==================== design 1
<file path="src/rtl/alu_arbiter.sv">
// Two-requester front end for a shared external ALU.
// One operation in flight; round-robin priority between requesters.
module alu_arbiter #(
    parameter int WIDTH     = 32,
    parameter bit FAIR_INIT = 1'b0
) (
    input  logic             clk,
    input  logic             rst_n,
    input  logic             req0_valid,
    input  logic             req1_valid,
    output logic             req0_ready,
    output logic             req1_ready,
    input  logic [WIDTH-1:0] req0_a,
    input  logic [WIDTH-1:0] req0_b,
    input  logic [WIDTH-1:0] req1_a,
    input  logic [WIDTH-1:0] req1_b,
    input  logic [3:0]       req0_ctl,
    input  logic [3:0]       req1_ctl,
    output logic             resp0_valid,
    output logic             resp1_valid,
    input  logic             resp0_ready,
    input  logic             resp1_ready,
    output logic [WIDTH-1:0] resp_data,
    output logic [1:0]       resp_zero,
    output logic             resp_err,
    output logic [WIDTH-1:0] alu_a,
    output logic [WIDTH-1:0] alu_b,
    output logic [3:0]       alu_ctl,
    input  logic [WIDTH-1:0] alu_out,
    input  logic [1:0]       alu_zero
);

    typedef enum logic [1:0] {
        IDLE,
        EXEC,
        RESP
    } state_t;

    state_t state;
    logic   prio;
    logic   owner;
    logic   idle;
    logic   grant0;
    logic   grant1;
    logic   ctl_ok;
    logic   resp_take;

    // prio names the requester that wins when both are valid
    assign idle   = (state == IDLE);
    assign grant0 = idle & req0_valid & (~req1_valid | ~prio);
    assign grant1 = idle & req1_valid & (~req0_valid | prio);

    assign req0_ready = rst_n & grant0;
    assign req1_ready = rst_n & grant1;

    assign resp_take = owner ? resp1_ready : resp0_ready;

    always_comb begin
        ctl_ok = 1'b0;
        case (alu_ctl)
            4'b0000, 4'b0001, 4'b0010,
            4'b0110, 4'b0111, 4'b1100: ctl_ok = 1'b1;
            default:                   ctl_ok = 1'b0;
        endcase
    end

    always_ff @(posedge clk or negedge rst_n) begin
        if (!rst_n) begin
            state       <= IDLE;
            prio        <= FAIR_INIT;
            owner       <= 1'b0;
            alu_a       <= '0;
            alu_b       <= '0;
            alu_ctl     <= 4'b0000;
            resp_data   <= '0;
            resp_zero   <= 2'b00;
            resp_err    <= 1'b0;
            resp0_valid <= 1'b0;
            resp1_valid <= 1'b0;
        end else begin
            case (state)
                IDLE: begin
                    if (grant0 | grant1) begin
                        alu_a   <= grant1 ? req1_a : req0_a;
                        alu_b   <= grant1 ? req1_b : req0_b;
                        alu_ctl <= grant1 ? req1_ctl : req0_ctl;
                        owner   <= grant1;
                        prio    <= grant0;
                        state   <= EXEC;
                    end
                end
                EXEC: begin
                    resp_data   <= ctl_ok ? alu_out : '0;
                    resp_zero   <= ctl_ok ? alu_zero : 2'b00;
                    resp_err    <= ~ctl_ok;
                    resp0_valid <= ~owner;
                    resp1_valid <= owner;
                    state       <= RESP;
                end
                RESP: begin
                    if (resp_take) begin
                        resp0_valid <= 1'b0;
                        resp1_valid <= 1'b0;
                        state       <= IDLE;
                    end
                end
                default: state <= IDLE;
            endcase
        end
    end

endmodule

</file>
<file path="config.mk">
export PLATFORM = sky130hd
export DESIGN_NAME = alu_arbiter
export DESIGN_NICKNAME = d
export VERILOG_FILES = /design/src/rtl/alu_arbiter.sv
export SDC_FILE = /design/constraint.sdc
export NUM_CORES = 1
export LEC_CHECK = 0
export CELL_PAD_IN_SITES_DETAIL_PLACEMENT = 1
export CELL_PAD_IN_SITES_GLOBAL_PLACEMENT = 1
export CORE_ASPECT_RATIO = 1.5
export CORE_MARGIN = 5
export CORE_UTILIZATION = 30
export CTS_CLUSTER_SIZE = 20
export DETAILED_ROUTE_END_ITERATION = 7
export DONT_BUFFER_PORTS = 1
export HOLD_SLACK_MARGIN = 0.02
export PLACE_DENSITY_LB_ADDON = 0.08
export SLEW_MARGIN = 0
export SYNTH_ARGS = -nofsm -noshare
export SYNTH_HDL_FRONTEND = slang
export SYNTH_SLANG_ARGS = --single-unit
</file>
<file path="constraint.sdc">
create_clock -name clk -period 4.6 [get_ports clk]
set_input_delay 0.92 -clock clk [delete_from_list [all_inputs] [get_ports clk]]
set_output_delay 0.92 -clock clk [all_outputs]
set_load 0.02 [all_outputs]
</file>
==================== design 2
`config.mk`:
```
export PLATFORM = sky130hd
export DESIGN_NAME = alu_req_master
export DESIGN_NICKNAME = d
export VERILOG_FILES = /design/src/rtl/alu_pkg.sv /design/src/rtl/alu_req_fifo.sv /design/src/rtl/alu_req_master.sv
export SDC_FILE = /design/constraint.sdc
export NUM_CORES = 1
export LEC_CHECK = 0
export CORE_UTILIZATION = 50
export CTS_BUF_LIST = sky130_fd_sc_hd__clkbuf_4 sky130_fd_sc_hd__clkbuf_8
export CTS_CLUSTER_SIZE = 16
export DETAILED_ROUTE_END_ITERATION = 6
export PLACE_DENSITY = 0.72
export REMOVE_ABC_BUFFERS = 1
export SLEW_MARGIN = 20
export SYNTH_ARGS = -nofsm -noshare
export SYNTH_HDL_FRONTEND = slang
export SYNTH_SLANG_ARGS = --single-unit
```
`constraint.sdc`:
```
create_clock -name clk -period 4.38 [get_ports clk]
set_input_delay 0.876 -clock clk [delete_from_list [all_inputs] [get_ports clk]]
set_output_delay 0.876 -clock clk [all_outputs]
set_load 0.03 [all_outputs]
```
`src/rtl/alu_pkg.sv`:
```
// Shared types for the ALU requester: request/flag structures and the
// sequencing FSM states used by alu_req_master.
package alu_pkg;

  typedef logic [3:0] alu_op_t;

  typedef struct packed {
    logic exc;
    logic ovf;
    logic unf;
  } alu_flags_t;

  typedef struct packed {
    logic [31:0] a;
    logic [31:0] b;
    alu_op_t     op;
  } alu_req_t;

  typedef enum logic [1:0] {
    IDLE,
    WAIT,
    RESP
  } req_state_e;

endpackage

```
`src/rtl/alu_req_fifo.sv`:
```
// Synchronous FIFO of ALU requests. Pushes are dropped when full and pops when
// empty. The head entry is presented combinationally.
module alu_req_fifo
  import alu_pkg::*;
#(
  parameter int DEPTH = 4
) (
  input  logic                   clk,
  input  logic                   rst,
  input  logic                   i_push,
  input  alu_req_t               i_wdata,
  input  logic                   i_pop,
  output alu_req_t               o_rdata,
  output logic                   o_full,
  output logic                   o_empty,
  output logic [$clog2(DEPTH):0] o_count
);

  localparam int AW = $clog2(DEPTH);

  alu_req_t        r_mem [DEPTH];
  logic [AW-1:0]   r_wptr;
  logic [AW-1:0]   r_rptr;
  logic [AW:0]     r_count;
  logic            w_push;
  logic            w_pop;

  assign o_full  = (r_count == (AW+1)'(DEPTH));
  assign o_empty = (r_count == '0);
  assign o_count = r_count;
  assign o_rdata = r_mem[r_rptr];
  assign w_push  = i_push && !o_full;
  assign w_pop   = i_pop && !o_empty;

  always_ff @(posedge clk) begin
    if (rst) begin
      r_wptr  <= '0;
      r_rptr  <= '0;
      r_count <= '0;
    end else begin
      if (w_push) r_wptr <= r_wptr + 1'b1;
      if (w_pop)  r_rptr <= r_rptr + 1'b1;
      case ({w_push, w_pop})
        2'b10:   r_count <= r_count + 1'b1;
        2'b01:   r_count <= r_count - 1'b1;
        default: r_count <= r_count;
      endcase
    end
  end

  // Storage is data only; validity is tracked by the pointers and count.
  always_ff @(posedge clk) begin
    if (w_push) r_mem[r_wptr] <= i_wdata;
  end

endmodule

```
`src/rtl/alu_req_master.sv`:
```
// Serialises buffered requests into the ALU, samples its result a fixed
// number of edges after the operand update, and returns it on a response port.
module alu_req_master
  import alu_pkg::*;
#(
  parameter int LATENCY = 1,
  parameter int DEPTH   = 4
) (
  input  logic        clk,
  input  logic        rst,
  input  logic        req_valid,
  output logic        req_ready,
  input  logic [31:0] req_a,
  input  logic [31:0] req_b,
  input  logic [3:0]  req_op,
  output logic [31:0] a_operand,
  output logic [31:0] b_operand,
  output logic [3:0]  Operation,
  input  logic [31:0] ALU_Output,
  input  logic        Exception,
  input  logic        Overflow,
  input  logic        Underflow,
  output logic        rsp_valid,
  input  logic        rsp_ready,
  output logic [31:0] rsp_result,
  output logic [2:0]  rsp_flags,
  output logic [15:0] flag_count
);

  localparam logic [3:0] LAT_M1 = 4'(LATENCY - 1);

  function automatic logic [15:0] sat_inc16(input logic [15:0] v);
    return (v == 16'hFFFF) ? v : v + 16'd1;
  endfunction

  req_state_e              r_state;
  logic [3:0]              r_wait_cnt;
  alu_req_t                w_wdata;
  alu_req_t                w_head;
  alu_flags_t              w_flags_in;
  logic                    w_full;
  logic                    w_empty;
  logic                    w_pop;
  logic [$clog2(DEPTH):0]  w_count_unused;

  assign w_wdata    = '{a: req_a, b: req_b, op: req_op};
  assign w_flags_in = '{exc: Exception, ovf: Overflow, unf: Underflow};
  assign req_ready  = !w_full;
  assign w_pop      = (r_state == IDLE) && !w_empty;

  alu_req_fifo #(
    .DEPTH(DEPTH)
  ) u_fifo (
    .clk     (clk),
    .rst     (rst),
    .i_push  (req_valid && req_ready),
    .i_wdata (w_wdata),
    .i_pop   (w_pop),
    .o_rdata (w_head),
    .o_full  (w_full),
    .o_empty (w_empty),
    .o_count (w_count_unused)
  );

  always_ff @(posedge clk) begin
    if (rst) begin
      r_state    <= IDLE;
      r_wait_cnt <= '0;
      a_operand  <= '0;
      b_operand  <= '0;
      Operation  <= '0;
      rsp_valid  <= 1'b0;
      rsp_result <= '0;
      rsp_flags  <= '0;
      flag_count <= '0;
    end else begin
      case (r_state)
        IDLE: begin
          if (!w_empty) begin
            a_operand  <= w_head.a;
            b_operand  <= w_head.b;
            Operation  <= w_head.op;
            r_wait_cnt <= LAT_M1;
            r_state    <= WAIT;
          end
        end
        // Operands stay driven after capture; the ALU sees them until the next pop.
        WAIT: begin
          if (r_wait_cnt == '0) begin
            rsp_result <= ALU_Output;
            rsp_flags  <= w_flags_in;
            rsp_valid  <= 1'b1;
            if (w_flags_in != '0) flag_count <= sat_inc16(flag_count);
            r_state    <= RESP;
          end else begin
            r_wait_cnt <= r_wait_cnt - 1'b1;
          end
        end
        RESP: begin
          if (rsp_ready) begin
            rsp_valid <= 1'b0;
            r_state   <= IDLE;
          end
        end
        default: r_state <= IDLE;
      endcase
    end
  end

endmodule

```

==> layout pictures side by side <==
Cell area per tile.
picture 1
12 x 18 tiles, from white (low) to dark blue (high), 0 to 100% covered.
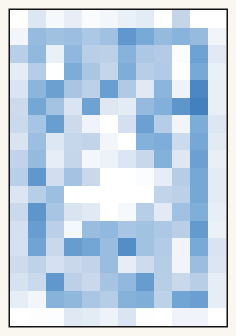
picture 2
17 x 17 tiles, from white (low) to dark blue (high), 0 to 100% covered.
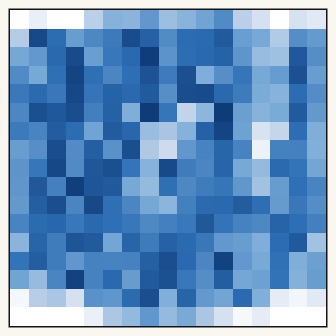
The one with the highest utilization is picture 2.
- design 2 = picture 2
- design 1 = picture 1

==> design_1/met3.png <==
Scale bar: 20 µm.
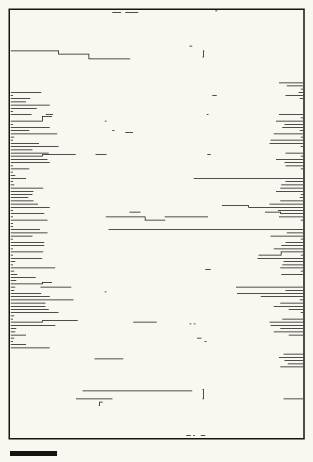
wire length on this layer = 1720 µm
nets with wire on the layer = 169
main direction = horizontal
longest straight run = 82.6 µm

==> qor.log, design 1 <==
[outcome] status finished clean
[sta] unrepaired setup endpoints after global routing false
[grt] met3 track demand over resource in global routing 0.0589
[final_layout] count of buffers not belonging to the clock network in the layout 10
[clocking] Root Buffer Master sky130_fd_sc_hd__clkbuf_16
[sta] summed negative setup slack over all endpoints 0 ns
[worst_setup_path] worst r2r path cells 5
[final_layout] finished layout cell area 0.00634 mm²
[grt] first-pass GRT wire length 30.2 mm
[synth] post-synthesis instance area 0.00594 mm²
[drt] number of detailed-route iterations in the first pass 4
[worst_setup_path] startpoint of the worst setup timing path state[1]
[clocking] maximum clock path buffer count 2
[drt] drt total wl 19.4 mm
[worst_setup_path] library cell contributing the largest single delay on the critical path sky130_fd_sc_hd__buf_4
[final_layout] Area Overhead vs Synth 6.81%
[synth] synthesis-stage register bit count 109
[final_layout] Commonest Layout Cell sky130_fd_sc_hd__dfrtp_1
[job] total tool warning count 28
[final_layout] fraction of standard cell area that is sequential 0.430
[final_layout] clock distribution area overhead in the final layout 0.0505
[pwr] Main power group registers
[sta] fmax 319 MHz
[synth] YS warnings 0
## design 1: registers in the layout, summed over array words and instances (netlist names), 2 cells and up
signal and count:
alu_a 32, alu_b 32, resp_data 32, alu_ctl 4
resp_zero 2, state 2
## design 1: worst min-delay path by stage
stage	slack (ns)	end	cells after the start	startpoint
after floorplan	0.47	prio	1	prio
after global placement	0.50	prio	1	prio
after detailed placement	0.51	prio	1	prio
after CTS	0.23	resp_data[11]	0	rst_n
after global routing	0.23	resp_data[11]	0	rst_n
final	0.25	resp_data[11]	0	rst_n
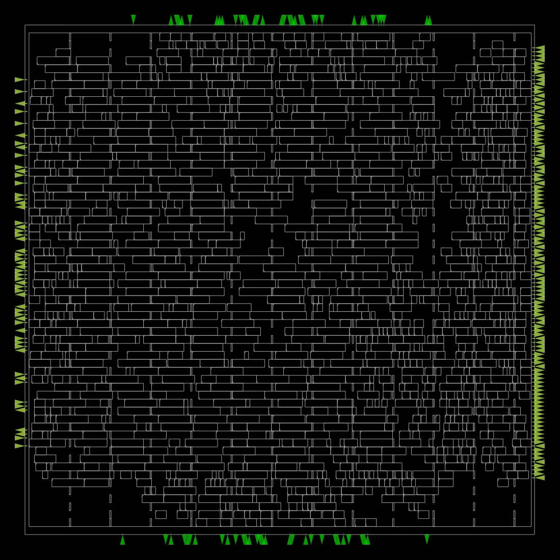
(design_2/final_placement.png)
fraction of standard cell area that is sequential: 0.575
core box area: 0.0289 mm²
Final Util: 0.651
non-filler cells, final: 1662

==> qor.log, design 2 <==
[outcome] status finished clean
[sta] unrepaired setup endpoints after global routing false
[sta] summed negative setup slack over all endpoints 0 ns
[synth] area share of and-or/or-and cells after synthesis 0.0488
[grt] global-route met1 utilization 0.265
[synth] flip-flop cell with the highest count after synthesis sky130_fd_sc_hd__edfxtp_1
[synth] leading cell types by count after synthesis sky130_fd_sc_hd__edfxtp_1, sky130_fd_sc_hd__nand2_1, sky130_fd_sc_hd__dfxtp_1
[placed_design] DP Worst Slack 1.38 ns
[placed_design] port bufs 227
[worst_setup_path] R2R Setup Slk 1.86 ns
[drt] count of unresolved DRC violations after routing 0
[sta] final hold slack 0.453 ns
[sta] clock skew 0.0138 ns
[sta] Final Critical Period 3.01 ns
[drt] DR WL met3 2.19 mm
[worst_hold_path] Worst Hold Path EP a_operand[10]
[design 2: area by class of cell]
| type | count | area share |
|---|---|---|
| clock inverter | 19 | 0.00731 |
| sequential | 405 | 0.575 |
| timing repair buffer | 234 | 0.124 |
| tap | 384 | 0.0255 |
| multi-input combinational | 514 | 0.200 |
| inverter | 8 | 0.00166 |
| antenna | 1 | 0.000133 |
| clock buffer | 97 | 0.0659 |
[design 2: worst max-delay path: cells and delay by family (launching register included)]
family,cells,cell delay [ns]
flip-flops,1,0.35
AND/OR/NAND/NOR,1,0.50
buffers and inverters,1,0.67

==================== design 3
`config.mk`:
```
export PLATFORM = sky130hd
export DESIGN_NAME = ram_port_arbiter
export DESIGN_NICKNAME = d
export VERILOG_FILES = /design/src/rtl/ram_port_arbiter.sv
export SDC_FILE = /design/constraint.sdc
export NUM_CORES = 1
export LEC_CHECK = 0
export ABC_AREA = 0
export CORE_MARGIN = 1
export CORE_UTILIZATION = 47
export DETAILED_ROUTE_END_ITERATION = 7
export GPL_ROUTABILITY_DRIVEN = 0
export PLACE_DENSITY = 0.85
export SETUP_SLACK_MARGIN = 0.15
export SKIP_CTS_REPAIR_TIMING = 1
export SYNTH_ARGS = -nofsm -noshare
export SYNTH_HDL_FRONTEND = slang
export SYNTH_SLANG_ARGS = --single-unit
```
`constraint.sdc`:
```
create_clock -name clock -period 1.8 [get_ports clock]
set_input_delay 0.36 -clock clock [delete_from_list [all_inputs] [get_ports clock]]
set_output_delay 0.36 -clock clock [all_outputs]
set_load 0.1 [all_outputs]
```
`src/rtl/ram_port_arbiter.sv`:
```
// ram_port_arbiter: two-port (A/B) arbiter sharing a single-port RAM with 1-cycle read latency.
// One command latched per grant; all outputs registered.
module ram_port_arbiter #(
    parameter int ADDR_W    = 10,
    parameter int DATA_W    = 8,
    parameter int FIXED_PRI = 0
) (
    input  logic              clock,
    input  logic              reset_n,
    input  logic              a_req,
    input  logic              a_we,
    input  logic [ADDR_W-1:0] a_addr,
    input  logic [DATA_W-1:0] a_wdata,
    output logic              a_ack,
    input  logic              b_req,
    input  logic              b_we,
    input  logic [ADDR_W-1:0] b_addr,
    input  logic [DATA_W-1:0] b_wdata,
    output logic              b_ack,
    output logic [DATA_W-1:0] rdata,
    output logic              busy,
    output logic              ram_en,
    output logic              ram_we,
    output logic [ADDR_W-1:0] ram_addr,
    output logic [DATA_W-1:0] ram_din,
    input  logic [DATA_W-1:0] ram_dout
);
    typedef enum logic [1:0] {IDLE, ISSUE, RDWAIT, DONE} state_t;

    state_t              state;
    logic                last_grant;
    logic                owner;
    logic                cmd_we;
    logic [ADDR_W-1:0]   cmd_addr;
    logic [DATA_W-1:0]   cmd_wdata;
    logic                pick_b;

    // last_grant/owner: 1 = port B
    always_comb pick_b = b_req && (!a_req || (FIXED_PRI == 0 && !last_grant));

    always_ff @(posedge clock) begin
        if (!reset_n) begin
            state      <= IDLE;
            last_grant <= 1'b1;
            owner      <= 1'b0;
            cmd_we     <= 1'b0;
            cmd_addr   <= '0;
            cmd_wdata  <= '0;
            a_ack      <= 1'b0;
            b_ack      <= 1'b0;
            rdata      <= '0;
            busy       <= 1'b0;
            ram_en     <= 1'b0;
            ram_we     <= 1'b0;
            ram_addr   <= '0;
            ram_din    <= '0;
        end else begin
            a_ack <= 1'b0;
            b_ack <= 1'b0;
            case (state)
                IDLE: if (a_req || b_req) begin
                    owner      <= pick_b;
                    last_grant <= pick_b;
                    cmd_we     <= pick_b ? b_we : a_we;
                    cmd_addr   <= pick_b ? b_addr : a_addr;
                    cmd_wdata  <= pick_b ? b_wdata : a_wdata;
                    busy       <= 1'b1;
                    state      <= ISSUE;
                end
                ISSUE: begin
                    ram_en   <= 1'b1;
                    ram_we   <= cmd_we;
                    ram_addr <= cmd_addr;
                    ram_din  <= cmd_wdata;
                    state    <= cmd_we ? DONE : RDWAIT;
                end
                RDWAIT: begin
                    ram_en <= 1'b0;
                    state  <= DONE;
                end
                DONE: begin
                    ram_en <= 1'b0;
                    ram_we <= 1'b0;
                    a_ack  <= !owner;
                    b_ack  <= owner;
                    if (!cmd_we)
                        rdata <= ram_dout;
                    busy   <= 1'b0;
                    state  <= IDLE;
                end
                default: state <= IDLE;
            endcase
        end
    end
endmodule
```
==================== design 4
`src/rtl/gate_stim_driver.sv`:
```
`default_nettype none
// ============================================================================
//  Module      : gate_stim_driver
//  Description : Stimulus driver and response compactor for 24-in / 10-out
//                combinational gate models. Steps a 24-bit LFSR through a run
//                of num_pat patterns, holds each for SETTLE cycles plus one
//                capture cycle, and folds the sampled response into a 10-bit
//                signature. start/done handshake, busy during a run.
//  Options     : GATE_STIM_MISR_EN - when defined, signature is a 10-bit MISR
//                (x^10+x^3+1); when undefined, signature is the raw response
//                captured for the last pattern.
//  Revision    : 1.0 - initial release
// ============================================================================
module gate_stim_driver #(
    parameter int SETTLE = 2,   // cycles each pattern is held before capture, 1..255
    parameter int CNT_W  = 16   // pattern counter width
) (
    input  logic             clk,
    input  logic             rst_n,
    input  logic             start,
    input  logic [CNT_W-1:0] num_pat,
    input  logic [23:0]      seed,
    input  logic [9:0]       rsp,
    output logic [23:0]      pat,
    output logic             busy,
    output logic             done,
    output logic [9:0]       signature,
    output logic [CNT_W-1:0] pat_cnt
);

    typedef enum logic [1:0] {
        S_IDLE    = 2'd0,
        S_SETTLE  = 2'd1,
        S_CAPTURE = 2'd2,
        S_DONE    = 2'd3
    } state_t;

    // Settle counter value on which the pattern slot moves to CAPTURE.
    localparam logic [7:0] C_SETTLE_LAST = 8'(SETTLE - 1);
    localparam logic [CNT_W-1:0] C_CNT_ONE = {{(CNT_W-1){1'b0}}, 1'b1};

    state_t           state_q,  state_d;
    logic [7:0]       settle_q, settle_d;
    logic [23:0]      pat_q,    pat_d;
    logic [9:0]       sig_q,    sig_d;
    logic [CNT_W-1:0] cnt_q,    cnt_d;
    logic [CNT_W-1:0] num_q,    num_d;

    logic [23:0]      w_lfsr_next;
    logic [9:0]       w_sig_capture;
    logic [CNT_W-1:0] w_cnt_inc;
    logic [23:0]      w_seed_fix;

    // Next LFSR state: Fibonacci x^24+x^23+x^22+x^17+1, shifting towards the MSB.
    assign w_lfsr_next = {pat_q[22:0], pat_q[23] ^ pat_q[22] ^ pat_q[21] ^ pat_q[16]};

    // An all-zero seed would lock the LFSR, so it is replaced by 1.
    assign w_seed_fix  = (seed == 24'h000000) ? 24'h000001 : seed;

    assign w_cnt_inc   = cnt_q + C_CNT_ONE;

`ifdef GATE_STIM_MISR_EN
    // MISR x^10+x^3+1: rotate left, feed bit 9 back into bit 3, xor response.
    assign w_sig_capture = {sig_q[8:0], sig_q[9]} ^ {6'b0, sig_q[9], 3'b0} ^ rsp;
`else
    // Without compaction the signature is the raw response of the last capture.
    assign w_sig_capture = rsp;
`endif

    // State and datapath registers; asynchronous reset clears everything.
    always_ff @(posedge clk or negedge rst_n) begin
        if (!rst_n) begin
            state_q  <= S_IDLE;
            settle_q <= 8'd0;
            pat_q    <= 24'd0;
            sig_q    <= 10'd0;
            cnt_q    <= '0;
            num_q    <= '0;
        end else begin
            state_q  <= state_d;
            settle_q <= settle_d;
            pat_q    <= pat_d;
            sig_q    <= sig_d;
            cnt_q    <= cnt_d;
            num_q    <= num_d;
        end
    end

    // Next-state, datapath updates and status outputs.
    always_comb begin
        state_d  = state_q;
        settle_d = settle_q;
        pat_d    = pat_q;
        sig_d    = sig_q;
        cnt_d    = cnt_q;
        num_d    = num_q;
        busy     = 1'b0;
        done     = 1'b0;

        case (state_q)
            S_IDLE: begin
                if (start) begin
                    sig_d = 10'd0;
                    cnt_d = '0;
                    if (num_pat != '0) begin
                        num_d    = num_pat;
                        pat_d    = w_seed_fix;
                        settle_d = 8'd0;
                        state_d  = S_SETTLE;
                    end else begin
                        state_d  = S_DONE;
                    end
                end
            end

            S_SETTLE: begin
                busy = 1'b1;
                if (settle_q == C_SETTLE_LAST) begin
                    settle_d = 8'd0;
                    state_d  = S_CAPTURE;
                end else begin
                    settle_d = settle_q + 8'd1;
                end
            end

            S_CAPTURE: begin
                busy  = 1'b1;
                sig_d = w_sig_capture;
                cnt_d = w_cnt_inc;
                if (w_cnt_inc == num_q) begin
                    state_d = S_DONE;
                end else begin
                    pat_d   = w_lfsr_next;
                    state_d = S_SETTLE;
                end
            end

            S_DONE: begin
                done    = 1'b1;
                state_d = S_IDLE;
            end

            default: begin
                state_d = S_IDLE;
            end
        endcase
    end

    assign pat       = pat_q;
    assign signature = sig_q;
    assign pat_cnt   = cnt_q;

endmodule
`default_nettype wire

```
`config.mk`:
```
export PLATFORM = sky130hd
export DESIGN_NAME = gate_stim_driver
export DESIGN_NICKNAME = d
export VERILOG_FILES = /design/src/rtl/gate_stim_driver.sv
export SDC_FILE = /design/constraint.sdc
export NUM_CORES = 1
export LEC_CHECK = 0
export CAP_MARGIN = 10
export CORE_ASPECT_RATIO = 1.2
export CORE_MARGIN = 3
export CORE_UTILIZATION = 54
export DETAILED_ROUTE_END_ITERATION = 10
export GPL_ROUTABILITY_DRIVEN = 0
export PLACE_DENSITY = 0.86
export SYNTH_ARGS = -nofsm -noshare
export SYNTH_HDL_FRONTEND = slang
export SYNTH_SLANG_ARGS = --single-unit
```
`constraint.sdc`:
```
create_clock -name clk -period 4.4 [get_ports clk]
set_input_delay 1.32 -clock clk [delete_from_list [all_inputs] [get_ports clk]]
set_output_delay 1.32 -clock clk [all_outputs]
set_load 0.01 [all_outputs]
```
==================== design 5
## src/rtl/hamming_pkg.sv

```systemverilog
// Shared Hamming(12,8) constants and parity function, common to encoder and decoder.
package hamming_pkg;

  localparam int CW_W   = 12;
  localparam int DATA_W = 8;
  localparam int INJ_W  = 4;

  // Parity bits sit at the power-of-two 1-based positions 1, 2, 4 and 8.
  localparam int P1_POS = 0;
  localparam int P2_POS = 1;
  localparam int P4_POS = 3;
  localparam int P8_POS = 7;

  // Codeword index that holds d[i].
  localparam int D_POS [DATA_W] = '{2, 4, 5, 6, 8, 9, 10, 11};

  function automatic logic [CW_W-1:0] hamming_parity(input logic [DATA_W-1:0] d);
    logic [CW_W-1:0] hc;
    hc = '0;
    for (int i = 0; i < DATA_W; i++) begin
      hc[D_POS[i]] = d[i];
    end
    hc[P1_POS] = d[6] ^ d[4] ^ d[3] ^ d[1] ^ d[0];
    hc[P2_POS] = d[6] ^ d[5] ^ d[3] ^ d[2] ^ d[0];
    hc[P4_POS] = d[7] ^ d[3] ^ d[2] ^ d[1];
    hc[P8_POS] = d[7] ^ d[6] ^ d[5] ^ d[4];
    return hc;
  endfunction

endpackage

```

## src/rtl/sync_fifo.sv

```systemverilog
// First-word-fall-through FIFO with registered pointers/count and a registered write-ready.
// Write-ready looks at the next count, so a full FIFO stays closed for the cycle it is popped.
module sync_fifo #(
  parameter int WIDTH = 12,
  parameter int DEPTH = 4
) (
  input  logic             clk,
  input  logic             arstn,
  input  logic             wr_en,
  input  logic [WIDTH-1:0] wr_data,
  input  logic             rd_en,
  output logic [WIDTH-1:0] rd_data,
  output logic             empty,
  output logic             wr_ready
);

  localparam int AW = $clog2(DEPTH);
  localparam logic [AW:0] FULL_CNT = (AW+1)'(DEPTH);

  logic [WIDTH-1:0] mem [DEPTH];
  logic [AW-1:0]    wr_ptr;
  logic [AW-1:0]    rd_ptr;
  logic [AW:0]      count;
  logic [AW:0]      count_next;
  logic             full;
  logic             push;
  logic             pop;

  assign full  = (count == FULL_CNT);
  assign empty = (count == '0);
  assign push  = wr_en & ~full;
  assign pop   = rd_en & ~empty;

  always_comb begin
    count_next = count;
    if (push && !pop) begin
      count_next = count + (AW+1)'(1);
    end else if (pop && !push) begin
      count_next = count - (AW+1)'(1);
    end
  end

  always_ff @(posedge clk or negedge arstn) begin
    if (!arstn) begin
      wr_ptr   <= '0;
      rd_ptr   <= '0;
      count    <= '0;
      wr_ready <= 1'b0;
      for (int i = 0; i < DEPTH; i++) begin
        mem[i] <= '0;
      end
    end else begin
      if (push) begin
        mem[wr_ptr] <= wr_data;
        wr_ptr      <= wr_ptr + AW'(1);
      end
      if (pop) begin
        rd_ptr <= rd_ptr + AW'(1);
      end
      count    <= count_next;
      wr_ready <= (count_next < FULL_CNT);
    end
  end

  assign rd_data = mem[rd_ptr];

endmodule

```

## src/rtl/hamming_encoder.sv

```systemverilog
// Streaming Hamming(12,8) encoder: parity, optional single-bit error injection, codeword FIFO.
// Codeword visible the cycle after its byte is accepted; s_ready drops once the FIFO fills.
module hamming_encoder
  import hamming_pkg::*;
#(
  parameter int DEPTH = 4,
  parameter int CNT_W = 16
) (
  input  logic              clk,
  input  logic              arstn,
  input  logic              s_valid,
  output logic              s_ready,
  input  logic [DATA_W-1:0] s_data,
  input  logic              inj_en,
  input  logic [INJ_W-1:0]  inj_pos,
  output logic              m_valid,
  input  logic              m_ready,
  output logic [CW_W-1:0]   m_data,
  output logic [CNT_W-1:0]  word_cnt
);

  logic            push;
  logic            fifo_empty;
  logic [CW_W-1:0] inj_mask;
  logic [CW_W-1:0] cw;

  assign push = s_valid & s_ready;

  // Positions 12..15 match no codeword bit, so they leave the word untouched.
  always_comb begin
    inj_mask = '0;
    for (int i = 0; i < CW_W; i++) begin
      inj_mask[i] = inj_en && (inj_pos == INJ_W'(i));
    end
  end

  assign cw = hamming_parity(s_data) ^ inj_mask;

  sync_fifo #(
    .WIDTH (CW_W),
    .DEPTH (DEPTH)
  ) u_fifo (
    .clk      (clk),
    .arstn    (arstn),
    .wr_en    (push),
    .wr_data  (cw),
    .rd_en    (m_ready),
    .rd_data  (m_data),
    .empty    (fifo_empty),
    .wr_ready (s_ready)
  );

  assign m_valid = ~fifo_empty;

  always_ff @(posedge clk or negedge arstn) begin
    if (!arstn) begin
      word_cnt <= '0;
    end else if (push) begin
      word_cnt <= word_cnt + CNT_W'(1);
    end
  end

endmodule

```

## config.mk

```make
export PLATFORM = sky130hd
export DESIGN_NAME = hamming_encoder
export DESIGN_NICKNAME = d
export VERILOG_FILES = /design/src/rtl/hamming_pkg.sv /design/src/rtl/sync_fifo.sv /design/src/rtl/hamming_encoder.sv
export SDC_FILE = /design/constraint.sdc
export NUM_CORES = 1
export LEC_CHECK = 0
export ABC_AREA = 1
export CAP_MARGIN = 25
export CORE_MARGIN = 2
export CORE_UTILIZATION = 45
export DETAILED_ROUTE_END_ITERATION = 8
export PLACE_DENSITY = 0.71
export SLEW_MARGIN = 20
export SYNTH_ARGS = -nofsm -noshare
export SYNTH_HDL_FRONTEND = slang
export SYNTH_HIERARCHICAL = 1
export SYNTH_SLANG_ARGS = --single-unit
```

## constraint.sdc

```tcl
create_clock -name clk -period 2.2 [get_ports clk]
set_input_delay 0.44 -clock clk [delete_from_list [all_inputs] [get_ports clk]]
set_output_delay 0.44 -clock clk [all_outputs]
set_load 0.05 [all_outputs]
```

==> design_3/cell_classes.png <==
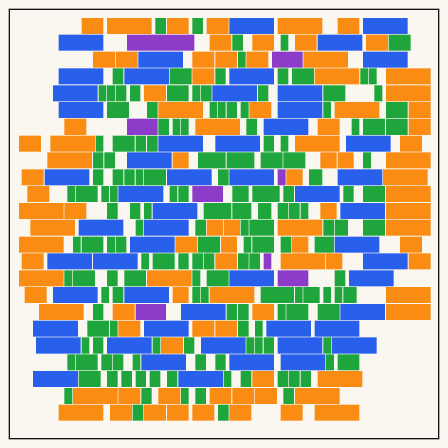
green -> all other logic  # cells 163
purple -> clock drivers and dummy loads  # cells 8
blue -> flip-flops  # cells 54
orange -> other buffers and delay cells  # cells 93

==> qor.log, design 3 <==
[synth] flip-flop cell with the highest count after synthesis sky130_fd_sc_hd__dfxtp_1
[final_layout] finished layout cell area 0.00344 mm²
[floorplan] well-tap cell count 52
[worst_setup_path] sort of element at the end of the critical path flop
[final_layout] fraction of standard cell area that is sequential 0.314
[outcome] status finished clean
[worst_setup_path] CP Launch Type primary input
[synth] share of Yosys cell area claimed by the top area cell type 0.509
[sta] clock skew 0.00802 ns
[floorplan] boundary pin count 81
[synth] YS warnings 0
[placed_design] cell count after placement 362
[drt] Antenna Violating Nets Remaining 0
[synth] sequential area share after synthesis 0.509
[sta] Final Critical Period 1.57 ns
[clocking] Num Clock Sinks 54
[final_layout] area share of buffers outside the clock network 0.358
[grt] GRT Resource Usage Total 0.257
[worst_setup_path] worst r2r path cells 6
-- design 3: where the power goes --
| group | total [mW] | switching, mW | leakage, nW | internal, mW |
|---|---|---|---|---|
| logic | 2.66 | 1.60 | 0.887 | 1.06 |
| clock network | 0.786 | 0.370 | 0.0524 | 0.416 |
| registers | 1.76 | 0.252 | 0.442 | 1.51 |
-- design 3: critical path, stage by stage --
cell	delay (ns)
sky130_fd_sc_hd__clkdlybuf4s50_1	0.57
sky130_fd_sc_hd__a21bo_1	0.54
sky130_fd_sc_hd__nand2_1	0.15
sky130_fd_sc_hd__a21oi_1	0.17
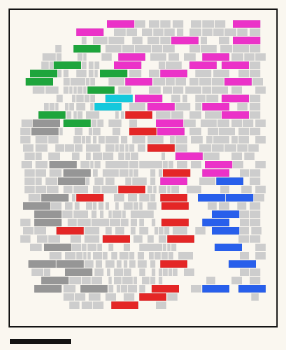
(design_4/registers.png)
Scale bar: 20 µm.
magenta -> pat  # flops 24
red -> pat_cnt  # flops 16
cyan -> state_q  # flops 2
green -> settle_q  # flops 8, where north-west
blue -> signature  # flops 10
not colored = 16

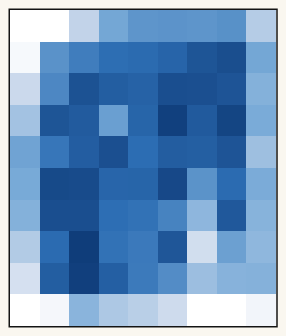
(design_4/density.png)
9 x 10 tiles, from white (low) to dark blue (high), 0 to 100% covered.
nearly empty tiles = 5.6%
fullest tile = 95%
densest ninth of the die = center
tiles over 75% full = 42%
emptiest ninth of the die = south-east

==> qor.log, design 4 <==
[outcome] status finished clean
[final_layout] Largest area class, layout logic gates
[drt] count of unresolved DRC violations after routing 0
[clocking] post-CTS clock slew at the launch and capture registers of the worst setup and hold paths 0.07 ns
[synth] adder-cell share of the synthesized area 0.0203
[worst_setup_path] buffers and inverters on the worst path 1
[worst_setup_path] library cell contributing the largest single delay on the critical path sky130_fd_sc_hd__a31oi_4
[worst_setup_path] Worst Path Max Fanout 24
[drt] number of vias after detailed routing 3380
[synth] share of Yosys cell area claimed by the top area cell type 0.441
[floorplan] core box area 0.00771 mm²
[sta] clock skew 0.0114 ns
[synth] Synth Area in XOR/XNOR 0.0508
[clocking] TritonCTS clock tree built
[sta] final hold slack 0.510 ns
[drt] Antenna Violating Nets Remaining 0
[pwr] total power of the final layout 1.29 mW
[design 4: metal layers]
layer	part of all wire	vias to the layer above	GRT usage
li1	-	1599	-
met3	0.061	16	0.0460
met5	0	-	0
met2	0.48	113	0.363
met1	0.44	1652	0.329
met4	0.015	0	0.0789
[design 4: power by group through the flow]
stage / sequential [mW] / clock, mW / combinational (mW)
finish: 0.705 / 0.486 / 0.0970
global route: 0.706 / 0.529 / 0.106
CTS: 0.705 / 0.497 / 0.0987
detailed placement: 0.719 / 0 / 0.0979
global placement: 0.719 / 0 / 0.0960
floorplan: 0.721 / 0 / 0.0164
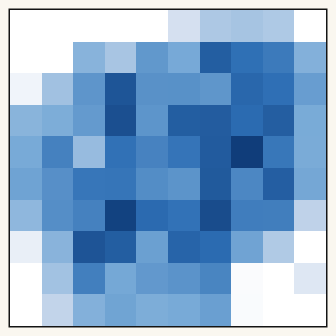
(design_5/density.png)
10 x 10 tiles, from white (low) to dark blue (high), 0 to 100% covered.
nearly empty tiles = 14%
fullest tile = 95%
tiles over 75% full = 19%
mean over tiles = 50%

==> qor.log, design 5 <==
[outcome] status finished clean
[sta] headroom to the max-slew limit 0.668
[grt] maximum number of pins on one net before global-route repair 41
[grt] total congestion overflow after global routing 0
[synth] cells after synthesis 483
[synth] adder-cell share of the synthesized area 0.0303
[final_layout] Commonest Layout Cell sky130_fd_sc_hd__nand2_1
[synth] synthesis-stage register bit count 72
[sta] final hold slack 0.483 ns
[floorplan] core box area 0.00881 mm²
[final_layout] nets 567
[clocking] maximum clock path buffer count 2
[drt] number of vias after detailed routing 3324
[drt] routed wire length on met2 4.03 mm
[floorplan] number of rows created at floorplan 34
[drt] number of detailed-route iterations in the first pass 5
[synth] synthesized chip area reported by yosys 0.00412 mm²
[worst_setup_path] number of cells on the critical path 4
[worst_hold_path] cell depth of the worst hold path 2
[worst_setup_path] arrival time at the worst endpoint 1.68 ns
[final_layout] clock tree buffer count of the final layout 10
[final_layout] count of buffers not belonging to the clock network in the layout 60
[synth] Basic Gates by Area 0.241
[worst_setup_path] buffers and inverters on the worst path 2
[design 5: tightest hold or removal path, delay by kind of cell (launching register included)]
family | cells | cell delay [ns]
AND-OR/OR-AND | 1 | 0.05
flip-flops | 1 | 0.34
AND/OR/NAND/NOR | 1 | 0.06
[design 5: where the power goes]
group          total (mW)  internal, mW  switching, mW
logic                4.52          1.81           2.71
clock network        1.26         0.778          0.484
registers            2.21          1.86          0.349
total                8.00          4.45           3.55

==================== design 6
==> design_6/met3.png <==
Scale bar: 200 µm.
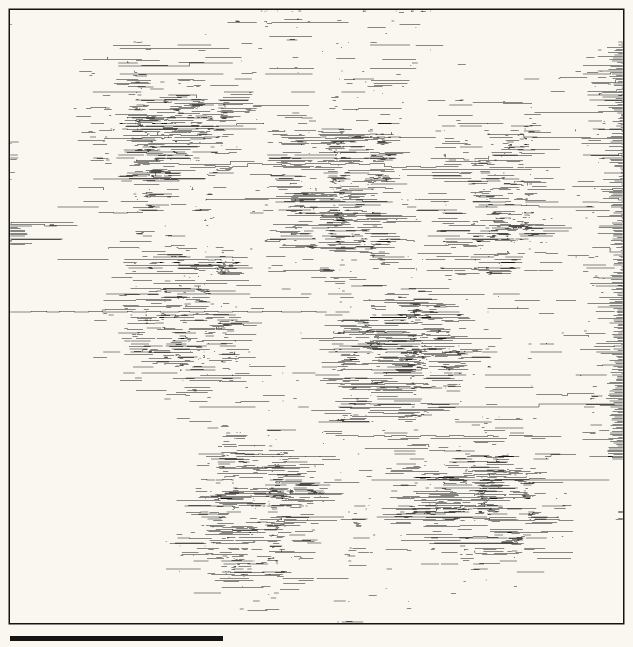

==> config.mk <==
export PLATFORM = sky130hd
export DESIGN_NAME = linebuffer_window_flat
export DESIGN_NICKNAME = d
export VERILOG_FILES = /design/src/rtl/lr_pkg.sv /design/src/rtl/linebuffer_window_if.sv /design/src/rtl/linebuf_line.sv /design/src/rtl/linebuffer_window.sv /design/src/flat_wrapper.sv
export SDC_FILE = /design/constraint.sdc
export NUM_CORES = 2
export LEC_CHECK = 0
export CORE_MARGIN = 4
export CORE_UTILIZATION = 46
export CTS_BUF_LIST = sky130_fd_sc_hd__clkbuf_16
export DETAILED_ROUTE_END_ITERATION = 10
export PLACE_DENSITY = 0.7
export SYNTH_ARGS = -nofsm -noshare
export SYNTH_HDL_FRONTEND = slang
export SYNTH_SLANG_ARGS = --single-unit
==> constraint.sdc <==
create_clock -name clk -period 43.6 [get_ports clk]
set_input_delay 4.36 -clock clk [delete_from_list [all_inputs] [get_ports clk]]
set_output_delay 4.36 -clock clk [all_outputs]
set_load 0.01 [all_outputs]
==> src/rtl/lr_pkg.sv <==
// Shared types and geometry for the line-buffer window front end.
package lr_pkg;

  localparam int PIX_W    = 7;
  localparam int WIN_ROWS = 8;
  localparam int WIN_COLS = 10;
  localparam int NFEAT    = 81;
  localparam int N_LINES  = WIN_ROWS - 1;

  typedef logic [PIX_W-1:0] pix_t;

  localparam pix_t BIAS_FEAT = 7'd1;

  // Slot 0 of the feature vector is the bias, so window cells start at 1.
  function automatic int feat_idx(input int r, input int c);
    return 1 + WIN_COLS * r + c;
  endfunction

endpackage

==> src/rtl/linebuffer_window_if.sv <==
// Raster pixel stream from the sensor side into the window generator.
interface linebuffer_window_if;
  import lr_pkg::*;

  pix_t pix_in;
  logic pix_valid;
  logic sof;

  modport master (output pix_in, output pix_valid, output sof);
  modport slave  (input  pix_in, input  pix_valid, input  sof);

endinterface

==> src/rtl/linebuf_line.sv <==
// One image line of pixel delay, advancing only on en; storage is a plain
// synchronous-read memory plus the output register, totalling DEPTH samples.
module linebuf_line
  import lr_pkg::*;
#(
  parameter int DEPTH = 64
) (
  input  logic clk,
  input  logic rst,
  input  logic en,
  input  pix_t din,
  output pix_t dout
);

  localparam int MEM_D = DEPTH - 1;
  localparam int AW    = (MEM_D > 1) ? $clog2(MEM_D) : 1;
  localparam logic [AW-1:0] PTR_LAST = AW'(MEM_D - 1);

  pix_t          mem [MEM_D];
  logic [AW-1:0] ptr;

  // Read-before-write: dout picks up the sample written MEM_D accepts ago.
  always_ff @(posedge clk) begin
    if (en) begin
      dout     <= mem[ptr];
      mem[ptr] <= din;
    end
  end

  // Circular write/read pointer.
  always_ff @(posedge clk) begin
    if (rst) begin
      ptr <= '0;
    end else if (en) begin
      ptr <= (ptr == PTR_LAST) ? '0 : ptr + 1'b1;
    end
  end

endmodule

==> src/rtl/linebuffer_window.sv <==
// 8x10 sliding window over a raster pixel stream, presented as an 81-entry
// feature vector (bias + window) for the downstream inner-product stage.
module linebuffer_window
  import lr_pkg::*;
#(
  parameter int IMG_W = 64,
  parameter int IMG_H = 48
) (
  input  logic                 clk,
  input  logic                 rst,
  linebuffer_window_if.slave   pix_if,
  output pix_t                 xarray [0:NFEAT-1],
  output logic                 win_valid,
  output logic [9:0]           win_row,
  output logic [9:0]           win_col,
  output logic                 frame_done
);

  localparam logic [9:0] COL_LAST  = 10'(IMG_W - 1);
  localparam logic [9:0] ROW_LAST  = 10'(IMG_H - 1);
  localparam logic [9:0] ROW_FIRST = 10'(WIN_ROWS - 1);
  localparam logic [9:0] COL_FIRST = 10'(WIN_COLS - 1);

  logic       accept;
  logic       line_en;
  logic [9:0] col;
  logic [9:0] row;
  logic [9:0] cur_col;
  logic [9:0] cur_row;

  pix_t line_in  [N_LINES];
  pix_t line_out [N_LINES];
  pix_t tap      [WIN_ROWS];
  pix_t win      [WIN_ROWS][WIN_COLS];

  assign accept  = pix_if.pix_valid;
  assign line_en = pix_if.pix_valid & ~rst;

  // Position of the pixel being accepted; sof restarts the frame at (0,0).
  always_comb begin
    cur_col = col;
    cur_row = row;
    if (pix_if.sof) begin
      cur_col = 10'd0;
      cur_row = 10'd0;
    end else begin
      cur_col = col;
      cur_row = row;
    end
  end

  // Line chain: line 0 sees the live stream, each later line delays the previous.
  always_comb begin
    for (int i = 0; i < N_LINES; i++) begin
      line_in[i] = (i == 0) ? pix_if.pix_in : line_out[(i > 0) ? i - 1 : 0];
    end
  end

  for (genvar g = 0; g < N_LINES; g++) begin : g_line
    linebuf_line #(.DEPTH(IMG_W)) u_line (
      .clk  (clk),
      .rst  (rst),
      .en   (line_en),
      .din  (line_in[g]),
      .dout (line_out[g])
    );
  end

  // Window row r=7 is the live line; row 0 is the oldest delayed line.
  always_comb begin
    tap[WIN_ROWS-1] = pix_if.pix_in;
    for (int r = 0; r < WIN_ROWS - 1; r++) begin
      tap[r] = line_out[WIN_ROWS - 2 - r];
    end
  end

  // Window shift register, one column per accepted pixel.
  always_ff @(posedge clk) begin
    if (rst) begin
      for (int r = 0; r < WIN_ROWS; r++) begin
        for (int c = 0; c < WIN_COLS; c++) begin
          win[r][c] <= '0;
        end
      end
    end else if (accept) begin
      for (int r = 0; r < WIN_ROWS; r++) begin
        for (int c = 0; c < WIN_COLS - 1; c++) begin
          win[r][c] <= win[r][c+1];
        end
        win[r][WIN_COLS-1] <= tap[r];
      end
    end
  end

  // Raster counters and the registered window/frame qualifiers.
  always_ff @(posedge clk) begin
    if (rst) begin
      col        <= 10'd0;
      row        <= 10'd0;
      win_valid  <= 1'b0;
      frame_done <= 1'b0;
      win_row    <= 10'd0;
      win_col    <= 10'd0;
    end else begin
      win_valid  <= 1'b0;
      frame_done <= 1'b0;
      if (accept) begin
        if (cur_col == COL_LAST) begin
          col <= 10'd0;
          row <= (cur_row == ROW_LAST) ? 10'd0 : cur_row + 10'd1;
        end else begin
          col <= cur_col + 10'd1;
          row <= cur_row;
        end
        frame_done <= (cur_col == COL_LAST) && (cur_row == ROW_LAST);
        // Requiring col >= 9 keeps every window inside a single line.
        if ((cur_row >= ROW_FIRST) && (cur_col >= COL_FIRST)) begin
          win_valid <= 1'b1;
          win_row   <= cur_row - ROW_FIRST;
          win_col   <= cur_col - COL_FIRST;
        end
      end
    end
  end

  // Flatten the registered window behind the constant bias slot.
  always_comb begin
    xarray[0] = BIAS_FEAT;
    for (int r = 0; r < WIN_ROWS; r++) begin
      for (int c = 0; c < WIN_COLS; c++) begin
        xarray[feat_idx(r, c)] = win[r][c];
      end
    end
  end

endmodule

==> src/flat_wrapper.sv <==
// flat-port wrapper written by rule: the top's interface ports become plain ports
module linebuffer_window_flat import lr_pkg::*;
#(
  parameter int IMG_W = 64,
  parameter int IMG_H = 48
)
  (clk, rst, xarray, win_valid, win_row, win_col, frame_done, pix_if_pix_in, pix_if_pix_valid, pix_if_sof);
  linebuffer_window_if pix_if_i ();
  input  logic clk;
  input  logic rst;
  output pix_t xarray[0:NFEAT-1];
  output logic win_valid;
  output logic [9:0] win_row;
  output logic [9:0] win_col;
  output logic frame_done;
  input wire logic [$bits(pix_if_i.pix_in)-1:0] pix_if_pix_in;
  input wire logic [$bits(pix_if_i.pix_valid)-1:0] pix_if_pix_valid;
  input wire logic [$bits(pix_if_i.sof)-1:0] pix_if_sof;
  assign pix_if_i.pix_in = pix_if_pix_in;
  assign pix_if_i.pix_valid = pix_if_pix_valid;
  assign pix_if_i.sof = pix_if_sof;
  linebuffer_window #(.IMG_W(IMG_W), .IMG_H(IMG_H)) u_core (.clk(clk), .rst(rst), .pix_if(pix_if_i), .xarray(xarray), .win_valid(win_valid), .win_row(win_row), .win_col(win_col), .frame_done(frame_done));
endmodule
==================== design 7
`src/rtl/bounce_counter_pkg.sv`:
```
// bounce_counter_pkg: mode and direction encodings shared by the LED sequencer
package bounce_counter_pkg;
    typedef enum logic [1:0] {
        MODE_UP     = 2'b00,
        MODE_DOWN   = 2'b01,
        MODE_BOUNCE = 2'b10,
        MODE_HOLD   = 2'b11
    } mode_t;
    typedef enum logic {
        DIR_DOWN = 1'b0,
        DIR_UP   = 1'b1
    } dir_t;
endpackage

```
`src/rtl/bounce_counter_tick_gen.sv`:
```
// tick_gen: prescaler producing a registered one-clk tick every DIV_COUNT enabled cycles
module tick_gen #(
    parameter int DIV_COUNT = 1500000,
    parameter int DIV_WIDTH = (DIV_COUNT > 1) ? $clog2(DIV_COUNT) : 1
) (
    input  logic clk,
    input  logic rst_btn,
    input  logic en,
    input  logic clr,
    output logic tick
);
    localparam logic [DIV_WIDTH-1:0] LAST = DIV_WIDTH'(DIV_COUNT - 1);
    logic [DIV_WIDTH-1:0] cnt;
    // count 0..LAST while enabled; a clear or disable restarts the period from zero
    always_ff @(posedge clk or negedge rst_btn) begin
        if (!rst_btn) begin
            cnt  <= '0;
            tick <= 1'b0;
        end else if (clr || !en) begin
            cnt  <= '0;
            tick <= 1'b0;
        end else begin
            cnt  <= (cnt == LAST) ? '0 : cnt + 1'b1;
            tick <= cnt == LAST;
        end
    end
endmodule

```
`src/rtl/bounce_counter.sv`:
```
// bounce_counter: LED sequencer counter with up/down wrap, ping-pong and hold modes
module bounce_counter
    import bounce_counter_pkg::*;
#(
    parameter int WIDTH     = 4,
    parameter int MIN_COUNT = 0,
    parameter int MAX_COUNT = 2**WIDTH - 1,
    parameter int DIV_COUNT = 1500000,
    parameter int DIV_WIDTH = (DIV_COUNT > 1) ? $clog2(DIV_COUNT) : 1
) (
    input  logic             clk,
    input  logic             rst_btn,
    input  logic             en,
    input  logic [1:0]       mode,
    input  logic             load,
    input  logic [WIDTH-1:0] load_val,
    output logic [WIDTH-1:0] count,
    output logic             dir,
    output logic             tick,
    output logic             edge_p
);
    localparam logic [WIDTH-1:0] MIN_V = WIDTH'(MIN_COUNT);
    localparam logic [WIDTH-1:0] MAX_V = WIDTH'(MAX_COUNT);
    dir_t             dir_q, dir_d;
    mode_t            mode_m;
    logic [WIDTH-1:0] count_d, up_v, dn_v, clamped;
    logic             edge_d;
    int               lv;
    assign mode_m  = mode_t'(mode);
    assign dir     = dir_q;
    assign up_v    = count + 1'b1;
    assign dn_v    = count - 1'b1;
    assign lv      = int'(load_val);
    assign clamped = lv < MIN_COUNT ? MIN_V : lv > MAX_COUNT ? MAX_V : load_val;
    tick_gen #(.DIV_COUNT(DIV_COUNT), .DIV_WIDTH(DIV_WIDTH)) u_tick (
        .clk     (clk),
        .rst_btn (rst_btn),
        .en      (en),
        .clr     (load),
        .tick    (tick)
    );
    // next count/direction: load wins, otherwise step on an enabled tick
    always_comb begin
        count_d = count;
        dir_d   = dir_q;
        edge_d  = 1'b0;
        if (load) begin
            count_d = clamped;
        end else if (tick && en) begin
            case (mode_m)
                MODE_UP: begin
                    count_d = count == MAX_V ? MIN_V : up_v;
                    dir_d   = DIR_UP;
                    edge_d  = count == MAX_V;
                end
                MODE_DOWN: begin
                    count_d = count == MIN_V ? MAX_V : dn_v;
                    dir_d   = DIR_DOWN;
                    edge_d  = count == MIN_V;
                end
                MODE_BOUNCE: begin
                    if (MIN_V == MAX_V) begin
                        edge_d = 1'b1;
                    end else if ((dir_q == DIR_UP && count != MAX_V) || (dir_q == DIR_DOWN && count == MIN_V)) begin
                        count_d = up_v;
                        dir_d   = up_v == MAX_V ? DIR_DOWN : DIR_UP;
                        edge_d  = up_v == MAX_V;
                    end else begin
                        count_d = dn_v;
                        dir_d   = dn_v == MIN_V ? DIR_UP : DIR_DOWN;
                        edge_d  = dn_v == MIN_V;
                    end
                end
                default: ;
            endcase
        end
    end
    // count, direction and endpoint pulse registers
    always_ff @(posedge clk or negedge rst_btn) begin
        if (!rst_btn) begin
            count  <= MIN_V;
            dir_q  <= DIR_UP;
            edge_p <= 1'b0;
        end else begin
            count  <= count_d;
            dir_q  <= dir_d;
            edge_p <= edge_d;
        end
    end
endmodule

```
`config.mk`:
```
export PLATFORM = sky130hd
export DESIGN_NAME = bounce_counter
export DESIGN_NICKNAME = d
export VERILOG_FILES = /design/src/rtl/bounce_counter_pkg.sv /design/src/rtl/bounce_counter_tick_gen.sv /design/src/rtl/bounce_counter.sv
export SDC_FILE = /design/constraint.sdc
export NUM_CORES = 1
export LEC_CHECK = 0
export ABC_AREA = 1
export CAP_MARGIN = 5
export CORE_AREA = 2 2 91 71
export CTS_BUF_LIST = sky130_fd_sc_hd__clkbuf_4 sky130_fd_sc_hd__clkbuf_8 sky130_fd_sc_hd__clkbuf_16
export DETAILED_ROUTE_END_ITERATION = 8
export DIE_AREA = 0 0 93 73
export PLACE_DENSITY = 0.52
export SLEW_MARGIN = 40
export SYNTH_ARGS = -nofsm -noshare
export SYNTH_HDL_FRONTEND = slang
export SYNTH_SLANG_ARGS = --single-unit
```
`constraint.sdc`:
```
create_clock -name clk -period 1.7 [get_ports clk]
set_input_delay 0.255 -clock clk [delete_from_list [all_inputs] [get_ports clk]]
set_output_delay 0.255 -clock clk [all_outputs]
set_load 0.02 [all_outputs]
```
==================== design 8
==> src/rtl/mem_lane_align_pkg.sv <==
// Shared types and funct3 encodings for the MEM-stage byte-lane alignment unit.
package mem_lane_align_pkg;

  typedef logic [63:0] u64;
  typedef logic [7:0]  strobe_t;

  typedef enum logic [2:0] {
    MSIZE1 = 3'd0,
    MSIZE2 = 3'd1,
    MSIZE4 = 3'd2,
    MSIZE8 = 3'd3
  } msize_t;

  localparam logic [2:0] MODE_B  = 3'b000;
  localparam logic [2:0] MODE_H  = 3'b001;
  localparam logic [2:0] MODE_W  = 3'b010;
  localparam logic [2:0] MODE_D  = 3'b011;
  localparam logic [2:0] MODE_BU = 3'b100;
  localparam logic [2:0] MODE_HU = 3'b101;
  localparam logic [2:0] MODE_WU = 3'b110;

endpackage

==> src/rtl/mem_lane_align_load_extract.sv <==
// Load-side extraction: shift the raw bus word down to the access offset, then
// sign- or zero-extend the selected bytes according to funct3.
module mem_load_extract
  import mem_lane_align_pkg::*;
(
  input  u64         raw,
  input  logic [2:0] off,
  input  logic [2:0] mem_mode,
  output u64         load_data
);

  u64 sh;

  always_comb begin
    sh = raw >> {off, 3'b000};
    load_data = sh;
    case (mem_mode)
      MODE_B:  load_data = {{56{sh[7]}}, sh[7:0]};
      MODE_BU: load_data = {56'd0, sh[7:0]};
      MODE_H:  load_data = {{48{sh[15]}}, sh[15:0]};
      MODE_HU: load_data = {48'd0, sh[15:0]};
      MODE_W:  load_data = {{32{sh[31]}}, sh[31:0]};
      MODE_WU: load_data = {32'd0, sh[31:0]};
      default: load_data = sh;
    endcase
  end

endmodule

==> src/rtl/mem_lane_align.sv <==
// Byte-lane alignment between the MEM stage and the 64-bit data bus: combinational
// request shaping plus a captured read word that is extracted into a load result.
module mem_lane_align
  import mem_lane_align_pkg::*;
(
  input  logic       clk,
  input  logic       rst,
  input  u64         address_req,
  input  u64         data_in,
  input  logic [2:0] mem_mode,
  output u64         addr,
  output msize_t     msize,
  output strobe_t    strobe,
  output u64         data,
  output logic       misaligned,
  input  logic       resp_valid,
  input  u64         resp_data,
  output u64         load_data
);

  logic [2:0] off;
  strobe_t    mask;
  u64         raw;

  assign off  = address_req[2:0];
  assign addr = address_req;

  // Size comes only from funct3[1:0], so unsigned variants and 111 share the signed decode.
  always_comb begin
    mask       = 8'h01;
    msize      = MSIZE1;
    misaligned = 1'b0;
    case (mem_mode[1:0])
      2'b00: begin
        mask  = 8'h01;
        msize = MSIZE1;
      end
      2'b01: begin
        mask       = 8'h03;
        msize      = MSIZE2;
        misaligned = off[0];
      end
      2'b10: begin
        mask       = 8'h0F;
        msize      = MSIZE4;
        misaligned = |off[1:0];
      end
      default: begin
        mask       = 8'hFF;
        msize      = MSIZE8;
        misaligned = |off;
      end
    endcase
  end

  assign strobe = mask << off;
  assign data   = data_in << {off, 3'b000};

  always_ff @(posedge clk or posedge rst) begin
    if (rst)
      raw <= '0;
    else if (resp_valid)
      raw <= resp_data;
  end

  mem_load_extract u_extract (
    .raw       (raw),
    .off       (off),
    .mem_mode  (mem_mode),
    .load_data (load_data)
  );

endmodule

==> config.mk <==
export PLATFORM = sky130hd
export DESIGN_NAME = mem_lane_align
export DESIGN_NICKNAME = d
export VERILOG_FILES = /design/src/rtl/mem_lane_align_pkg.sv /design/src/rtl/mem_lane_align_load_extract.sv /design/src/rtl/mem_lane_align.sv
export SDC_FILE = /design/constraint.sdc
export NUM_CORES = 1
export LEC_CHECK = 0
export ABC_AREA = 1
export CAP_MARGIN = 10
export CORE_AREA = 2 2 155 157
export CTS_BUF_LIST = sky130_fd_sc_hd__clkbuf_4
export DETAILED_ROUTE_END_ITERATION = 6
export DIE_AREA = 0 0 157 159
export GPL_ROUTABILITY_DRIVEN = 0
export HOLD_SLACK_MARGIN = 0.05
export PLACE_DENSITY = 0.76
export REMOVE_ABC_BUFFERS = 1
export SYNTH_ARGS = -nofsm -noshare
export SYNTH_HDL_FRONTEND = slang
export SYNTH_SLANG_ARGS = --single-unit
==> constraint.sdc <==
create_clock -name clk -period 2.4 [get_ports clk]
set_clock_uncertainty 0.15 [all_clocks]
set_input_delay 0.36 -clock clk [delete_from_list [all_inputs] [get_ports clk]]
set_output_delay 0.36 -clock clk [all_outputs]
set_load 0.05 [all_outputs]

==> layout pictures side by side <==
Cells colored by class.
Plate I
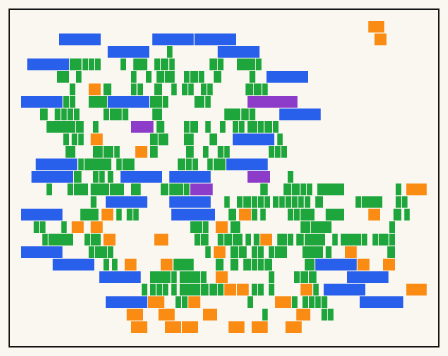
Plate II
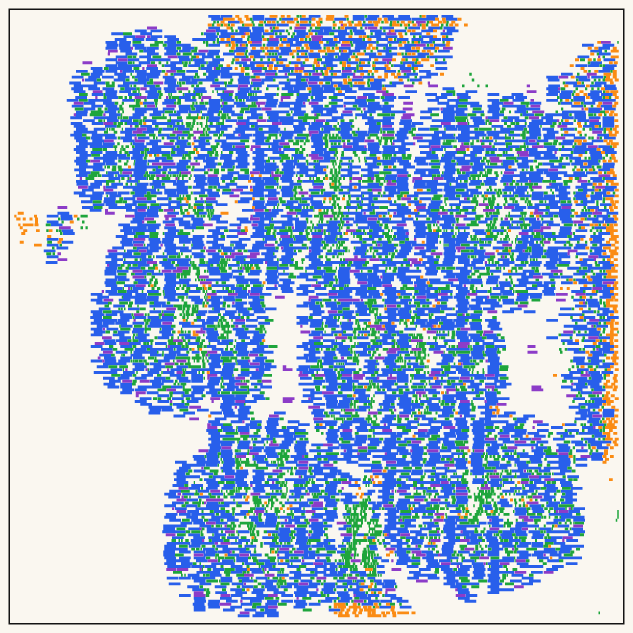
Plate III
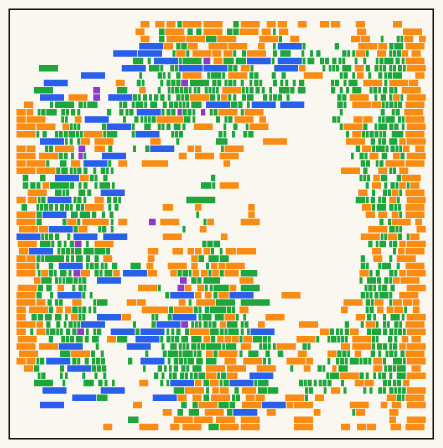
- most sequential cells: Plate II
| picture | from |
|---|---|
| Plate I | design 7 |
| Plate II | design 6 |
| Plate III | design 8 |

==> design_8/density.png <==
16 x 16 tiles, from white (low) to dark blue (high), 0 to 100% covered.
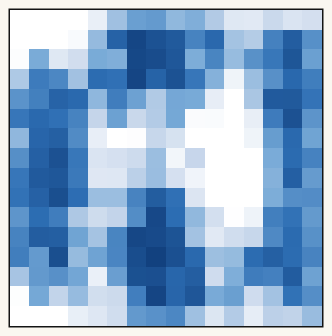
nearly empty tiles = 11%
tiles over 75% full = 23%
emptiest ninth of the die = center
fullest tile = 93%

==> qor.log, design 8 <==
[outcome] status finished with violations
[outcome] violated checks setup timing
[grt] maximum number of pins on one net before global-route repair 67
[sta] final setup slack of the worst path -0.129 ns
[worst_setup_path] cell chain of the critical path buf_6, nand2_4, nand3_4, nand3_2, nand2_4, nand2_8, buf_12, buf_16, nand4_1, buf_12
[final_layout] non-filler cells, final 1681
[synth] top post-synthesis cells by area sky130_fd_sc_hd__dfrtp_1, sky130_fd_sc_hd__nand2_1, sky130_fd_sc_hd__o21ai_0, sky130_fd_sc_hd__buf_4, sky130_fd_sc_hd__nand3_1
[grt] met3 track demand over resource in global routing 0.153
[pwr] Reg power frac 0.232
[pwr] power density over the cells 438 mW/mm²
[sta] Final Critical Period 2.53 ns
[clocking] post-CTS clock slew at the launch and capture registers of the worst setup and hold paths 0.12 ns
[final_layout] number of multi-input combinational cells in the layout 812
[sta] count of final setup violators 56
[floorplan] initial cell density of the core 0.294
[grt] first-pass GRT wire length 51.2 mm
[pwr] switching power 2.40 mW
[design 8: power by group through the flow]
stage / clock network (mW) / registers (mW) / logic (mW)
2_1_floorplan: 0 / 1.24 / 1.44
3_3_place_gp: 0 / 1.26 / 3.16
3_5_place_dp: 0 / 1.26 / 3.20
4_1_cts: 0.691 / 1.24 / 3.33
5_1_grt: 0.737 / 1.26 / 3.61
6_report: 0.675 / 1.24 / 3.44
[design 8: kinds of logic after synthesis]
family / share of synthesized area
and+or+nand+nor: 0.335
DFF: 0.235
AOI/OAI and AO/OA: 0.178
buffers and inverters: 0.182
other: 0.000551
muxes: 0.0702
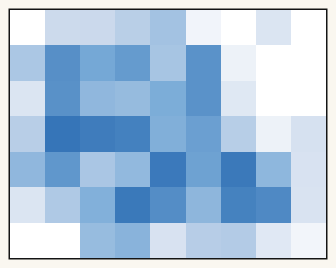
(design_7/density.png)
9 x 7 tiles, from white (low) to dark blue (high), 0 to 100% covered.
fullest tile = 72%
densest ninth of the die = center
nearly empty tiles = 14%
mean over tiles = 34%
emptiest ninth of the die = north-east

==> qor.log, design 7 <==
[sta] final hold slack 0.352 ns
[synth] flip-flop cell with the highest count after synthesis sky130_fd_sc_hd__dfrtp_1
[placed_design] DP Worst Slack -0.177 ns
[drt] number of DRC markers in iteration 0 99
[drt] count of unresolved DRC violations after routing 0
[synth] most frequent cell after synthesis sky130_fd_sc_hd__nand2_1
[pwr] power density over the cells 703 mW/mm²
[synth] synthesized chip area reported by yosys 0.00190 mm²
[clocking] TritonCTS clock tree built
[sta] clock skew 0.00736 ns
[synth] post-synthesis instance area 0.00190 mm²
[final_layout] number of multi-input combinational cells in the layout 199
[final_layout] Commonest Layout Cell sky130_fd_sc_hd__nand2_1
[drt] number of vias after detailed routing 1794
[pwr] Reg power frac 0.426
[worst_setup_path] library cell contributing the largest single delay on the critical path sky130_fd_sc_hd__dfrtp_1
[drt] Post-Route M1 WL 2.40 mm
[synth] cells after synthesis 267
[drt] number of detailed-route iterations in the first pass 4
[worst_setup_path] CP Launch Type flop
[job] total tool warning count 33
[drt] drt total wl 4.60 mm
[floorplan] number of rows created at floorplan 25
[synth] top post-synthesis cells by area sky130_fd_sc_hd__dfrtp_1, sky130_fd_sc_hd__nand2_1, sky130_fd_sc_hd__nor2_1, sky130_fd_sc_hd__inv_1, sky130_fd_sc_hd__ha_1
[drt] routed wire length on met2 2.00 mm
[clocking] Root Buffer Master sky130_fd_sc_hd__clkbuf_8
[clocking] maximum clock path buffer count 2
[final_layout] Top Layout Cells sky130_fd_sc_hd__nand2_1, sky130_fd_sc_hd__nor2_1, sky130_fd_sc_hd__inv_1
[final_layout] fraction of layout instances using a drive strength above 1 0.149
[sta] Final Slew Violations 0
[final_layout] Final Util 0.404
[grt] first-pass GRT wire length 7.96 mm
[outcome] status finished clean
[synth] mux cell area share after synthesis 0
[synth] sequential area share after synthesis 0.369
[drt] Antenna Violating Nets Remaining 0
[synth] adder-cell share of the synthesized area 0.0657
[pwr] Main power group registers
[worst_setup_path] required time of the critical path 1.88 ns
[sta] transition time at the pin with the least slew margin 0.372 ns
[clocking] post-CTS clock slew at the launch and capture registers of the worst setup and hold paths 0.10 ns
## design 7: per-stage QoR
| stage | total power, mW | setup TNS, ns | cell area (µm²) |
|---|---|---|---|
| after floorplan | 0.982 | 0 | 1900 |
| after global placement | 1.17 | -0.499 | 2300 |
| after detailed placement | 1.16 | -0.562 | 2300 |
| after CTS | 1.71 | 0 | 2370 |
| after global routing | 1.82 | -0.00118 | 2430 |
| final | 1.71 | 0 | 2430 |
## design 7: registers in the layout (all words and copies together), names as in the netlist
register,cells
count,4
dir,1
edge_p,1
u_tick.cnt,21
u_tick.tick,1
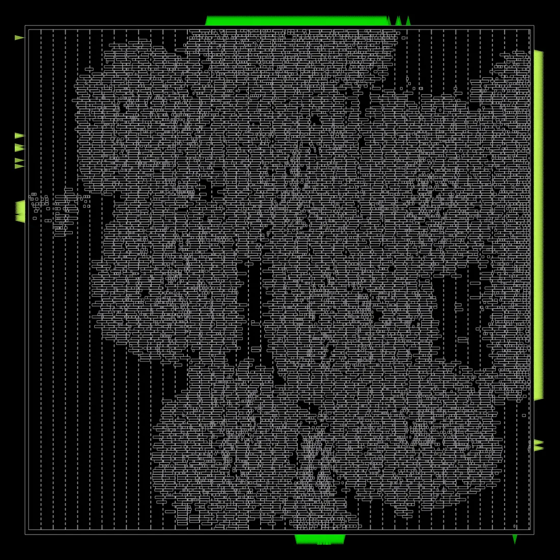
(design_6/final_placement.png)
non-filler cells, final: 14000
core box area: 0.321 mm²
Final Util: 0.531
filler cell count in the final layout: 25100
flip-flop and latch count: 3780

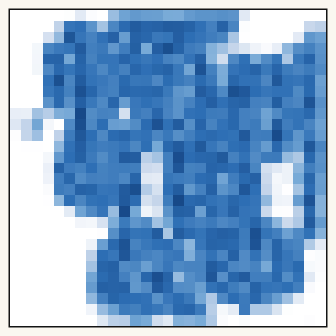
(design_6/density.png)
29 x 29 tiles, from white (low) to dark blue (high), 0 to 100% covered.
fullest tile = 90%
tiles over 75% full = 22%
nearly empty tiles = 20%
mean over tiles = 50%

About design_6/met3.png:
main direction = horizontal
wire length on this layer = 42.8 mm
share of all routed wire = 11%

==> qor.log, design 6 <==
[clocking] Root Buffer Master sky130_fd_sc_hd__clkbuf_16
[worst_setup_path] kind of cell adding the most delay to the critical path buffers and inverters
[synth] sequential area share after synthesis 0.760
[sta] fmax 122 MHz
[synth] Basic Gates by Area 0.0672
[synth] number of distinct library cells after synthesis 86
[drt] ratio of routed vias to standard cells 6.19
[worst_setup_path] cell chain of the critical path buf_8, nor2_2, inv_8, buf_4, buf_4, buf_4
[synth] adder-cell share of the synthesized area 0.00152
[drt] number of DRC markers in iteration 0 12500
[grt] global-route met1 utilization 0.322
[final_layout] number of multi-input combinational cells in the layout 4448
[floorplan] number of rows created at floorplan 208
[worst_hold_path] Worst Hold Path EP u_core.win_row[9]
[final_layout] nets 9436
[placed_design] cell count after placement 13300
[synth] Logic family by area multiplexers
[synth] most frequent cell after synthesis sky130_fd_sc_hd__edfxtp_1
[drt] Antenna Violating Nets Remaining 0
[drt] DR WL met3 42.8 mm
[floorplan] chip area 0.332 mm²
[worst_setup_path] Worst Path Class, Setup primary input to flop
[synth] share of Yosys cell area claimed by the top area cell type 0.748
[final_layout] area share of buffers outside the clock network 0.0426
[worst_setup_path] Slowest Stage Delay on Critical Path 0.92 ns
[grt] antenna violations before repair 15
[pwr] Combinational Power Share 0.056
[clocking] Late-Pin Clk Latency 0.95 ns
[synth] average instance area after synthesis 16.7 µm²
[drt] highest routing layer actually used met5
[final_layout] count of buffers not belonging to the clock network in the layout 773
[final_layout] footprint of the multi-input gates 0.0328 mm²
[final_layout] count of inverters not on the clock network in the layout 32
[sta] final setup slack of the worst path 35.42 ns
[placed_design] placer's final routability congestion estimate 0.964
[grt] total congestion overflow after global routing 0
[worst_setup_path] CP Launch Type primary input
[final_layout] Largest area class, layout sequential cells
[placed_design] port bufs 592
[outcome] status finished clean
[sta] final hold slack 0.482 ns
[synth] count of library flops with an enable pin 3696
[worst_setup_path] buffers and inverters on the worst path 5
[drt] drt total wl 407 mm
[placed_design] detailed placement HPWL 250 mm
-- design 6: power groups by stage --
stage,sequential [mW],combinational (mW),clock [mW]
after CTS,4.08,0.433,3.25
after detailed placement,4.16,0.431,0
after global placement,4.16,0.426,0
final,4.08,0.436,3.21
after floorplan,4.18,0.190,0
after global routing,4.09,0.455,3.41
-- design 6: sequential cells by signal, summed over array words and instances (netlist names), 10 cells and up --
signal                     cells
u_core.row                    10
u_core.g_line.u_line.mem    3087
u_core.col                    10
u_core.g_line.u_line.dout     49
u_core.win_col                10
u_core.win                   560
u_core.g_line.u_line.ptr      42
u_core.win_row                10

==================== design 9
==> design_9/final_placement.png <==
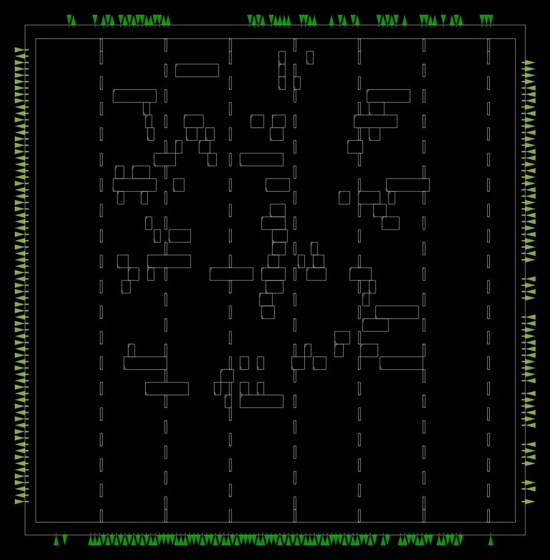

File: src/rtl/fft_reorder_ctrl.sv
// Single-symbol reorder buffer: FFT words are written into the symbol RAM at bit-reversed
// addresses, then read back in natural order to the downstream stream. The two phases never overlap.
module fft_reorder_ctrl #(
    parameter int DATA_WIDTH = 64,
    parameter int ADDR_WIDTH = 5,
    parameter int RAM_DEPTH  = 32,
    parameter bit BIT_REV    = 1'b1
) (
    input  logic                  iClk,
    input  logic                  iRst,
    input  logic                  iIn_Valid,
    input  logic [DATA_WIDTH-1:0] iIn_Data,
    output logic                  oIn_Ready,
    output logic                  oOut_Valid,
    output logic [DATA_WIDTH-1:0] oOut_Data,
    input  logic                  iOut_Ready,
    output logic                  oRam_REN,
    output logic                  oRam_WEN,
    output logic [ADDR_WIDTH-1:0] oRam_Addr,
    output logic [DATA_WIDTH-1:0] oRam_WData,
    input  logic [DATA_WIDTH-1:0] iRam_RData,
    output logic                  oBusy,
    output logic                  oSym_Done
);
    typedef enum logic {S_WRITE = 1'b0, S_READ = 1'b1} state_t;

    localparam logic [ADDR_WIDTH-1:0] W_ONE  = ADDR_WIDTH'(1);
    localparam logic [ADDR_WIDTH-1:0] W_LAST = ADDR_WIDTH'(RAM_DEPTH - 1);
    localparam logic [ADDR_WIDTH:0]   R_ONE  = (ADDR_WIDTH+1)'(1);
    localparam logic [ADDR_WIDTH:0]   R_END  = (ADDR_WIDTH+1)'(RAM_DEPTH);

    function automatic logic [ADDR_WIDTH-1:0] f_bitrev(input logic [ADDR_WIDTH-1:0] a);
        logic [ADDR_WIDTH-1:0] r;
        r = '0;
        for (int i = 0; i < ADDR_WIDTH; i++) r[i] = a[ADDR_WIDTH-1-i];
        return r;
    endfunction

    state_t                r_state, w_state_nxt;
    logic [ADDR_WIDTH-1:0] r_wcnt, w_wcnt_nxt;
    // One extra bit so the read counter can sit at RAM_DEPTH once every read is issued.
    logic [ADDR_WIDTH:0]   r_rcnt, w_rcnt_nxt;
    logic                  r_out_vld, w_out_vld_nxt;
    logic                  r_sym_done, w_sym_done_nxt;
    logic                  w_wr, w_rd, w_out_hs;
    logic [ADDR_WIDTH-1:0] w_addr;

    always_ff @(posedge iClk or posedge iRst) begin
        if (iRst) begin
            r_state    <= S_WRITE;
            r_wcnt     <= '0;
            r_rcnt     <= '0;
            r_out_vld  <= 1'b0;
            r_sym_done <= 1'b0;
        end else begin
            r_state    <= w_state_nxt;
            r_wcnt     <= w_wcnt_nxt;
            r_rcnt     <= w_rcnt_nxt;
            r_out_vld  <= w_out_vld_nxt;
            r_sym_done <= w_sym_done_nxt;
        end
    end

    always_comb begin
        w_state_nxt    = r_state;
        w_wcnt_nxt     = r_wcnt;
        w_rcnt_nxt     = r_rcnt;
        w_out_vld_nxt  = r_out_vld;
        w_sym_done_nxt = 1'b0;
        w_wr           = 1'b0;
        w_rd           = 1'b0;
        w_out_hs       = 1'b0;
        w_addr         = '0;
        case (r_state)
            S_WRITE: begin
                w_wr = iIn_Valid;
                if (w_wr) begin
                    w_addr = BIT_REV ? f_bitrev(r_wcnt) : r_wcnt;
                    if (r_wcnt == W_LAST) begin
                        w_wcnt_nxt  = '0;
                        w_state_nxt = S_READ;
                    end else begin
                        w_wcnt_nxt = r_wcnt + W_ONE;
                    end
                end
            end
            S_READ: begin
                w_out_hs = r_out_vld & iOut_Ready;
                // Issue only into a free slot so the RAM output register doubles as the holding stage.
                w_rd = (r_rcnt != R_END) && (!r_out_vld || iOut_Ready);
                if (w_rd) begin
                    w_addr     = r_rcnt[ADDR_WIDTH-1:0];
                    w_rcnt_nxt = r_rcnt + R_ONE;
                end
                if (w_rd)
                    w_out_vld_nxt = 1'b1;
                else if (w_out_hs)
                    w_out_vld_nxt = 1'b0;
                if (w_out_hs && (r_rcnt == R_END)) begin
                    w_rcnt_nxt     = '0;
                    w_state_nxt    = S_WRITE;
                    w_sym_done_nxt = 1'b1;
                end
            end
            default: w_state_nxt = S_WRITE;
        endcase
    end

    // Write strobe and address are combinational from iIn_Valid, so mask them while reset is held.
    assign oIn_Ready  = (r_state == S_WRITE);
    assign oBusy      = (r_state == S_READ);
    assign oRam_WEN   = w_wr & ~iRst;
    assign oRam_REN   = w_rd & ~iRst;
    assign oRam_Addr  = iRst ? '0 : w_addr;
    assign oRam_WData = iIn_Data;
    assign oOut_Valid = r_out_vld;
    assign oOut_Data  = iRam_RData;
    assign oSym_Done  = r_sym_done;

endmodule

File: config.mk
export PLATFORM = sky130hd
export DESIGN_NAME = fft_reorder_ctrl
export DESIGN_NICKNAME = d
export VERILOG_FILES = /design/src/rtl/fft_reorder_ctrl.sv
export SDC_FILE = /design/constraint.sdc
export NUM_CORES = 1
export LEC_CHECK = 0
export CELL_PAD_IN_SITES_DETAIL_PLACEMENT = 2
export CELL_PAD_IN_SITES_GLOBAL_PLACEMENT = 2
export CORE_AREA = 2 2 105 107
export CTS_CLUSTER_SIZE = 8
export DETAILED_ROUTE_END_ITERATION = 16
export DIE_AREA = 0 0 107 109
export DONT_BUFFER_PORTS = 1
export PLACE_DENSITY_LB_ADDON = 0.1
export SYNTH_ARGS = -nofsm -noshare
export SYNTH_HDL_FRONTEND = slang
export SYNTH_SLANG_ARGS = --single-unit
File: constraint.sdc
create_clock -name iClk -period 3.4 [get_ports iClk]
set_clock_uncertainty 0.2 [all_clocks]
set_input_delay 0.68 -clock iClk [delete_from_list [all_inputs] [get_ports iClk]]
set_output_delay 0.68 -clock iClk [all_outputs]
set_load 0.02 [all_outputs]
==================== design 10
File: config.mk
export PLATFORM = sky130hd
export DESIGN_NAME = aq_mmu_sram_ctrl
export DESIGN_NICKNAME = d
export VERILOG_FILES = /design/src/rtl/aq_mmu_sram_ctrl.sv
export SDC_FILE = /design/constraint.sdc
export NUM_CORES = 1
export LEC_CHECK = 0
export ABC_AREA = 1
export ABC_CLOCK_PERIOD_IN_PS = 1890
export CAP_MARGIN = 20
export CORE_AREA = 2 2 241 243
export CTS_CLUSTER_SIZE = 24
export DETAILED_ROUTE_END_ITERATION = 10
export DIE_AREA = 0 0 243 245
export GPL_TIMING_DRIVEN = 0
export PLACE_DENSITY = 0.39
export SYNTH_ARGS = -nofsm -noshare
export SYNTH_HDL_FRONTEND = slang
export SYNTH_SLANG_ARGS = --single-unit
File: constraint.sdc
create_clock -name forever_cpuclk -period 1.89 [get_ports forever_cpuclk]
set_clock_uncertainty 0.15 [all_clocks]
set_input_delay 0.2835 -clock forever_cpuclk [delete_from_list [all_inputs] [get_ports forever_cpuclk]]
set_output_delay 0.2835 -clock forever_cpuclk [all_outputs]
set_load 0.02 [all_outputs]
File: src/rtl/aq_mmu_sram_ctrl.sv
// aq_mmu_sram_ctrl
// Front-end controller for a single-port MMU SRAM. After reset, and on
// request, it zeroes every entry with a one-entry-per-cycle sweep. While
// idle it turns read/write requests into SRAM accesses in the cycle they
// are accepted. Read data comes back on the following cycle.
`timescale 1ns/1ps

module aq_mmu_sram_ctrl #(
   parameter int ADDR_WIDTH = 6,
   parameter int DATA_WIDTH = 98
) (
   input  logic                  forever_cpuclk,
   input  logic                  cpurst_b,

   input  logic                  inv_all_req,
   output logic                  inv_all_done,
   output logic                  ctrl_busy,

   input  logic                  req_vld,
   input  logic                  req_wen,
   input  logic [ADDR_WIDTH-1:0] req_addr,
   input  logic [DATA_WIDTH-1:0] req_wdata,
   input  logic [DATA_WIDTH-1:0] req_wmask,
   output logic                  req_rdy,

   output logic                  rsp_vld,
   output logic [DATA_WIDTH-1:0] rsp_rdata,

   output logic                  sram_cen,
   output logic                  sram_gwen,
   output logic [DATA_WIDTH-1:0] sram_wen,
   output logic [ADDR_WIDTH-1:0] sram_a,
   output logic [DATA_WIDTH-1:0] sram_d,
   input  logic [DATA_WIDTH-1:0] sram_q
);

   typedef enum logic [1:0] {
      ST_INIT  = 2'd0,
      ST_SWEEP = 2'd1,
      ST_IDLE  = 2'd2
   } state_t;

   // The sweep ends once the counter has reached the last entry index.
   localparam logic [ADDR_WIDTH-1:0] CNT_LAST = '1;

   state_t                  state_q, state_d;
   logic [ADDR_WIDTH-1:0]   sweepCnt_q, sweepCnt_d;
   logic                    invDone_q, invDone_d;
   logic                    rspPend_q, rspPend_d;
   logic                    reqRdy;
   logic                    reqAccept;

   // State, sweep counter, completion pulse and pending-read flag. All of
   // them clear at once on reset, so an in-flight sweep or read is dropped.
   always_ff @(posedge forever_cpuclk or negedge cpurst_b) begin
      if (!cpurst_b) begin
         state_q    <= ST_INIT;
         sweepCnt_q <= '0;
         invDone_q  <= 1'b0;
         rspPend_q  <= 1'b0;
      end else begin
         state_q    <= state_d;
         sweepCnt_q <= sweepCnt_d;
         invDone_q  <= invDone_d;
         rspPend_q  <= rspPend_d;
      end
   end

   // Next-state logic: INIT leads straight into a sweep. A sweep lasts one
   // cycle per entry. In IDLE, an invalidate request beats any access request.
   always_comb begin
      state_d    = state_q;
      sweepCnt_d = sweepCnt_q;
      invDone_d  = 1'b0;
      reqRdy     = 1'b0;
      case (state_q)
         ST_INIT: begin
            state_d    = ST_SWEEP;
            sweepCnt_d = '0;
         end
         ST_SWEEP: begin
            sweepCnt_d = sweepCnt_q + 1'b1;
            if (sweepCnt_q == CNT_LAST) begin
               state_d   = ST_IDLE;
               invDone_d = 1'b1;
            end
         end
         ST_IDLE: begin
            if (inv_all_req) begin
               state_d    = ST_SWEEP;
               sweepCnt_d = '0;
            end else begin
               reqRdy = 1'b1;
            end
         end
         default: begin
            state_d    = ST_INIT;
            sweepCnt_d = '0;
         end
      endcase
   end

   assign reqAccept = req_vld & reqRdy;
   assign rspPend_d = reqAccept & ~req_wen;

   // SRAM port drive. A sweep writes zeros across the full width. An
   // accepted request goes to the SRAM in the same cycle. Otherwise the
   // port sits idle with every enable deasserted.
   always_comb begin
      sram_cen  = 1'b1;
      sram_gwen = 1'b1;
      sram_wen  = '1;
      sram_a    = '0;
      sram_d    = '0;
      if (state_q == ST_SWEEP) begin
         sram_cen  = 1'b0;
         sram_gwen = 1'b0;
         sram_wen  = '0;
         sram_a    = sweepCnt_q;
         sram_d    = '0;
      end else if (reqAccept) begin
         sram_cen = 1'b0;
         sram_a   = req_addr;
         if (req_wen) begin
            sram_gwen = 1'b0;
            sram_wen  = ~req_wmask;
            sram_d    = req_wdata;
         end
      end
   end

   assign req_rdy      = reqRdy;
   assign ctrl_busy    = (state_q != ST_IDLE);
   assign inv_all_done = invDone_q;
   assign rsp_vld      = rspPend_q;
   assign rsp_rdata    = rspPend_q ? sram_q : '0;

endmodule
==================== design 11
[config.mk]
export PLATFORM = sky130hd
export DESIGN_NAME = impulse_sequencer_flat
export DESIGN_NICKNAME = d
export VERILOG_FILES = /design/src/rtl/impulse_sequencer_pkg.sv /design/src/rtl/impulse_sequencer_if.sv /design/src/rtl/impulse_sequencer_freq_stepper.sv /design/src/rtl/impulse_sequencer.sv /design/src/flat_wrapper.sv
export SDC_FILE = /design/constraint.sdc
export NUM_CORES = 2
export LEC_CHECK = 0
export CAP_MARGIN = 0
export CORE_MARGIN = 3
export CORE_UTILIZATION = 25
export CTS_CLUSTER_DIAMETER = 30
export CTS_CLUSTER_SIZE = 16
export DETAILED_ROUTE_END_ITERATION = 16
export MAX_ROUTING_LAYER = met4
export PLACE_DENSITY_LB_ADDON = 0.05
export SYNTH_ARGS = -nofsm -noshare
export SYNTH_HDL_FRONTEND = slang
export SYNTH_SLANG_ARGS = --single-unit
[constraint.sdc]
create_clock -name clk -period 18.86 [get_ports clk]
set_input_delay 3.772 -clock clk [delete_from_list [all_inputs] [get_ports clk]]
set_output_delay 3.772 -clock clk [all_outputs]
set_load 0.01 [all_outputs]
[src/rtl/impulse_sequencer_pkg.sv]
// Shared types and widths for the impulse sequencer.
//   state_e  : sequencer FSM states
//   prm_t    : latched SPI parameter packet
//   eff_period() : pulse period with the zero case mapped to one clock
package imp_seq_pkg;

  localparam int unsigned TIME_W = 64;
  localparam int unsigned FREQ_W = 48;
  localparam int unsigned INT_W  = 32;
  localparam int unsigned NIMP_W = 16;
  localparam int unsigned TYPE_W = 8;

  // TYPE_impulse bit positions; bits 7:1 are latched but reserved
  localparam int unsigned TYPE_CONT = 0;

  typedef enum logic [1:0] {
    IDLE = 2'd0,
    ARM  = 2'd1,
    RUN  = 2'd2
  } state_e;

  typedef struct packed {
    logic [FREQ_W-1:0] freq;
    logic [FREQ_W-1:0] freq_step;
    logic [INT_W-1:0]  freq_rate;
    logic [TIME_W-1:0] time_start;
    logic [NIMP_W-1:0] n_impulse;
    logic [TYPE_W-1:0] type_impulse;
    logic [INT_W-1:0]  ti;
    logic [INT_W-1:0]  tp;
    logic [INT_W-1:0]  tblank1;
    logic [INT_W-1:0]  tblank2;
  } prm_t;

  // A zero period would never let a pulse complete; run it as one clock
  function automatic logic [INT_W-1:0] eff_period(input logic [INT_W-1:0] tp);
    return (tp == '0) ? INT_W'(1) : tp;
  endfunction

endpackage

[src/rtl/impulse_sequencer_if.sv]
// Parameter-packet / pulse-output bus of the impulse sequencer.
//   master : packet source (decoder side), observes the sequencer outputs
//   slave  : impulse_sequencer
interface impulse_sequencer_if;
  import imp_seq_pkg::*;

  logic              SPI_WR;
  logic              SYS_TIME_UPDATE;
  logic [TIME_W-1:0] TIME;
  logic [FREQ_W-1:0] FREQ;
  logic [FREQ_W-1:0] FREQ_STEP;
  logic [INT_W-1:0]  FREQ_RATE;
  logic [TIME_W-1:0] TIME_START;
  logic [NIMP_W-1:0] N_impulse;
  logic [TYPE_W-1:0] TYPE_impulse;
  logic [INT_W-1:0]  Interval_Ti;
  logic [INT_W-1:0]  Interval_Tp;
  logic [INT_W-1:0]  Tblank1;
  logic [INT_W-1:0]  Tblank2;

  logic [TIME_W-1:0] SYS_TIME;
  logic              IMP;
  logic              BLANK;
  logic [FREQ_W-1:0] FREQ_OUT;
  logic              FREQ_VALID;
  logic              BUSY;
  logic              DONE;

  modport master (
    output SPI_WR, SYS_TIME_UPDATE, TIME, FREQ, FREQ_STEP, FREQ_RATE, TIME_START,
           N_impulse, TYPE_impulse, Interval_Ti, Interval_Tp, Tblank1, Tblank2,
    input  SYS_TIME, IMP, BLANK, FREQ_OUT, FREQ_VALID, BUSY, DONE
  );

  modport slave (
    input  SPI_WR, SYS_TIME_UPDATE, TIME, FREQ, FREQ_STEP, FREQ_RATE, TIME_START,
           N_impulse, TYPE_impulse, Interval_Ti, Interval_Tp, Tblank1, Tblank2,
    output SYS_TIME, IMP, BLANK, FREQ_OUT, FREQ_VALID, BUSY, DONE
  );

endinterface

[src/rtl/impulse_sequencer_freq_stepper.sv]
// Carrier frequency stepper: accumulator advanced by step_size_i once every
// rate_i pulses (rate_i = 0 keeps the start frequency).
//   load_i      : restart at freq_i (first pulse of a burst / pulse index wrap)
//   step_i      : advance to the next pulse
//   freq_o      : frequency word of the current pulse, held otherwise
module freq_stepper
  import imp_seq_pkg::*;
(
  input  logic              clk,
  input  logic              rst_n,
  input  logic              load_i,
  input  logic              step_i,
  input  logic [FREQ_W-1:0] freq_i,
  input  logic [FREQ_W-1:0] step_size_i,
  input  logic [INT_W-1:0]  rate_i,
  output logic [FREQ_W-1:0] freq_o
);

  logic [FREQ_W-1:0] freq_q, freq_d;
  logic [INT_W-1:0]  rcnt_q, rcnt_d;

  // rcnt counts pulses already emitted at the current frequency
  always_comb begin
    freq_d = freq_q;
    rcnt_d = rcnt_q;
    if (load_i) begin
      freq_d = freq_i;
      rcnt_d = '0;
    end else if (step_i && (rate_i != '0)) begin
      if (rcnt_q == rate_i - INT_W'(1)) begin
        freq_d = freq_q + step_size_i;
        rcnt_d = '0;
      end else begin
        rcnt_d = rcnt_q + INT_W'(1);
      end
    end
  end

  always_ff @(posedge clk or negedge rst_n) begin
    if (!rst_n) begin
      freq_q <= '0;
      rcnt_q <= '0;
    end else begin
      freq_q <= freq_d;
      rcnt_q <= rcnt_d;
    end
  end

  assign freq_o = freq_q;

endmodule

[src/rtl/impulse_sequencer.sv]
// Impulse sequencer: keeps system time, latches SPI parameter packets and
// generates timed probing-pulse bursts with blanking gate and stepped carrier.
//   clk, rst_n : clock, asynchronous active-low reset
//   clk_en     : global clock enable (all state holds when low)
//   bus        : packet inputs and pulse/status outputs (slave side)
module impulse_sequencer
  import imp_seq_pkg::*;
(
  input  logic                clk,
  input  logic                rst_n,
  input  logic                clk_en,
  impulse_sequencer_if.slave  bus
);

  state_e            state_q, state_d;
  logic [TIME_W-1:0] sys_time_q, sys_time_d;
  prm_t              prm_q, prm_d, pkt_c;
  logic [INT_W-1:0]  cnt_q, cnt_d;
  logic [NIMP_W-1:0] k_q, k_d;
  logic              imp_q, imp_d;
  logic              blank_q, blank_d;
  logic              fv_q, fv_d;
  logic              busy_q, busy_d;
  logic              done_q, done_d;
  logic              load_c, step_c;

  logic              stop_c, cont_c, last_k_c;
  logic [INT_W-1:0]  tp_eff_c, tp_last_c;
  logic [INT_W:0]    blank1_end_c, blank2_start_c;

  assign pkt_c = '{
    freq:         bus.FREQ,
    freq_step:    bus.FREQ_STEP,
    freq_rate:    bus.FREQ_RATE,
    time_start:   bus.TIME_START,
    n_impulse:    bus.N_impulse,
    type_impulse: bus.TYPE_impulse,
    ti:           bus.Interval_Ti,
    tp:           bus.Interval_Tp,
    tblank1:      bus.Tblank1,
    tblank2:      bus.Tblank2
  };

  // N=0 in burst mode is the stop command
  assign stop_c    = (bus.N_impulse == '0) && !bus.TYPE_impulse[TYPE_CONT];
  assign cont_c    = prm_q.type_impulse[TYPE_CONT];
  assign last_k_c  = (k_q == prm_q.n_impulse - NIMP_W'(1));
  assign tp_eff_c  = eff_period(prm_q.tp);
  assign tp_last_c = tp_eff_c - INT_W'(1);

  // One extra bit keeps Ti+Tblank1 from wrapping; Tblank2 >= Tp blanks all
  assign blank1_end_c   = {1'b0, prm_q.ti} + {1'b0, prm_q.tblank1};
  assign blank2_start_c = (prm_q.tblank2 >= tp_eff_c) ? '0
                        : ({1'b0, tp_eff_c} - {1'b0, prm_q.tblank2});

  // Next state, counters and registered outputs (computed from next counters)
  always_comb begin
    state_d    = state_q;
    sys_time_d = sys_time_q;
    prm_d      = prm_q;
    cnt_d      = cnt_q;
    k_d        = k_q;
    imp_d      = imp_q;
    blank_d    = blank_q;
    busy_d     = busy_q;
    fv_d       = 1'b0;
    done_d     = 1'b0;
    load_c     = 1'b0;
    step_c     = 1'b0;

    if (clk_en) begin
      sys_time_d = (bus.SPI_WR && bus.SYS_TIME_UPDATE) ? bus.TIME
                                                       : sys_time_q + TIME_W'(1);
      if (bus.SPI_WR) begin
        prm_d   = pkt_c;
        state_d = stop_c ? IDLE : ARM;
      end else begin
        case (state_q)
          ARM: begin
            if (sys_time_q >= prm_q.time_start) begin
              state_d = RUN;
              cnt_d   = '0;
              k_d     = '0;
              load_c  = 1'b1;
            end
          end
          RUN: begin
            if (cnt_q >= tp_last_c) begin
              cnt_d = '0;
              if (!cont_c && last_k_c) begin
                state_d = IDLE;
                done_d  = 1'b1;
              end else begin
                k_d = k_q + NIMP_W'(1);
                // k wraps to 0: frequency sequence restarts with it
                if (k_q == '1) load_c = 1'b1;
                else           step_c = 1'b1;
              end
            end else begin
              cnt_d = cnt_q + INT_W'(1);
            end
          end
          default: ;
        endcase
      end

      busy_d = (state_d != IDLE);
      if (state_d == RUN) begin
        imp_d   = (cnt_d < prm_q.ti);
        blank_d = ({1'b0, cnt_d} < blank1_end_c) || ({1'b0, cnt_d} >= blank2_start_c);
        fv_d    = (cnt_d == '0);
      end else begin
        imp_d   = 1'b0;
        blank_d = 1'b0;
      end
    end
  end

  always_ff @(posedge clk or negedge rst_n) begin
    if (!rst_n) begin
      state_q    <= IDLE;
      sys_time_q <= '0;
      prm_q      <= '0;
      cnt_q      <= '0;
      k_q        <= '0;
      imp_q      <= 1'b0;
      blank_q    <= 1'b0;
      fv_q       <= 1'b0;
      busy_q     <= 1'b0;
      done_q     <= 1'b0;
    end else begin
      state_q    <= state_d;
      sys_time_q <= sys_time_d;
      prm_q      <= prm_d;
      cnt_q      <= cnt_d;
      k_q        <= k_d;
      imp_q      <= imp_d;
      blank_q    <= blank_d;
      fv_q       <= fv_d;
      busy_q     <= busy_d;
      done_q     <= done_d;
    end
  end

  freq_stepper u_freq_stepper (
    .clk         (clk),
    .rst_n       (rst_n),
    .load_i      (load_c),
    .step_i      (step_c),
    .freq_i      (prm_q.freq),
    .step_size_i (prm_q.freq_step),
    .rate_i      (prm_q.freq_rate),
    .freq_o      (bus.FREQ_OUT)
  );

  assign bus.SYS_TIME   = sys_time_q;
  assign bus.IMP        = imp_q;
  assign bus.BLANK      = blank_q;
  assign bus.FREQ_VALID = fv_q;
  assign bus.BUSY       = busy_q;
  assign bus.DONE       = done_q;

endmodule

[src/flat_wrapper.sv]
// flat-port wrapper written by rule: the top's interface ports become plain ports
module impulse_sequencer_flat import imp_seq_pkg::*;
  (clk, rst_n, clk_en, bus_SPI_WR, bus_SYS_TIME_UPDATE, bus_TIME, bus_FREQ, bus_FREQ_STEP, bus_FREQ_RATE, bus_TIME_START, bus_N_impulse, bus_TYPE_impulse, bus_Interval_Ti, bus_Interval_Tp, bus_Tblank1, bus_Tblank2, bus_SYS_TIME, bus_IMP, bus_BLANK, bus_FREQ_OUT, bus_FREQ_VALID, bus_BUSY, bus_DONE);
  impulse_sequencer_if bus_i ();
  input  logic clk;
  input  logic rst_n;
  input  logic clk_en;
  input wire logic [$bits(bus_i.SPI_WR)-1:0] bus_SPI_WR;
  input wire logic [$bits(bus_i.SYS_TIME_UPDATE)-1:0] bus_SYS_TIME_UPDATE;
  input wire logic [$bits(bus_i.TIME)-1:0] bus_TIME;
  input wire logic [$bits(bus_i.FREQ)-1:0] bus_FREQ;
  input wire logic [$bits(bus_i.FREQ_STEP)-1:0] bus_FREQ_STEP;
  input wire logic [$bits(bus_i.FREQ_RATE)-1:0] bus_FREQ_RATE;
  input wire logic [$bits(bus_i.TIME_START)-1:0] bus_TIME_START;
  input wire logic [$bits(bus_i.N_impulse)-1:0] bus_N_impulse;
  input wire logic [$bits(bus_i.TYPE_impulse)-1:0] bus_TYPE_impulse;
  input wire logic [$bits(bus_i.Interval_Ti)-1:0] bus_Interval_Ti;
  input wire logic [$bits(bus_i.Interval_Tp)-1:0] bus_Interval_Tp;
  input wire logic [$bits(bus_i.Tblank1)-1:0] bus_Tblank1;
  input wire logic [$bits(bus_i.Tblank2)-1:0] bus_Tblank2;
  output wire logic [$bits(bus_i.SYS_TIME)-1:0] bus_SYS_TIME;
  output wire logic [$bits(bus_i.IMP)-1:0] bus_IMP;
  output wire logic [$bits(bus_i.BLANK)-1:0] bus_BLANK;
  output wire logic [$bits(bus_i.FREQ_OUT)-1:0] bus_FREQ_OUT;
  output wire logic [$bits(bus_i.FREQ_VALID)-1:0] bus_FREQ_VALID;
  output wire logic [$bits(bus_i.BUSY)-1:0] bus_BUSY;
  output wire logic [$bits(bus_i.DONE)-1:0] bus_DONE;
  assign bus_i.SPI_WR = bus_SPI_WR;
  assign bus_i.SYS_TIME_UPDATE = bus_SYS_TIME_UPDATE;
  assign bus_i.TIME = bus_TIME;
  assign bus_i.FREQ = bus_FREQ;
  assign bus_i.FREQ_STEP = bus_FREQ_STEP;
  assign bus_i.FREQ_RATE = bus_FREQ_RATE;
  assign bus_i.TIME_START = bus_TIME_START;
  assign bus_i.N_impulse = bus_N_impulse;
  assign bus_i.TYPE_impulse = bus_TYPE_impulse;
  assign bus_i.Interval_Ti = bus_Interval_Ti;
  assign bus_i.Interval_Tp = bus_Interval_Tp;
  assign bus_i.Tblank1 = bus_Tblank1;
  assign bus_i.Tblank2 = bus_Tblank2;
  assign bus_SYS_TIME = bus_i.SYS_TIME;
  assign bus_IMP = bus_i.IMP;
  assign bus_BLANK = bus_i.BLANK;
  assign bus_FREQ_OUT = bus_i.FREQ_OUT;
  assign bus_FREQ_VALID = bus_i.FREQ_VALID;
  assign bus_BUSY = bus_i.BUSY;
  assign bus_DONE = bus_i.DONE;
  impulse_sequencer u_core (.clk(clk), .rst_n(rst_n), .clk_en(clk_en), .bus(bus_i));
endmodule
==================== design 12
## src/rtl/nmr_voter_if.sv

```systemverilog
// Channel-side and result-side signals of the N-modular-redundancy voter.
interface nmr_voter_if #(
  parameter int WIDTH = 8,
  parameter int N     = 5
);
  logic               in_valid;
  logic [N*WIDTH-1:0] ch_data;
  logic               clear_faults;
  logic               out_valid;
  logic [WIDTH-1:0]   z;
  logic               no_majority;
  logic [N-1:0]       disagree;
  logic [N-1:0]       ch_fault;

  modport master (
    output in_valid, ch_data, clear_faults,
    input  out_valid, z, no_majority, disagree, ch_fault
  );

  modport slave (
    input  in_valid, ch_data, clear_faults,
    output out_valid, z, no_majority, disagree, ch_fault
  );
endinterface

```

## src/rtl/nmr_voter.sv

```systemverilog
// N-way bitwise majority voter with per-channel fault tracking and exclusion.
// Optional re-admission of faulted channels is enabled by defining VOTER_READMIT_EN.
module nmr_voter #(
  parameter int WIDTH       = 8,
  parameter int N           = 5,
  parameter int FAULT_LIMIT = 4,
  parameter int MIN_ACTIVE  = 3,
  parameter int READMIT     = 8
) (
  input  logic        clk,
  input  logic        rst,
  nmr_voter_if.slave  bus
);

  localparam int KW = $clog2(N + 1);
  localparam int CW = $clog2(FAULT_LIMIT + 1);

  if (N < 3 || N > 15) begin : g_bad_n
    $error("nmr_voter: N out of range");
  end
  if (FAULT_LIMIT < 1 || FAULT_LIMIT > 15) begin : g_bad_limit
    $error("nmr_voter: FAULT_LIMIT out of range");
  end
  if (MIN_ACTIVE < 3 || MIN_ACTIVE > N) begin : g_bad_min
    $error("nmr_voter: MIN_ACTIVE out of range");
  end
  if (READMIT < 1) begin : g_bad_readmit
    $error("nmr_voter: READMIT out of range");
  end

  logic                    out_valid_q;
  logic [WIDTH-1:0]        z_q;
  logic                    no_majority_q;
  logic [N-1:0]            disagree_q;
  logic [N-1:0]            fault_q, fault_d;
  logic [N-1:0][CW-1:0]    mis_q, mis_d;

  logic [KW-1:0]           k_act;
  logic [KW-1:0]           ones;
  logic [WIDTH-1:0]        z_vote;
  logic                    tie_any;
  logic [N-1:0]            dis_vec;
  int                      room;

`ifdef VOTER_READMIT_EN
  localparam int RW = $clog2(READMIT + 1);
  logic [N-1:0][RW-1:0]    match_q, match_d;
`endif

  always_comb begin
    k_act   = '0;
    ones    = '0;
    z_vote  = '0;
    tie_any = 1'b0;
    dis_vec = '0;
    for (int i = 0; i < N; i++) k_act = k_act + KW'(!fault_q[i]);
    for (int b = 0; b < WIDTH; b++) begin
      ones = '0;
      for (int i = 0; i < N; i++) ones = ones + KW'(!fault_q[i] && bus.ch_data[i*WIDTH+b]);
      if ({ones, 1'b0} > {1'b0, k_act}) z_vote[b] = 1'b1;
      else if ({ones, 1'b0} == {1'b0, k_act}) tie_any = 1'b1;
    end
    for (int i = 0; i < N; i++) dis_vec[i] = (bus.ch_data[i*WIDTH +: WIDTH] != z_vote);
  end

  // A channel becomes a candidate on the valid mismatch that brings its counter to the
  // limit; grants go lowest index first while the active count stays at or above MIN_ACTIVE.
  always_comb begin
    mis_d   = mis_q;
    fault_d = fault_q;
    room    = int'(k_act) - MIN_ACTIVE;
`ifdef VOTER_READMIT_EN
    match_d = match_q;
`endif
    if (bus.in_valid) begin
      for (int i = 0; i < N; i++) begin
        if (!fault_q[i]) begin
          if (dis_vec[i]) begin
            if (mis_q[i] != CW'(FAULT_LIMIT)) mis_d[i] = mis_q[i] + 1'b1;
            if (mis_q[i] >= CW'(FAULT_LIMIT - 1) && room > 0) begin
              fault_d[i] = 1'b1;
              room       = room - 1;
            end
          end else begin
            mis_d[i] = '0;
          end
        end
`ifdef VOTER_READMIT_EN
        else begin
          if (dis_vec[i]) begin
            match_d[i] = '0;
          end else if (match_q[i] >= RW'(READMIT - 1)) begin
            match_d[i] = '0;
            fault_d[i] = 1'b0;
            mis_d[i]   = '0;
          end else begin
            match_d[i] = match_q[i] + 1'b1;
          end
        end
`endif
      end
    end
    if (bus.clear_faults) begin
      fault_d = '0;
      mis_d   = '0;
`ifdef VOTER_READMIT_EN
      match_d = '0;
`endif
    end
  end

  always_ff @(posedge clk or posedge rst) begin
    if (rst) begin
      out_valid_q   <= 1'b0;
      z_q           <= '0;
      no_majority_q <= 1'b0;
      disagree_q    <= '0;
      fault_q       <= '0;
      mis_q         <= '0;
    end else begin
      out_valid_q <= bus.in_valid;
      fault_q     <= fault_d;
      mis_q       <= mis_d;
      if (bus.in_valid) begin
        z_q           <= z_vote;
        no_majority_q <= tie_any;
        disagree_q    <= dis_vec;
      end
    end
  end

`ifdef VOTER_READMIT_EN
  always_ff @(posedge clk or posedge rst) begin
    if (rst) match_q <= '0;
    else     match_q <= match_d;
  end
`endif

  assign bus.out_valid   = out_valid_q;
  assign bus.z           = z_q;
  assign bus.no_majority = no_majority_q;
  assign bus.disagree    = disagree_q;
  assign bus.ch_fault    = fault_q;

endmodule
```

## src/flat_wrapper.sv

```systemverilog
// flat-port wrapper written by rule: the top's interface ports become plain ports
module nmr_voter_flat 
#(
  parameter int WIDTH       = 8,
  parameter int N           = 5,
  parameter int FAULT_LIMIT = 4,
  parameter int MIN_ACTIVE  = 3,
  parameter int READMIT     = 8
)
  (clk, rst, bus_in_valid, bus_ch_data, bus_clear_faults, bus_out_valid, bus_z, bus_no_majority, bus_disagree, bus_ch_fault);
  nmr_voter_if #(.WIDTH(WIDTH), .N(N)) bus_i ();
  input  logic clk;
  input  logic rst;
  input wire logic [$bits(bus_i.in_valid)-1:0] bus_in_valid;
  input wire logic [$bits(bus_i.ch_data)-1:0] bus_ch_data;
  input wire logic [$bits(bus_i.clear_faults)-1:0] bus_clear_faults;
  output wire logic [$bits(bus_i.out_valid)-1:0] bus_out_valid;
  output wire logic [$bits(bus_i.z)-1:0] bus_z;
  output wire logic [$bits(bus_i.no_majority)-1:0] bus_no_majority;
  output wire logic [$bits(bus_i.disagree)-1:0] bus_disagree;
  output wire logic [$bits(bus_i.ch_fault)-1:0] bus_ch_fault;
  assign bus_i.in_valid = bus_in_valid;
  assign bus_i.ch_data = bus_ch_data;
  assign bus_i.clear_faults = bus_clear_faults;
  assign bus_out_valid = bus_i.out_valid;
  assign bus_z = bus_i.z;
  assign bus_no_majority = bus_i.no_majority;
  assign bus_disagree = bus_i.disagree;
  assign bus_ch_fault = bus_i.ch_fault;
  nmr_voter #(.WIDTH(WIDTH), .N(N), .FAULT_LIMIT(FAULT_LIMIT), .MIN_ACTIVE(MIN_ACTIVE), .READMIT(READMIT)) u_core (.clk(clk), .rst(rst), .bus(bus_i));
endmodule
```

## config.mk

```make
export PLATFORM = sky130hd
export DESIGN_NAME = nmr_voter_flat
export DESIGN_NICKNAME = d
export VERILOG_FILES = /design/src/rtl/nmr_voter_if.sv /design/src/rtl/nmr_voter.sv /design/src/flat_wrapper.sv
export SDC_FILE = /design/constraint.sdc
export NUM_CORES = 1
export LEC_CHECK = 0
export CORE_UTILIZATION = 35
export CTS_CLUSTER_DIAMETER = 50
export DETAILED_ROUTE_END_ITERATION = 12
export HOLD_SLACK_MARGIN = 0.12
export PLACE_DENSITY = 0.52
export SKIP_CTS_REPAIR_TIMING = 1
export SLEW_MARGIN = 25
export SYNTH_ARGS = -nofsm -noshare
export SYNTH_HDL_FRONTEND = slang
export SYNTH_SLANG_ARGS = --single-unit
export TNS_END_PERCENT = 100
```

## constraint.sdc

```tcl
create_clock -name clk -period 12.3 [get_ports clk]
set_input_delay 3.69 -clock clk [delete_from_list [all_inputs] [get_ports clk]]
set_output_delay 3.69 -clock clk [all_outputs]
set_load 0.02 [all_outputs]
```

==> design_12/density.png <==
12 x 12 tiles, from white (low) to dark blue (high), 0 to 100% covered.
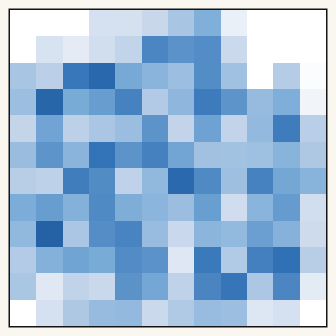
nearly empty tiles = 9.0%
fullest tile = 80%
tiles over 75% full = 2.8%
mean over tiles = 39%
emptiest ninth of the die = north-east

==> qor.log, design 12 <==
[outcome] status finished clean
[synth] flip-flop cell with the highest count after synthesis sky130_fd_sc_hd__dfrtp_1
[synth] top post-synthesis cells by area sky130_fd_sc_hd__dfrtp_1, sky130_fd_sc_hd__ha_1, sky130_fd_sc_hd__fa_1, sky130_fd_sc_hd__inv_1, sky130_fd_sc_hd__o211ai_1
[drt] count of unresolved DRC violations after routing 0
[final_layout] clock tree buffer count of the final layout 7
[worst_setup_path] library cell contributing the largest single delay on the critical path sky130_fd_sc_hd__nor4_2
[worst_setup_path] Slowest Stage Delay on Critical Path 0.70 ns
[drt] Antenna Violating Nets Remaining 0
[pwr] Combinational Power 734 µW
[worst_hold_path] Hold WC Path Type flop to flop
[drt] number of detailed-route iterations in the first pass 5
[floorplan] Die Y-Extent 118 µm
[drt] highest routing layer actually used met4
[clocking] number of H-tree levels 2
[pwr] power density over the cells 178 mW/mm²
[drt] average wire length per cell after detail routing 17.7 µm
[final_layout] # diodes 0
[sta] final number of hold-violating endpoints 0
[final_layout] Final Util 0.441
[grt] met3 track demand over resource in global routing 0.0291
[final_layout] count of buffers not belonging to the clock network in the layout 67
[pwr] clock network fraction of total power 0.122
[job] tally of max-capacitance violations 0
[clocking] Root Buffer Master sky130_fd_sc_hd__clkbuf_16
[drt] ratio of routed vias to standard cells 5.48
[worst_hold_path] cell depth of the worst hold path 2
[pwr] Reg power frac 0.151
[clocking] Num Clock Sinks 35
[pwr] Seq. pwr 152 µW
[placed_design] Cell Area, Placed 0.00551 mm²
## design 12: worst max-delay path, delay by kind of cell
kind	cells	cell delay, ns
fa+ha+maj	8	2.46
compound gates	7	1.96
mux	1	0.40
simple gates	9	2.44
buf+inv	7	0.82
## design 12: flip-flops by register name (all words and copies together) (netlist names)
name / cells
u_core.bus.ch_fault: 5
u_core.bus.out_valid: 1
u_core.bus.no_majority: 1
u_core.bus.z: 8
u_core.bus.disagree: 5
u_core.mis_q: 15
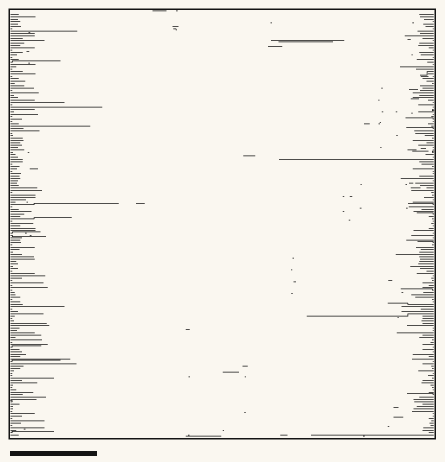
(design_10/met3.png)
Scale bar: 50 µm.
main direction = horizontal
nets with wire on the layer = 391
longest straight run = 88.3 µm

==> qor.log, design 10 <==
[clocking] post-CTS resize count 2121
[clocking] TritonCTS clock tree built
[synth] YS warnings 0
[outcome] violated checks setup timing
[final_layout] nets 1884
[synth] count of library flops with an enable pin 0
[sta] count of final setup violators 225
[synth] flip-flop cell with the highest count after synthesis sky130_fd_sc_hd__dfrtp_1
[grt] antenna violations before repair 14
[worst_setup_path] worst r2r path cells 8
[grt] global-route met1 utilization 0.126
[outcome] status finished with violations
[sta] share of the clock period used by the worst path 1.21
[synth] yosys cell count 831
[synth] leading cell types by count after synthesis sky130_fd_sc_hd__nand2_1, sky130_fd_sc_hd__nor2_1, sky130_fd_sc_hd__inv_1
[worst_setup_path] cell repeated most along the worst path sky130_fd_sc_hd__buf_6
[job] total tool warning count 28
[sta] Final Critical Period 2.29 ns
[final_layout] filler cell count in the final layout 6334
[sta] final setup slack of the worst path -0.403 ns
[final_layout] flip-flop and latch count 10
## design 10: where the power goes
group / switching, mW / leakage [nW] / internal [mW]
clock: 0.0930 / 0.0370 / 0.274
combinational: 0.406 / 6.81 / 0.614
sequential: 0 / 0.109 / 0.215
## design 10: stage by stage
step | TNS, ns | total power, mW
after detailed placement | -302.48 | 1.08
final | -50.70 | 1.60
after global placement | -299.78 | 1.07
after floorplan | 0 | 0.363
after global routing | -66.79 | 1.68
after CTS | -71.53 | 1.57
## design 10: sequential cells by signal, summed over array words and instances, names as in the netlist
name and count:
inv_all_done 1, sweepCnt_q 6, rsp_vld 1, state_q 2
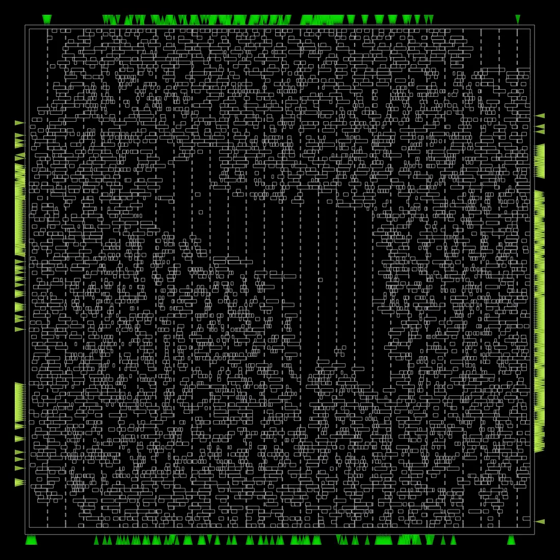
(design_11/final_placement.png)
flip-flop and latch count: 536
well-tap cell count: 1917
core box area: 0.146 mm²
Final Util: 0.347
fraction of standard cell area that is sequential: 0.265

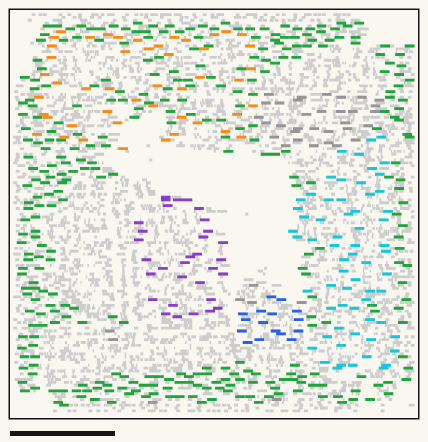
(design_11/registers.png)
Scale bar: 100 µm.
green -> u_core.prm_q  # flops 336, where widely spread
purple -> u_core.cnt_q  # flops 32
orange -> u_core.u_freq_stepper.freq_o  # flops 48
blue -> u_core.k_q  # flops 16
cyan -> u_core.bus.SYS_TIME  # flops 64

==> qor.log, design 11 <==
[synth] ys async rst share 1.00
[synth] yosys cell count 3946
[worst_setup_path] buffers and inverters on the worst path 1
[pwr] power in the clock group 3.18 mW
[synth] YS warnings 0
[grt] antenna violations before repair 16
[floorplan] Die Y-Extent 389 µm
[synth] mux cell area share after synthesis 0.120
[worst_setup_path] library cell contributing the largest single delay on the critical path sky130_fd_sc_hd__o31ai_2
[final_layout] nets 5230
[grt] met3 track demand over resource in global routing 0.0398
[final_layout] Commonest Layout Cell sky130_fd_sc_hd__dfrtp_1
[worst_setup_path] sort of element at the end of the critical path flop
[pwr] total power of the final layout 6.79 mW
[worst_setup_path] worst r2r path cells 33
[synth] flip-flop cell with the highest count after synthesis sky130_fd_sc_hd__dfrtp_1
[job] tally of max-capacitance violations 0
[final_layout] footprint of the multi-input gates 0.0218 mm²
[clocking] Late-Pin Clk Latency 0.76 ns
[worst_hold_path] Hold WC Path Type flop to flop
[synth] most frequent cell after synthesis sky130_fd_sc_hd__dfrtp_1
[final_layout] filler cell count in the final layout 15100
[worst_setup_path] kind of cell adding the most delay to the critical path AND-OR/OR-AND gates
[worst_setup_path] R2R Path End u_core.bus.BLANK
[grt] number of global-route vias before repair 32700
[worst_setup_path] arrival time at the worst endpoint 10.40 ns
[clocking] post-CTS resize count 0
[outcome] status finished clean
[drt] highest routing layer actually used met4
design 11: worst max path at each step:
| stage | from | end | slack (ns) | cells after the start |
|---|---|---|---|---|
| CTS | u_core.prm_q[85] | u_core.bus.BLANK | 9.10 | 33 |
| global route | u_core.prm_q[77] | u_core.bus.BLANK | 8.57 | 33 |
| detailed placement | u_core.prm_q[85] | u_core.bus.BLANK | 9.14 | 33 |
| global placement | u_core.prm_q[85] | u_core.bus.BLANK | 9.12 | 33 |
| finish | u_core.prm_q[85] | u_core.bus.BLANK | 9.09 | 33 |
| floorplan | bus_SPI_WR | u_core.bus.BLANK | 11.07 | 21 |
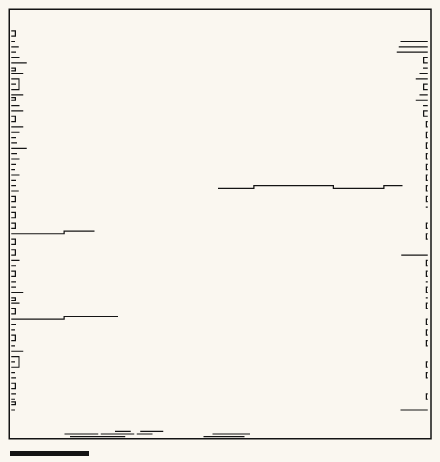
(design_9/met3.png)
Scale bar: 20 µm.
wire length on this layer = 371 µm
share of all routed wire = 10%
nets with wire on the layer = 78
longest straight run = 20.2 µm
main direction = horizontal

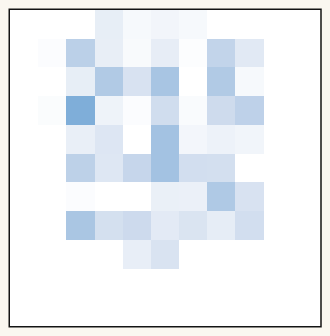
(design_9/density.png)
11 x 11 tiles, from white (low) to dark blue (high), 0 to 100% covered.
nearly empty tiles = 60%
mean over tiles = 7.1%
densest ninth of the die = center
emptiest ninth of the die = south-east
fullest tile = 48%

## Picture notes: design_9/final_placement.png
core box area: 0.0106 mm²
Final Util: 0.0942

==> qor.log, design 9 <==
[outcome] status finished clean
[final_layout] Top Layout Cells sky130_fd_sc_hd__dfrtp_1, sky130_fd_sc_hd__nor2_1, sky130_fd_sc_hd__nand2_1
[drt] highest routing layer actually used met4
[sta] summed negative setup slack over all endpoints 0 ns
[synth] leading cell types by count after synthesis sky130_fd_sc_hd__buf_4, sky130_fd_sc_hd__dfrtp_1, sky130_fd_sc_hd__nand2_1, sky130_fd_sc_hd__nor2_1
[worst_setup_path] buffers and inverters on the worst path 1
[worst_setup_path] number of cells on the critical path 6
[pwr] Reg power frac 0.453
[synth] flip-flop cell with the highest count after synthesis sky130_fd_sc_hd__dfrtp_1
[pwr] Main power group registers
[grt] total congestion overflow after global routing 0
[synth] synthesized net count 348
[drt] Antenna Violating Nets Remaining 0
[synth] synthesis-stage register bit count 14
[sta] Final Slew Violations 0
[floorplan] chip area 0.0117 mm²
[clocking] number of setup buffers added after CTS 0
[synth] sequential area share after synthesis 0.199
design 9: flip-flops by register name, summed over array words and instances (netlist names):
register    cells
oBusy           1
oOut_Valid      1
oSym_Done       1
r_rcnt          6
r_wcnt          5
design 9: layout make-up:
cell class              instances  area (µm²)
fillers                      1226        9600
multi-input cells              61         405
flip-flops and latches         14         350
well taps                     140         175
clock buffers                   3        41.3
inverters                       5        18.8
repair buffers                  1        7.51

==================== design 13
<file path="src/rtl/fetch_decode_reg_pkg.sv">
// Shared fetch/decode pipeline constants, widths and boundary-register state encoding.
package fetch_decode_reg_pkg;

    localparam int PC_W    = 32;
    localparam int INSTR_W = 16;

    localparam logic [3:0]         ITYPE_OPCODE_DEF = 4'd8;
    localparam logic [INSTR_W-1:0] NOP_WORD_DEF     = 16'd0;

    typedef enum logic {
        NORMAL   = 1'b0,
        WAIT_IMM = 1'b1
    } fd_state_e;

endpackage

</file>
<file path="src/rtl/fetch_decode_reg_pipe_reg.sv">
// Width-parameterised pipeline register: async active-low reset, sync clear, enable.
module pipe_reg #(
    parameter int             W       = 1,
    parameter logic [W-1:0]   RST_VAL = '0
) (
    input  logic         clk,
    input  logic         rst_n,
    input  logic         i_clr,
    input  logic         i_en,
    input  logic [W-1:0] i_d,
    output logic [W-1:0] o_q
);

    logic [W-1:0] r_q;

    // Clear outranks enable so a flush lands even while stalled.
    always_ff @(posedge clk or negedge rst_n) begin
        if (!rst_n) begin
            r_q <= RST_VAL;
        end else if (i_clr) begin
            r_q <= RST_VAL;
        end else if (i_en) begin
            r_q <= i_d;
        end
    end

    assign o_q = r_q;

endmodule

</file>
<file path="src/rtl/fetch_decode_reg.sv">
// Fetch/decode boundary register: merges two-word I-type instructions, applies stall/flush/bubbles.
module fetch_decode_reg
    import fetch_decode_reg_pkg::*;
#(
    parameter logic [3:0]         ITYPE_OPCODE = ITYPE_OPCODE_DEF,
    parameter logic [INSTR_W-1:0] NOP_WORD     = NOP_WORD_DEF
) (
    input  logic               clk,
    input  logic               reset,
    input  logic [PC_W-1:0]    pc_if,
    input  logic [INSTR_W-1:0] instr_if,
    input  logic [INSTR_W-1:0] data_if,
    input  logic               int_if,
    input  logic               stall,
    input  logic               flush,
    output logic [PC_W-1:0]    pc_id,
    output logic [INSTR_W-1:0] instr_id,
    output logic [INSTR_W-1:0] imm_id,
    output logic               valid_id,
    output logic               itype_id,
    output logic               int_id,
    output logic               busy
);

    fd_state_e          r_state;
    fd_state_e          w_state_nxt;
    logic               r_int_pending;
    logic               w_emit;
    logic               w_capture;
    logic [PC_W-1:0]    w_pc_nxt;
    logic [INSTR_W-1:0] w_instr_nxt;
    logic [INSTR_W-1:0] w_imm_nxt;
    logic               w_itype_nxt;
    logic               w_int_nxt;
    logic [PC_W-1:0]    w_hold_pc;
    logic [INSTR_W-1:0] w_hold_instr;
    logic [2:0]         w_flags;

    always_ff @(posedge clk or negedge reset) begin
        if (!reset) begin
            r_state <= NORMAL;
        end else begin
            r_state <= w_state_nxt;
        end
    end

    always_comb begin
        w_state_nxt = r_state;
        w_emit      = 1'b0;
        w_capture   = 1'b0;
        w_pc_nxt    = pc_if;
        w_instr_nxt = NOP_WORD;
        w_imm_nxt   = '0;
        w_itype_nxt = 1'b0;
        if (flush) begin
            w_state_nxt = NORMAL;
        end else if (!stall) begin
            unique case (r_state)
                NORMAL: begin
                    if (instr_if[15:12] == ITYPE_OPCODE) begin
                        w_capture   = 1'b1;
                        w_state_nxt = WAIT_IMM;
                    end else begin
                        w_emit      = 1'b1;
                        w_instr_nxt = instr_if;
                    end
                end
                WAIT_IMM: begin
                    // The immediate word is consumed raw; its opcode bits are ignored.
                    w_emit      = 1'b1;
                    w_pc_nxt    = w_hold_pc;
                    w_instr_nxt = w_hold_instr;
                    w_imm_nxt   = data_if;
                    w_itype_nxt = 1'b1;
                    w_state_nxt = NORMAL;
                end
                default: w_state_nxt = NORMAL;
            endcase
        end
    end

    assign w_int_nxt = w_emit & (r_int_pending | int_if);

    // Pending interrupt waits for the next emitted instruction; bubbles and flushes keep it.
    always_ff @(posedge clk or negedge reset) begin
        if (!reset) begin
            r_int_pending <= 1'b0;
        end else if (w_emit) begin
            r_int_pending <= 1'b0;
        end else if (int_if) begin
            r_int_pending <= 1'b1;
        end
    end

    pipe_reg #(.W(PC_W)) u_hold_pc (
        .clk   (clk),
        .rst_n (reset),
        .i_clr (flush),
        .i_en  (w_capture),
        .i_d   (pc_if),
        .o_q   (w_hold_pc)
    );

    pipe_reg #(.W(INSTR_W)) u_hold_instr (
        .clk   (clk),
        .rst_n (reset),
        .i_clr (flush),
        .i_en  (w_capture),
        .i_d   (instr_if),
        .o_q   (w_hold_instr)
    );

    // A bubble leaves pc_id untouched, so the PC only loads on emission.
    pipe_reg #(.W(PC_W)) u_pc_id (
        .clk   (clk),
        .rst_n (reset),
        .i_clr (1'b0),
        .i_en  (w_emit),
        .i_d   (w_pc_nxt),
        .o_q   (pc_id)
    );

    pipe_reg #(.W(INSTR_W), .RST_VAL(NOP_WORD)) u_instr_id (
        .clk   (clk),
        .rst_n (reset),
        .i_clr (flush),
        .i_en  (!stall),
        .i_d   (w_instr_nxt),
        .o_q   (instr_id)
    );

    pipe_reg #(.W(INSTR_W)) u_imm_id (
        .clk   (clk),
        .rst_n (reset),
        .i_clr (flush),
        .i_en  (!stall),
        .i_d   (w_imm_nxt),
        .o_q   (imm_id)
    );

    pipe_reg #(.W(3)) u_flags (
        .clk   (clk),
        .rst_n (reset),
        .i_clr (flush),
        .i_en  (!stall),
        .i_d   ({w_emit, w_itype_nxt, w_int_nxt}),
        .o_q   (w_flags)
    );

    assign valid_id = w_flags[2];
    assign itype_id = w_flags[1];
    assign int_id   = w_flags[0];
    assign busy     = (r_state == WAIT_IMM);

endmodule
</file>
<file path="config.mk">
export PLATFORM = sky130hd
export DESIGN_NAME = fetch_decode_reg
export DESIGN_NICKNAME = d
export VERILOG_FILES = /design/src/rtl/fetch_decode_reg_pkg.sv /design/src/rtl/fetch_decode_reg_pipe_reg.sv /design/src/rtl/fetch_decode_reg.sv
export SDC_FILE = /design/constraint.sdc
export NUM_CORES = 1
export LEC_CHECK = 0
export ABC_CLOCK_PERIOD_IN_PS = 2100
export CORE_AREA = 3 3 141 143
export CTS_BUF_LIST = sky130_fd_sc_hd__clkbuf_4 sky130_fd_sc_hd__clkbuf_8
export DETAILED_ROUTE_END_ITERATION = 7
export DIE_AREA = 0 0 144 146
export PLACE_DENSITY_LB_ADDON = 0.3
export SLEW_MARGIN = 20
export SYNTH_ARGS = -nofsm -noshare
export SYNTH_HDL_FRONTEND = slang
export SYNTH_SLANG_ARGS = --single-unit
</file>
<file path="constraint.sdc">
create_clock -name clk -period 2.1 [get_ports clk]
set_clock_uncertainty 0.1 [all_clocks]
set_input_delay 0.315 -clock clk [delete_from_list [all_inputs] [get_ports clk]]
set_output_delay 0.315 -clock clk [all_outputs]
set_load 0.01 [all_outputs]
</file>
==================== design 14
==> src/rtl/alu_issue_stage_pkg.sv <==
// Package for the ALU issue stage.
// Holds the operand widths, the ALU operation codes presented to the ALU,
// the alu_op class encodings coming from decode, the funct3 values that the
// stage understands, the occupancy state type and the registered payload.
package alu_issue_stage_pkg;

  localparam int XLEN   = 64;
  localparam int REG_AW = 5;

  // Codes presented to the ALU on alu_code.
  localparam logic [3:0] ALU_AND     = 4'b0000;
  localparam logic [3:0] ALU_OR      = 4'b0001;
  localparam logic [3:0] ALU_ADD     = 4'b0010;
  localparam logic [3:0] ALU_SUB     = 4'b0011;
  localparam logic [3:0] ALU_ILLEGAL = 4'b1111;

  // Instruction class from the decoder.
  localparam logic [1:0] ALU_OP_MEM    = 2'b00;
  localparam logic [1:0] ALU_OP_BRANCH = 2'b01;
  localparam logic [1:0] ALU_OP_RTYPE  = 2'b10;
  localparam logic [1:0] ALU_OP_ITYPE  = 2'b11;

  localparam logic [2:0] FUNCT3_ADD = 3'b000;
  localparam logic [2:0] FUNCT3_OR  = 3'b110;
  localparam logic [2:0] FUNCT3_AND = 3'b111;

  // Number of valid entries held by the stage.
  typedef enum logic [1:0] {
    OCC_EMPTY = 2'd0,
    OCC_ONE   = 2'd1,
    OCC_TWO   = 2'd2
  } occ_state_e;

  // Everything captured for one instruction.
  typedef struct packed {
    logic [XLEN-1:0]   source_1;
    logic [XLEN-1:0]   source_2;
    logic [3:0]        alu_code;
    logic [REG_AW-1:0] rd;
    logic [XLEN-1:0]   store;
    logic              illegal;
  } payload_t;

  // Single-source forwarding; register 0 is hard-wired and never forwarded.
  function automatic logic [XLEN-1:0] fwd_select(
    input logic              fwd_valid,
    input logic [REG_AW-1:0] fwd_rd,
    input logic [XLEN-1:0]   fwd_data,
    input logic [REG_AW-1:0] rs,
    input logic [XLEN-1:0]   rs_data
  );
    if (fwd_valid && (fwd_rd == rs) && (rs != '0)) return fwd_data;
    return rs_data;
  endfunction

endpackage

==> src/rtl/alu_issue_stage_if.sv <==
// Interface bundling the upstream instruction channel, the forwarding port
// and the downstream ALU operand channel of the issue stage.
//
// Handshake: a beat transfers on a rising edge where valid && ready are both
// high. A producer holds valid and its payload unchanged until the transfer
// happens; ready may be driven from registered state only (no dependence on
// valid), so neither side has a combinational path to the other.
//
// Modports:
//   master - the environment: drives in_*, fwd_*, out_ready; sees out_*.
//   slave  - the issue stage: the reverse.
interface alu_issue_stage_if;
  import alu_issue_stage_pkg::*;

  logic              in_valid;
  logic              in_ready;
  logic [1:0]        in_alu_op;
  logic [2:0]        in_funct3;
  logic              in_funct7_5;
  logic              in_alu_src;
  logic [REG_AW-1:0] in_rs1;
  logic [REG_AW-1:0] in_rs2;
  logic [XLEN-1:0]   in_rs1_data;
  logic [XLEN-1:0]   in_rs2_data;
  logic [XLEN-1:0]   in_imm;
  logic [REG_AW-1:0] in_rd;

  logic              fwd_valid;
  logic [REG_AW-1:0] fwd_rd;
  logic [XLEN-1:0]   fwd_data;

  logic              out_valid;
  logic              out_ready;
  logic [XLEN-1:0]   source_1;
  logic [XLEN-1:0]   source_2;
  logic [3:0]        alu_code;
  logic [REG_AW-1:0] out_rd;
  logic [XLEN-1:0]   out_store;
  logic              out_illegal;

  modport master (
    output in_valid, in_alu_op, in_funct3, in_funct7_5, in_alu_src,
           in_rs1, in_rs2, in_rs1_data, in_rs2_data, in_imm, in_rd,
           fwd_valid, fwd_rd, fwd_data, out_ready,
    input  in_ready, out_valid, source_1, source_2, alu_code, out_rd,
           out_store, out_illegal
  );

  modport slave (
    input  in_valid, in_alu_op, in_funct3, in_funct7_5, in_alu_src,
           in_rs1, in_rs2, in_rs1_data, in_rs2_data, in_imm, in_rd,
           fwd_valid, fwd_rd, fwd_data, out_ready,
    output in_ready, out_valid, source_1, source_2, alu_code, out_rd,
           out_store, out_illegal
  );

endinterface

==> src/rtl/alu_issue_stage_alu_control.sv <==
// ALU control decode (purely combinational).
// Ports:
//   alu_op_i   - instruction class (mem / branch / R-type / I-type)
//   funct3_i   - instruction funct3
//   funct7_5_i - instruction bit 30 (selects SUB for R-type funct3 000)
//   alu_code_o - code for the ALU, ALU_ILLEGAL when unsupported
//   illegal_o  - high for any unsupported funct3/funct7 combination
module alu_control
  import alu_issue_stage_pkg::*;
(
  input  logic [1:0] alu_op_i,
  input  logic [2:0] funct3_i,
  input  logic       funct7_5_i,
  output logic [3:0] alu_code_o,
  output logic       illegal_o
);

  always_comb begin
    alu_code_o = ALU_ILLEGAL;
    illegal_o  = 1'b1;
    unique case (alu_op_i)
      ALU_OP_MEM: begin
        alu_code_o = ALU_ADD;
        illegal_o  = 1'b0;
      end
      ALU_OP_BRANCH: begin
        alu_code_o = ALU_SUB;
        illegal_o  = 1'b0;
      end
      ALU_OP_RTYPE, ALU_OP_ITYPE: begin
        unique case (funct3_i)
          FUNCT3_ADD: begin
            // I-type has no SUB; bit 30 belongs to the immediate there.
            alu_code_o = (alu_op_i == ALU_OP_RTYPE && funct7_5_i) ? ALU_SUB : ALU_ADD;
            illegal_o  = 1'b0;
          end
          FUNCT3_AND: begin
            alu_code_o = ALU_AND;
            illegal_o  = 1'b0;
          end
          FUNCT3_OR: begin
            alu_code_o = ALU_OR;
            illegal_o  = 1'b0;
          end
          default: begin
            alu_code_o = ALU_ILLEGAL;
            illegal_o  = 1'b1;
          end
        endcase
      end
      default: begin
        alu_code_o = ALU_ILLEGAL;
        illegal_o  = 1'b1;
      end
    endcase
  end

endmodule

==> src/rtl/alu_issue_stage.sv <==
// Execute-issue stage in front of the 64-bit ALU.
// Captures one decoded instruction per cycle, resolves forwarding for rs1/rs2,
// selects operand 2 (rs2 or immediate), decodes alu_code, and presents the
// registered result on the output channel through a two-entry skid buffer.
// Ports:
//   clk         - rising-edge clock
//   reset       - asynchronous active-high reset
//   bus         - slave side of alu_issue_stage_if (in_*, fwd_*, out_*)
//   dbg_state_o - current occupancy state (EMPTY / ONE / TWO)
module alu_issue_stage
  import alu_issue_stage_pkg::*;
(
  input  logic                clk,
  input  logic                reset,
  alu_issue_stage_if.slave    bus,
  output occ_state_e          dbg_state_o
);

  occ_state_e state_q, state_d;
  payload_t   main_q, main_d;
  payload_t   skid_q, skid_d;
  payload_t   new_pl;

  logic [XLEN-1:0] rs1_val;
  logic [XLEN-1:0] rs2_val;
  logic [3:0]      dec_code;
  logic            dec_illegal;
  logic            in_ready;
  logic            out_valid;
  logic            accept;
  logic            retire;

  alu_control u_alu_control (
    .alu_op_i   (bus.in_alu_op),
    .funct3_i   (bus.in_funct3),
    .funct7_5_i (bus.in_funct7_5),
    .alu_code_o (dec_code),
    .illegal_o  (dec_illegal)
  );

  // Operand selection for the incoming instruction.
  always_comb begin
    rs1_val = fwd_select(bus.fwd_valid, bus.fwd_rd, bus.fwd_data, bus.in_rs1, bus.in_rs1_data);
    rs2_val = fwd_select(bus.fwd_valid, bus.fwd_rd, bus.fwd_data, bus.in_rs2, bus.in_rs2_data);
    new_pl          = '0;
    new_pl.source_1 = rs1_val;
    new_pl.source_2 = bus.in_alu_src ? bus.in_imm : rs2_val;
    new_pl.alu_code = dec_code;
    new_pl.rd       = bus.in_rd;
    new_pl.store    = rs2_val;
    new_pl.illegal  = dec_illegal;
  end

  // Both handshake outputs come straight from the state register.
  assign in_ready  = (state_q != OCC_TWO);
  assign out_valid = (state_q != OCC_EMPTY);
  assign accept    = bus.in_valid && in_ready;
  assign retire    = out_valid && bus.out_ready;

  always_comb begin
    state_d = state_q;
    main_d  = main_q;
    skid_d  = skid_q;
    unique case (state_q)
      OCC_EMPTY: begin
        if (accept) begin
          main_d  = new_pl;
          state_d = OCC_ONE;
        end
      end
      OCC_ONE: begin
        if (accept && retire) begin
          main_d = new_pl;
        end else if (accept) begin
          // Main is stalled; park the newcomer in the skid entry.
          skid_d  = new_pl;
          state_d = OCC_TWO;
        end else if (retire) begin
          state_d = OCC_EMPTY;
        end
      end
      OCC_TWO: begin
        if (retire) begin
          main_d  = skid_q;
          state_d = OCC_ONE;
        end
      end
      default: state_d = OCC_EMPTY;
    endcase
  end

  always_ff @(posedge clk or posedge reset) begin
    if (reset) begin
      state_q <= OCC_EMPTY;
      main_q  <= '0;
      skid_q  <= '0;
    end else begin
      state_q <= state_d;
      main_q  <= main_d;
      skid_q  <= skid_d;
    end
  end

  assign bus.in_ready    = in_ready;
  assign bus.out_valid   = out_valid;
  assign bus.source_1    = main_q.source_1;
  assign bus.source_2    = main_q.source_2;
  assign bus.alu_code    = main_q.alu_code;
  assign bus.out_rd      = main_q.rd;
  assign bus.out_store   = main_q.store;
  assign bus.out_illegal = main_q.illegal;
  assign dbg_state_o     = state_q;

endmodule

==> src/flat_wrapper.sv <==
// flat-port wrapper written by rule: the top's interface ports become plain ports
module alu_issue_stage_flat import alu_issue_stage_pkg::*;
  (clk, reset, dbg_state_o, bus_in_valid, bus_in_alu_op, bus_in_funct3, bus_in_funct7_5, bus_in_alu_src, bus_in_rs1, bus_in_rs2, bus_in_rs1_data, bus_in_rs2_data, bus_in_imm, bus_in_rd, bus_fwd_valid, bus_fwd_rd, bus_fwd_data, bus_out_ready, bus_in_ready, bus_out_valid, bus_source_1, bus_source_2, bus_alu_code, bus_out_rd, bus_out_store, bus_out_illegal);
  alu_issue_stage_if bus_i ();
  input  logic clk;
  input  logic reset;
  output occ_state_e dbg_state_o;
  input wire logic [$bits(bus_i.in_valid)-1:0] bus_in_valid;
  input wire logic [$bits(bus_i.in_alu_op)-1:0] bus_in_alu_op;
  input wire logic [$bits(bus_i.in_funct3)-1:0] bus_in_funct3;
  input wire logic [$bits(bus_i.in_funct7_5)-1:0] bus_in_funct7_5;
  input wire logic [$bits(bus_i.in_alu_src)-1:0] bus_in_alu_src;
  input wire logic [$bits(bus_i.in_rs1)-1:0] bus_in_rs1;
  input wire logic [$bits(bus_i.in_rs2)-1:0] bus_in_rs2;
  input wire logic [$bits(bus_i.in_rs1_data)-1:0] bus_in_rs1_data;
  input wire logic [$bits(bus_i.in_rs2_data)-1:0] bus_in_rs2_data;
  input wire logic [$bits(bus_i.in_imm)-1:0] bus_in_imm;
  input wire logic [$bits(bus_i.in_rd)-1:0] bus_in_rd;
  input wire logic [$bits(bus_i.fwd_valid)-1:0] bus_fwd_valid;
  input wire logic [$bits(bus_i.fwd_rd)-1:0] bus_fwd_rd;
  input wire logic [$bits(bus_i.fwd_data)-1:0] bus_fwd_data;
  input wire logic [$bits(bus_i.out_ready)-1:0] bus_out_ready;
  output wire logic [$bits(bus_i.in_ready)-1:0] bus_in_ready;
  output wire logic [$bits(bus_i.out_valid)-1:0] bus_out_valid;
  output wire logic [$bits(bus_i.source_1)-1:0] bus_source_1;
  output wire logic [$bits(bus_i.source_2)-1:0] bus_source_2;
  output wire logic [$bits(bus_i.alu_code)-1:0] bus_alu_code;
  output wire logic [$bits(bus_i.out_rd)-1:0] bus_out_rd;
  output wire logic [$bits(bus_i.out_store)-1:0] bus_out_store;
  output wire logic [$bits(bus_i.out_illegal)-1:0] bus_out_illegal;
  assign bus_i.in_valid = bus_in_valid;
  assign bus_i.in_alu_op = bus_in_alu_op;
  assign bus_i.in_funct3 = bus_in_funct3;
  assign bus_i.in_funct7_5 = bus_in_funct7_5;
  assign bus_i.in_alu_src = bus_in_alu_src;
  assign bus_i.in_rs1 = bus_in_rs1;
  assign bus_i.in_rs2 = bus_in_rs2;
  assign bus_i.in_rs1_data = bus_in_rs1_data;
  assign bus_i.in_rs2_data = bus_in_rs2_data;
  assign bus_i.in_imm = bus_in_imm;
  assign bus_i.in_rd = bus_in_rd;
  assign bus_i.fwd_valid = bus_fwd_valid;
  assign bus_i.fwd_rd = bus_fwd_rd;
  assign bus_i.fwd_data = bus_fwd_data;
  assign bus_i.out_ready = bus_out_ready;
  assign bus_in_ready = bus_i.in_ready;
  assign bus_out_valid = bus_i.out_valid;
  assign bus_source_1 = bus_i.source_1;
  assign bus_source_2 = bus_i.source_2;
  assign bus_alu_code = bus_i.alu_code;
  assign bus_out_rd = bus_i.out_rd;
  assign bus_out_store = bus_i.out_store;
  assign bus_out_illegal = bus_i.out_illegal;
  alu_issue_stage u_core (.clk(clk), .reset(reset), .bus(bus_i), .dbg_state_o(dbg_state_o));
endmodule
==> config.mk <==
export PLATFORM = sky130hd
export DESIGN_NAME = alu_issue_stage_flat
export DESIGN_NICKNAME = d
export VERILOG_FILES = /design/src/rtl/alu_issue_stage_pkg.sv /design/src/rtl/alu_issue_stage_if.sv /design/src/rtl/alu_issue_stage_alu_control.sv /design/src/rtl/alu_issue_stage.sv /design/src/flat_wrapper.sv
export SDC_FILE = /design/constraint.sdc
export NUM_CORES = 1
export LEC_CHECK = 0
export CORE_MARGIN = 1
export CORE_UTILIZATION = 25
export CTS_CLUSTER_SIZE = 8
export DETAILED_ROUTE_END_ITERATION = 6
export GPL_ROUTABILITY_DRIVEN = 0
export MAX_ROUTING_LAYER = met4
export PLACE_DENSITY_LB_ADDON = 0.2
export REMOVE_ABC_BUFFERS = 1
export SYNTH_ARGS = -nofsm -noshare
export SYNTH_HDL_FRONTEND = slang
export SYNTH_SLANG_ARGS = --single-unit
==> constraint.sdc <==
create_clock -name clk -period 17 [get_ports clk]
set_clock_uncertainty 0.1 [all_clocks]
set_input_delay 2.55 -clock clk [delete_from_list [all_inputs] [get_ports clk]]
set_output_delay 2.55 -clock clk [all_outputs]
set_load 0.05 [all_outputs]
==> design_13/density.png <==
14 x 15 tiles, from white (low) to dark blue (high), 0 to 100% covered.
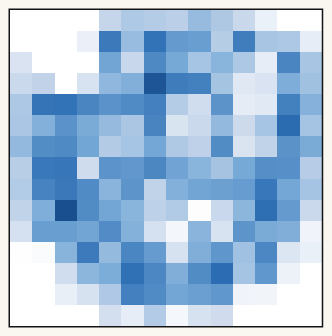
nearly empty tiles = 14%
fullest tile = 88%
mean over tiles = 37%
tiles over 75% full = 1.9%

==> qor.log, design 13 <==
[outcome] status finished clean
[floorplan] core box area 0.0187 mm²
[pwr] Reg power frac 0.435
[pwr] clock network fraction of total power 0.411
[synth] flip-flop cell with the highest count after synthesis sky130_fd_sc_hd__dfrtp_1
[placed_design] Cell Area, Placed 0.00754 mm²
[worst_setup_path] reg2reg start busy
[worst_setup_path] library cell contributing the largest single delay on the critical path sky130_fd_sc_hd__clkdlybuf4s50_1
[clocking] TritonCTS clock tree built
[drt] number of DRC markers in iteration 0 236
[worst_setup_path] kind of cell adding the most delay to the critical path buffers and inverters
[clocking] post-CTS clock slew at the launch and capture registers of the worst setup and hold paths 0.06 ns
[synth] YS warnings 0
[floorplan] boundary pin count 137
[placed_design] placer's final routability congestion estimate 0.727
[grt] busiest layer in global routing met2
[sta] fmax 517 MHz
[clocking] number of H-tree levels 4
[worst_hold_path] Worst Hold Path EP u_instr_id.o_q[13]
[synth] sequential area share after synthesis 0.505
[worst_setup_path] sort of element at the end of the critical path output port
[drt] ratio of routed vias to standard cells 5.08
[drt] count of unresolved DRC violations after routing 0
[final_layout] footprint of the multi-input gates 0.00265 mm²
[synth] synthesis-stage register bit count 117
[clocking] Num Clock Sinks 117
[clocking] number of buffers created by CTS 17
[pwr] power density over the cells 716 mW/mm²
[clocking] number of setup buffers added after CTS 0
[sta] final number of hold-violating endpoints 0
[placed_design] DP Worst Slack -0.250 ns
[synth] number of distinct library cells after synthesis 29
[sta] share of the clock period used by the worst path 0.920
[sta] unrepaired setup endpoints after global routing false
[sta] transition time at the pin with the least slew margin 0.563 ns
[placed_design] port bufs 136
-- design 13: layout make-up --
type	instances	share of cell area
Sequential cell	117	0.366
Multi-Input combinational cell	378	0.332
Timing Repair Buffer	166	0.209
Clock buffer	23	0.0380
Tap cell	234	0.0366
Clock inverter	9	0.0185
Inverter	1	0.000469
-- design 13: repair_timing --
action	4_1_cts	5_1_grt
endpoints found under the hold margin	36	0
hold buffers	1	0
gates resized	0	0
-- design 13: cells by family after synthesis --
kind of cell    share of synthesized area
mux                                0.0870
buf+inv                            0.0419
compound gates                     0.0982
flops                               0.505
simple gates                        0.268
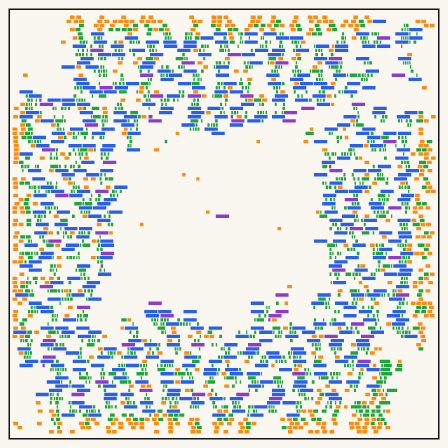
(design_14/cell_classes.png)
orange -> other buffers and delay cells  # cells 522
purple -> clock drivers and dummy loads  # cells 66
green -> all other logic  # cells 1450
blue -> flip-flops  # cells 404

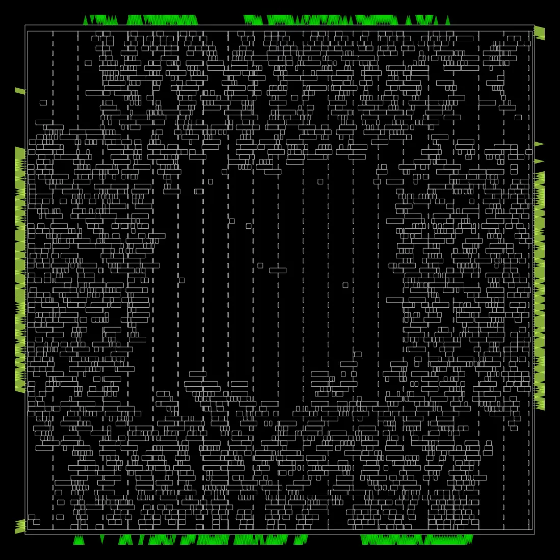
(design_14/final_placement.png)
non-filler cells, final: 3476
number of rows created at floorplan: 101

==> qor.log, design 14 <==
[outcome] status finished clean
[grt] GR met2 Demand/Resource 0.283
[final_layout] Most flops, register u_core.skid_q
[pwr] Combinational Power 1.47 mW
[worst_setup_path] startpoint of the worst setup timing path reset
[drt] Antenna Violating Nets Remaining 0
[drt] number of detailed-route iterations in the first pass 7
[worst_hold_path] Hold WC Path Type flop to flop
[synth] Basic Gates by Area 0.134
[clocking] post-CTS clock slew at the launch and capture registers of the worst setup and hold paths 0.05 ns
[sta] Final Critical Period 5.86 ns
[synth] Synth Area in XOR/XNOR 0.00360
[pwr] power in the clock group 1.02 mW
[final_layout] Final Util 0.347
[synth] top post-synthesis cells by area sky130_fd_sc_hd__dfrtp_1, sky130_fd_sc_hd__o21ai_0, sky130_fd_sc_hd__mux2i_1, sky130_fd_sc_hd__nand2_1, sky130_fd_sc_hd__a21oi_1
[drt] Post-Route M1 WL 29.6 mm
[job] tally of max-capacitance violations 0
[worst_hold_path] Min-Delay Startpoint u_core.skid_q[18]
[worst_hold_path] Worst Hold Path EP u_core.skid_q[18]
[placed_design] detailed placement HPWL 45.2 mm
[sta] fmax 171 MHz
[synth] cell type with the largest total area sky130_fd_sc_hd__dfrtp_1
[final_layout] Area Overhead vs Synth 36.5%
[clocking] number of setup buffers added after CTS 0
[synth] most frequent cell after synthesis sky130_fd_sc_hd__dfrtp_1
[synth] average instance area after synthesis 9.59 µm²
[synth] Logic family by area AND-OR/OR-AND gates
[clocking] CTS Hold Bufs 0
[final_layout] fraction of standard cell area that is sequential 0.381
[clocking] post-CTS resize count 0
[synth] number of distinct library cells after synthesis 48
[final_layout] count of inverters not on the clock network in the layout 3
[sta] Final Slew Violations 0
[pwr] switching power 1.56 mW
[worst_setup_path] reg2reg start u_core.dbg_state_o[1]
[clocking] number of buffers created by CTS 57
[drt] DR WL met3 4.55 mm
[synth] cells after synthesis 2026
[final_layout] Commonest Layout Cell sky130_fd_sc_hd__clkdlybuf4s50_1
[worst_setup_path] Worst Path Class, Setup primary input to asynchronous set/reset pin
[final_layout] number of flip-flops in the largest register 201
[synth] ys async rst share 1.00
[worst_setup_path] CP Launch Type primary input
[final_layout] nets 2723
==> design 14: tightest hold or removal path: stages, from the launching register on <==
cell and delay (ns):
sky130_fd_sc_hd__dfrtp_1 0.33, sky130_fd_sc_hd__nand2_1 0.04, sky130_fd_sc_hd__o21ai_0 0.06
==> design 14: through the flow <==
step | hold WS [ns] | power, mW | setup slack, ns
after floorplan | 0.343 | 2.35 | 3.11
after global placement | 0.354 | 2.89 | 10.40
after detailed placement | 0.363 | 2.93 | 10.28
after CTS | 0.375 | 3.98 | 10.95
after global routing | 0.390 | 4.14 | 10.55
final | 0.371 | 3.92 | 11.14

==================== design 15
### config.mk
export PLATFORM = sky130hd
export DESIGN_NAME = axi_wr_ctrl
export DESIGN_NICKNAME = d
export VERILOG_FILES = /design/src/rtl/axi_wctrl_pkg.sv /design/src/rtl/axi_wr_ctrl_rr_arb2.sv /design/src/rtl/axi_wr_ctrl.sv
export SDC_FILE = /design/constraint.sdc
export NUM_CORES = 1
export LEC_CHECK = 0
export CORE_MARGIN = 1
export CORE_UTILIZATION = 31
export CTS_CLUSTER_SIZE = 8
export DETAILED_ROUTE_END_ITERATION = 16
export PLACE_DENSITY = 0.76
export RECOVER_POWER = 25
export SLEW_MARGIN = 40
export SYNTH_ARGS = -nofsm -noshare
export SYNTH_HDL_FRONTEND = slang
export SYNTH_HIERARCHICAL = 1
export SYNTH_SLANG_ARGS = --single-unit
export TNS_END_PERCENT = 30
### constraint.sdc
create_clock -name clk -period 1.73 [get_ports clk]
set_input_delay 0.346 -clock clk [delete_from_list [all_inputs] [get_ports clk]]
set_output_delay 0.346 -clock clk [all_outputs]
set_load 0.005 [all_outputs]
### src/rtl/axi_wctrl_pkg.sv
// Shared types and address decode for the AXI write-channel controller.
// Slave selects are one-hot over {S2,S1,S0}; the default (error) slave is all-zero.
package axi_wctrl_pkg;

  localparam int ADDR_W = 32;

  typedef enum logic [1:0] {
    IDLE = 2'd0,
    ADDR = 2'd1,
    DATA = 2'd2,
    RESP = 2'd3
  } state_e;

  localparam logic [2:0] SLV_S0  = 3'b001;
  localparam logic [2:0] SLV_S1  = 3'b010;
  localparam logic [2:0] SLV_S2  = 3'b100;
  localparam logic [2:0] SLV_DEF = 3'b000;

  function automatic logic [2:0] decode_slave(
    input logic [15:0] prefix,
    input logic [15:0] p0,
    input logic [15:0] p1,
    input logic [15:0] p2
  );
    if (prefix == p0) return SLV_S0;
    else if (prefix == p1) return SLV_S1;
    else if (prefix == p2) return SLV_S2;
    else return SLV_DEF;
  endfunction

endpackage

### src/rtl/axi_wr_ctrl_rr_arb2.sv
// Two-requester round-robin arbiter; the pointer moves away from the master
// reported on last_grant_i whenever update_i is pulsed.
module rr_arb2 (
  input  logic       clk,
  input  logic       rst,
  input  logic [1:0] req_i,
  input  logic       update_i,
  input  logic [1:0] last_grant_i,
  output logic [1:0] gnt_o
);

  logic favor_m1_q, favor_m1_d;

  always_comb begin
    favor_m1_d = favor_m1_q;
    if (update_i) begin
      if (last_grant_i[0]) favor_m1_d = 1'b1;
      else if (last_grant_i[1]) favor_m1_d = 1'b0;
    end
  end

  always_comb begin
    gnt_o = 2'b00;
    case (req_i)
      2'b01:   gnt_o = 2'b01;
      2'b10:   gnt_o = 2'b10;
      2'b11:   gnt_o = favor_m1_q ? 2'b10 : 2'b01;
      default: gnt_o = 2'b00;
    endcase
  end

  always_ff @(posedge clk or negedge rst) begin
    if (!rst) favor_m1_q <= 1'b0;
    else      favor_m1_q <= favor_m1_d;
  end

endmodule

### src/rtl/axi_wr_ctrl.sv
// AXI write-transaction controller: AW arbitration between two masters, address
// decode to three slaves plus a default slave, W-select hold and B completion.
import axi_wctrl_pkg::*;

module axi_wr_ctrl #(
  parameter logic [15:0] S0_PREFIX = 16'h0000,
  parameter logic [15:0] S1_PREFIX = 16'h0001,
  parameter logic [15:0] S2_PREFIX = 16'h0002,
  parameter int          TIMEOUT   = 1024
) (
  input  logic              clk,
  input  logic              rst,
  input  logic              awvalid_m0_i,
  input  logic [ADDR_W-1:0] awaddr_m0_i,
  output logic              awready_m0_o,
  input  logic              awvalid_m1_i,
  input  logic [ADDR_W-1:0] awaddr_m1_i,
  output logic              awready_m1_o,
  output logic [2:0]        awvalid_s_o,
  input  logic [2:0]        awready_s_i,
  output logic [1:0]        aw_grant_o,
  output logic [2:0]        wsel_o,
  input  logic              wvalid_i,
  input  logic              wready_i,
  input  logic              wlast_i,
  input  logic              bvalid_i,
  input  logic              bready_i,
  output logic              busy_o,
  output logic              decerr_o,
  output logic              timeout_o
);

  localparam int              WD_W     = (TIMEOUT > 1) ? $clog2(TIMEOUT + 1) : 1;
  localparam logic [WD_W-1:0] WD_LIMIT = WD_W'(TIMEOUT);
  localparam bit              WD_EN    = (TIMEOUT != 0);

  if ((S0_PREFIX == S1_PREFIX) || (S0_PREFIX == S2_PREFIX) || (S1_PREFIX == S2_PREFIX)) begin : g_prefix_chk
    $error("axi_wr_ctrl: slave address prefixes must be distinct");
  end

  state_e          state_q, state_d;
  logic [1:0]      grant_q, grant_d;
  logic [2:0]      slv_q, slv_d;
  logic [WD_W-1:0] wdog_q, wdog_d;

  logic [1:0]  arb_req, arb_gnt;
  logic        arb_upd;
  logic [15:0] req_prefix;
  logic        in_addr, in_dp, aw_fire, timeout_hit;
  logic        unused_addr_lo;

  assign arb_req    = {awvalid_m1_i, awvalid_m0_i};
  assign req_prefix = arb_gnt[1] ? awaddr_m1_i[31:16] : awaddr_m0_i[31:16];
  // Only the 16-bit prefix participates in decode.
  assign unused_addr_lo = ^{awaddr_m0_i[15:0], awaddr_m1_i[15:0]};

  rr_arb2 u_arb (
    .clk          (clk),
    .rst          (rst),
    .req_i        (arb_req),
    .update_i     (arb_upd),
    .last_grant_i (grant_q),
    .gnt_o        (arb_gnt)
  );

  assign in_addr     = (state_q == ADDR);
  assign in_dp       = (state_q == DATA) || (state_q == RESP);
  // The default slave accepts the address unconditionally on its single ADDR cycle.
  assign aw_fire     = in_addr && ((slv_q == SLV_DEF) || (|(slv_q & awready_s_i)));
  assign timeout_hit = WD_EN && in_dp && (wdog_q == WD_LIMIT);

  always_comb begin
    state_d = state_q;
    grant_d = grant_q;
    slv_d   = slv_q;
    arb_upd = 1'b0;
    wdog_d  = wdog_q;
    case (state_q)
      IDLE: begin
        if (|arb_req) begin
          grant_d = arb_gnt;
          slv_d   = decode_slave(req_prefix, S0_PREFIX, S1_PREFIX, S2_PREFIX);
          state_d = ADDR;
        end
      end
      ADDR: if (aw_fire) state_d = DATA;
      DATA: if (wvalid_i && wready_i && wlast_i) state_d = RESP;
      RESP: begin
        if (bvalid_i && bready_i) begin
          state_d = IDLE;
          grant_d = 2'b00;
          slv_d   = SLV_DEF;
          arb_upd = 1'b1;
        end
      end
      default: state_d = IDLE;
    endcase
    if (timeout_hit) begin
      state_d = IDLE;
      grant_d = 2'b00;
      slv_d   = SLV_DEF;
      arb_upd = 1'b1;
    end
    if (state_d != state_q) wdog_d = '0;
    else if (in_dp && (wdog_q != '1)) wdog_d = wdog_q + 1'b1;
  end

  always_ff @(posedge clk or negedge rst) begin
    if (!rst) begin
      state_q <= IDLE;
      grant_q <= 2'b00;
      slv_q   <= SLV_DEF;
      wdog_q  <= '0;
    end else begin
      state_q <= state_d;
      grant_q <= grant_d;
      slv_q   <= slv_d;
      wdog_q  <= wdog_d;
    end
  end

  genvar gi;
  for (gi = 0; gi < 3; gi++) begin : g_awvalid
    assign awvalid_s_o[gi] = in_addr & slv_q[gi];
  end

  assign awready_m0_o = aw_fire & grant_q[0];
  assign awready_m1_o = aw_fire & grant_q[1];
  assign aw_grant_o   = grant_q;
  assign wsel_o       = in_dp ? slv_q : 3'b000;
  assign busy_o       = (state_q != IDLE);
  assign decerr_o     = in_addr && (slv_q == SLV_DEF);
  assign timeout_o    = timeout_hit;

endmodule
==================== design 16
--- src/rtl/arm_check_pkg.sv ---
// Shared definitions for the post-run data-memory self-check engine.
// The default sizes are the same ones the ARM core and its benches use.
package arm_check_pkg;

  localparam int DATA_MEM_SIZE_DEF = 64;
  localparam int INS_MEM_SIZE_DEF  = 32;

  // Checker FSM states
  typedef enum logic [1:0] {
    ST_IDLE  = 2'd0,
    ST_SCAN  = 2'd1,
    ST_DRAIN = 2'd2,
    ST_DONE  = 2'd3
  } check_state_e;

endpackage

--- src/rtl/check_compare_stage.sv ---
// Compare stage of the result checker.
// Delays the read strobe and address by one cycle so they line up with the
// memory and golden-ROM data, counts mismatching words and captures the
// lowest failing word.
module check_compare_stage
  import arm_check_pkg::*;
#(
  parameter int ADDR_W = 6,
  parameter int DATA_W = 32,
  parameter int CNT_W  = 7
) (
  input  logic              clk,
  input  logic              rst,
  input  logic              rd_en,
  input  logic [ADDR_W-1:0] rd_addr,
  input  logic [DATA_W-1:0] rd_data,
  input  logic [DATA_W-1:0] exp_data,
  output logic              mismatch,
  output logic [CNT_W-1:0]  error_count,
  output logic [ADDR_W-1:0] first_err_addr,
  output logic [DATA_W-1:0] first_err_got,
  output logic [DATA_W-1:0] first_err_exp
);

  logic              valid_q;
  logic [ADDR_W-1:0] addr_q;

  // A word is judged only in the cycle its read data is actually present.
  assign mismatch = valid_q && (rd_data != exp_data);

  // Delay pipeline, error counter and first-error capture.
  always_ff @(posedge clk) begin
    if (rst) begin
      valid_q        <= 1'b0;
      addr_q         <= '0;
      error_count    <= '0;
      first_err_addr <= '0;
      first_err_got  <= '0;
      first_err_exp  <= '0;
    end else begin
      valid_q <= rd_en;
      addr_q  <= rd_addr;
      if (mismatch) begin
        // Counter is wide enough for every word failing; no saturation needed.
        error_count <= error_count + CNT_W'(1);
        // Addresses are walked upward, so the first mismatch seen is the lowest.
        if (error_count == '0) begin
          first_err_addr <= addr_q;
          first_err_got  <= rd_data;
          first_err_exp  <= exp_data;
        end
      end
    end
  end

endmodule

--- config.mk ---
export PLATFORM = sky130hd
export DESIGN_NAME = check_compare_stage
export DESIGN_NICKNAME = d
export VERILOG_FILES = /design/src/rtl/arm_check_pkg.sv /design/src/rtl/check_compare_stage.sv
export SDC_FILE = /design/constraint.sdc
export NUM_CORES = 1
export LEC_CHECK = 0
export CAP_MARGIN = 20
export CORE_ASPECT_RATIO = 0.75
export CORE_MARGIN = 2
export CORE_UTILIZATION = 42
export CTS_CLUSTER_DIAMETER = 150
export DETAILED_ROUTE_END_ITERATION = 12
export GPL_TIMING_DRIVEN = 0
export PLACE_DENSITY = 0.8
export SETUP_SLACK_MARGIN = 0.4
export SYNTH_ARGS = -nofsm -noshare
export SYNTH_HDL_FRONTEND = slang
export SYNTH_SLANG_ARGS = --single-unit
--- constraint.sdc ---
create_clock -name clk -period 2.2 [get_ports clk]
set_clock_uncertainty 0.2 [all_clocks]
set_input_delay 0.33 -clock clk [delete_from_list [all_inputs] [get_ports clk]]
set_output_delay 0.33 -clock clk [all_outputs]
set_load 0.01 [all_outputs]
==> design_15/density.png <==
7 x 7 tiles, from white (low) to dark blue (high), 0 to 100% covered.
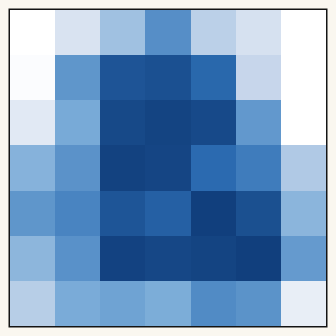
fullest tile = 94%
emptiest ninth of the die = north-east
mean over tiles = 56%
tiles over 75% full = 35%
nearly empty tiles = 10%
densest ninth of the die = center

==> qor.log, design 15 <==
[clocking] number of setup buffers added after CTS 7
[drt] average wire length per cell after detail routing 15.0 µm
[drt] number of vias after detailed routing 1531
[sta] count of final setup violators 19
[synth] cells after synthesis 138
[worst_setup_path] kind of cell adding the most delay to the critical path simple AND/OR/NAND/NOR gates
[final_layout] fraction of layout instances using a drive strength above 1 0.346
[synth] cell type with the largest total area sky130_fd_sc_hd__dfrtp_1
[floorplan] boundary pin count 89
[sta] fmax 518 MHz
[grt] first-pass GRT wire length 6.96 mm
[outcome] violated checks setup timing
[worst_setup_path] cell chain of the critical path or3_4, a31oi_4, buf_6, and2_4, buf_6
[synth] top post-synthesis cells by area sky130_fd_sc_hd__dfrtp_1, sky130_fd_sc_hd__nor2_1, sky130_fd_sc_hd__and2_1, sky130_fd_sc_hd__a32o_1, sky130_fd_sc_hd__mux2i_1
[outcome] status finished with violations
[floorplan] initial cell density of the core 0.331
[pwr] Main power group combinational logic
[worst_setup_path] library cell contributing the largest single delay on the critical path sky130_fd_sc_hd__or3_4
[synth] synthesis-stage register bit count 19
[sta] final setup slack of the worst path -0.199 ns
-- design 15: area by class of cell --
| class | instances | area (µm²) | area share |
|---|---|---|---|
| Clock buffer | 4 | 45.0 | 0.0186 |
| Inverter | 7 | 26.3 | 0.0108 |
| Multi-Input combinational cell | 108 | 847 | 0.350 |
| Sequential cell | 19 | 475 | 0.196 |
| Tap cell | 48 | 60.1 | 0.0248 |
| Timing Repair Buffer | 108 | 968 | 0.400 |
-- design 15: layer usage --
metal,share of wire,wire length [µm]
met5,0,0
met4,0.011,50
met3,0.042,187
met2,0.48,2140
met1,0.46,2040
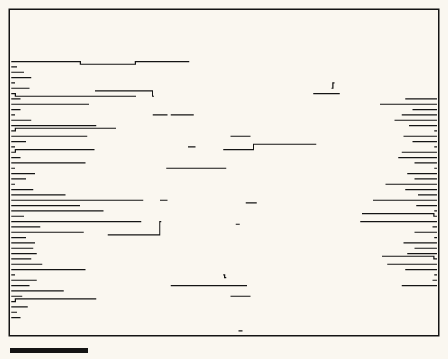
(design_16/met3.png)
Scale bar: 20 µm.
share of all routed wire = 8.8%
main direction = horizontal

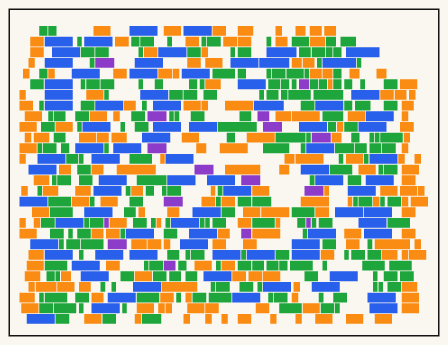
(design_16/cell_classes.png)
purple -> clock drivers and dummy loads  # cells 16
blue -> flip-flops  # cells 84
orange -> other buffers and delay cells  # cells 181
green -> all other logic  # cells 222

==> qor.log, design 16 <==
[clocking] number of buffers created by CTS 9
[grt] total congestion overflow after global routing 0
[worst_hold_path] Min-Delay Startpoint exp_data[18]
[final_layout] filler cell count in the final layout 622
[pwr] Combinational Power Share 0.211
[synth] Basic Gates by Area 0.144
[grt] GR met2 Demand/Resource 0.363
[synth] Synth Area in XOR/XNOR 0.0855
[final_layout] nets 573
[final_layout] Commonest Layout Cell sky130_fd_sc_hd__dfxtp_1
[final_layout] fraction of standard cell area that is sequential 0.301
[floorplan] Die Y-Extent 82.9 µm
[drt] Antenna Violating Nets Remaining 0
[worst_setup_path] sort of element at the end of the critical path flop
[synth] synthesized chip area reported by yosys 0.00348 mm²
[drt] DR WL met3 898 µm
[sta] fmax 483 MHz
[outcome] status finished clean
[grt] maximum number of pins on one net before global-route repair 15
[worst_setup_path] critical path capture point first_err_exp[6]
[synth] cells after synthesis 323
[synth] adder-cell share of the synthesized area 0.00719
-- design 16: state kept, by name, indices dropped and copies added (netlist names) --
name	flops
valid_q	1
first_err_got	32
first_err_exp	32
first_err_addr	6
addr_q	6
error_count	7
-- design 16: metrics by stage --
stage,setup slack [ns],util,instances
2_1_floorplan,0.287,-,323
3_3_place_gp,-0.729,0.650,578
3_5_place_dp,-0.726,0.650,578
4_1_cts,0.191,0.677,599
5_1_grt,0.0757,0.707,608
6_report,0.129,0.707,608

==================== design 17
==> config.mk <==
export PLATFORM = sky130hd
export DESIGN_NAME = fft_seq_ctrl
export DESIGN_NICKNAME = d
export VERILOG_FILES = /design/src/rtl/fft_seq_ctrl.sv
export SDC_FILE = /design/constraint.sdc
export NUM_CORES = 1
export LEC_CHECK = 0
export ABC_AREA = 0
export CORE_MARGIN = 2
export CORE_UTILIZATION = 29
export DETAILED_ROUTE_END_ITERATION = 10
export SKIP_LAST_GASP = 1
export SLEW_MARGIN = 20
export SYNTH_ARGS = -nofsm -noshare
export SYNTH_HDL_FRONTEND = slang
export SYNTH_SLANG_ARGS = --single-unit
export TNS_END_PERCENT = 5
==> constraint.sdc <==
create_clock -name clk -period 2 [get_ports clk]
set_clock_uncertainty 0.15 [all_clocks]
set_input_delay 0.3 -clock clk [delete_from_list [all_inputs] [get_ports clk]]
set_output_delay 0.3 -clock clk [all_outputs]
set_load 0.02 [all_outputs]
==> src/rtl/fft_seq_ctrl.sv <==
// fft_seq_ctrl: sequences one 8-point FFT through a register-mapped engine.
// It streams 16 input words into the X buffers, kicks and clears the GPR start bit,
// waits for completion with a timeout, then reads 16 result words out to a stream.
`timescale 1ns/1ps
module fft_seq_ctrl #(
  parameter int DATA_WIDTH = 16,
  parameter int ADDR_WIDTH = 6,
  parameter int GPR_ADDR   = 0,
  parameter int XR_BASE    = 31,
  parameter int XI_BASE    = 39,
  parameter int YR_BASE    = 47,
  parameter int YI_BASE    = 55,
  parameter int START_BIT  = 6,
  parameter int TIMEOUT    = 1023
) (
  input  logic                  clk,
  input  logic                  rst,
  input  logic                  start,
  input  logic [DATA_WIDTH-1:0] gpr_cfg,
  output logic                  busy,
  output logic                  done,
  output logic                  error,
  input  logic [DATA_WIDTH-1:0] src_data_in,
  input  logic                  src_valid_in,
  output logic                  src_ready_out,
  output logic [DATA_WIDTH-1:0] dst_data_out,
  output logic                  dst_valid_out,
  input  logic                  dst_ready_in,
  input  logic [ADDR_WIDTH-1:0] host_addr,
  input  logic                  host_write_en,
  input  logic [DATA_WIDTH-1:0] host_wdata,
  output logic                  host_grant,
  output logic [ADDR_WIDTH-1:0] bus_addr,
  output logic                  bus_write_en,
  output logic [DATA_WIDTH-1:0] bus_wdata,
  input  logic [DATA_WIDTH-1:0] bus_rdata,
  input  logic                  fft_done
);
  localparam int TW = (TIMEOUT < 1) ? 1 : $clog2(TIMEOUT + 1);
  localparam logic [DATA_WIDTH-1:0] START_MASK = DATA_WIDTH'(1) << START_BIT;

  typedef enum logic [2:0] {IDLE, LOAD, KICK, CLEAR, WAIT, RADDR, RDATA} state_t;

  state_t                state_q, state_d;
  logic [3:0]            k_q, k_d, j_q, j_d;
  logic [TW-1:0]         tmo_q, tmo_d;
  logic                  err_q, err_d, done_q, done_d;
  logic                  dv_q, dv_d, fseen_q, fseen_d;
  logic [DATA_WIDTH-1:0] dout_q, dout_d;
  logic                  src_hs;

  // Ready/valid come only from state flops, so no valid->ready or ready->valid path.
  assign src_hs        = (state_q == LOAD) && src_valid_in;
  assign busy          = (state_q != IDLE);
  assign host_grant    = (state_q == IDLE);
  assign src_ready_out = (state_q == LOAD);
  assign dst_valid_out = dv_q;
  assign dst_data_out  = dout_q;
  assign done          = done_q;
  assign error         = err_q;

  // Next-state, counters and output-register updates.
  always_comb begin
    state_d = state_q;
    k_d     = k_q;
    j_d     = j_q;
    tmo_d   = tmo_q;
    err_d   = err_q;
    done_d  = 1'b0;
    dv_d    = dv_q;
    dout_d  = dout_q;
    fseen_d = 1'b0;
    case (state_q)
      IDLE: if (start) begin
        state_d = LOAD;
        k_d     = '0;
        err_d   = 1'b0;
      end
      LOAD: if (src_hs) begin
        k_d = k_q + 4'd1;
        if (k_q == 4'd15) state_d = KICK;
      end
      KICK: state_d = CLEAR;
      CLEAR: begin
        state_d = WAIT;
        tmo_d   = '0;
        // A completion that lands while the start bit is being cleared is not lost.
        fseen_d = fft_done;
      end
      WAIT: begin
        if (fft_done || fseen_q) begin
          state_d = RADDR;
          j_d     = '0;
        end else begin
          if (int'(tmo_q) < TIMEOUT) tmo_d = tmo_q + 1'b1;
          // The counter reaching TIMEOUT on this edge ends the wait.
          if (int'(tmo_q) + 1 >= TIMEOUT) begin
            err_d   = 1'b1;
            state_d = IDLE;
          end
        end
      end
      RADDR: begin
        state_d = RDATA;
        dv_d    = 1'b0;
      end
      RDATA: begin
        // Read data for the RADDR address arrives in the first RDATA cycle.
        if (!dv_q) begin
          dout_d = bus_rdata;
          dv_d   = 1'b1;
        end else if (dst_ready_in) begin
          dv_d = 1'b0;
          j_d  = j_q + 4'd1;
          if (j_q == 4'd15) begin
            done_d  = 1'b1;
            state_d = IDLE;
          end else begin
            state_d = RADDR;
          end
        end
      end
      default: state_d = IDLE;
    endcase
  end

  // Bus mux: host owns the bus in IDLE; otherwise only controller accesses, else zero.
  always_comb begin
    bus_addr     = '0;
    bus_write_en = 1'b0;
    bus_wdata    = '0;
    case (state_q)
      IDLE: begin
        bus_addr     = host_addr;
        bus_write_en = host_write_en;
        bus_wdata    = host_wdata;
      end
      LOAD: if (src_hs && !rst) begin
        bus_addr     = ADDR_WIDTH'(k_q[0] ? XI_BASE : XR_BASE) + ADDR_WIDTH'(k_q[3:1]);
        bus_write_en = 1'b1;
        bus_wdata    = src_data_in;
      end
      KICK: if (!rst) begin
        bus_addr     = ADDR_WIDTH'(GPR_ADDR);
        bus_write_en = 1'b1;
        bus_wdata    = gpr_cfg | START_MASK;
      end
      CLEAR: if (!rst) begin
        bus_addr     = ADDR_WIDTH'(GPR_ADDR);
        bus_write_en = 1'b1;
        bus_wdata    = gpr_cfg & ~START_MASK;
      end
      RADDR: bus_addr = ADDR_WIDTH'(j_q[0] ? YI_BASE : YR_BASE) + ADDR_WIDTH'(j_q[3:1]);
      default: ;
    endcase
  end

  // State and register file with synchronous reset.
  always_ff @(posedge clk) begin
    if (rst) begin
      state_q <= IDLE;
      k_q     <= '0;
      j_q     <= '0;
      tmo_q   <= '0;
      err_q   <= 1'b0;
      done_q  <= 1'b0;
      dv_q    <= 1'b0;
      fseen_q <= 1'b0;
      dout_q  <= '0;
    end else begin
      state_q <= state_d;
      k_q     <= k_d;
      j_q     <= j_d;
      tmo_q   <= tmo_d;
      err_q   <= err_d;
      done_q  <= done_d;
      dv_q    <= dv_d;
      fseen_q <= fseen_d;
      dout_q  <= dout_d;
    end
  end
endmodule

==================== design 18
<file path="src/rtl/sdram_arbit_if.sv">
// ---------------------------------------------------------------------------
// sdram_arbit_if
//   Bundles everything the SDRAM arbiter exchanges with its four requesters
//   (init, auto-refresh, write, read) and with the SDRAM pad ring.
//
//   Requester side : init_end/init_cmd/init_addr,
//                    x_req / x_en / flag_x_end / x_cmd / x_addr for
//                    x in {aref, wr, rd}, plus wr_data.
//   SDRAM side     : sdram_cs_n, sdram_ras_n, sdram_cas_n, sdram_we_n,
//                    sdram_addr, sdram_ba, sdram_dq_out, sdram_dq_oe.
//
//   modport master : the arbiter's view (it owns the SDRAM pins and the grants).
//   modport slave  : the requesters'/pad view (mirror image of master).
// ---------------------------------------------------------------------------
interface sdram_arbit_if;
    // Power-up init requester
    logic        init_end;
    logic [3:0]  init_cmd;
    logic [12:0] init_addr;
    // Auto-refresh requester
    logic        aref_req;
    logic        aref_en;
    logic        flag_aref_end;
    logic [3:0]  aref_cmd;
    logic [12:0] aref_addr;
    // Write requester
    logic        wr_req;
    logic        wr_en;
    logic        flag_wr_end;
    logic [3:0]  wr_cmd;
    logic [12:0] wr_addr;
    logic [15:0] wr_data;
    // Read requester
    logic        rd_req;
    logic        rd_en;
    logic        flag_rd_end;
    logic [3:0]  rd_cmd;
    logic [12:0] rd_addr;
    // SDRAM pins
    logic        sdram_cs_n;
    logic        sdram_ras_n;
    logic        sdram_cas_n;
    logic        sdram_we_n;
    logic [12:0] sdram_addr;
    logic [1:0]  sdram_ba;
    logic [15:0] sdram_dq_out;
    logic        sdram_dq_oe;

    modport master (
        input  init_end, init_cmd, init_addr,
        input  aref_req, flag_aref_end, aref_cmd, aref_addr,
        input  wr_req, flag_wr_end, wr_cmd, wr_addr, wr_data,
        input  rd_req, flag_rd_end, rd_cmd, rd_addr,
        output aref_en, wr_en, rd_en,
        output sdram_cs_n, sdram_ras_n, sdram_cas_n, sdram_we_n,
        output sdram_addr, sdram_ba, sdram_dq_out, sdram_dq_oe
    );

    modport slave (
        output init_end, init_cmd, init_addr,
        output aref_req, flag_aref_end, aref_cmd, aref_addr,
        output wr_req, flag_wr_end, wr_cmd, wr_addr, wr_data,
        output rd_req, flag_rd_end, rd_cmd, rd_addr,
        input  aref_en, wr_en, rd_en,
        input  sdram_cs_n, sdram_ras_n, sdram_cas_n, sdram_we_n,
        input  sdram_addr, sdram_ba, sdram_dq_out, sdram_dq_oe
    );
endinterface

</file>
<file path="src/rtl/sdram_arbit.sv">
// ---------------------------------------------------------------------------
// sdram_arbit
//   Central arbiter / command multiplexer of the SDRAM controller. Owns the
//   SDRAM command, address and write-data pins and hands them to one of four
//   requesters at a time: power-up init first, then auto-refresh > write >
//   read with fixed priority and no preemption.
//
//   Ports:
//     clk   : system clock, rising edge.
//     rst_n : asynchronous active-low reset.
//     bus   : sdram_arbit_if.master (requester handshakes + SDRAM pins).
//
//   Parameters:
//     BANK      : constant bank address on sdram_ba.
//     IDLE_ADDR : address driven when nobody owns the bus (A10 high).
// ---------------------------------------------------------------------------
module sdram_arbit #(
    parameter logic [1:0]  BANK      = 2'b00,
    parameter logic [12:0] IDLE_ADDR = 13'b0_0100_0000_0000
) (
    input  logic            clk,
    input  logic            rst_n,
    sdram_arbit_if.master   bus
);

    localparam logic [3:0] CMD_NOP = 4'b0111;

    typedef enum logic [4:0] {
        ARB_INIT  = 5'b0_0001,
        ARB_IDLE  = 5'b0_0010,
        ARB_AREF  = 5'b0_0100,
        ARB_WRITE = 5'b0_1000,
        ARB_READ  = 5'b1_0000
    } arb_state_t;

    arb_state_t  r_state_c;
    arb_state_t  w_state_n;

    logic [3:0]  w_cmd;
    logic [12:0] w_addr;

    logic [3:0]  r_cmd;
    logic [12:0] r_addr;
    logic [15:0] r_dq_out;
    logic        r_dq_oe;
    logic        r_aref_en;
    logic        r_wr_en;
    logic        r_rd_en;

    // -----------------------------------------------------------------------
    // State register
    // -----------------------------------------------------------------------
    always_ff @(posedge clk or negedge rst_n) begin
        if (!rst_n) begin
            r_state_c <= ARB_INIT;
        end else begin
            r_state_c <= w_state_n;
        end
    end

    // -----------------------------------------------------------------------
    // Next-state logic. Owners only ever return to IDLE, so a request that
    // arrives together with an end flag always sees one IDLE cycle first.
    // -----------------------------------------------------------------------
    always_comb begin
        w_state_n = r_state_c;
        case (r_state_c)
            ARB_INIT: begin
                if (bus.init_end) w_state_n = ARB_IDLE;
            end
            ARB_IDLE: begin
                if (bus.aref_req)      w_state_n = ARB_AREF;
                else if (bus.wr_req)   w_state_n = ARB_WRITE;
                else if (bus.rd_req)   w_state_n = ARB_READ;
            end
            ARB_AREF: begin
                if (bus.flag_aref_end) w_state_n = ARB_IDLE;
            end
            ARB_WRITE: begin
                if (bus.flag_wr_end)   w_state_n = ARB_IDLE;
            end
            ARB_READ: begin
                if (bus.flag_rd_end)   w_state_n = ARB_IDLE;
            end
            default: w_state_n = ARB_INIT;
        endcase
    end

    // -----------------------------------------------------------------------
    // Command / address select from the current owner. Registered below, so
    // every requester sees the same one-cycle latency to the pins.
    // -----------------------------------------------------------------------
    always_comb begin
        w_cmd  = CMD_NOP;
        w_addr = IDLE_ADDR;
        case (r_state_c)
            ARB_INIT: begin
                w_cmd  = bus.init_cmd;
                w_addr = bus.init_addr;
            end
            ARB_AREF: begin
                w_cmd  = bus.aref_cmd;
                w_addr = bus.aref_addr;
            end
            ARB_WRITE: begin
                w_cmd  = bus.wr_cmd;
                w_addr = bus.wr_addr;
            end
            ARB_READ: begin
                w_cmd  = bus.rd_cmd;
                w_addr = bus.rd_addr;
            end
            default: begin
                w_cmd  = CMD_NOP;
                w_addr = IDLE_ADDR;
            end
        endcase
    end

    // -----------------------------------------------------------------------
    // Output register stage: pins, write data, pad enable and grant pulses.
    // A grant fires only on the IDLE -> owner transition, so it is high
    // during exactly the first cycle the new owner holds the bus.
    // -----------------------------------------------------------------------
    always_ff @(posedge clk or negedge rst_n) begin
        if (!rst_n) begin
            r_cmd     <= CMD_NOP;
            r_addr    <= IDLE_ADDR;
            r_dq_out  <= 16'h0000;
            r_dq_oe   <= 1'b0;
            r_aref_en <= 1'b0;
            r_wr_en   <= 1'b0;
            r_rd_en   <= 1'b0;
        end else begin
            r_cmd     <= w_cmd;
            r_addr    <= w_addr;
            r_dq_out  <= bus.wr_data;
            // Aligned with r_cmd so the pad drives exactly while write cmds are on the pins
            r_dq_oe   <= (r_state_c == ARB_WRITE);
            r_aref_en <= (r_state_c == ARB_IDLE) && (w_state_n == ARB_AREF);
            r_wr_en   <= (r_state_c == ARB_IDLE) && (w_state_n == ARB_WRITE);
            r_rd_en   <= (r_state_c == ARB_IDLE) && (w_state_n == ARB_READ);
        end
    end

    assign bus.sdram_cs_n   = r_cmd[3];
    assign bus.sdram_ras_n  = r_cmd[2];
    assign bus.sdram_cas_n  = r_cmd[1];
    assign bus.sdram_we_n   = r_cmd[0];
    assign bus.sdram_addr   = r_addr;
    assign bus.sdram_ba     = BANK;
    assign bus.sdram_dq_out = r_dq_out;
    assign bus.sdram_dq_oe  = r_dq_oe;
    assign bus.aref_en      = r_aref_en;
    assign bus.wr_en        = r_wr_en;
    assign bus.rd_en        = r_rd_en;

endmodule
</file>
<file path="src/flat_wrapper.sv">
// flat-port wrapper written by rule: the top's interface ports become plain ports
module sdram_arbit_flat 
#(
    parameter logic [1:0]  BANK      = 2'b00,
    parameter logic [12:0] IDLE_ADDR = 13'b0_0100_0000_0000
)
  (clk, rst_n, bus_init_end, bus_init_cmd, bus_init_addr, bus_aref_req, bus_flag_aref_end, bus_aref_cmd, bus_aref_addr, bus_wr_req, bus_flag_wr_end, bus_wr_cmd, bus_wr_addr, bus_wr_data, bus_rd_req, bus_flag_rd_end, bus_rd_cmd, bus_rd_addr, bus_aref_en, bus_wr_en, bus_rd_en, bus_sdram_cs_n, bus_sdram_ras_n, bus_sdram_cas_n, bus_sdram_we_n, bus_sdram_addr, bus_sdram_ba, bus_sdram_dq_out, bus_sdram_dq_oe);
  sdram_arbit_if bus_i ();
  input  logic clk;
  input  logic rst_n;
  input wire logic [$bits(bus_i.init_end)-1:0] bus_init_end;
  input wire logic [$bits(bus_i.init_cmd)-1:0] bus_init_cmd;
  input wire logic [$bits(bus_i.init_addr)-1:0] bus_init_addr;
  input wire logic [$bits(bus_i.aref_req)-1:0] bus_aref_req;
  input wire logic [$bits(bus_i.flag_aref_end)-1:0] bus_flag_aref_end;
  input wire logic [$bits(bus_i.aref_cmd)-1:0] bus_aref_cmd;
  input wire logic [$bits(bus_i.aref_addr)-1:0] bus_aref_addr;
  input wire logic [$bits(bus_i.wr_req)-1:0] bus_wr_req;
  input wire logic [$bits(bus_i.flag_wr_end)-1:0] bus_flag_wr_end;
  input wire logic [$bits(bus_i.wr_cmd)-1:0] bus_wr_cmd;
  input wire logic [$bits(bus_i.wr_addr)-1:0] bus_wr_addr;
  input wire logic [$bits(bus_i.wr_data)-1:0] bus_wr_data;
  input wire logic [$bits(bus_i.rd_req)-1:0] bus_rd_req;
  input wire logic [$bits(bus_i.flag_rd_end)-1:0] bus_flag_rd_end;
  input wire logic [$bits(bus_i.rd_cmd)-1:0] bus_rd_cmd;
  input wire logic [$bits(bus_i.rd_addr)-1:0] bus_rd_addr;
  output wire logic [$bits(bus_i.aref_en)-1:0] bus_aref_en;
  output wire logic [$bits(bus_i.wr_en)-1:0] bus_wr_en;
  output wire logic [$bits(bus_i.rd_en)-1:0] bus_rd_en;
  output wire logic [$bits(bus_i.sdram_cs_n)-1:0] bus_sdram_cs_n;
  output wire logic [$bits(bus_i.sdram_ras_n)-1:0] bus_sdram_ras_n;
  output wire logic [$bits(bus_i.sdram_cas_n)-1:0] bus_sdram_cas_n;
  output wire logic [$bits(bus_i.sdram_we_n)-1:0] bus_sdram_we_n;
  output wire logic [$bits(bus_i.sdram_addr)-1:0] bus_sdram_addr;
  output wire logic [$bits(bus_i.sdram_ba)-1:0] bus_sdram_ba;
  output wire logic [$bits(bus_i.sdram_dq_out)-1:0] bus_sdram_dq_out;
  output wire logic [$bits(bus_i.sdram_dq_oe)-1:0] bus_sdram_dq_oe;
  assign bus_i.init_end = bus_init_end;
  assign bus_i.init_cmd = bus_init_cmd;
  assign bus_i.init_addr = bus_init_addr;
  assign bus_i.aref_req = bus_aref_req;
  assign bus_i.flag_aref_end = bus_flag_aref_end;
  assign bus_i.aref_cmd = bus_aref_cmd;
  assign bus_i.aref_addr = bus_aref_addr;
  assign bus_i.wr_req = bus_wr_req;
  assign bus_i.flag_wr_end = bus_flag_wr_end;
  assign bus_i.wr_cmd = bus_wr_cmd;
  assign bus_i.wr_addr = bus_wr_addr;
  assign bus_i.wr_data = bus_wr_data;
  assign bus_i.rd_req = bus_rd_req;
  assign bus_i.flag_rd_end = bus_flag_rd_end;
  assign bus_i.rd_cmd = bus_rd_cmd;
  assign bus_i.rd_addr = bus_rd_addr;
  assign bus_aref_en = bus_i.aref_en;
  assign bus_wr_en = bus_i.wr_en;
  assign bus_rd_en = bus_i.rd_en;
  assign bus_sdram_cs_n = bus_i.sdram_cs_n;
  assign bus_sdram_ras_n = bus_i.sdram_ras_n;
  assign bus_sdram_cas_n = bus_i.sdram_cas_n;
  assign bus_sdram_we_n = bus_i.sdram_we_n;
  assign bus_sdram_addr = bus_i.sdram_addr;
  assign bus_sdram_ba = bus_i.sdram_ba;
  assign bus_sdram_dq_out = bus_i.sdram_dq_out;
  assign bus_sdram_dq_oe = bus_i.sdram_dq_oe;
  sdram_arbit #(.BANK(BANK), .IDLE_ADDR(IDLE_ADDR)) u_core (.clk(clk), .rst_n(rst_n), .bus(bus_i));
endmodule
</file>
<file path="config.mk">
export PLATFORM = sky130hd
export DESIGN_NAME = sdram_arbit_flat
export DESIGN_NICKNAME = d
export VERILOG_FILES = /design/src/rtl/sdram_arbit_if.sv /design/src/rtl/sdram_arbit.sv /design/src/flat_wrapper.sv
export SDC_FILE = /design/constraint.sdc
export NUM_CORES = 1
export LEC_CHECK = 0
export CORE_MARGIN = 2
export CORE_UTILIZATION = 34
export DETAILED_ROUTE_END_ITERATION = 10
export PLACE_DENSITY = 0.81
export SLEW_MARGIN = 5
export SYNTH_ARGS = -nofsm -noshare
export SYNTH_HDL_FRONTEND = slang
export SYNTH_SLANG_ARGS = --single-unit
</file>
<file path="constraint.sdc">
create_clock -name clk -period 1.7 [get_ports clk]
set_input_delay 0.17 -clock clk [delete_from_list [all_inputs] [get_ports clk]]
set_output_delay 0.17 -clock clk [all_outputs]
set_load 0.03 [all_outputs]
</file>
==================== design 19
--- src/rtl/pc_pkg.sv ---
// pc_pkg: hold-flag encodings, PC generator state enum and alignment helper.
package pc_pkg;
  localparam logic [1:0] HOLD_RUN   = 2'b00;
  localparam logic [1:0] HOLD_FLUSH = 2'b01;
  localparam logic [1:0] HOLD_STALL = 2'b10;
  typedef enum logic [1:0] {BOOT, RUN, BUBBLE, WAIT_TRAP} state_e;
  function automatic int inst_shift(input int inst_bytes);
    return (inst_bytes == 2) ? 1 : 2;
  endfunction
endpackage

--- src/rtl/pc_dff.sv ---
// pc_dff: width-parametrised register with async active-low reset to RST_VAL and load enable.
module pc_dff #(
  parameter int             W       = 64,
  parameter logic [W-1:0]   RST_VAL = '0
) (
  input  logic         clk,
  input  logic         rst,
  input  logic         en,
  input  logic [W-1:0] d,
  output logic [W-1:0] q
);
  always_ff @(posedge clk or negedge rst)
    if (!rst) q <= RST_VAL;
    else if (en) q <= d;
endmodule

--- src/rtl/pc_gen.sv ---
// pc_gen: RV64 fetch PC generator with valid/ready handshake, trap/jump redirect and epoch tag.
// Define PC_MISALIGN_CHK_EN to trap misaligned jump targets instead of silently aligning them.
module pc_gen
  import pc_pkg::*;
#(
  parameter int               XLEN         = 64,
  parameter logic [XLEN-1:0]  RESET_VECTOR = '0,
  parameter int               INST_BYTES   = 4
) (
  input  logic            clk,
  input  logic            rst,
  input  logic            trap_en_i,
  input  logic [XLEN-1:0] trap_addr_i,
  input  logic            jump_en_i,
  input  logic [XLEN-1:0] jump_addr_i,
  input  logic [1:0]      hold_flag_i,
  input  logic            fetch_ready_i,
  output logic            fetch_valid_o,
  output logic [XLEN-1:0] inst_addr_o,
  output logic            epoch_o,
  output logic            misalign_o,
  output logic [XLEN-1:0] bad_addr_o
);
  localparam int              SH      = inst_shift(INST_BYTES);
  localparam logic [XLEN-1:0] ALIGN_M = XLEN'((64'd1 << SH) - 64'd1);
  localparam logic [XLEN-1:0] STEP    = XLEN'(INST_BYTES);
  state_e state_q, state_d;
  logic valid_q, valid_d, epoch_q, epoch_d, misalign_q, misalign_d, pc_en, bad_en;
  logic [XLEN-1:0] pc_q, pc_d, bad_d;
  always_comb begin
    state_d    = state_q;
    valid_d    = valid_q;
    epoch_d    = epoch_q;
    misalign_d = 1'b0;
    pc_d       = pc_q;
    pc_en      = 1'b0;
    bad_d      = jump_addr_i;
    bad_en     = 1'b0;
    if (trap_en_i) begin
      pc_d    = trap_addr_i & ~ALIGN_M;
      pc_en   = 1'b1;
      epoch_d = ~epoch_q;
      state_d = RUN;
      valid_d = 1'b1;
    end else if (state_q == WAIT_TRAP) begin
      valid_d = 1'b0;
`ifdef PC_MISALIGN_CHK_EN
    end else if (jump_en_i && |(jump_addr_i & ALIGN_M)) begin
      bad_en     = 1'b1;
      misalign_d = 1'b1;
      valid_d    = 1'b0;
      state_d    = WAIT_TRAP;
`endif
    end else if (jump_en_i) begin
      pc_d    = jump_addr_i & ~ALIGN_M;
      pc_en   = 1'b1;
      epoch_d = ~epoch_q;
      state_d = RUN;
      valid_d = 1'b1;
    end else if (state_q != RUN) begin
      // BOOT and BUBBLE each last exactly one cycle, regardless of hold
      state_d = RUN;
      valid_d = 1'b1;
    end else if (hold_flag_i == HOLD_FLUSH) begin
      state_d = BUBBLE;
      valid_d = 1'b0;
    end else if (hold_flag_i == HOLD_RUN && valid_q && fetch_ready_i) begin
      pc_d  = pc_q + STEP;
      pc_en = 1'b1;
    end
  end
  always_ff @(posedge clk or negedge rst)
    if (!rst) begin
      state_q    <= BOOT;
      valid_q    <= 1'b0;
      epoch_q    <= 1'b0;
      misalign_q <= 1'b0;
    end else begin
      state_q    <= state_d;
      valid_q    <= valid_d;
      epoch_q    <= epoch_d;
      misalign_q <= misalign_d;
    end
  pc_dff #(.W(XLEN), .RST_VAL(RESET_VECTOR)) u_pc (
    .clk(clk), .rst(rst), .en(pc_en), .d(pc_d), .q(pc_q)
  );
`ifdef PC_MISALIGN_CHK_EN
  pc_dff #(.W(XLEN), .RST_VAL('0)) u_bad (
    .clk(clk), .rst(rst), .en(bad_en), .d(bad_d), .q(bad_addr_o)
  );
  assign misalign_o = misalign_q;
`else
  logic unused_ok;
  assign unused_ok  = ^{bad_en, bad_d, misalign_q};
  assign bad_addr_o = '0;
  assign misalign_o = 1'b0;
`endif
  assign fetch_valid_o = valid_q;
  assign inst_addr_o   = pc_q;
  assign epoch_o       = epoch_q;
endmodule

--- config.mk ---
export PLATFORM = sky130hd
export DESIGN_NAME = pc_gen
export DESIGN_NICKNAME = d
export VERILOG_FILES = /design/src/rtl/pc_pkg.sv /design/src/rtl/pc_dff.sv /design/src/rtl/pc_gen.sv
export SDC_FILE = /design/constraint.sdc
export NUM_CORES = 1
export LEC_CHECK = 0
export CORE_MARGIN = 10
export CORE_UTILIZATION = 37
export CTS_CLUSTER_DIAMETER = 60
export DETAILED_ROUTE_END_ITERATION = 8
export PLACE_DENSITY = 0.78
export RECOVER_POWER = 50
export SLEW_MARGIN = 20
export SYNTH_ARGS = -nofsm -noshare
export SYNTH_HDL_FRONTEND = slang
export SYNTH_SLANG_ARGS = --single-unit
--- constraint.sdc ---
create_clock -name clk -period 2.3 [get_ports clk]
set_input_delay 0.46 -clock clk [delete_from_list [all_inputs] [get_ports clk]]
set_output_delay 0.46 -clock clk [all_outputs]
set_load 0.01 [all_outputs]
==================== design 20
**src/rtl/ppu_sprite_pkg.sv**
```systemverilog
// Shared types and helpers for the PPU sprite evaluation and fetch stages.
package ppu_sprite_pkg;

  typedef enum logic [2:0] {
    ST_IDLE    = 3'd0,
    ST_CLEAR   = 3'd1,
    ST_SCAN_RD = 3'd2,
    ST_SCAN_WR = 3'd3,
    ST_DONE    = 3'd4
  } eval_state_t;

  localparam int OAM_BYTES_PER_SPRITE = 4;
  localparam int SPRITE_H_SHORT       = 8;
  localparam int SPRITE_H_TALL        = 16;

  typedef struct packed {
    logic [7:0] y;
    logic [7:0] tile;
    logic [7:0] attr;
    logic [7:0] x;
  } oam_entry_t;

  // 9-bit unsigned distance from the sprite top to the line; a sprite above
  // the line wraps to a large value, so one compare covers both bounds.
  function automatic logic sprite_in_range(input logic [8:0] line,
                                           input logic [7:0] y,
                                           input logic       tall);
    logic [8:0] diff;
    diff = line - {1'b0, y};
    return tall ? (diff < 9'(SPRITE_H_TALL)) : (diff < 9'(SPRITE_H_SHORT));
  endfunction

endpackage

```
**src/rtl/secondary_oam_ram.sv**
```systemverilog
// Secondary OAM storage: one synchronous write port, one asynchronous read
// port. A read of the address being written returns the previous contents.
module secondary_oam_ram #(
  parameter int DEPTH = 32,
  parameter int AW    = $clog2(DEPTH)
) (
  input  logic          i_clk,
  input  logic          i_we,
  input  logic [AW-1:0] i_waddr,
  input  logic [7:0]    i_wdata,
  input  logic [AW-1:0] i_raddr,
  output logic [7:0]    o_rdata
);

  logic [7:0] r_mem [DEPTH];

  // Byte write, no reset: contents are meaningless until the first clear pass.
  always_ff @(posedge i_clk) begin
    if (i_we) r_mem[i_waddr] <= i_wdata;
  end

  assign o_rdata = r_mem[i_raddr];

endmodule

```
**src/rtl/sprite_line_evaluator.sv**
```systemverilog
// Per-scanline sprite evaluator: clears secondary OAM, scans primary OAM two
// ticks per byte, copies up to MAX_SPRITES in-range sprites and tracks the
// sticky overflow flag (optionally with the NES diagonal-scan quirk).
//
// Handshake: evalStart is a one-tick request sampled on an enabled tick and
// is always accepted (it aborts any evaluation in progress); evalDone acts as
// the result-valid and stays high, with all results stable, until the next
// evalStart.
module sprite_line_evaluator
  import ppu_sprite_pkg::*;
#(
  parameter  int MAX_SPRITES     = 8,
  parameter  int OAM_ENTRIES     = 64,
  parameter  int HW_OVERFLOW_BUG = 1,
  localparam int SEC_DEPTH       = OAM_BYTES_PER_SPRITE * MAX_SPRITES,
  localparam int SEC_AW          = $clog2(SEC_DEPTH),
  localparam int CNT_W           = $clog2(MAX_SPRITES + 1),
  localparam int N_W             = (OAM_ENTRIES > 1) ? $clog2(OAM_ENTRIES) : 1
) (
  input  logic              clock,
  input  logic              reset,
  input  logic              clock_EN,
  input  logic              evalStart,
  input  logic              resetFlags,
  input  logic              tallSprites,
  input  logic [8:0]        yPosition,
  output logic [7:0]        oamAddress,
  input  logic [7:0]        oamData,
  input  logic [SEC_AW-1:0] secReadIndex,
  output logic [7:0]        secReadData,
  output logic [CNT_W-1:0]  spriteCount,
  output logic              sprite0OnLine,
  output logic              spriteOverflow,
  output logic              evalDone,
  output eval_state_t       o_dbg_state
);

  eval_state_t       r_state, w_state_nxt;
  logic [N_W-1:0]    r_n, w_n_nxt;
  logic [1:0]        r_m, w_m_nxt;
  logic [CNT_W-1:0]  r_count, w_count_nxt;
  logic [SEC_AW-1:0] r_clr_idx, w_clr_nxt;
  logic              r_sprite0, w_sprite0_nxt;
  logic              r_overflow, w_overflow_nxt;
  logic [7:0]        r_addr_hold, w_hold_nxt;

  logic              w_in_range, w_full, w_n_last;
  logic [7:0]        w_addr_now;
  logic              w_sec_we;
  logic [SEC_AW-1:0] w_sec_waddr;
  logic [7:0]        w_sec_wdata;

  // The slot pointer is the sprite count itself: a slot is counted once its
  // fourth byte lands, so the write address is {count, byte}.
  assign w_in_range = sprite_in_range(yPosition, oamData, tallSprites);
  assign w_full     = (r_count == CNT_W'(MAX_SPRITES));
  assign w_n_last   = (r_n == N_W'(OAM_ENTRIES - 1));
  assign w_addr_now = 8'({r_n, r_m});

  // Next-state and datapath decode; evalStart overrides everything at the end.
  always_comb begin
    w_state_nxt    = r_state;
    w_n_nxt        = r_n;
    w_m_nxt        = r_m;
    w_count_nxt    = r_count;
    w_clr_nxt      = r_clr_idx;
    w_sprite0_nxt  = r_sprite0;
    w_overflow_nxt = resetFlags ? 1'b0 : r_overflow;
    w_hold_nxt     = r_addr_hold;
    w_sec_we       = 1'b0;
    w_sec_waddr    = SEC_AW'({r_count, r_m});
    w_sec_wdata    = oamData;
    case (r_state)
      ST_CLEAR: begin
        w_sec_we    = 1'b1;
        w_sec_waddr = r_clr_idx;
        w_sec_wdata = 8'hFF;
        if (r_clr_idx == SEC_AW'(SEC_DEPTH - 1)) w_state_nxt = ST_SCAN_RD;
        else w_clr_nxt = r_clr_idx + SEC_AW'(1);
      end
      ST_SCAN_RD: begin
        w_hold_nxt  = w_addr_now;
        w_state_nxt = ST_SCAN_WR;
      end
      ST_SCAN_WR: begin
        w_state_nxt = ST_SCAN_RD;
        if (!w_full) begin
          if (r_m == 2'd0 && !w_in_range) begin
            w_n_nxt = r_n + N_W'(1);
            if (w_n_last) w_state_nxt = ST_DONE;
          end else begin
            w_sec_we = 1'b1;
            w_m_nxt  = r_m + 2'd1;
            if (r_m == 2'd3) begin
              w_count_nxt = r_count + CNT_W'(1);
              w_n_nxt     = r_n + N_W'(1);
              if (r_count == '0 && r_n == '0) w_sprite0_nxt = 1'b1;
              if (w_n_last) w_state_nxt = ST_DONE;
            end
          end
        end else if (w_in_range) begin
          // Setting wins over a coincident resetFlags.
          w_overflow_nxt = 1'b1;
          w_state_nxt    = ST_DONE;
        end else begin
          // With the quirk the byte index drifts, so later tests read
          // tile/attr/x bytes as if they were Y coordinates.
          w_n_nxt = r_n + N_W'(1);
          w_m_nxt = (HW_OVERFLOW_BUG != 0) ? r_m + 2'd1 : 2'd0;
          if (w_n_last) w_state_nxt = ST_DONE;
        end
      end
      ST_IDLE, ST_DONE: ;
      default: w_state_nxt = ST_IDLE;
    endcase
    if (evalStart) begin
      w_state_nxt    = ST_CLEAR;
      w_n_nxt        = '0;
      w_m_nxt        = 2'd0;
      w_count_nxt    = '0;
      w_clr_nxt      = '0;
      w_sprite0_nxt  = 1'b0;
      w_overflow_nxt = resetFlags ? 1'b0 : r_overflow;
      w_sec_we       = 1'b0;
    end
  end

  // State register, advancing only on dot-enable ticks.
  always_ff @(posedge clock) begin
    if (reset) r_state <= ST_IDLE;
    else if (clock_EN) r_state <= w_state_nxt;
  end

  // Scan pointers, counters and flags, advancing only on dot-enable ticks.
  always_ff @(posedge clock) begin
    if (reset) begin
      r_n         <= '0;
      r_m         <= 2'd0;
      r_count     <= '0;
      r_clr_idx   <= '0;
      r_sprite0   <= 1'b0;
      r_overflow  <= 1'b0;
      r_addr_hold <= 8'd0;
    end else if (clock_EN) begin
      r_n         <= w_n_nxt;
      r_m         <= w_m_nxt;
      r_count     <= w_count_nxt;
      r_clr_idx   <= w_clr_nxt;
      r_sprite0   <= w_sprite0_nxt;
      r_overflow  <= w_overflow_nxt;
      r_addr_hold <= w_hold_nxt;
    end
  end

  secondary_oam_ram #(.DEPTH(SEC_DEPTH), .AW(SEC_AW)) u_sec_oam (
    .i_clk   (clock),
    .i_we    (w_sec_we & clock_EN & ~reset),
    .i_waddr (w_sec_waddr),
    .i_wdata (w_sec_wdata),
    .i_raddr (secReadIndex),
    .o_rdata (secReadData)
  );

  // n has already wrapped by the time DONE is reached, so the last driven
  // address is replayed from the hold register.
  assign oamAddress     = (r_state == ST_DONE) ? r_addr_hold : w_addr_now;
  assign spriteCount    = r_count;
  assign sprite0OnLine  = r_sprite0;
  assign spriteOverflow = r_overflow;
  assign evalDone       = (r_state == ST_DONE);
  assign o_dbg_state    = r_state;

endmodule

```
**config.mk**
```make
export PLATFORM = sky130hd
export DESIGN_NAME = sprite_line_evaluator
export DESIGN_NICKNAME = d
export VERILOG_FILES = /design/src/rtl/ppu_sprite_pkg.sv /design/src/rtl/secondary_oam_ram.sv /design/src/rtl/sprite_line_evaluator.sv
export SDC_FILE = /design/constraint.sdc
export NUM_CORES = 1
export LEC_CHECK = 0
export CORE_ASPECT_RATIO = 0.9
export CORE_MARGIN = 1
export CORE_UTILIZATION = 30
export DETAILED_ROUTE_END_ITERATION = 7
export GPL_TIMING_DRIVEN = 0
export SLEW_MARGIN = 10
export SYNTH_ARGS = -nofsm -noshare
export SYNTH_HDL_FRONTEND = slang
export SYNTH_SLANG_ARGS = --single-unit
```
**constraint.sdc**
```tcl
create_clock -name clock -period 3.8 [get_ports clock]
set_clock_uncertainty 0.1 [all_clocks]
set_input_delay 0.57 -clock clock [delete_from_list [all_inputs] [get_ports clock]]
set_output_delay 0.57 -clock clock [all_outputs]
set_load 0.02 [all_outputs]
```
==> design_20/registers.png <==
Scale bar: 50 µm.
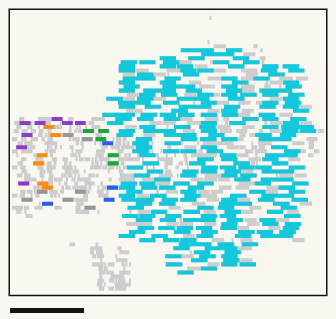
cyan -> u_sec_oam.r_mem  # flops 256
blue -> spriteCount  # flops 4
purple -> r_addr_hold  # flops 8, where west
green -> r_clr_idx  # flops 5
orange -> r_n  # flops 6, where west
not colored = 7

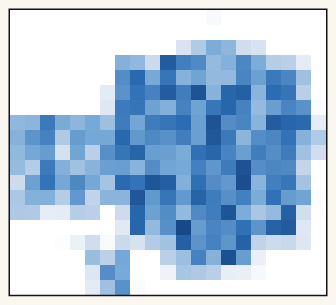
(design_20/density.png)
21 x 19 tiles, from white (low) to dark blue (high), 0 to 100% covered.
tiles over 75% full = 8.5%
nearly empty tiles = 36%
densest ninth of the die = center
mean over tiles = 33%
emptiest ninth of the die = north-west

==> qor.log, design 20 <==
[clocking] number of buffers created by CTS 29
[drt] number of vias after detailed routing 6547
[final_layout] filler cell count in the final layout 3703
[pwr] maximum vdd ir drop 0.000345 V
[placed_design] Cell Area, Placed 0.0131 mm²
[worst_setup_path] R2R Path End u_sec_oam.r_mem[21][0]
[drt] average wire length per cell after detail routing 20.9 µm
[grt] maximum number of pins on one net before global-route repair 33
[drt] drt total wl 27.6 mm
[final_layout] count of inverters not on the clock network in the layout 24
[outcome] violated checks DRC
[worst_hold_path] Worst Hold Path EP r_addr_hold[7]
[clocking] maximum clock path buffer count 3
[job] tally of max-capacitance violations 0
[sta] unrepaired setup endpoints after global routing true
[synth] cell type with the largest total area sky130_fd_sc_hd__edfxtp_1
[sta] transition time at the pin with the least slew margin 1.22 ns
[drt] count of unresolved DRC violations after routing 2
[synth] count of library flops with an enable pin 256
[outcome] status finished with violations
[pwr] Main power group registers
[placed_design] detailed placement HPWL 18.3 mm
[worst_setup_path] Slowest Stage Delay on Critical Path 0.55 ns
[worst_setup_path] buffers and inverters on the worst path 3
[grt] GR met2 Demand/Resource 0.209
[design 20: repair_timing]
item                       4_1_cts  5_1_grt
setup endpoints to repair        8       91
resized                         20        4
hold buffers                     0        0
[design 20: state kept, by name (all words and copies together), names as in the netlist]
name	count
spriteOverflow	1
r_clr_idx	5
r_addr_hold	8
sprite0OnLine	1
o_dbg_state	3
spriteCount	4
r_m	2
r_n	6
u_sec_oam.r_mem	256
[design 20: per-layer routing]
| metal | share of wire | wire length, µm |
|---|---|---|
| met3 | 0.054 | 1480 |
| met1 | 0.48 | 13300 |
| met4 | 0.017 | 462 |
| met2 | 0.45 | 12300 |
| met5 | 0 | 0 |
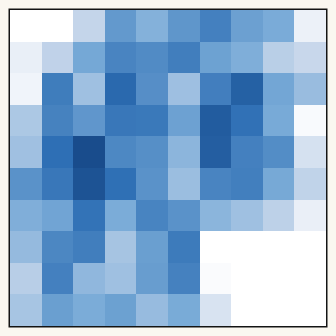
(design_17/density.png)
10 x 10 tiles, from white (low) to dark blue (high), 0 to 100% covered.
tiles over 75% full = 6.0%
nearly empty tiles = 12%
fullest tile = 89%
emptiest ninth of the die = south-east
mean over tiles = 45%

==> qor.log, design 17 <==
[pwr] Main power group registers
[pwr] clock network fraction of total power 0.376
[pwr] total power of the final layout 2.16 mW
[synth] cells after synthesis 340
[grt] GRT Resource Usage Total 0.175
[sta] final setup slack of the worst path -0.0752 ns
[final_layout] Final Util 0.513
[final_layout] nets 595
[placed_design] Cell Area, Placed 0.00427 mm²
[pwr] Combinational Power Share 0.242
[worst_hold_path] Worst Hold Path EP dst_data_out[9]
[worst_setup_path] library cell contributing the largest single delay on the critical path sky130_fd_sc_hd__or4_1
[final_layout] Top Layout Cells sky130_fd_sc_hd__clkdlybuf4s50_1, sky130_fd_sc_hd__buf_4, sky130_fd_sc_hd__nand2_1
[floorplan] chip area 0.00948 mm²
[worst_setup_path] Worst Path Max Fanout 4
[final_layout] Area Overhead vs Synth 74.4%
[final_layout] area share of buffers outside the clock network 0.374
[synth] leading cell types by count after synthesis sky130_fd_sc_hd__nand2_1, sky130_fd_sc_hd__dfxtp_1, sky130_fd_sc_hd__a21oi_1, sky130_fd_sc_hd__nor2_1, sky130_fd_sc_hd__inv_1
[drt] number of vias after detailed routing 3067
[clocking] number of setup buffers added after CTS 4
[sta] count of final setup violators 18
[sta] transition time at the pin with the least slew margin 0.558 ns
[outcome] violated checks setup timing
[final_layout] number of multi-input combinational cells in the layout 254
[pwr] Reg power frac 0.382
[outcome] status finished with violations
[synth] average instance area after synthesis 7.44 µm²
[grt] antenna violations before repair 0
[worst_setup_path] cell chain of the critical path ha_1, or4_1, a32o_1, nor4_4, o22ai_1
[drt] number of DRC markers in iteration 0 143
[synth] share of Yosys cell area claimed by the top area cell type 0.325
[sta] share of the clock period used by the worst path 1.04
[final_layout] fraction of layout instances using a drive strength above 1 0.239
[placed_design] DP Worst Slack -0.636 ns
[clocking] number of H-tree levels 2
[synth] flip-flop cell with the highest count after synthesis sky130_fd_sc_hd__dfxtp_1
## design 17: cells by family after synthesis
| kind of cell | synth area share |
|---|---|
| fa+ha+maj | 0.0396 |
| simple gates | 0.272 |
| compound gates | 0.238 |
| buf+inv | 0.0757 |
| mux | 0.0119 |
| xor+xnor | 0.0381 |
| flops | 0.325 |
## design 17: layer usage
metal  vias to the layer above  track usage  wire length [µm]
li1                       1557            -                 -
met1                      1441        0.213              3640
met2                        59        0.321              4450
met3                        10       0.0396               302
met4                         0       0.0256                80
met5                         -            0                 0
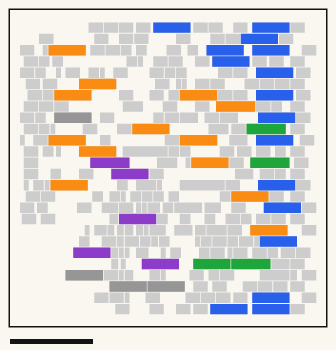
(design_18/registers.png)
Scale bar: 20 µm.
green -> u_core.r_cmd  # flops 4
blue -> u_core.bus.sdram_dq_out  # flops 16
purple -> u_core.r_state_c  # flops 5
orange -> u_core.bus.sdram_addr  # flops 13
not colored = 4

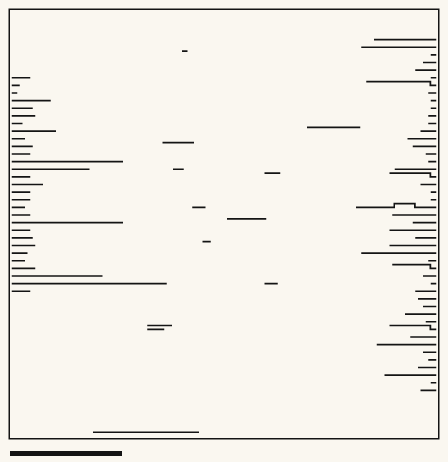
(design_18/met3.png)
Scale bar: 20 µm.
nets with wire on the layer = 82
longest straight run = 27.4 µm

==> qor.log, design 18 <==
[outcome] status finished clean
[clocking] TritonCTS clock tree built
[synth] synthesized chip area reported by yosys 0.00178 mm²
[drt] number of DRC markers in iteration 0 56
[floorplan] Die Y-Extent 76.3 µm
[synth] ys async rst share 1.00
[synth] number of distinct library cells after synthesis 34
[synth] sequential area share after synthesis 0.594
[pwr] power in the clock group 946 µW
[grt] number of global-route vias before repair 1832
[drt] ratio of routed vias to standard cells 4.75
[final_layout] fraction of standard cell area that is sequential 0.317
[placed_design] detailed placement HPWL 4.40 mm
[final_layout] Final Util 0.656
[job] tally of max-capacitance violations 0
[final_layout] count of buffers not belonging to the clock network in the layout 145
[placed_design] DP Worst Slack 0.00945 ns
[clocking] maximum clock path buffer count 2
[worst_setup_path] kind of cell adding the most delay to the critical path buffers and inverters
[worst_setup_path] worst r2r path cells 5
[pwr] switching power 1.40 mW
[clocking] Late-Pin Clk Latency 0.29 ns
[worst_hold_path] cell depth of the worst hold path 1
## design 18: cell families after synthesis
logic type,after synthesis,share of synthesized area
compound gates,44,0.197
xor+xnor,1,0.00492
buf+inv,18,0.0668
flops,42,0.594
mux,2,0.0120
other cells,1,0.00211
simple gates,37,0.123
## design 18: worst reg2reg max path, delay by kind of cell, from the launching register on
family	cells	cell delay [ns]
AND-OR/OR-AND	1	0.10
buffers and inverters	1	0.22
flip-flops	1	0.43
AND/OR/NAND/NOR	3	0.80
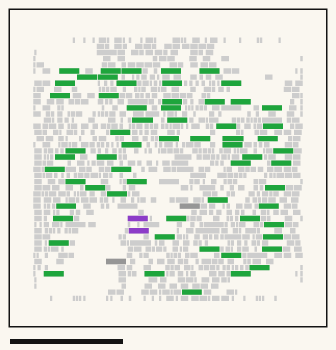
(design_19/registers.png)
Scale bar: 50 µm.
green -> u_pc.q  # flops 62
purple -> state_q  # flops 2
not colored = 2

==> qor.log, design 19 <==
[sta] Final Slew Violations 67
[drt] Antenna Violating Nets Remaining 0
[final_layout] Area Overhead vs Synth 50.3%
[synth] Synth Area in XOR/XNOR 0.0247
[grt] number of global-route vias before repair 6062
[final_layout] filler cell count in the final layout 1280
[pwr] Main power group combinational logic
[worst_hold_path] Min-Delay Startpoint epoch_o
[clocking] number of setup buffers added after CTS 0
[clocking] number of H-tree levels 3
[final_layout] nets 1035
[synth] number of distinct library cells after synthesis 69
[grt] GRT Resource Usage Total 0.209
[final_layout] footprint of the multi-input gates 0.00323 mm²
[job] tally of max-capacitance violations 1
[final_layout] Most flops, register u_pc.q
[clocking] Late-Pin Clk Latency 0.35 ns
[sta] final hold slack 0.464 ns
[final_layout] number of multi-input combinational cells in the layout 543
[clocking] TritonCTS clock tree built
[drt] DR WL met3 2.43 mm
[outcome] status finished with violations
[worst_setup_path] required time of the critical path 2.53 ns
[pwr] Reg power frac 0.329
[placed_design] port bufs 194
[pwr] power density over the cells 582 mW/mm²
[synth] synthesis-stage register bit count 66
[worst_setup_path] worst r2r path cells 6
[floorplan] core box area 0.0140 mm²
[drt] count of unresolved DRC violations after routing 0
[synth] flip-flop cell with the highest count after synthesis sky130_fd_sc_hd__dfrtp_1
[grt] first-pass GRT wire length 33.1 mm
[placed_design] cell count after placement 1068
[sta] unrepaired setup endpoints after global routing false
[outcome] violated checks capacitance limit, slew limit
[final_layout] count of inverters not on the clock network in the layout 11
[final_layout] Largest area class, layout logic gates
[synth] ys async rst share 1.00
[final_layout] Sequential cell area 0.00165 mm²
design 19: critical path: stages:
cell and delay [ns]:
sky130_fd_sc_hd__clkdlybuf4s50_1 0.45, sky130_fd_sc_hd__a21boi_0 0.15, sky130_fd_sc_hd__buf_4 0.16, sky130_fd_sc_hd__a311oi_4 0.49, sky130_fd_sc_hd__buf_4 0.29, sky130_fd_sc_hd__or3_1 0.12, sky130_fd_sc_hd__mux2i_1 0.06, sky130_fd_sc_hd__a211o_1 0.27

==> layout pictures side by side <==
Cells colored by class.
(a)
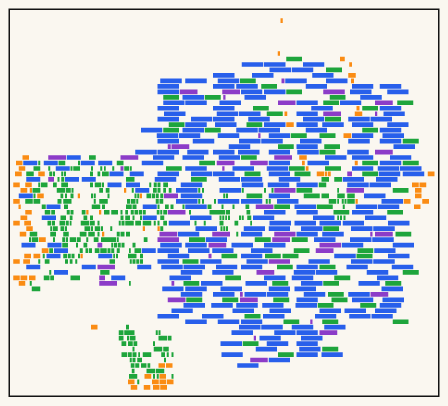
(b)
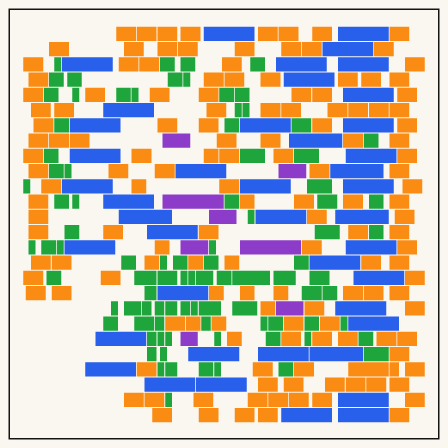
(c)
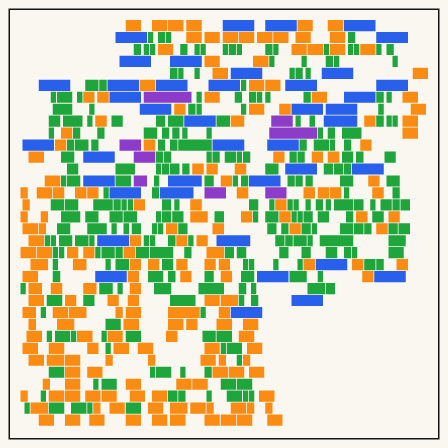
(d)
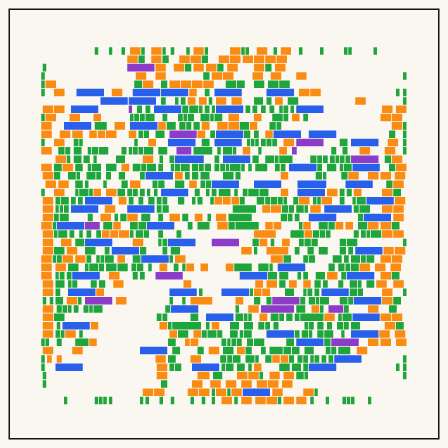
For design 17, see (c).
For design 19, see (d).
For design 20, see (a).
For design 18, see (b).

Key to (a):
orange -> other buffers and delay cells  # cells 77
purple -> clock drivers and dummy loads  # cells 53
blue -> flip-flops  # cells 286
green -> all other logic  # cells 372



==> layout pictures side by side <==
Where the registers sit.
shot_01.png
Scale bar: 50 µm.
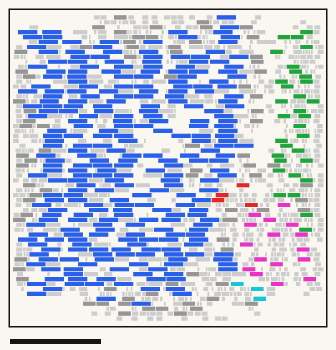
shot_02.png
Scale bar: 100 µm.
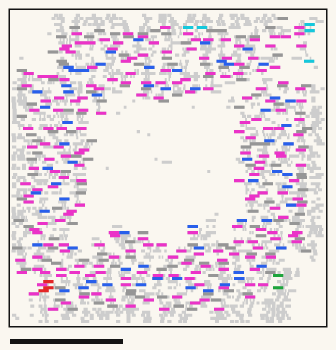
shot_03.png
Scale bar: 50 µm.
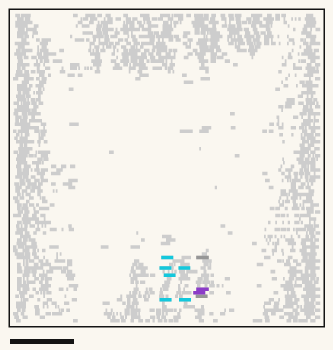
shot_04.png
Scale bar: 20 µm.
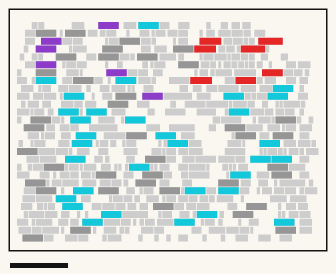
shot_05.png
Scale bar: 20 µm.
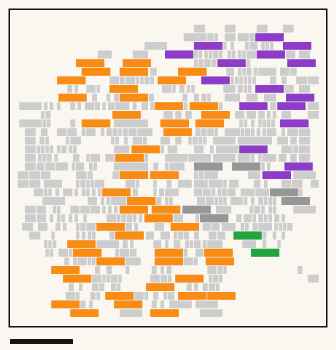
shot_06.png
Scale bar: 20 µm.
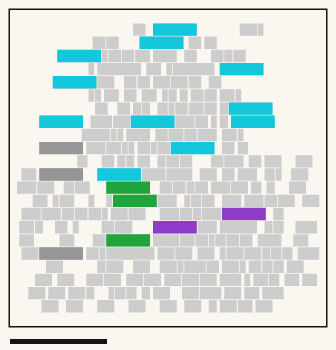
design 14 -> shot_02.png
design 2 -> shot_01.png
design 15 -> shot_06.png
design 10 -> shot_03.png
design 5 -> shot_05.png
design 16 -> shot_04.png

Key to shot_01.png:
red -> r_wait_cnt  # flops 4
green -> rsp_result  # flops 32
cyan -> u_fifo.o_count  # flops 3
magenta -> flag_count  # flops 16, where south-east
blue -> u_fifo.r_mem  # flops 272
not colored = 78


==> layout pictures side by side <==
Metal 3.
panel A
Scale bar: 20 µm.
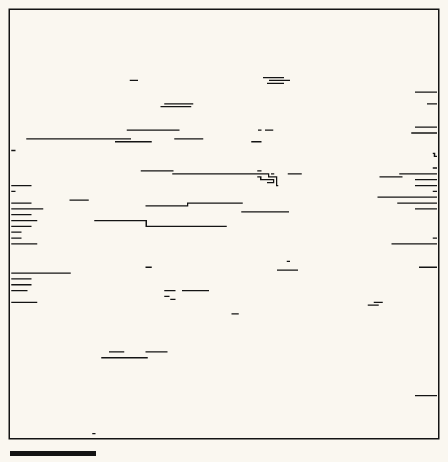
panel B
Scale bar: 20 µm.
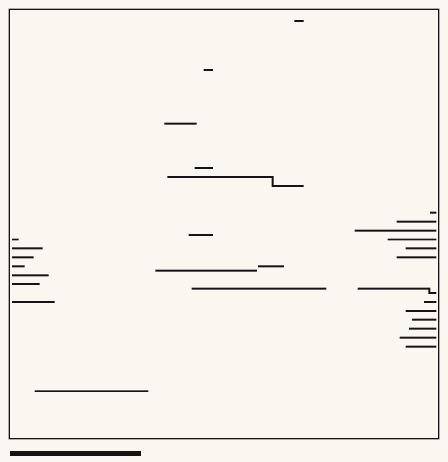
panel C
Scale bar: 50 µm.
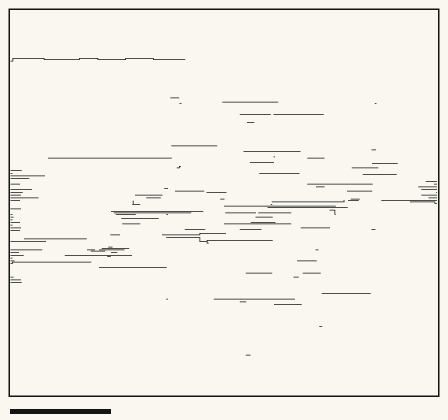
panel D
Scale bar: 50 µm.
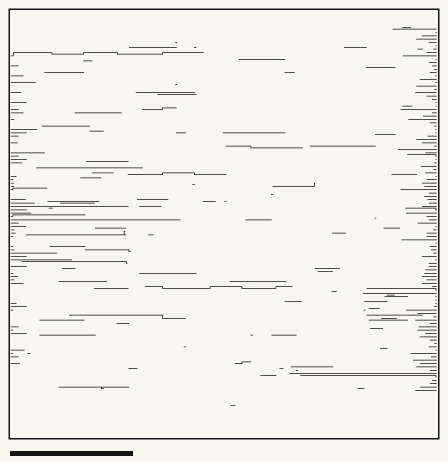
panel E
Scale bar: 50 µm.
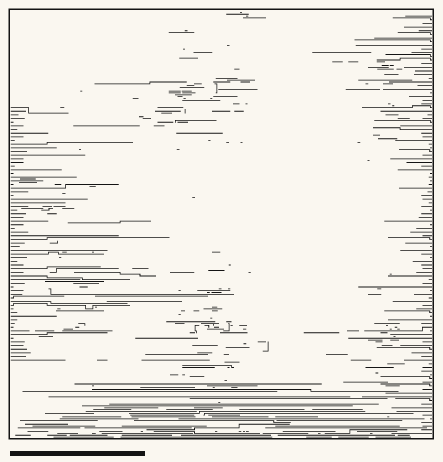
panel F
Scale bar: 20 µm.
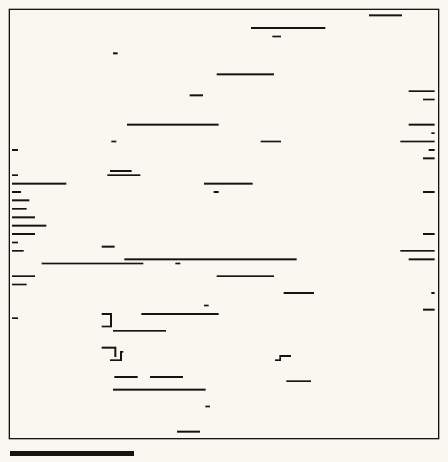
design 5: panel A
design 20: panel C
design 15: panel B
design 2: panel D
design 8: panel E
design 3: panel F
- largest die: panel C

Power is estimated from default activity; no workload was simulated.
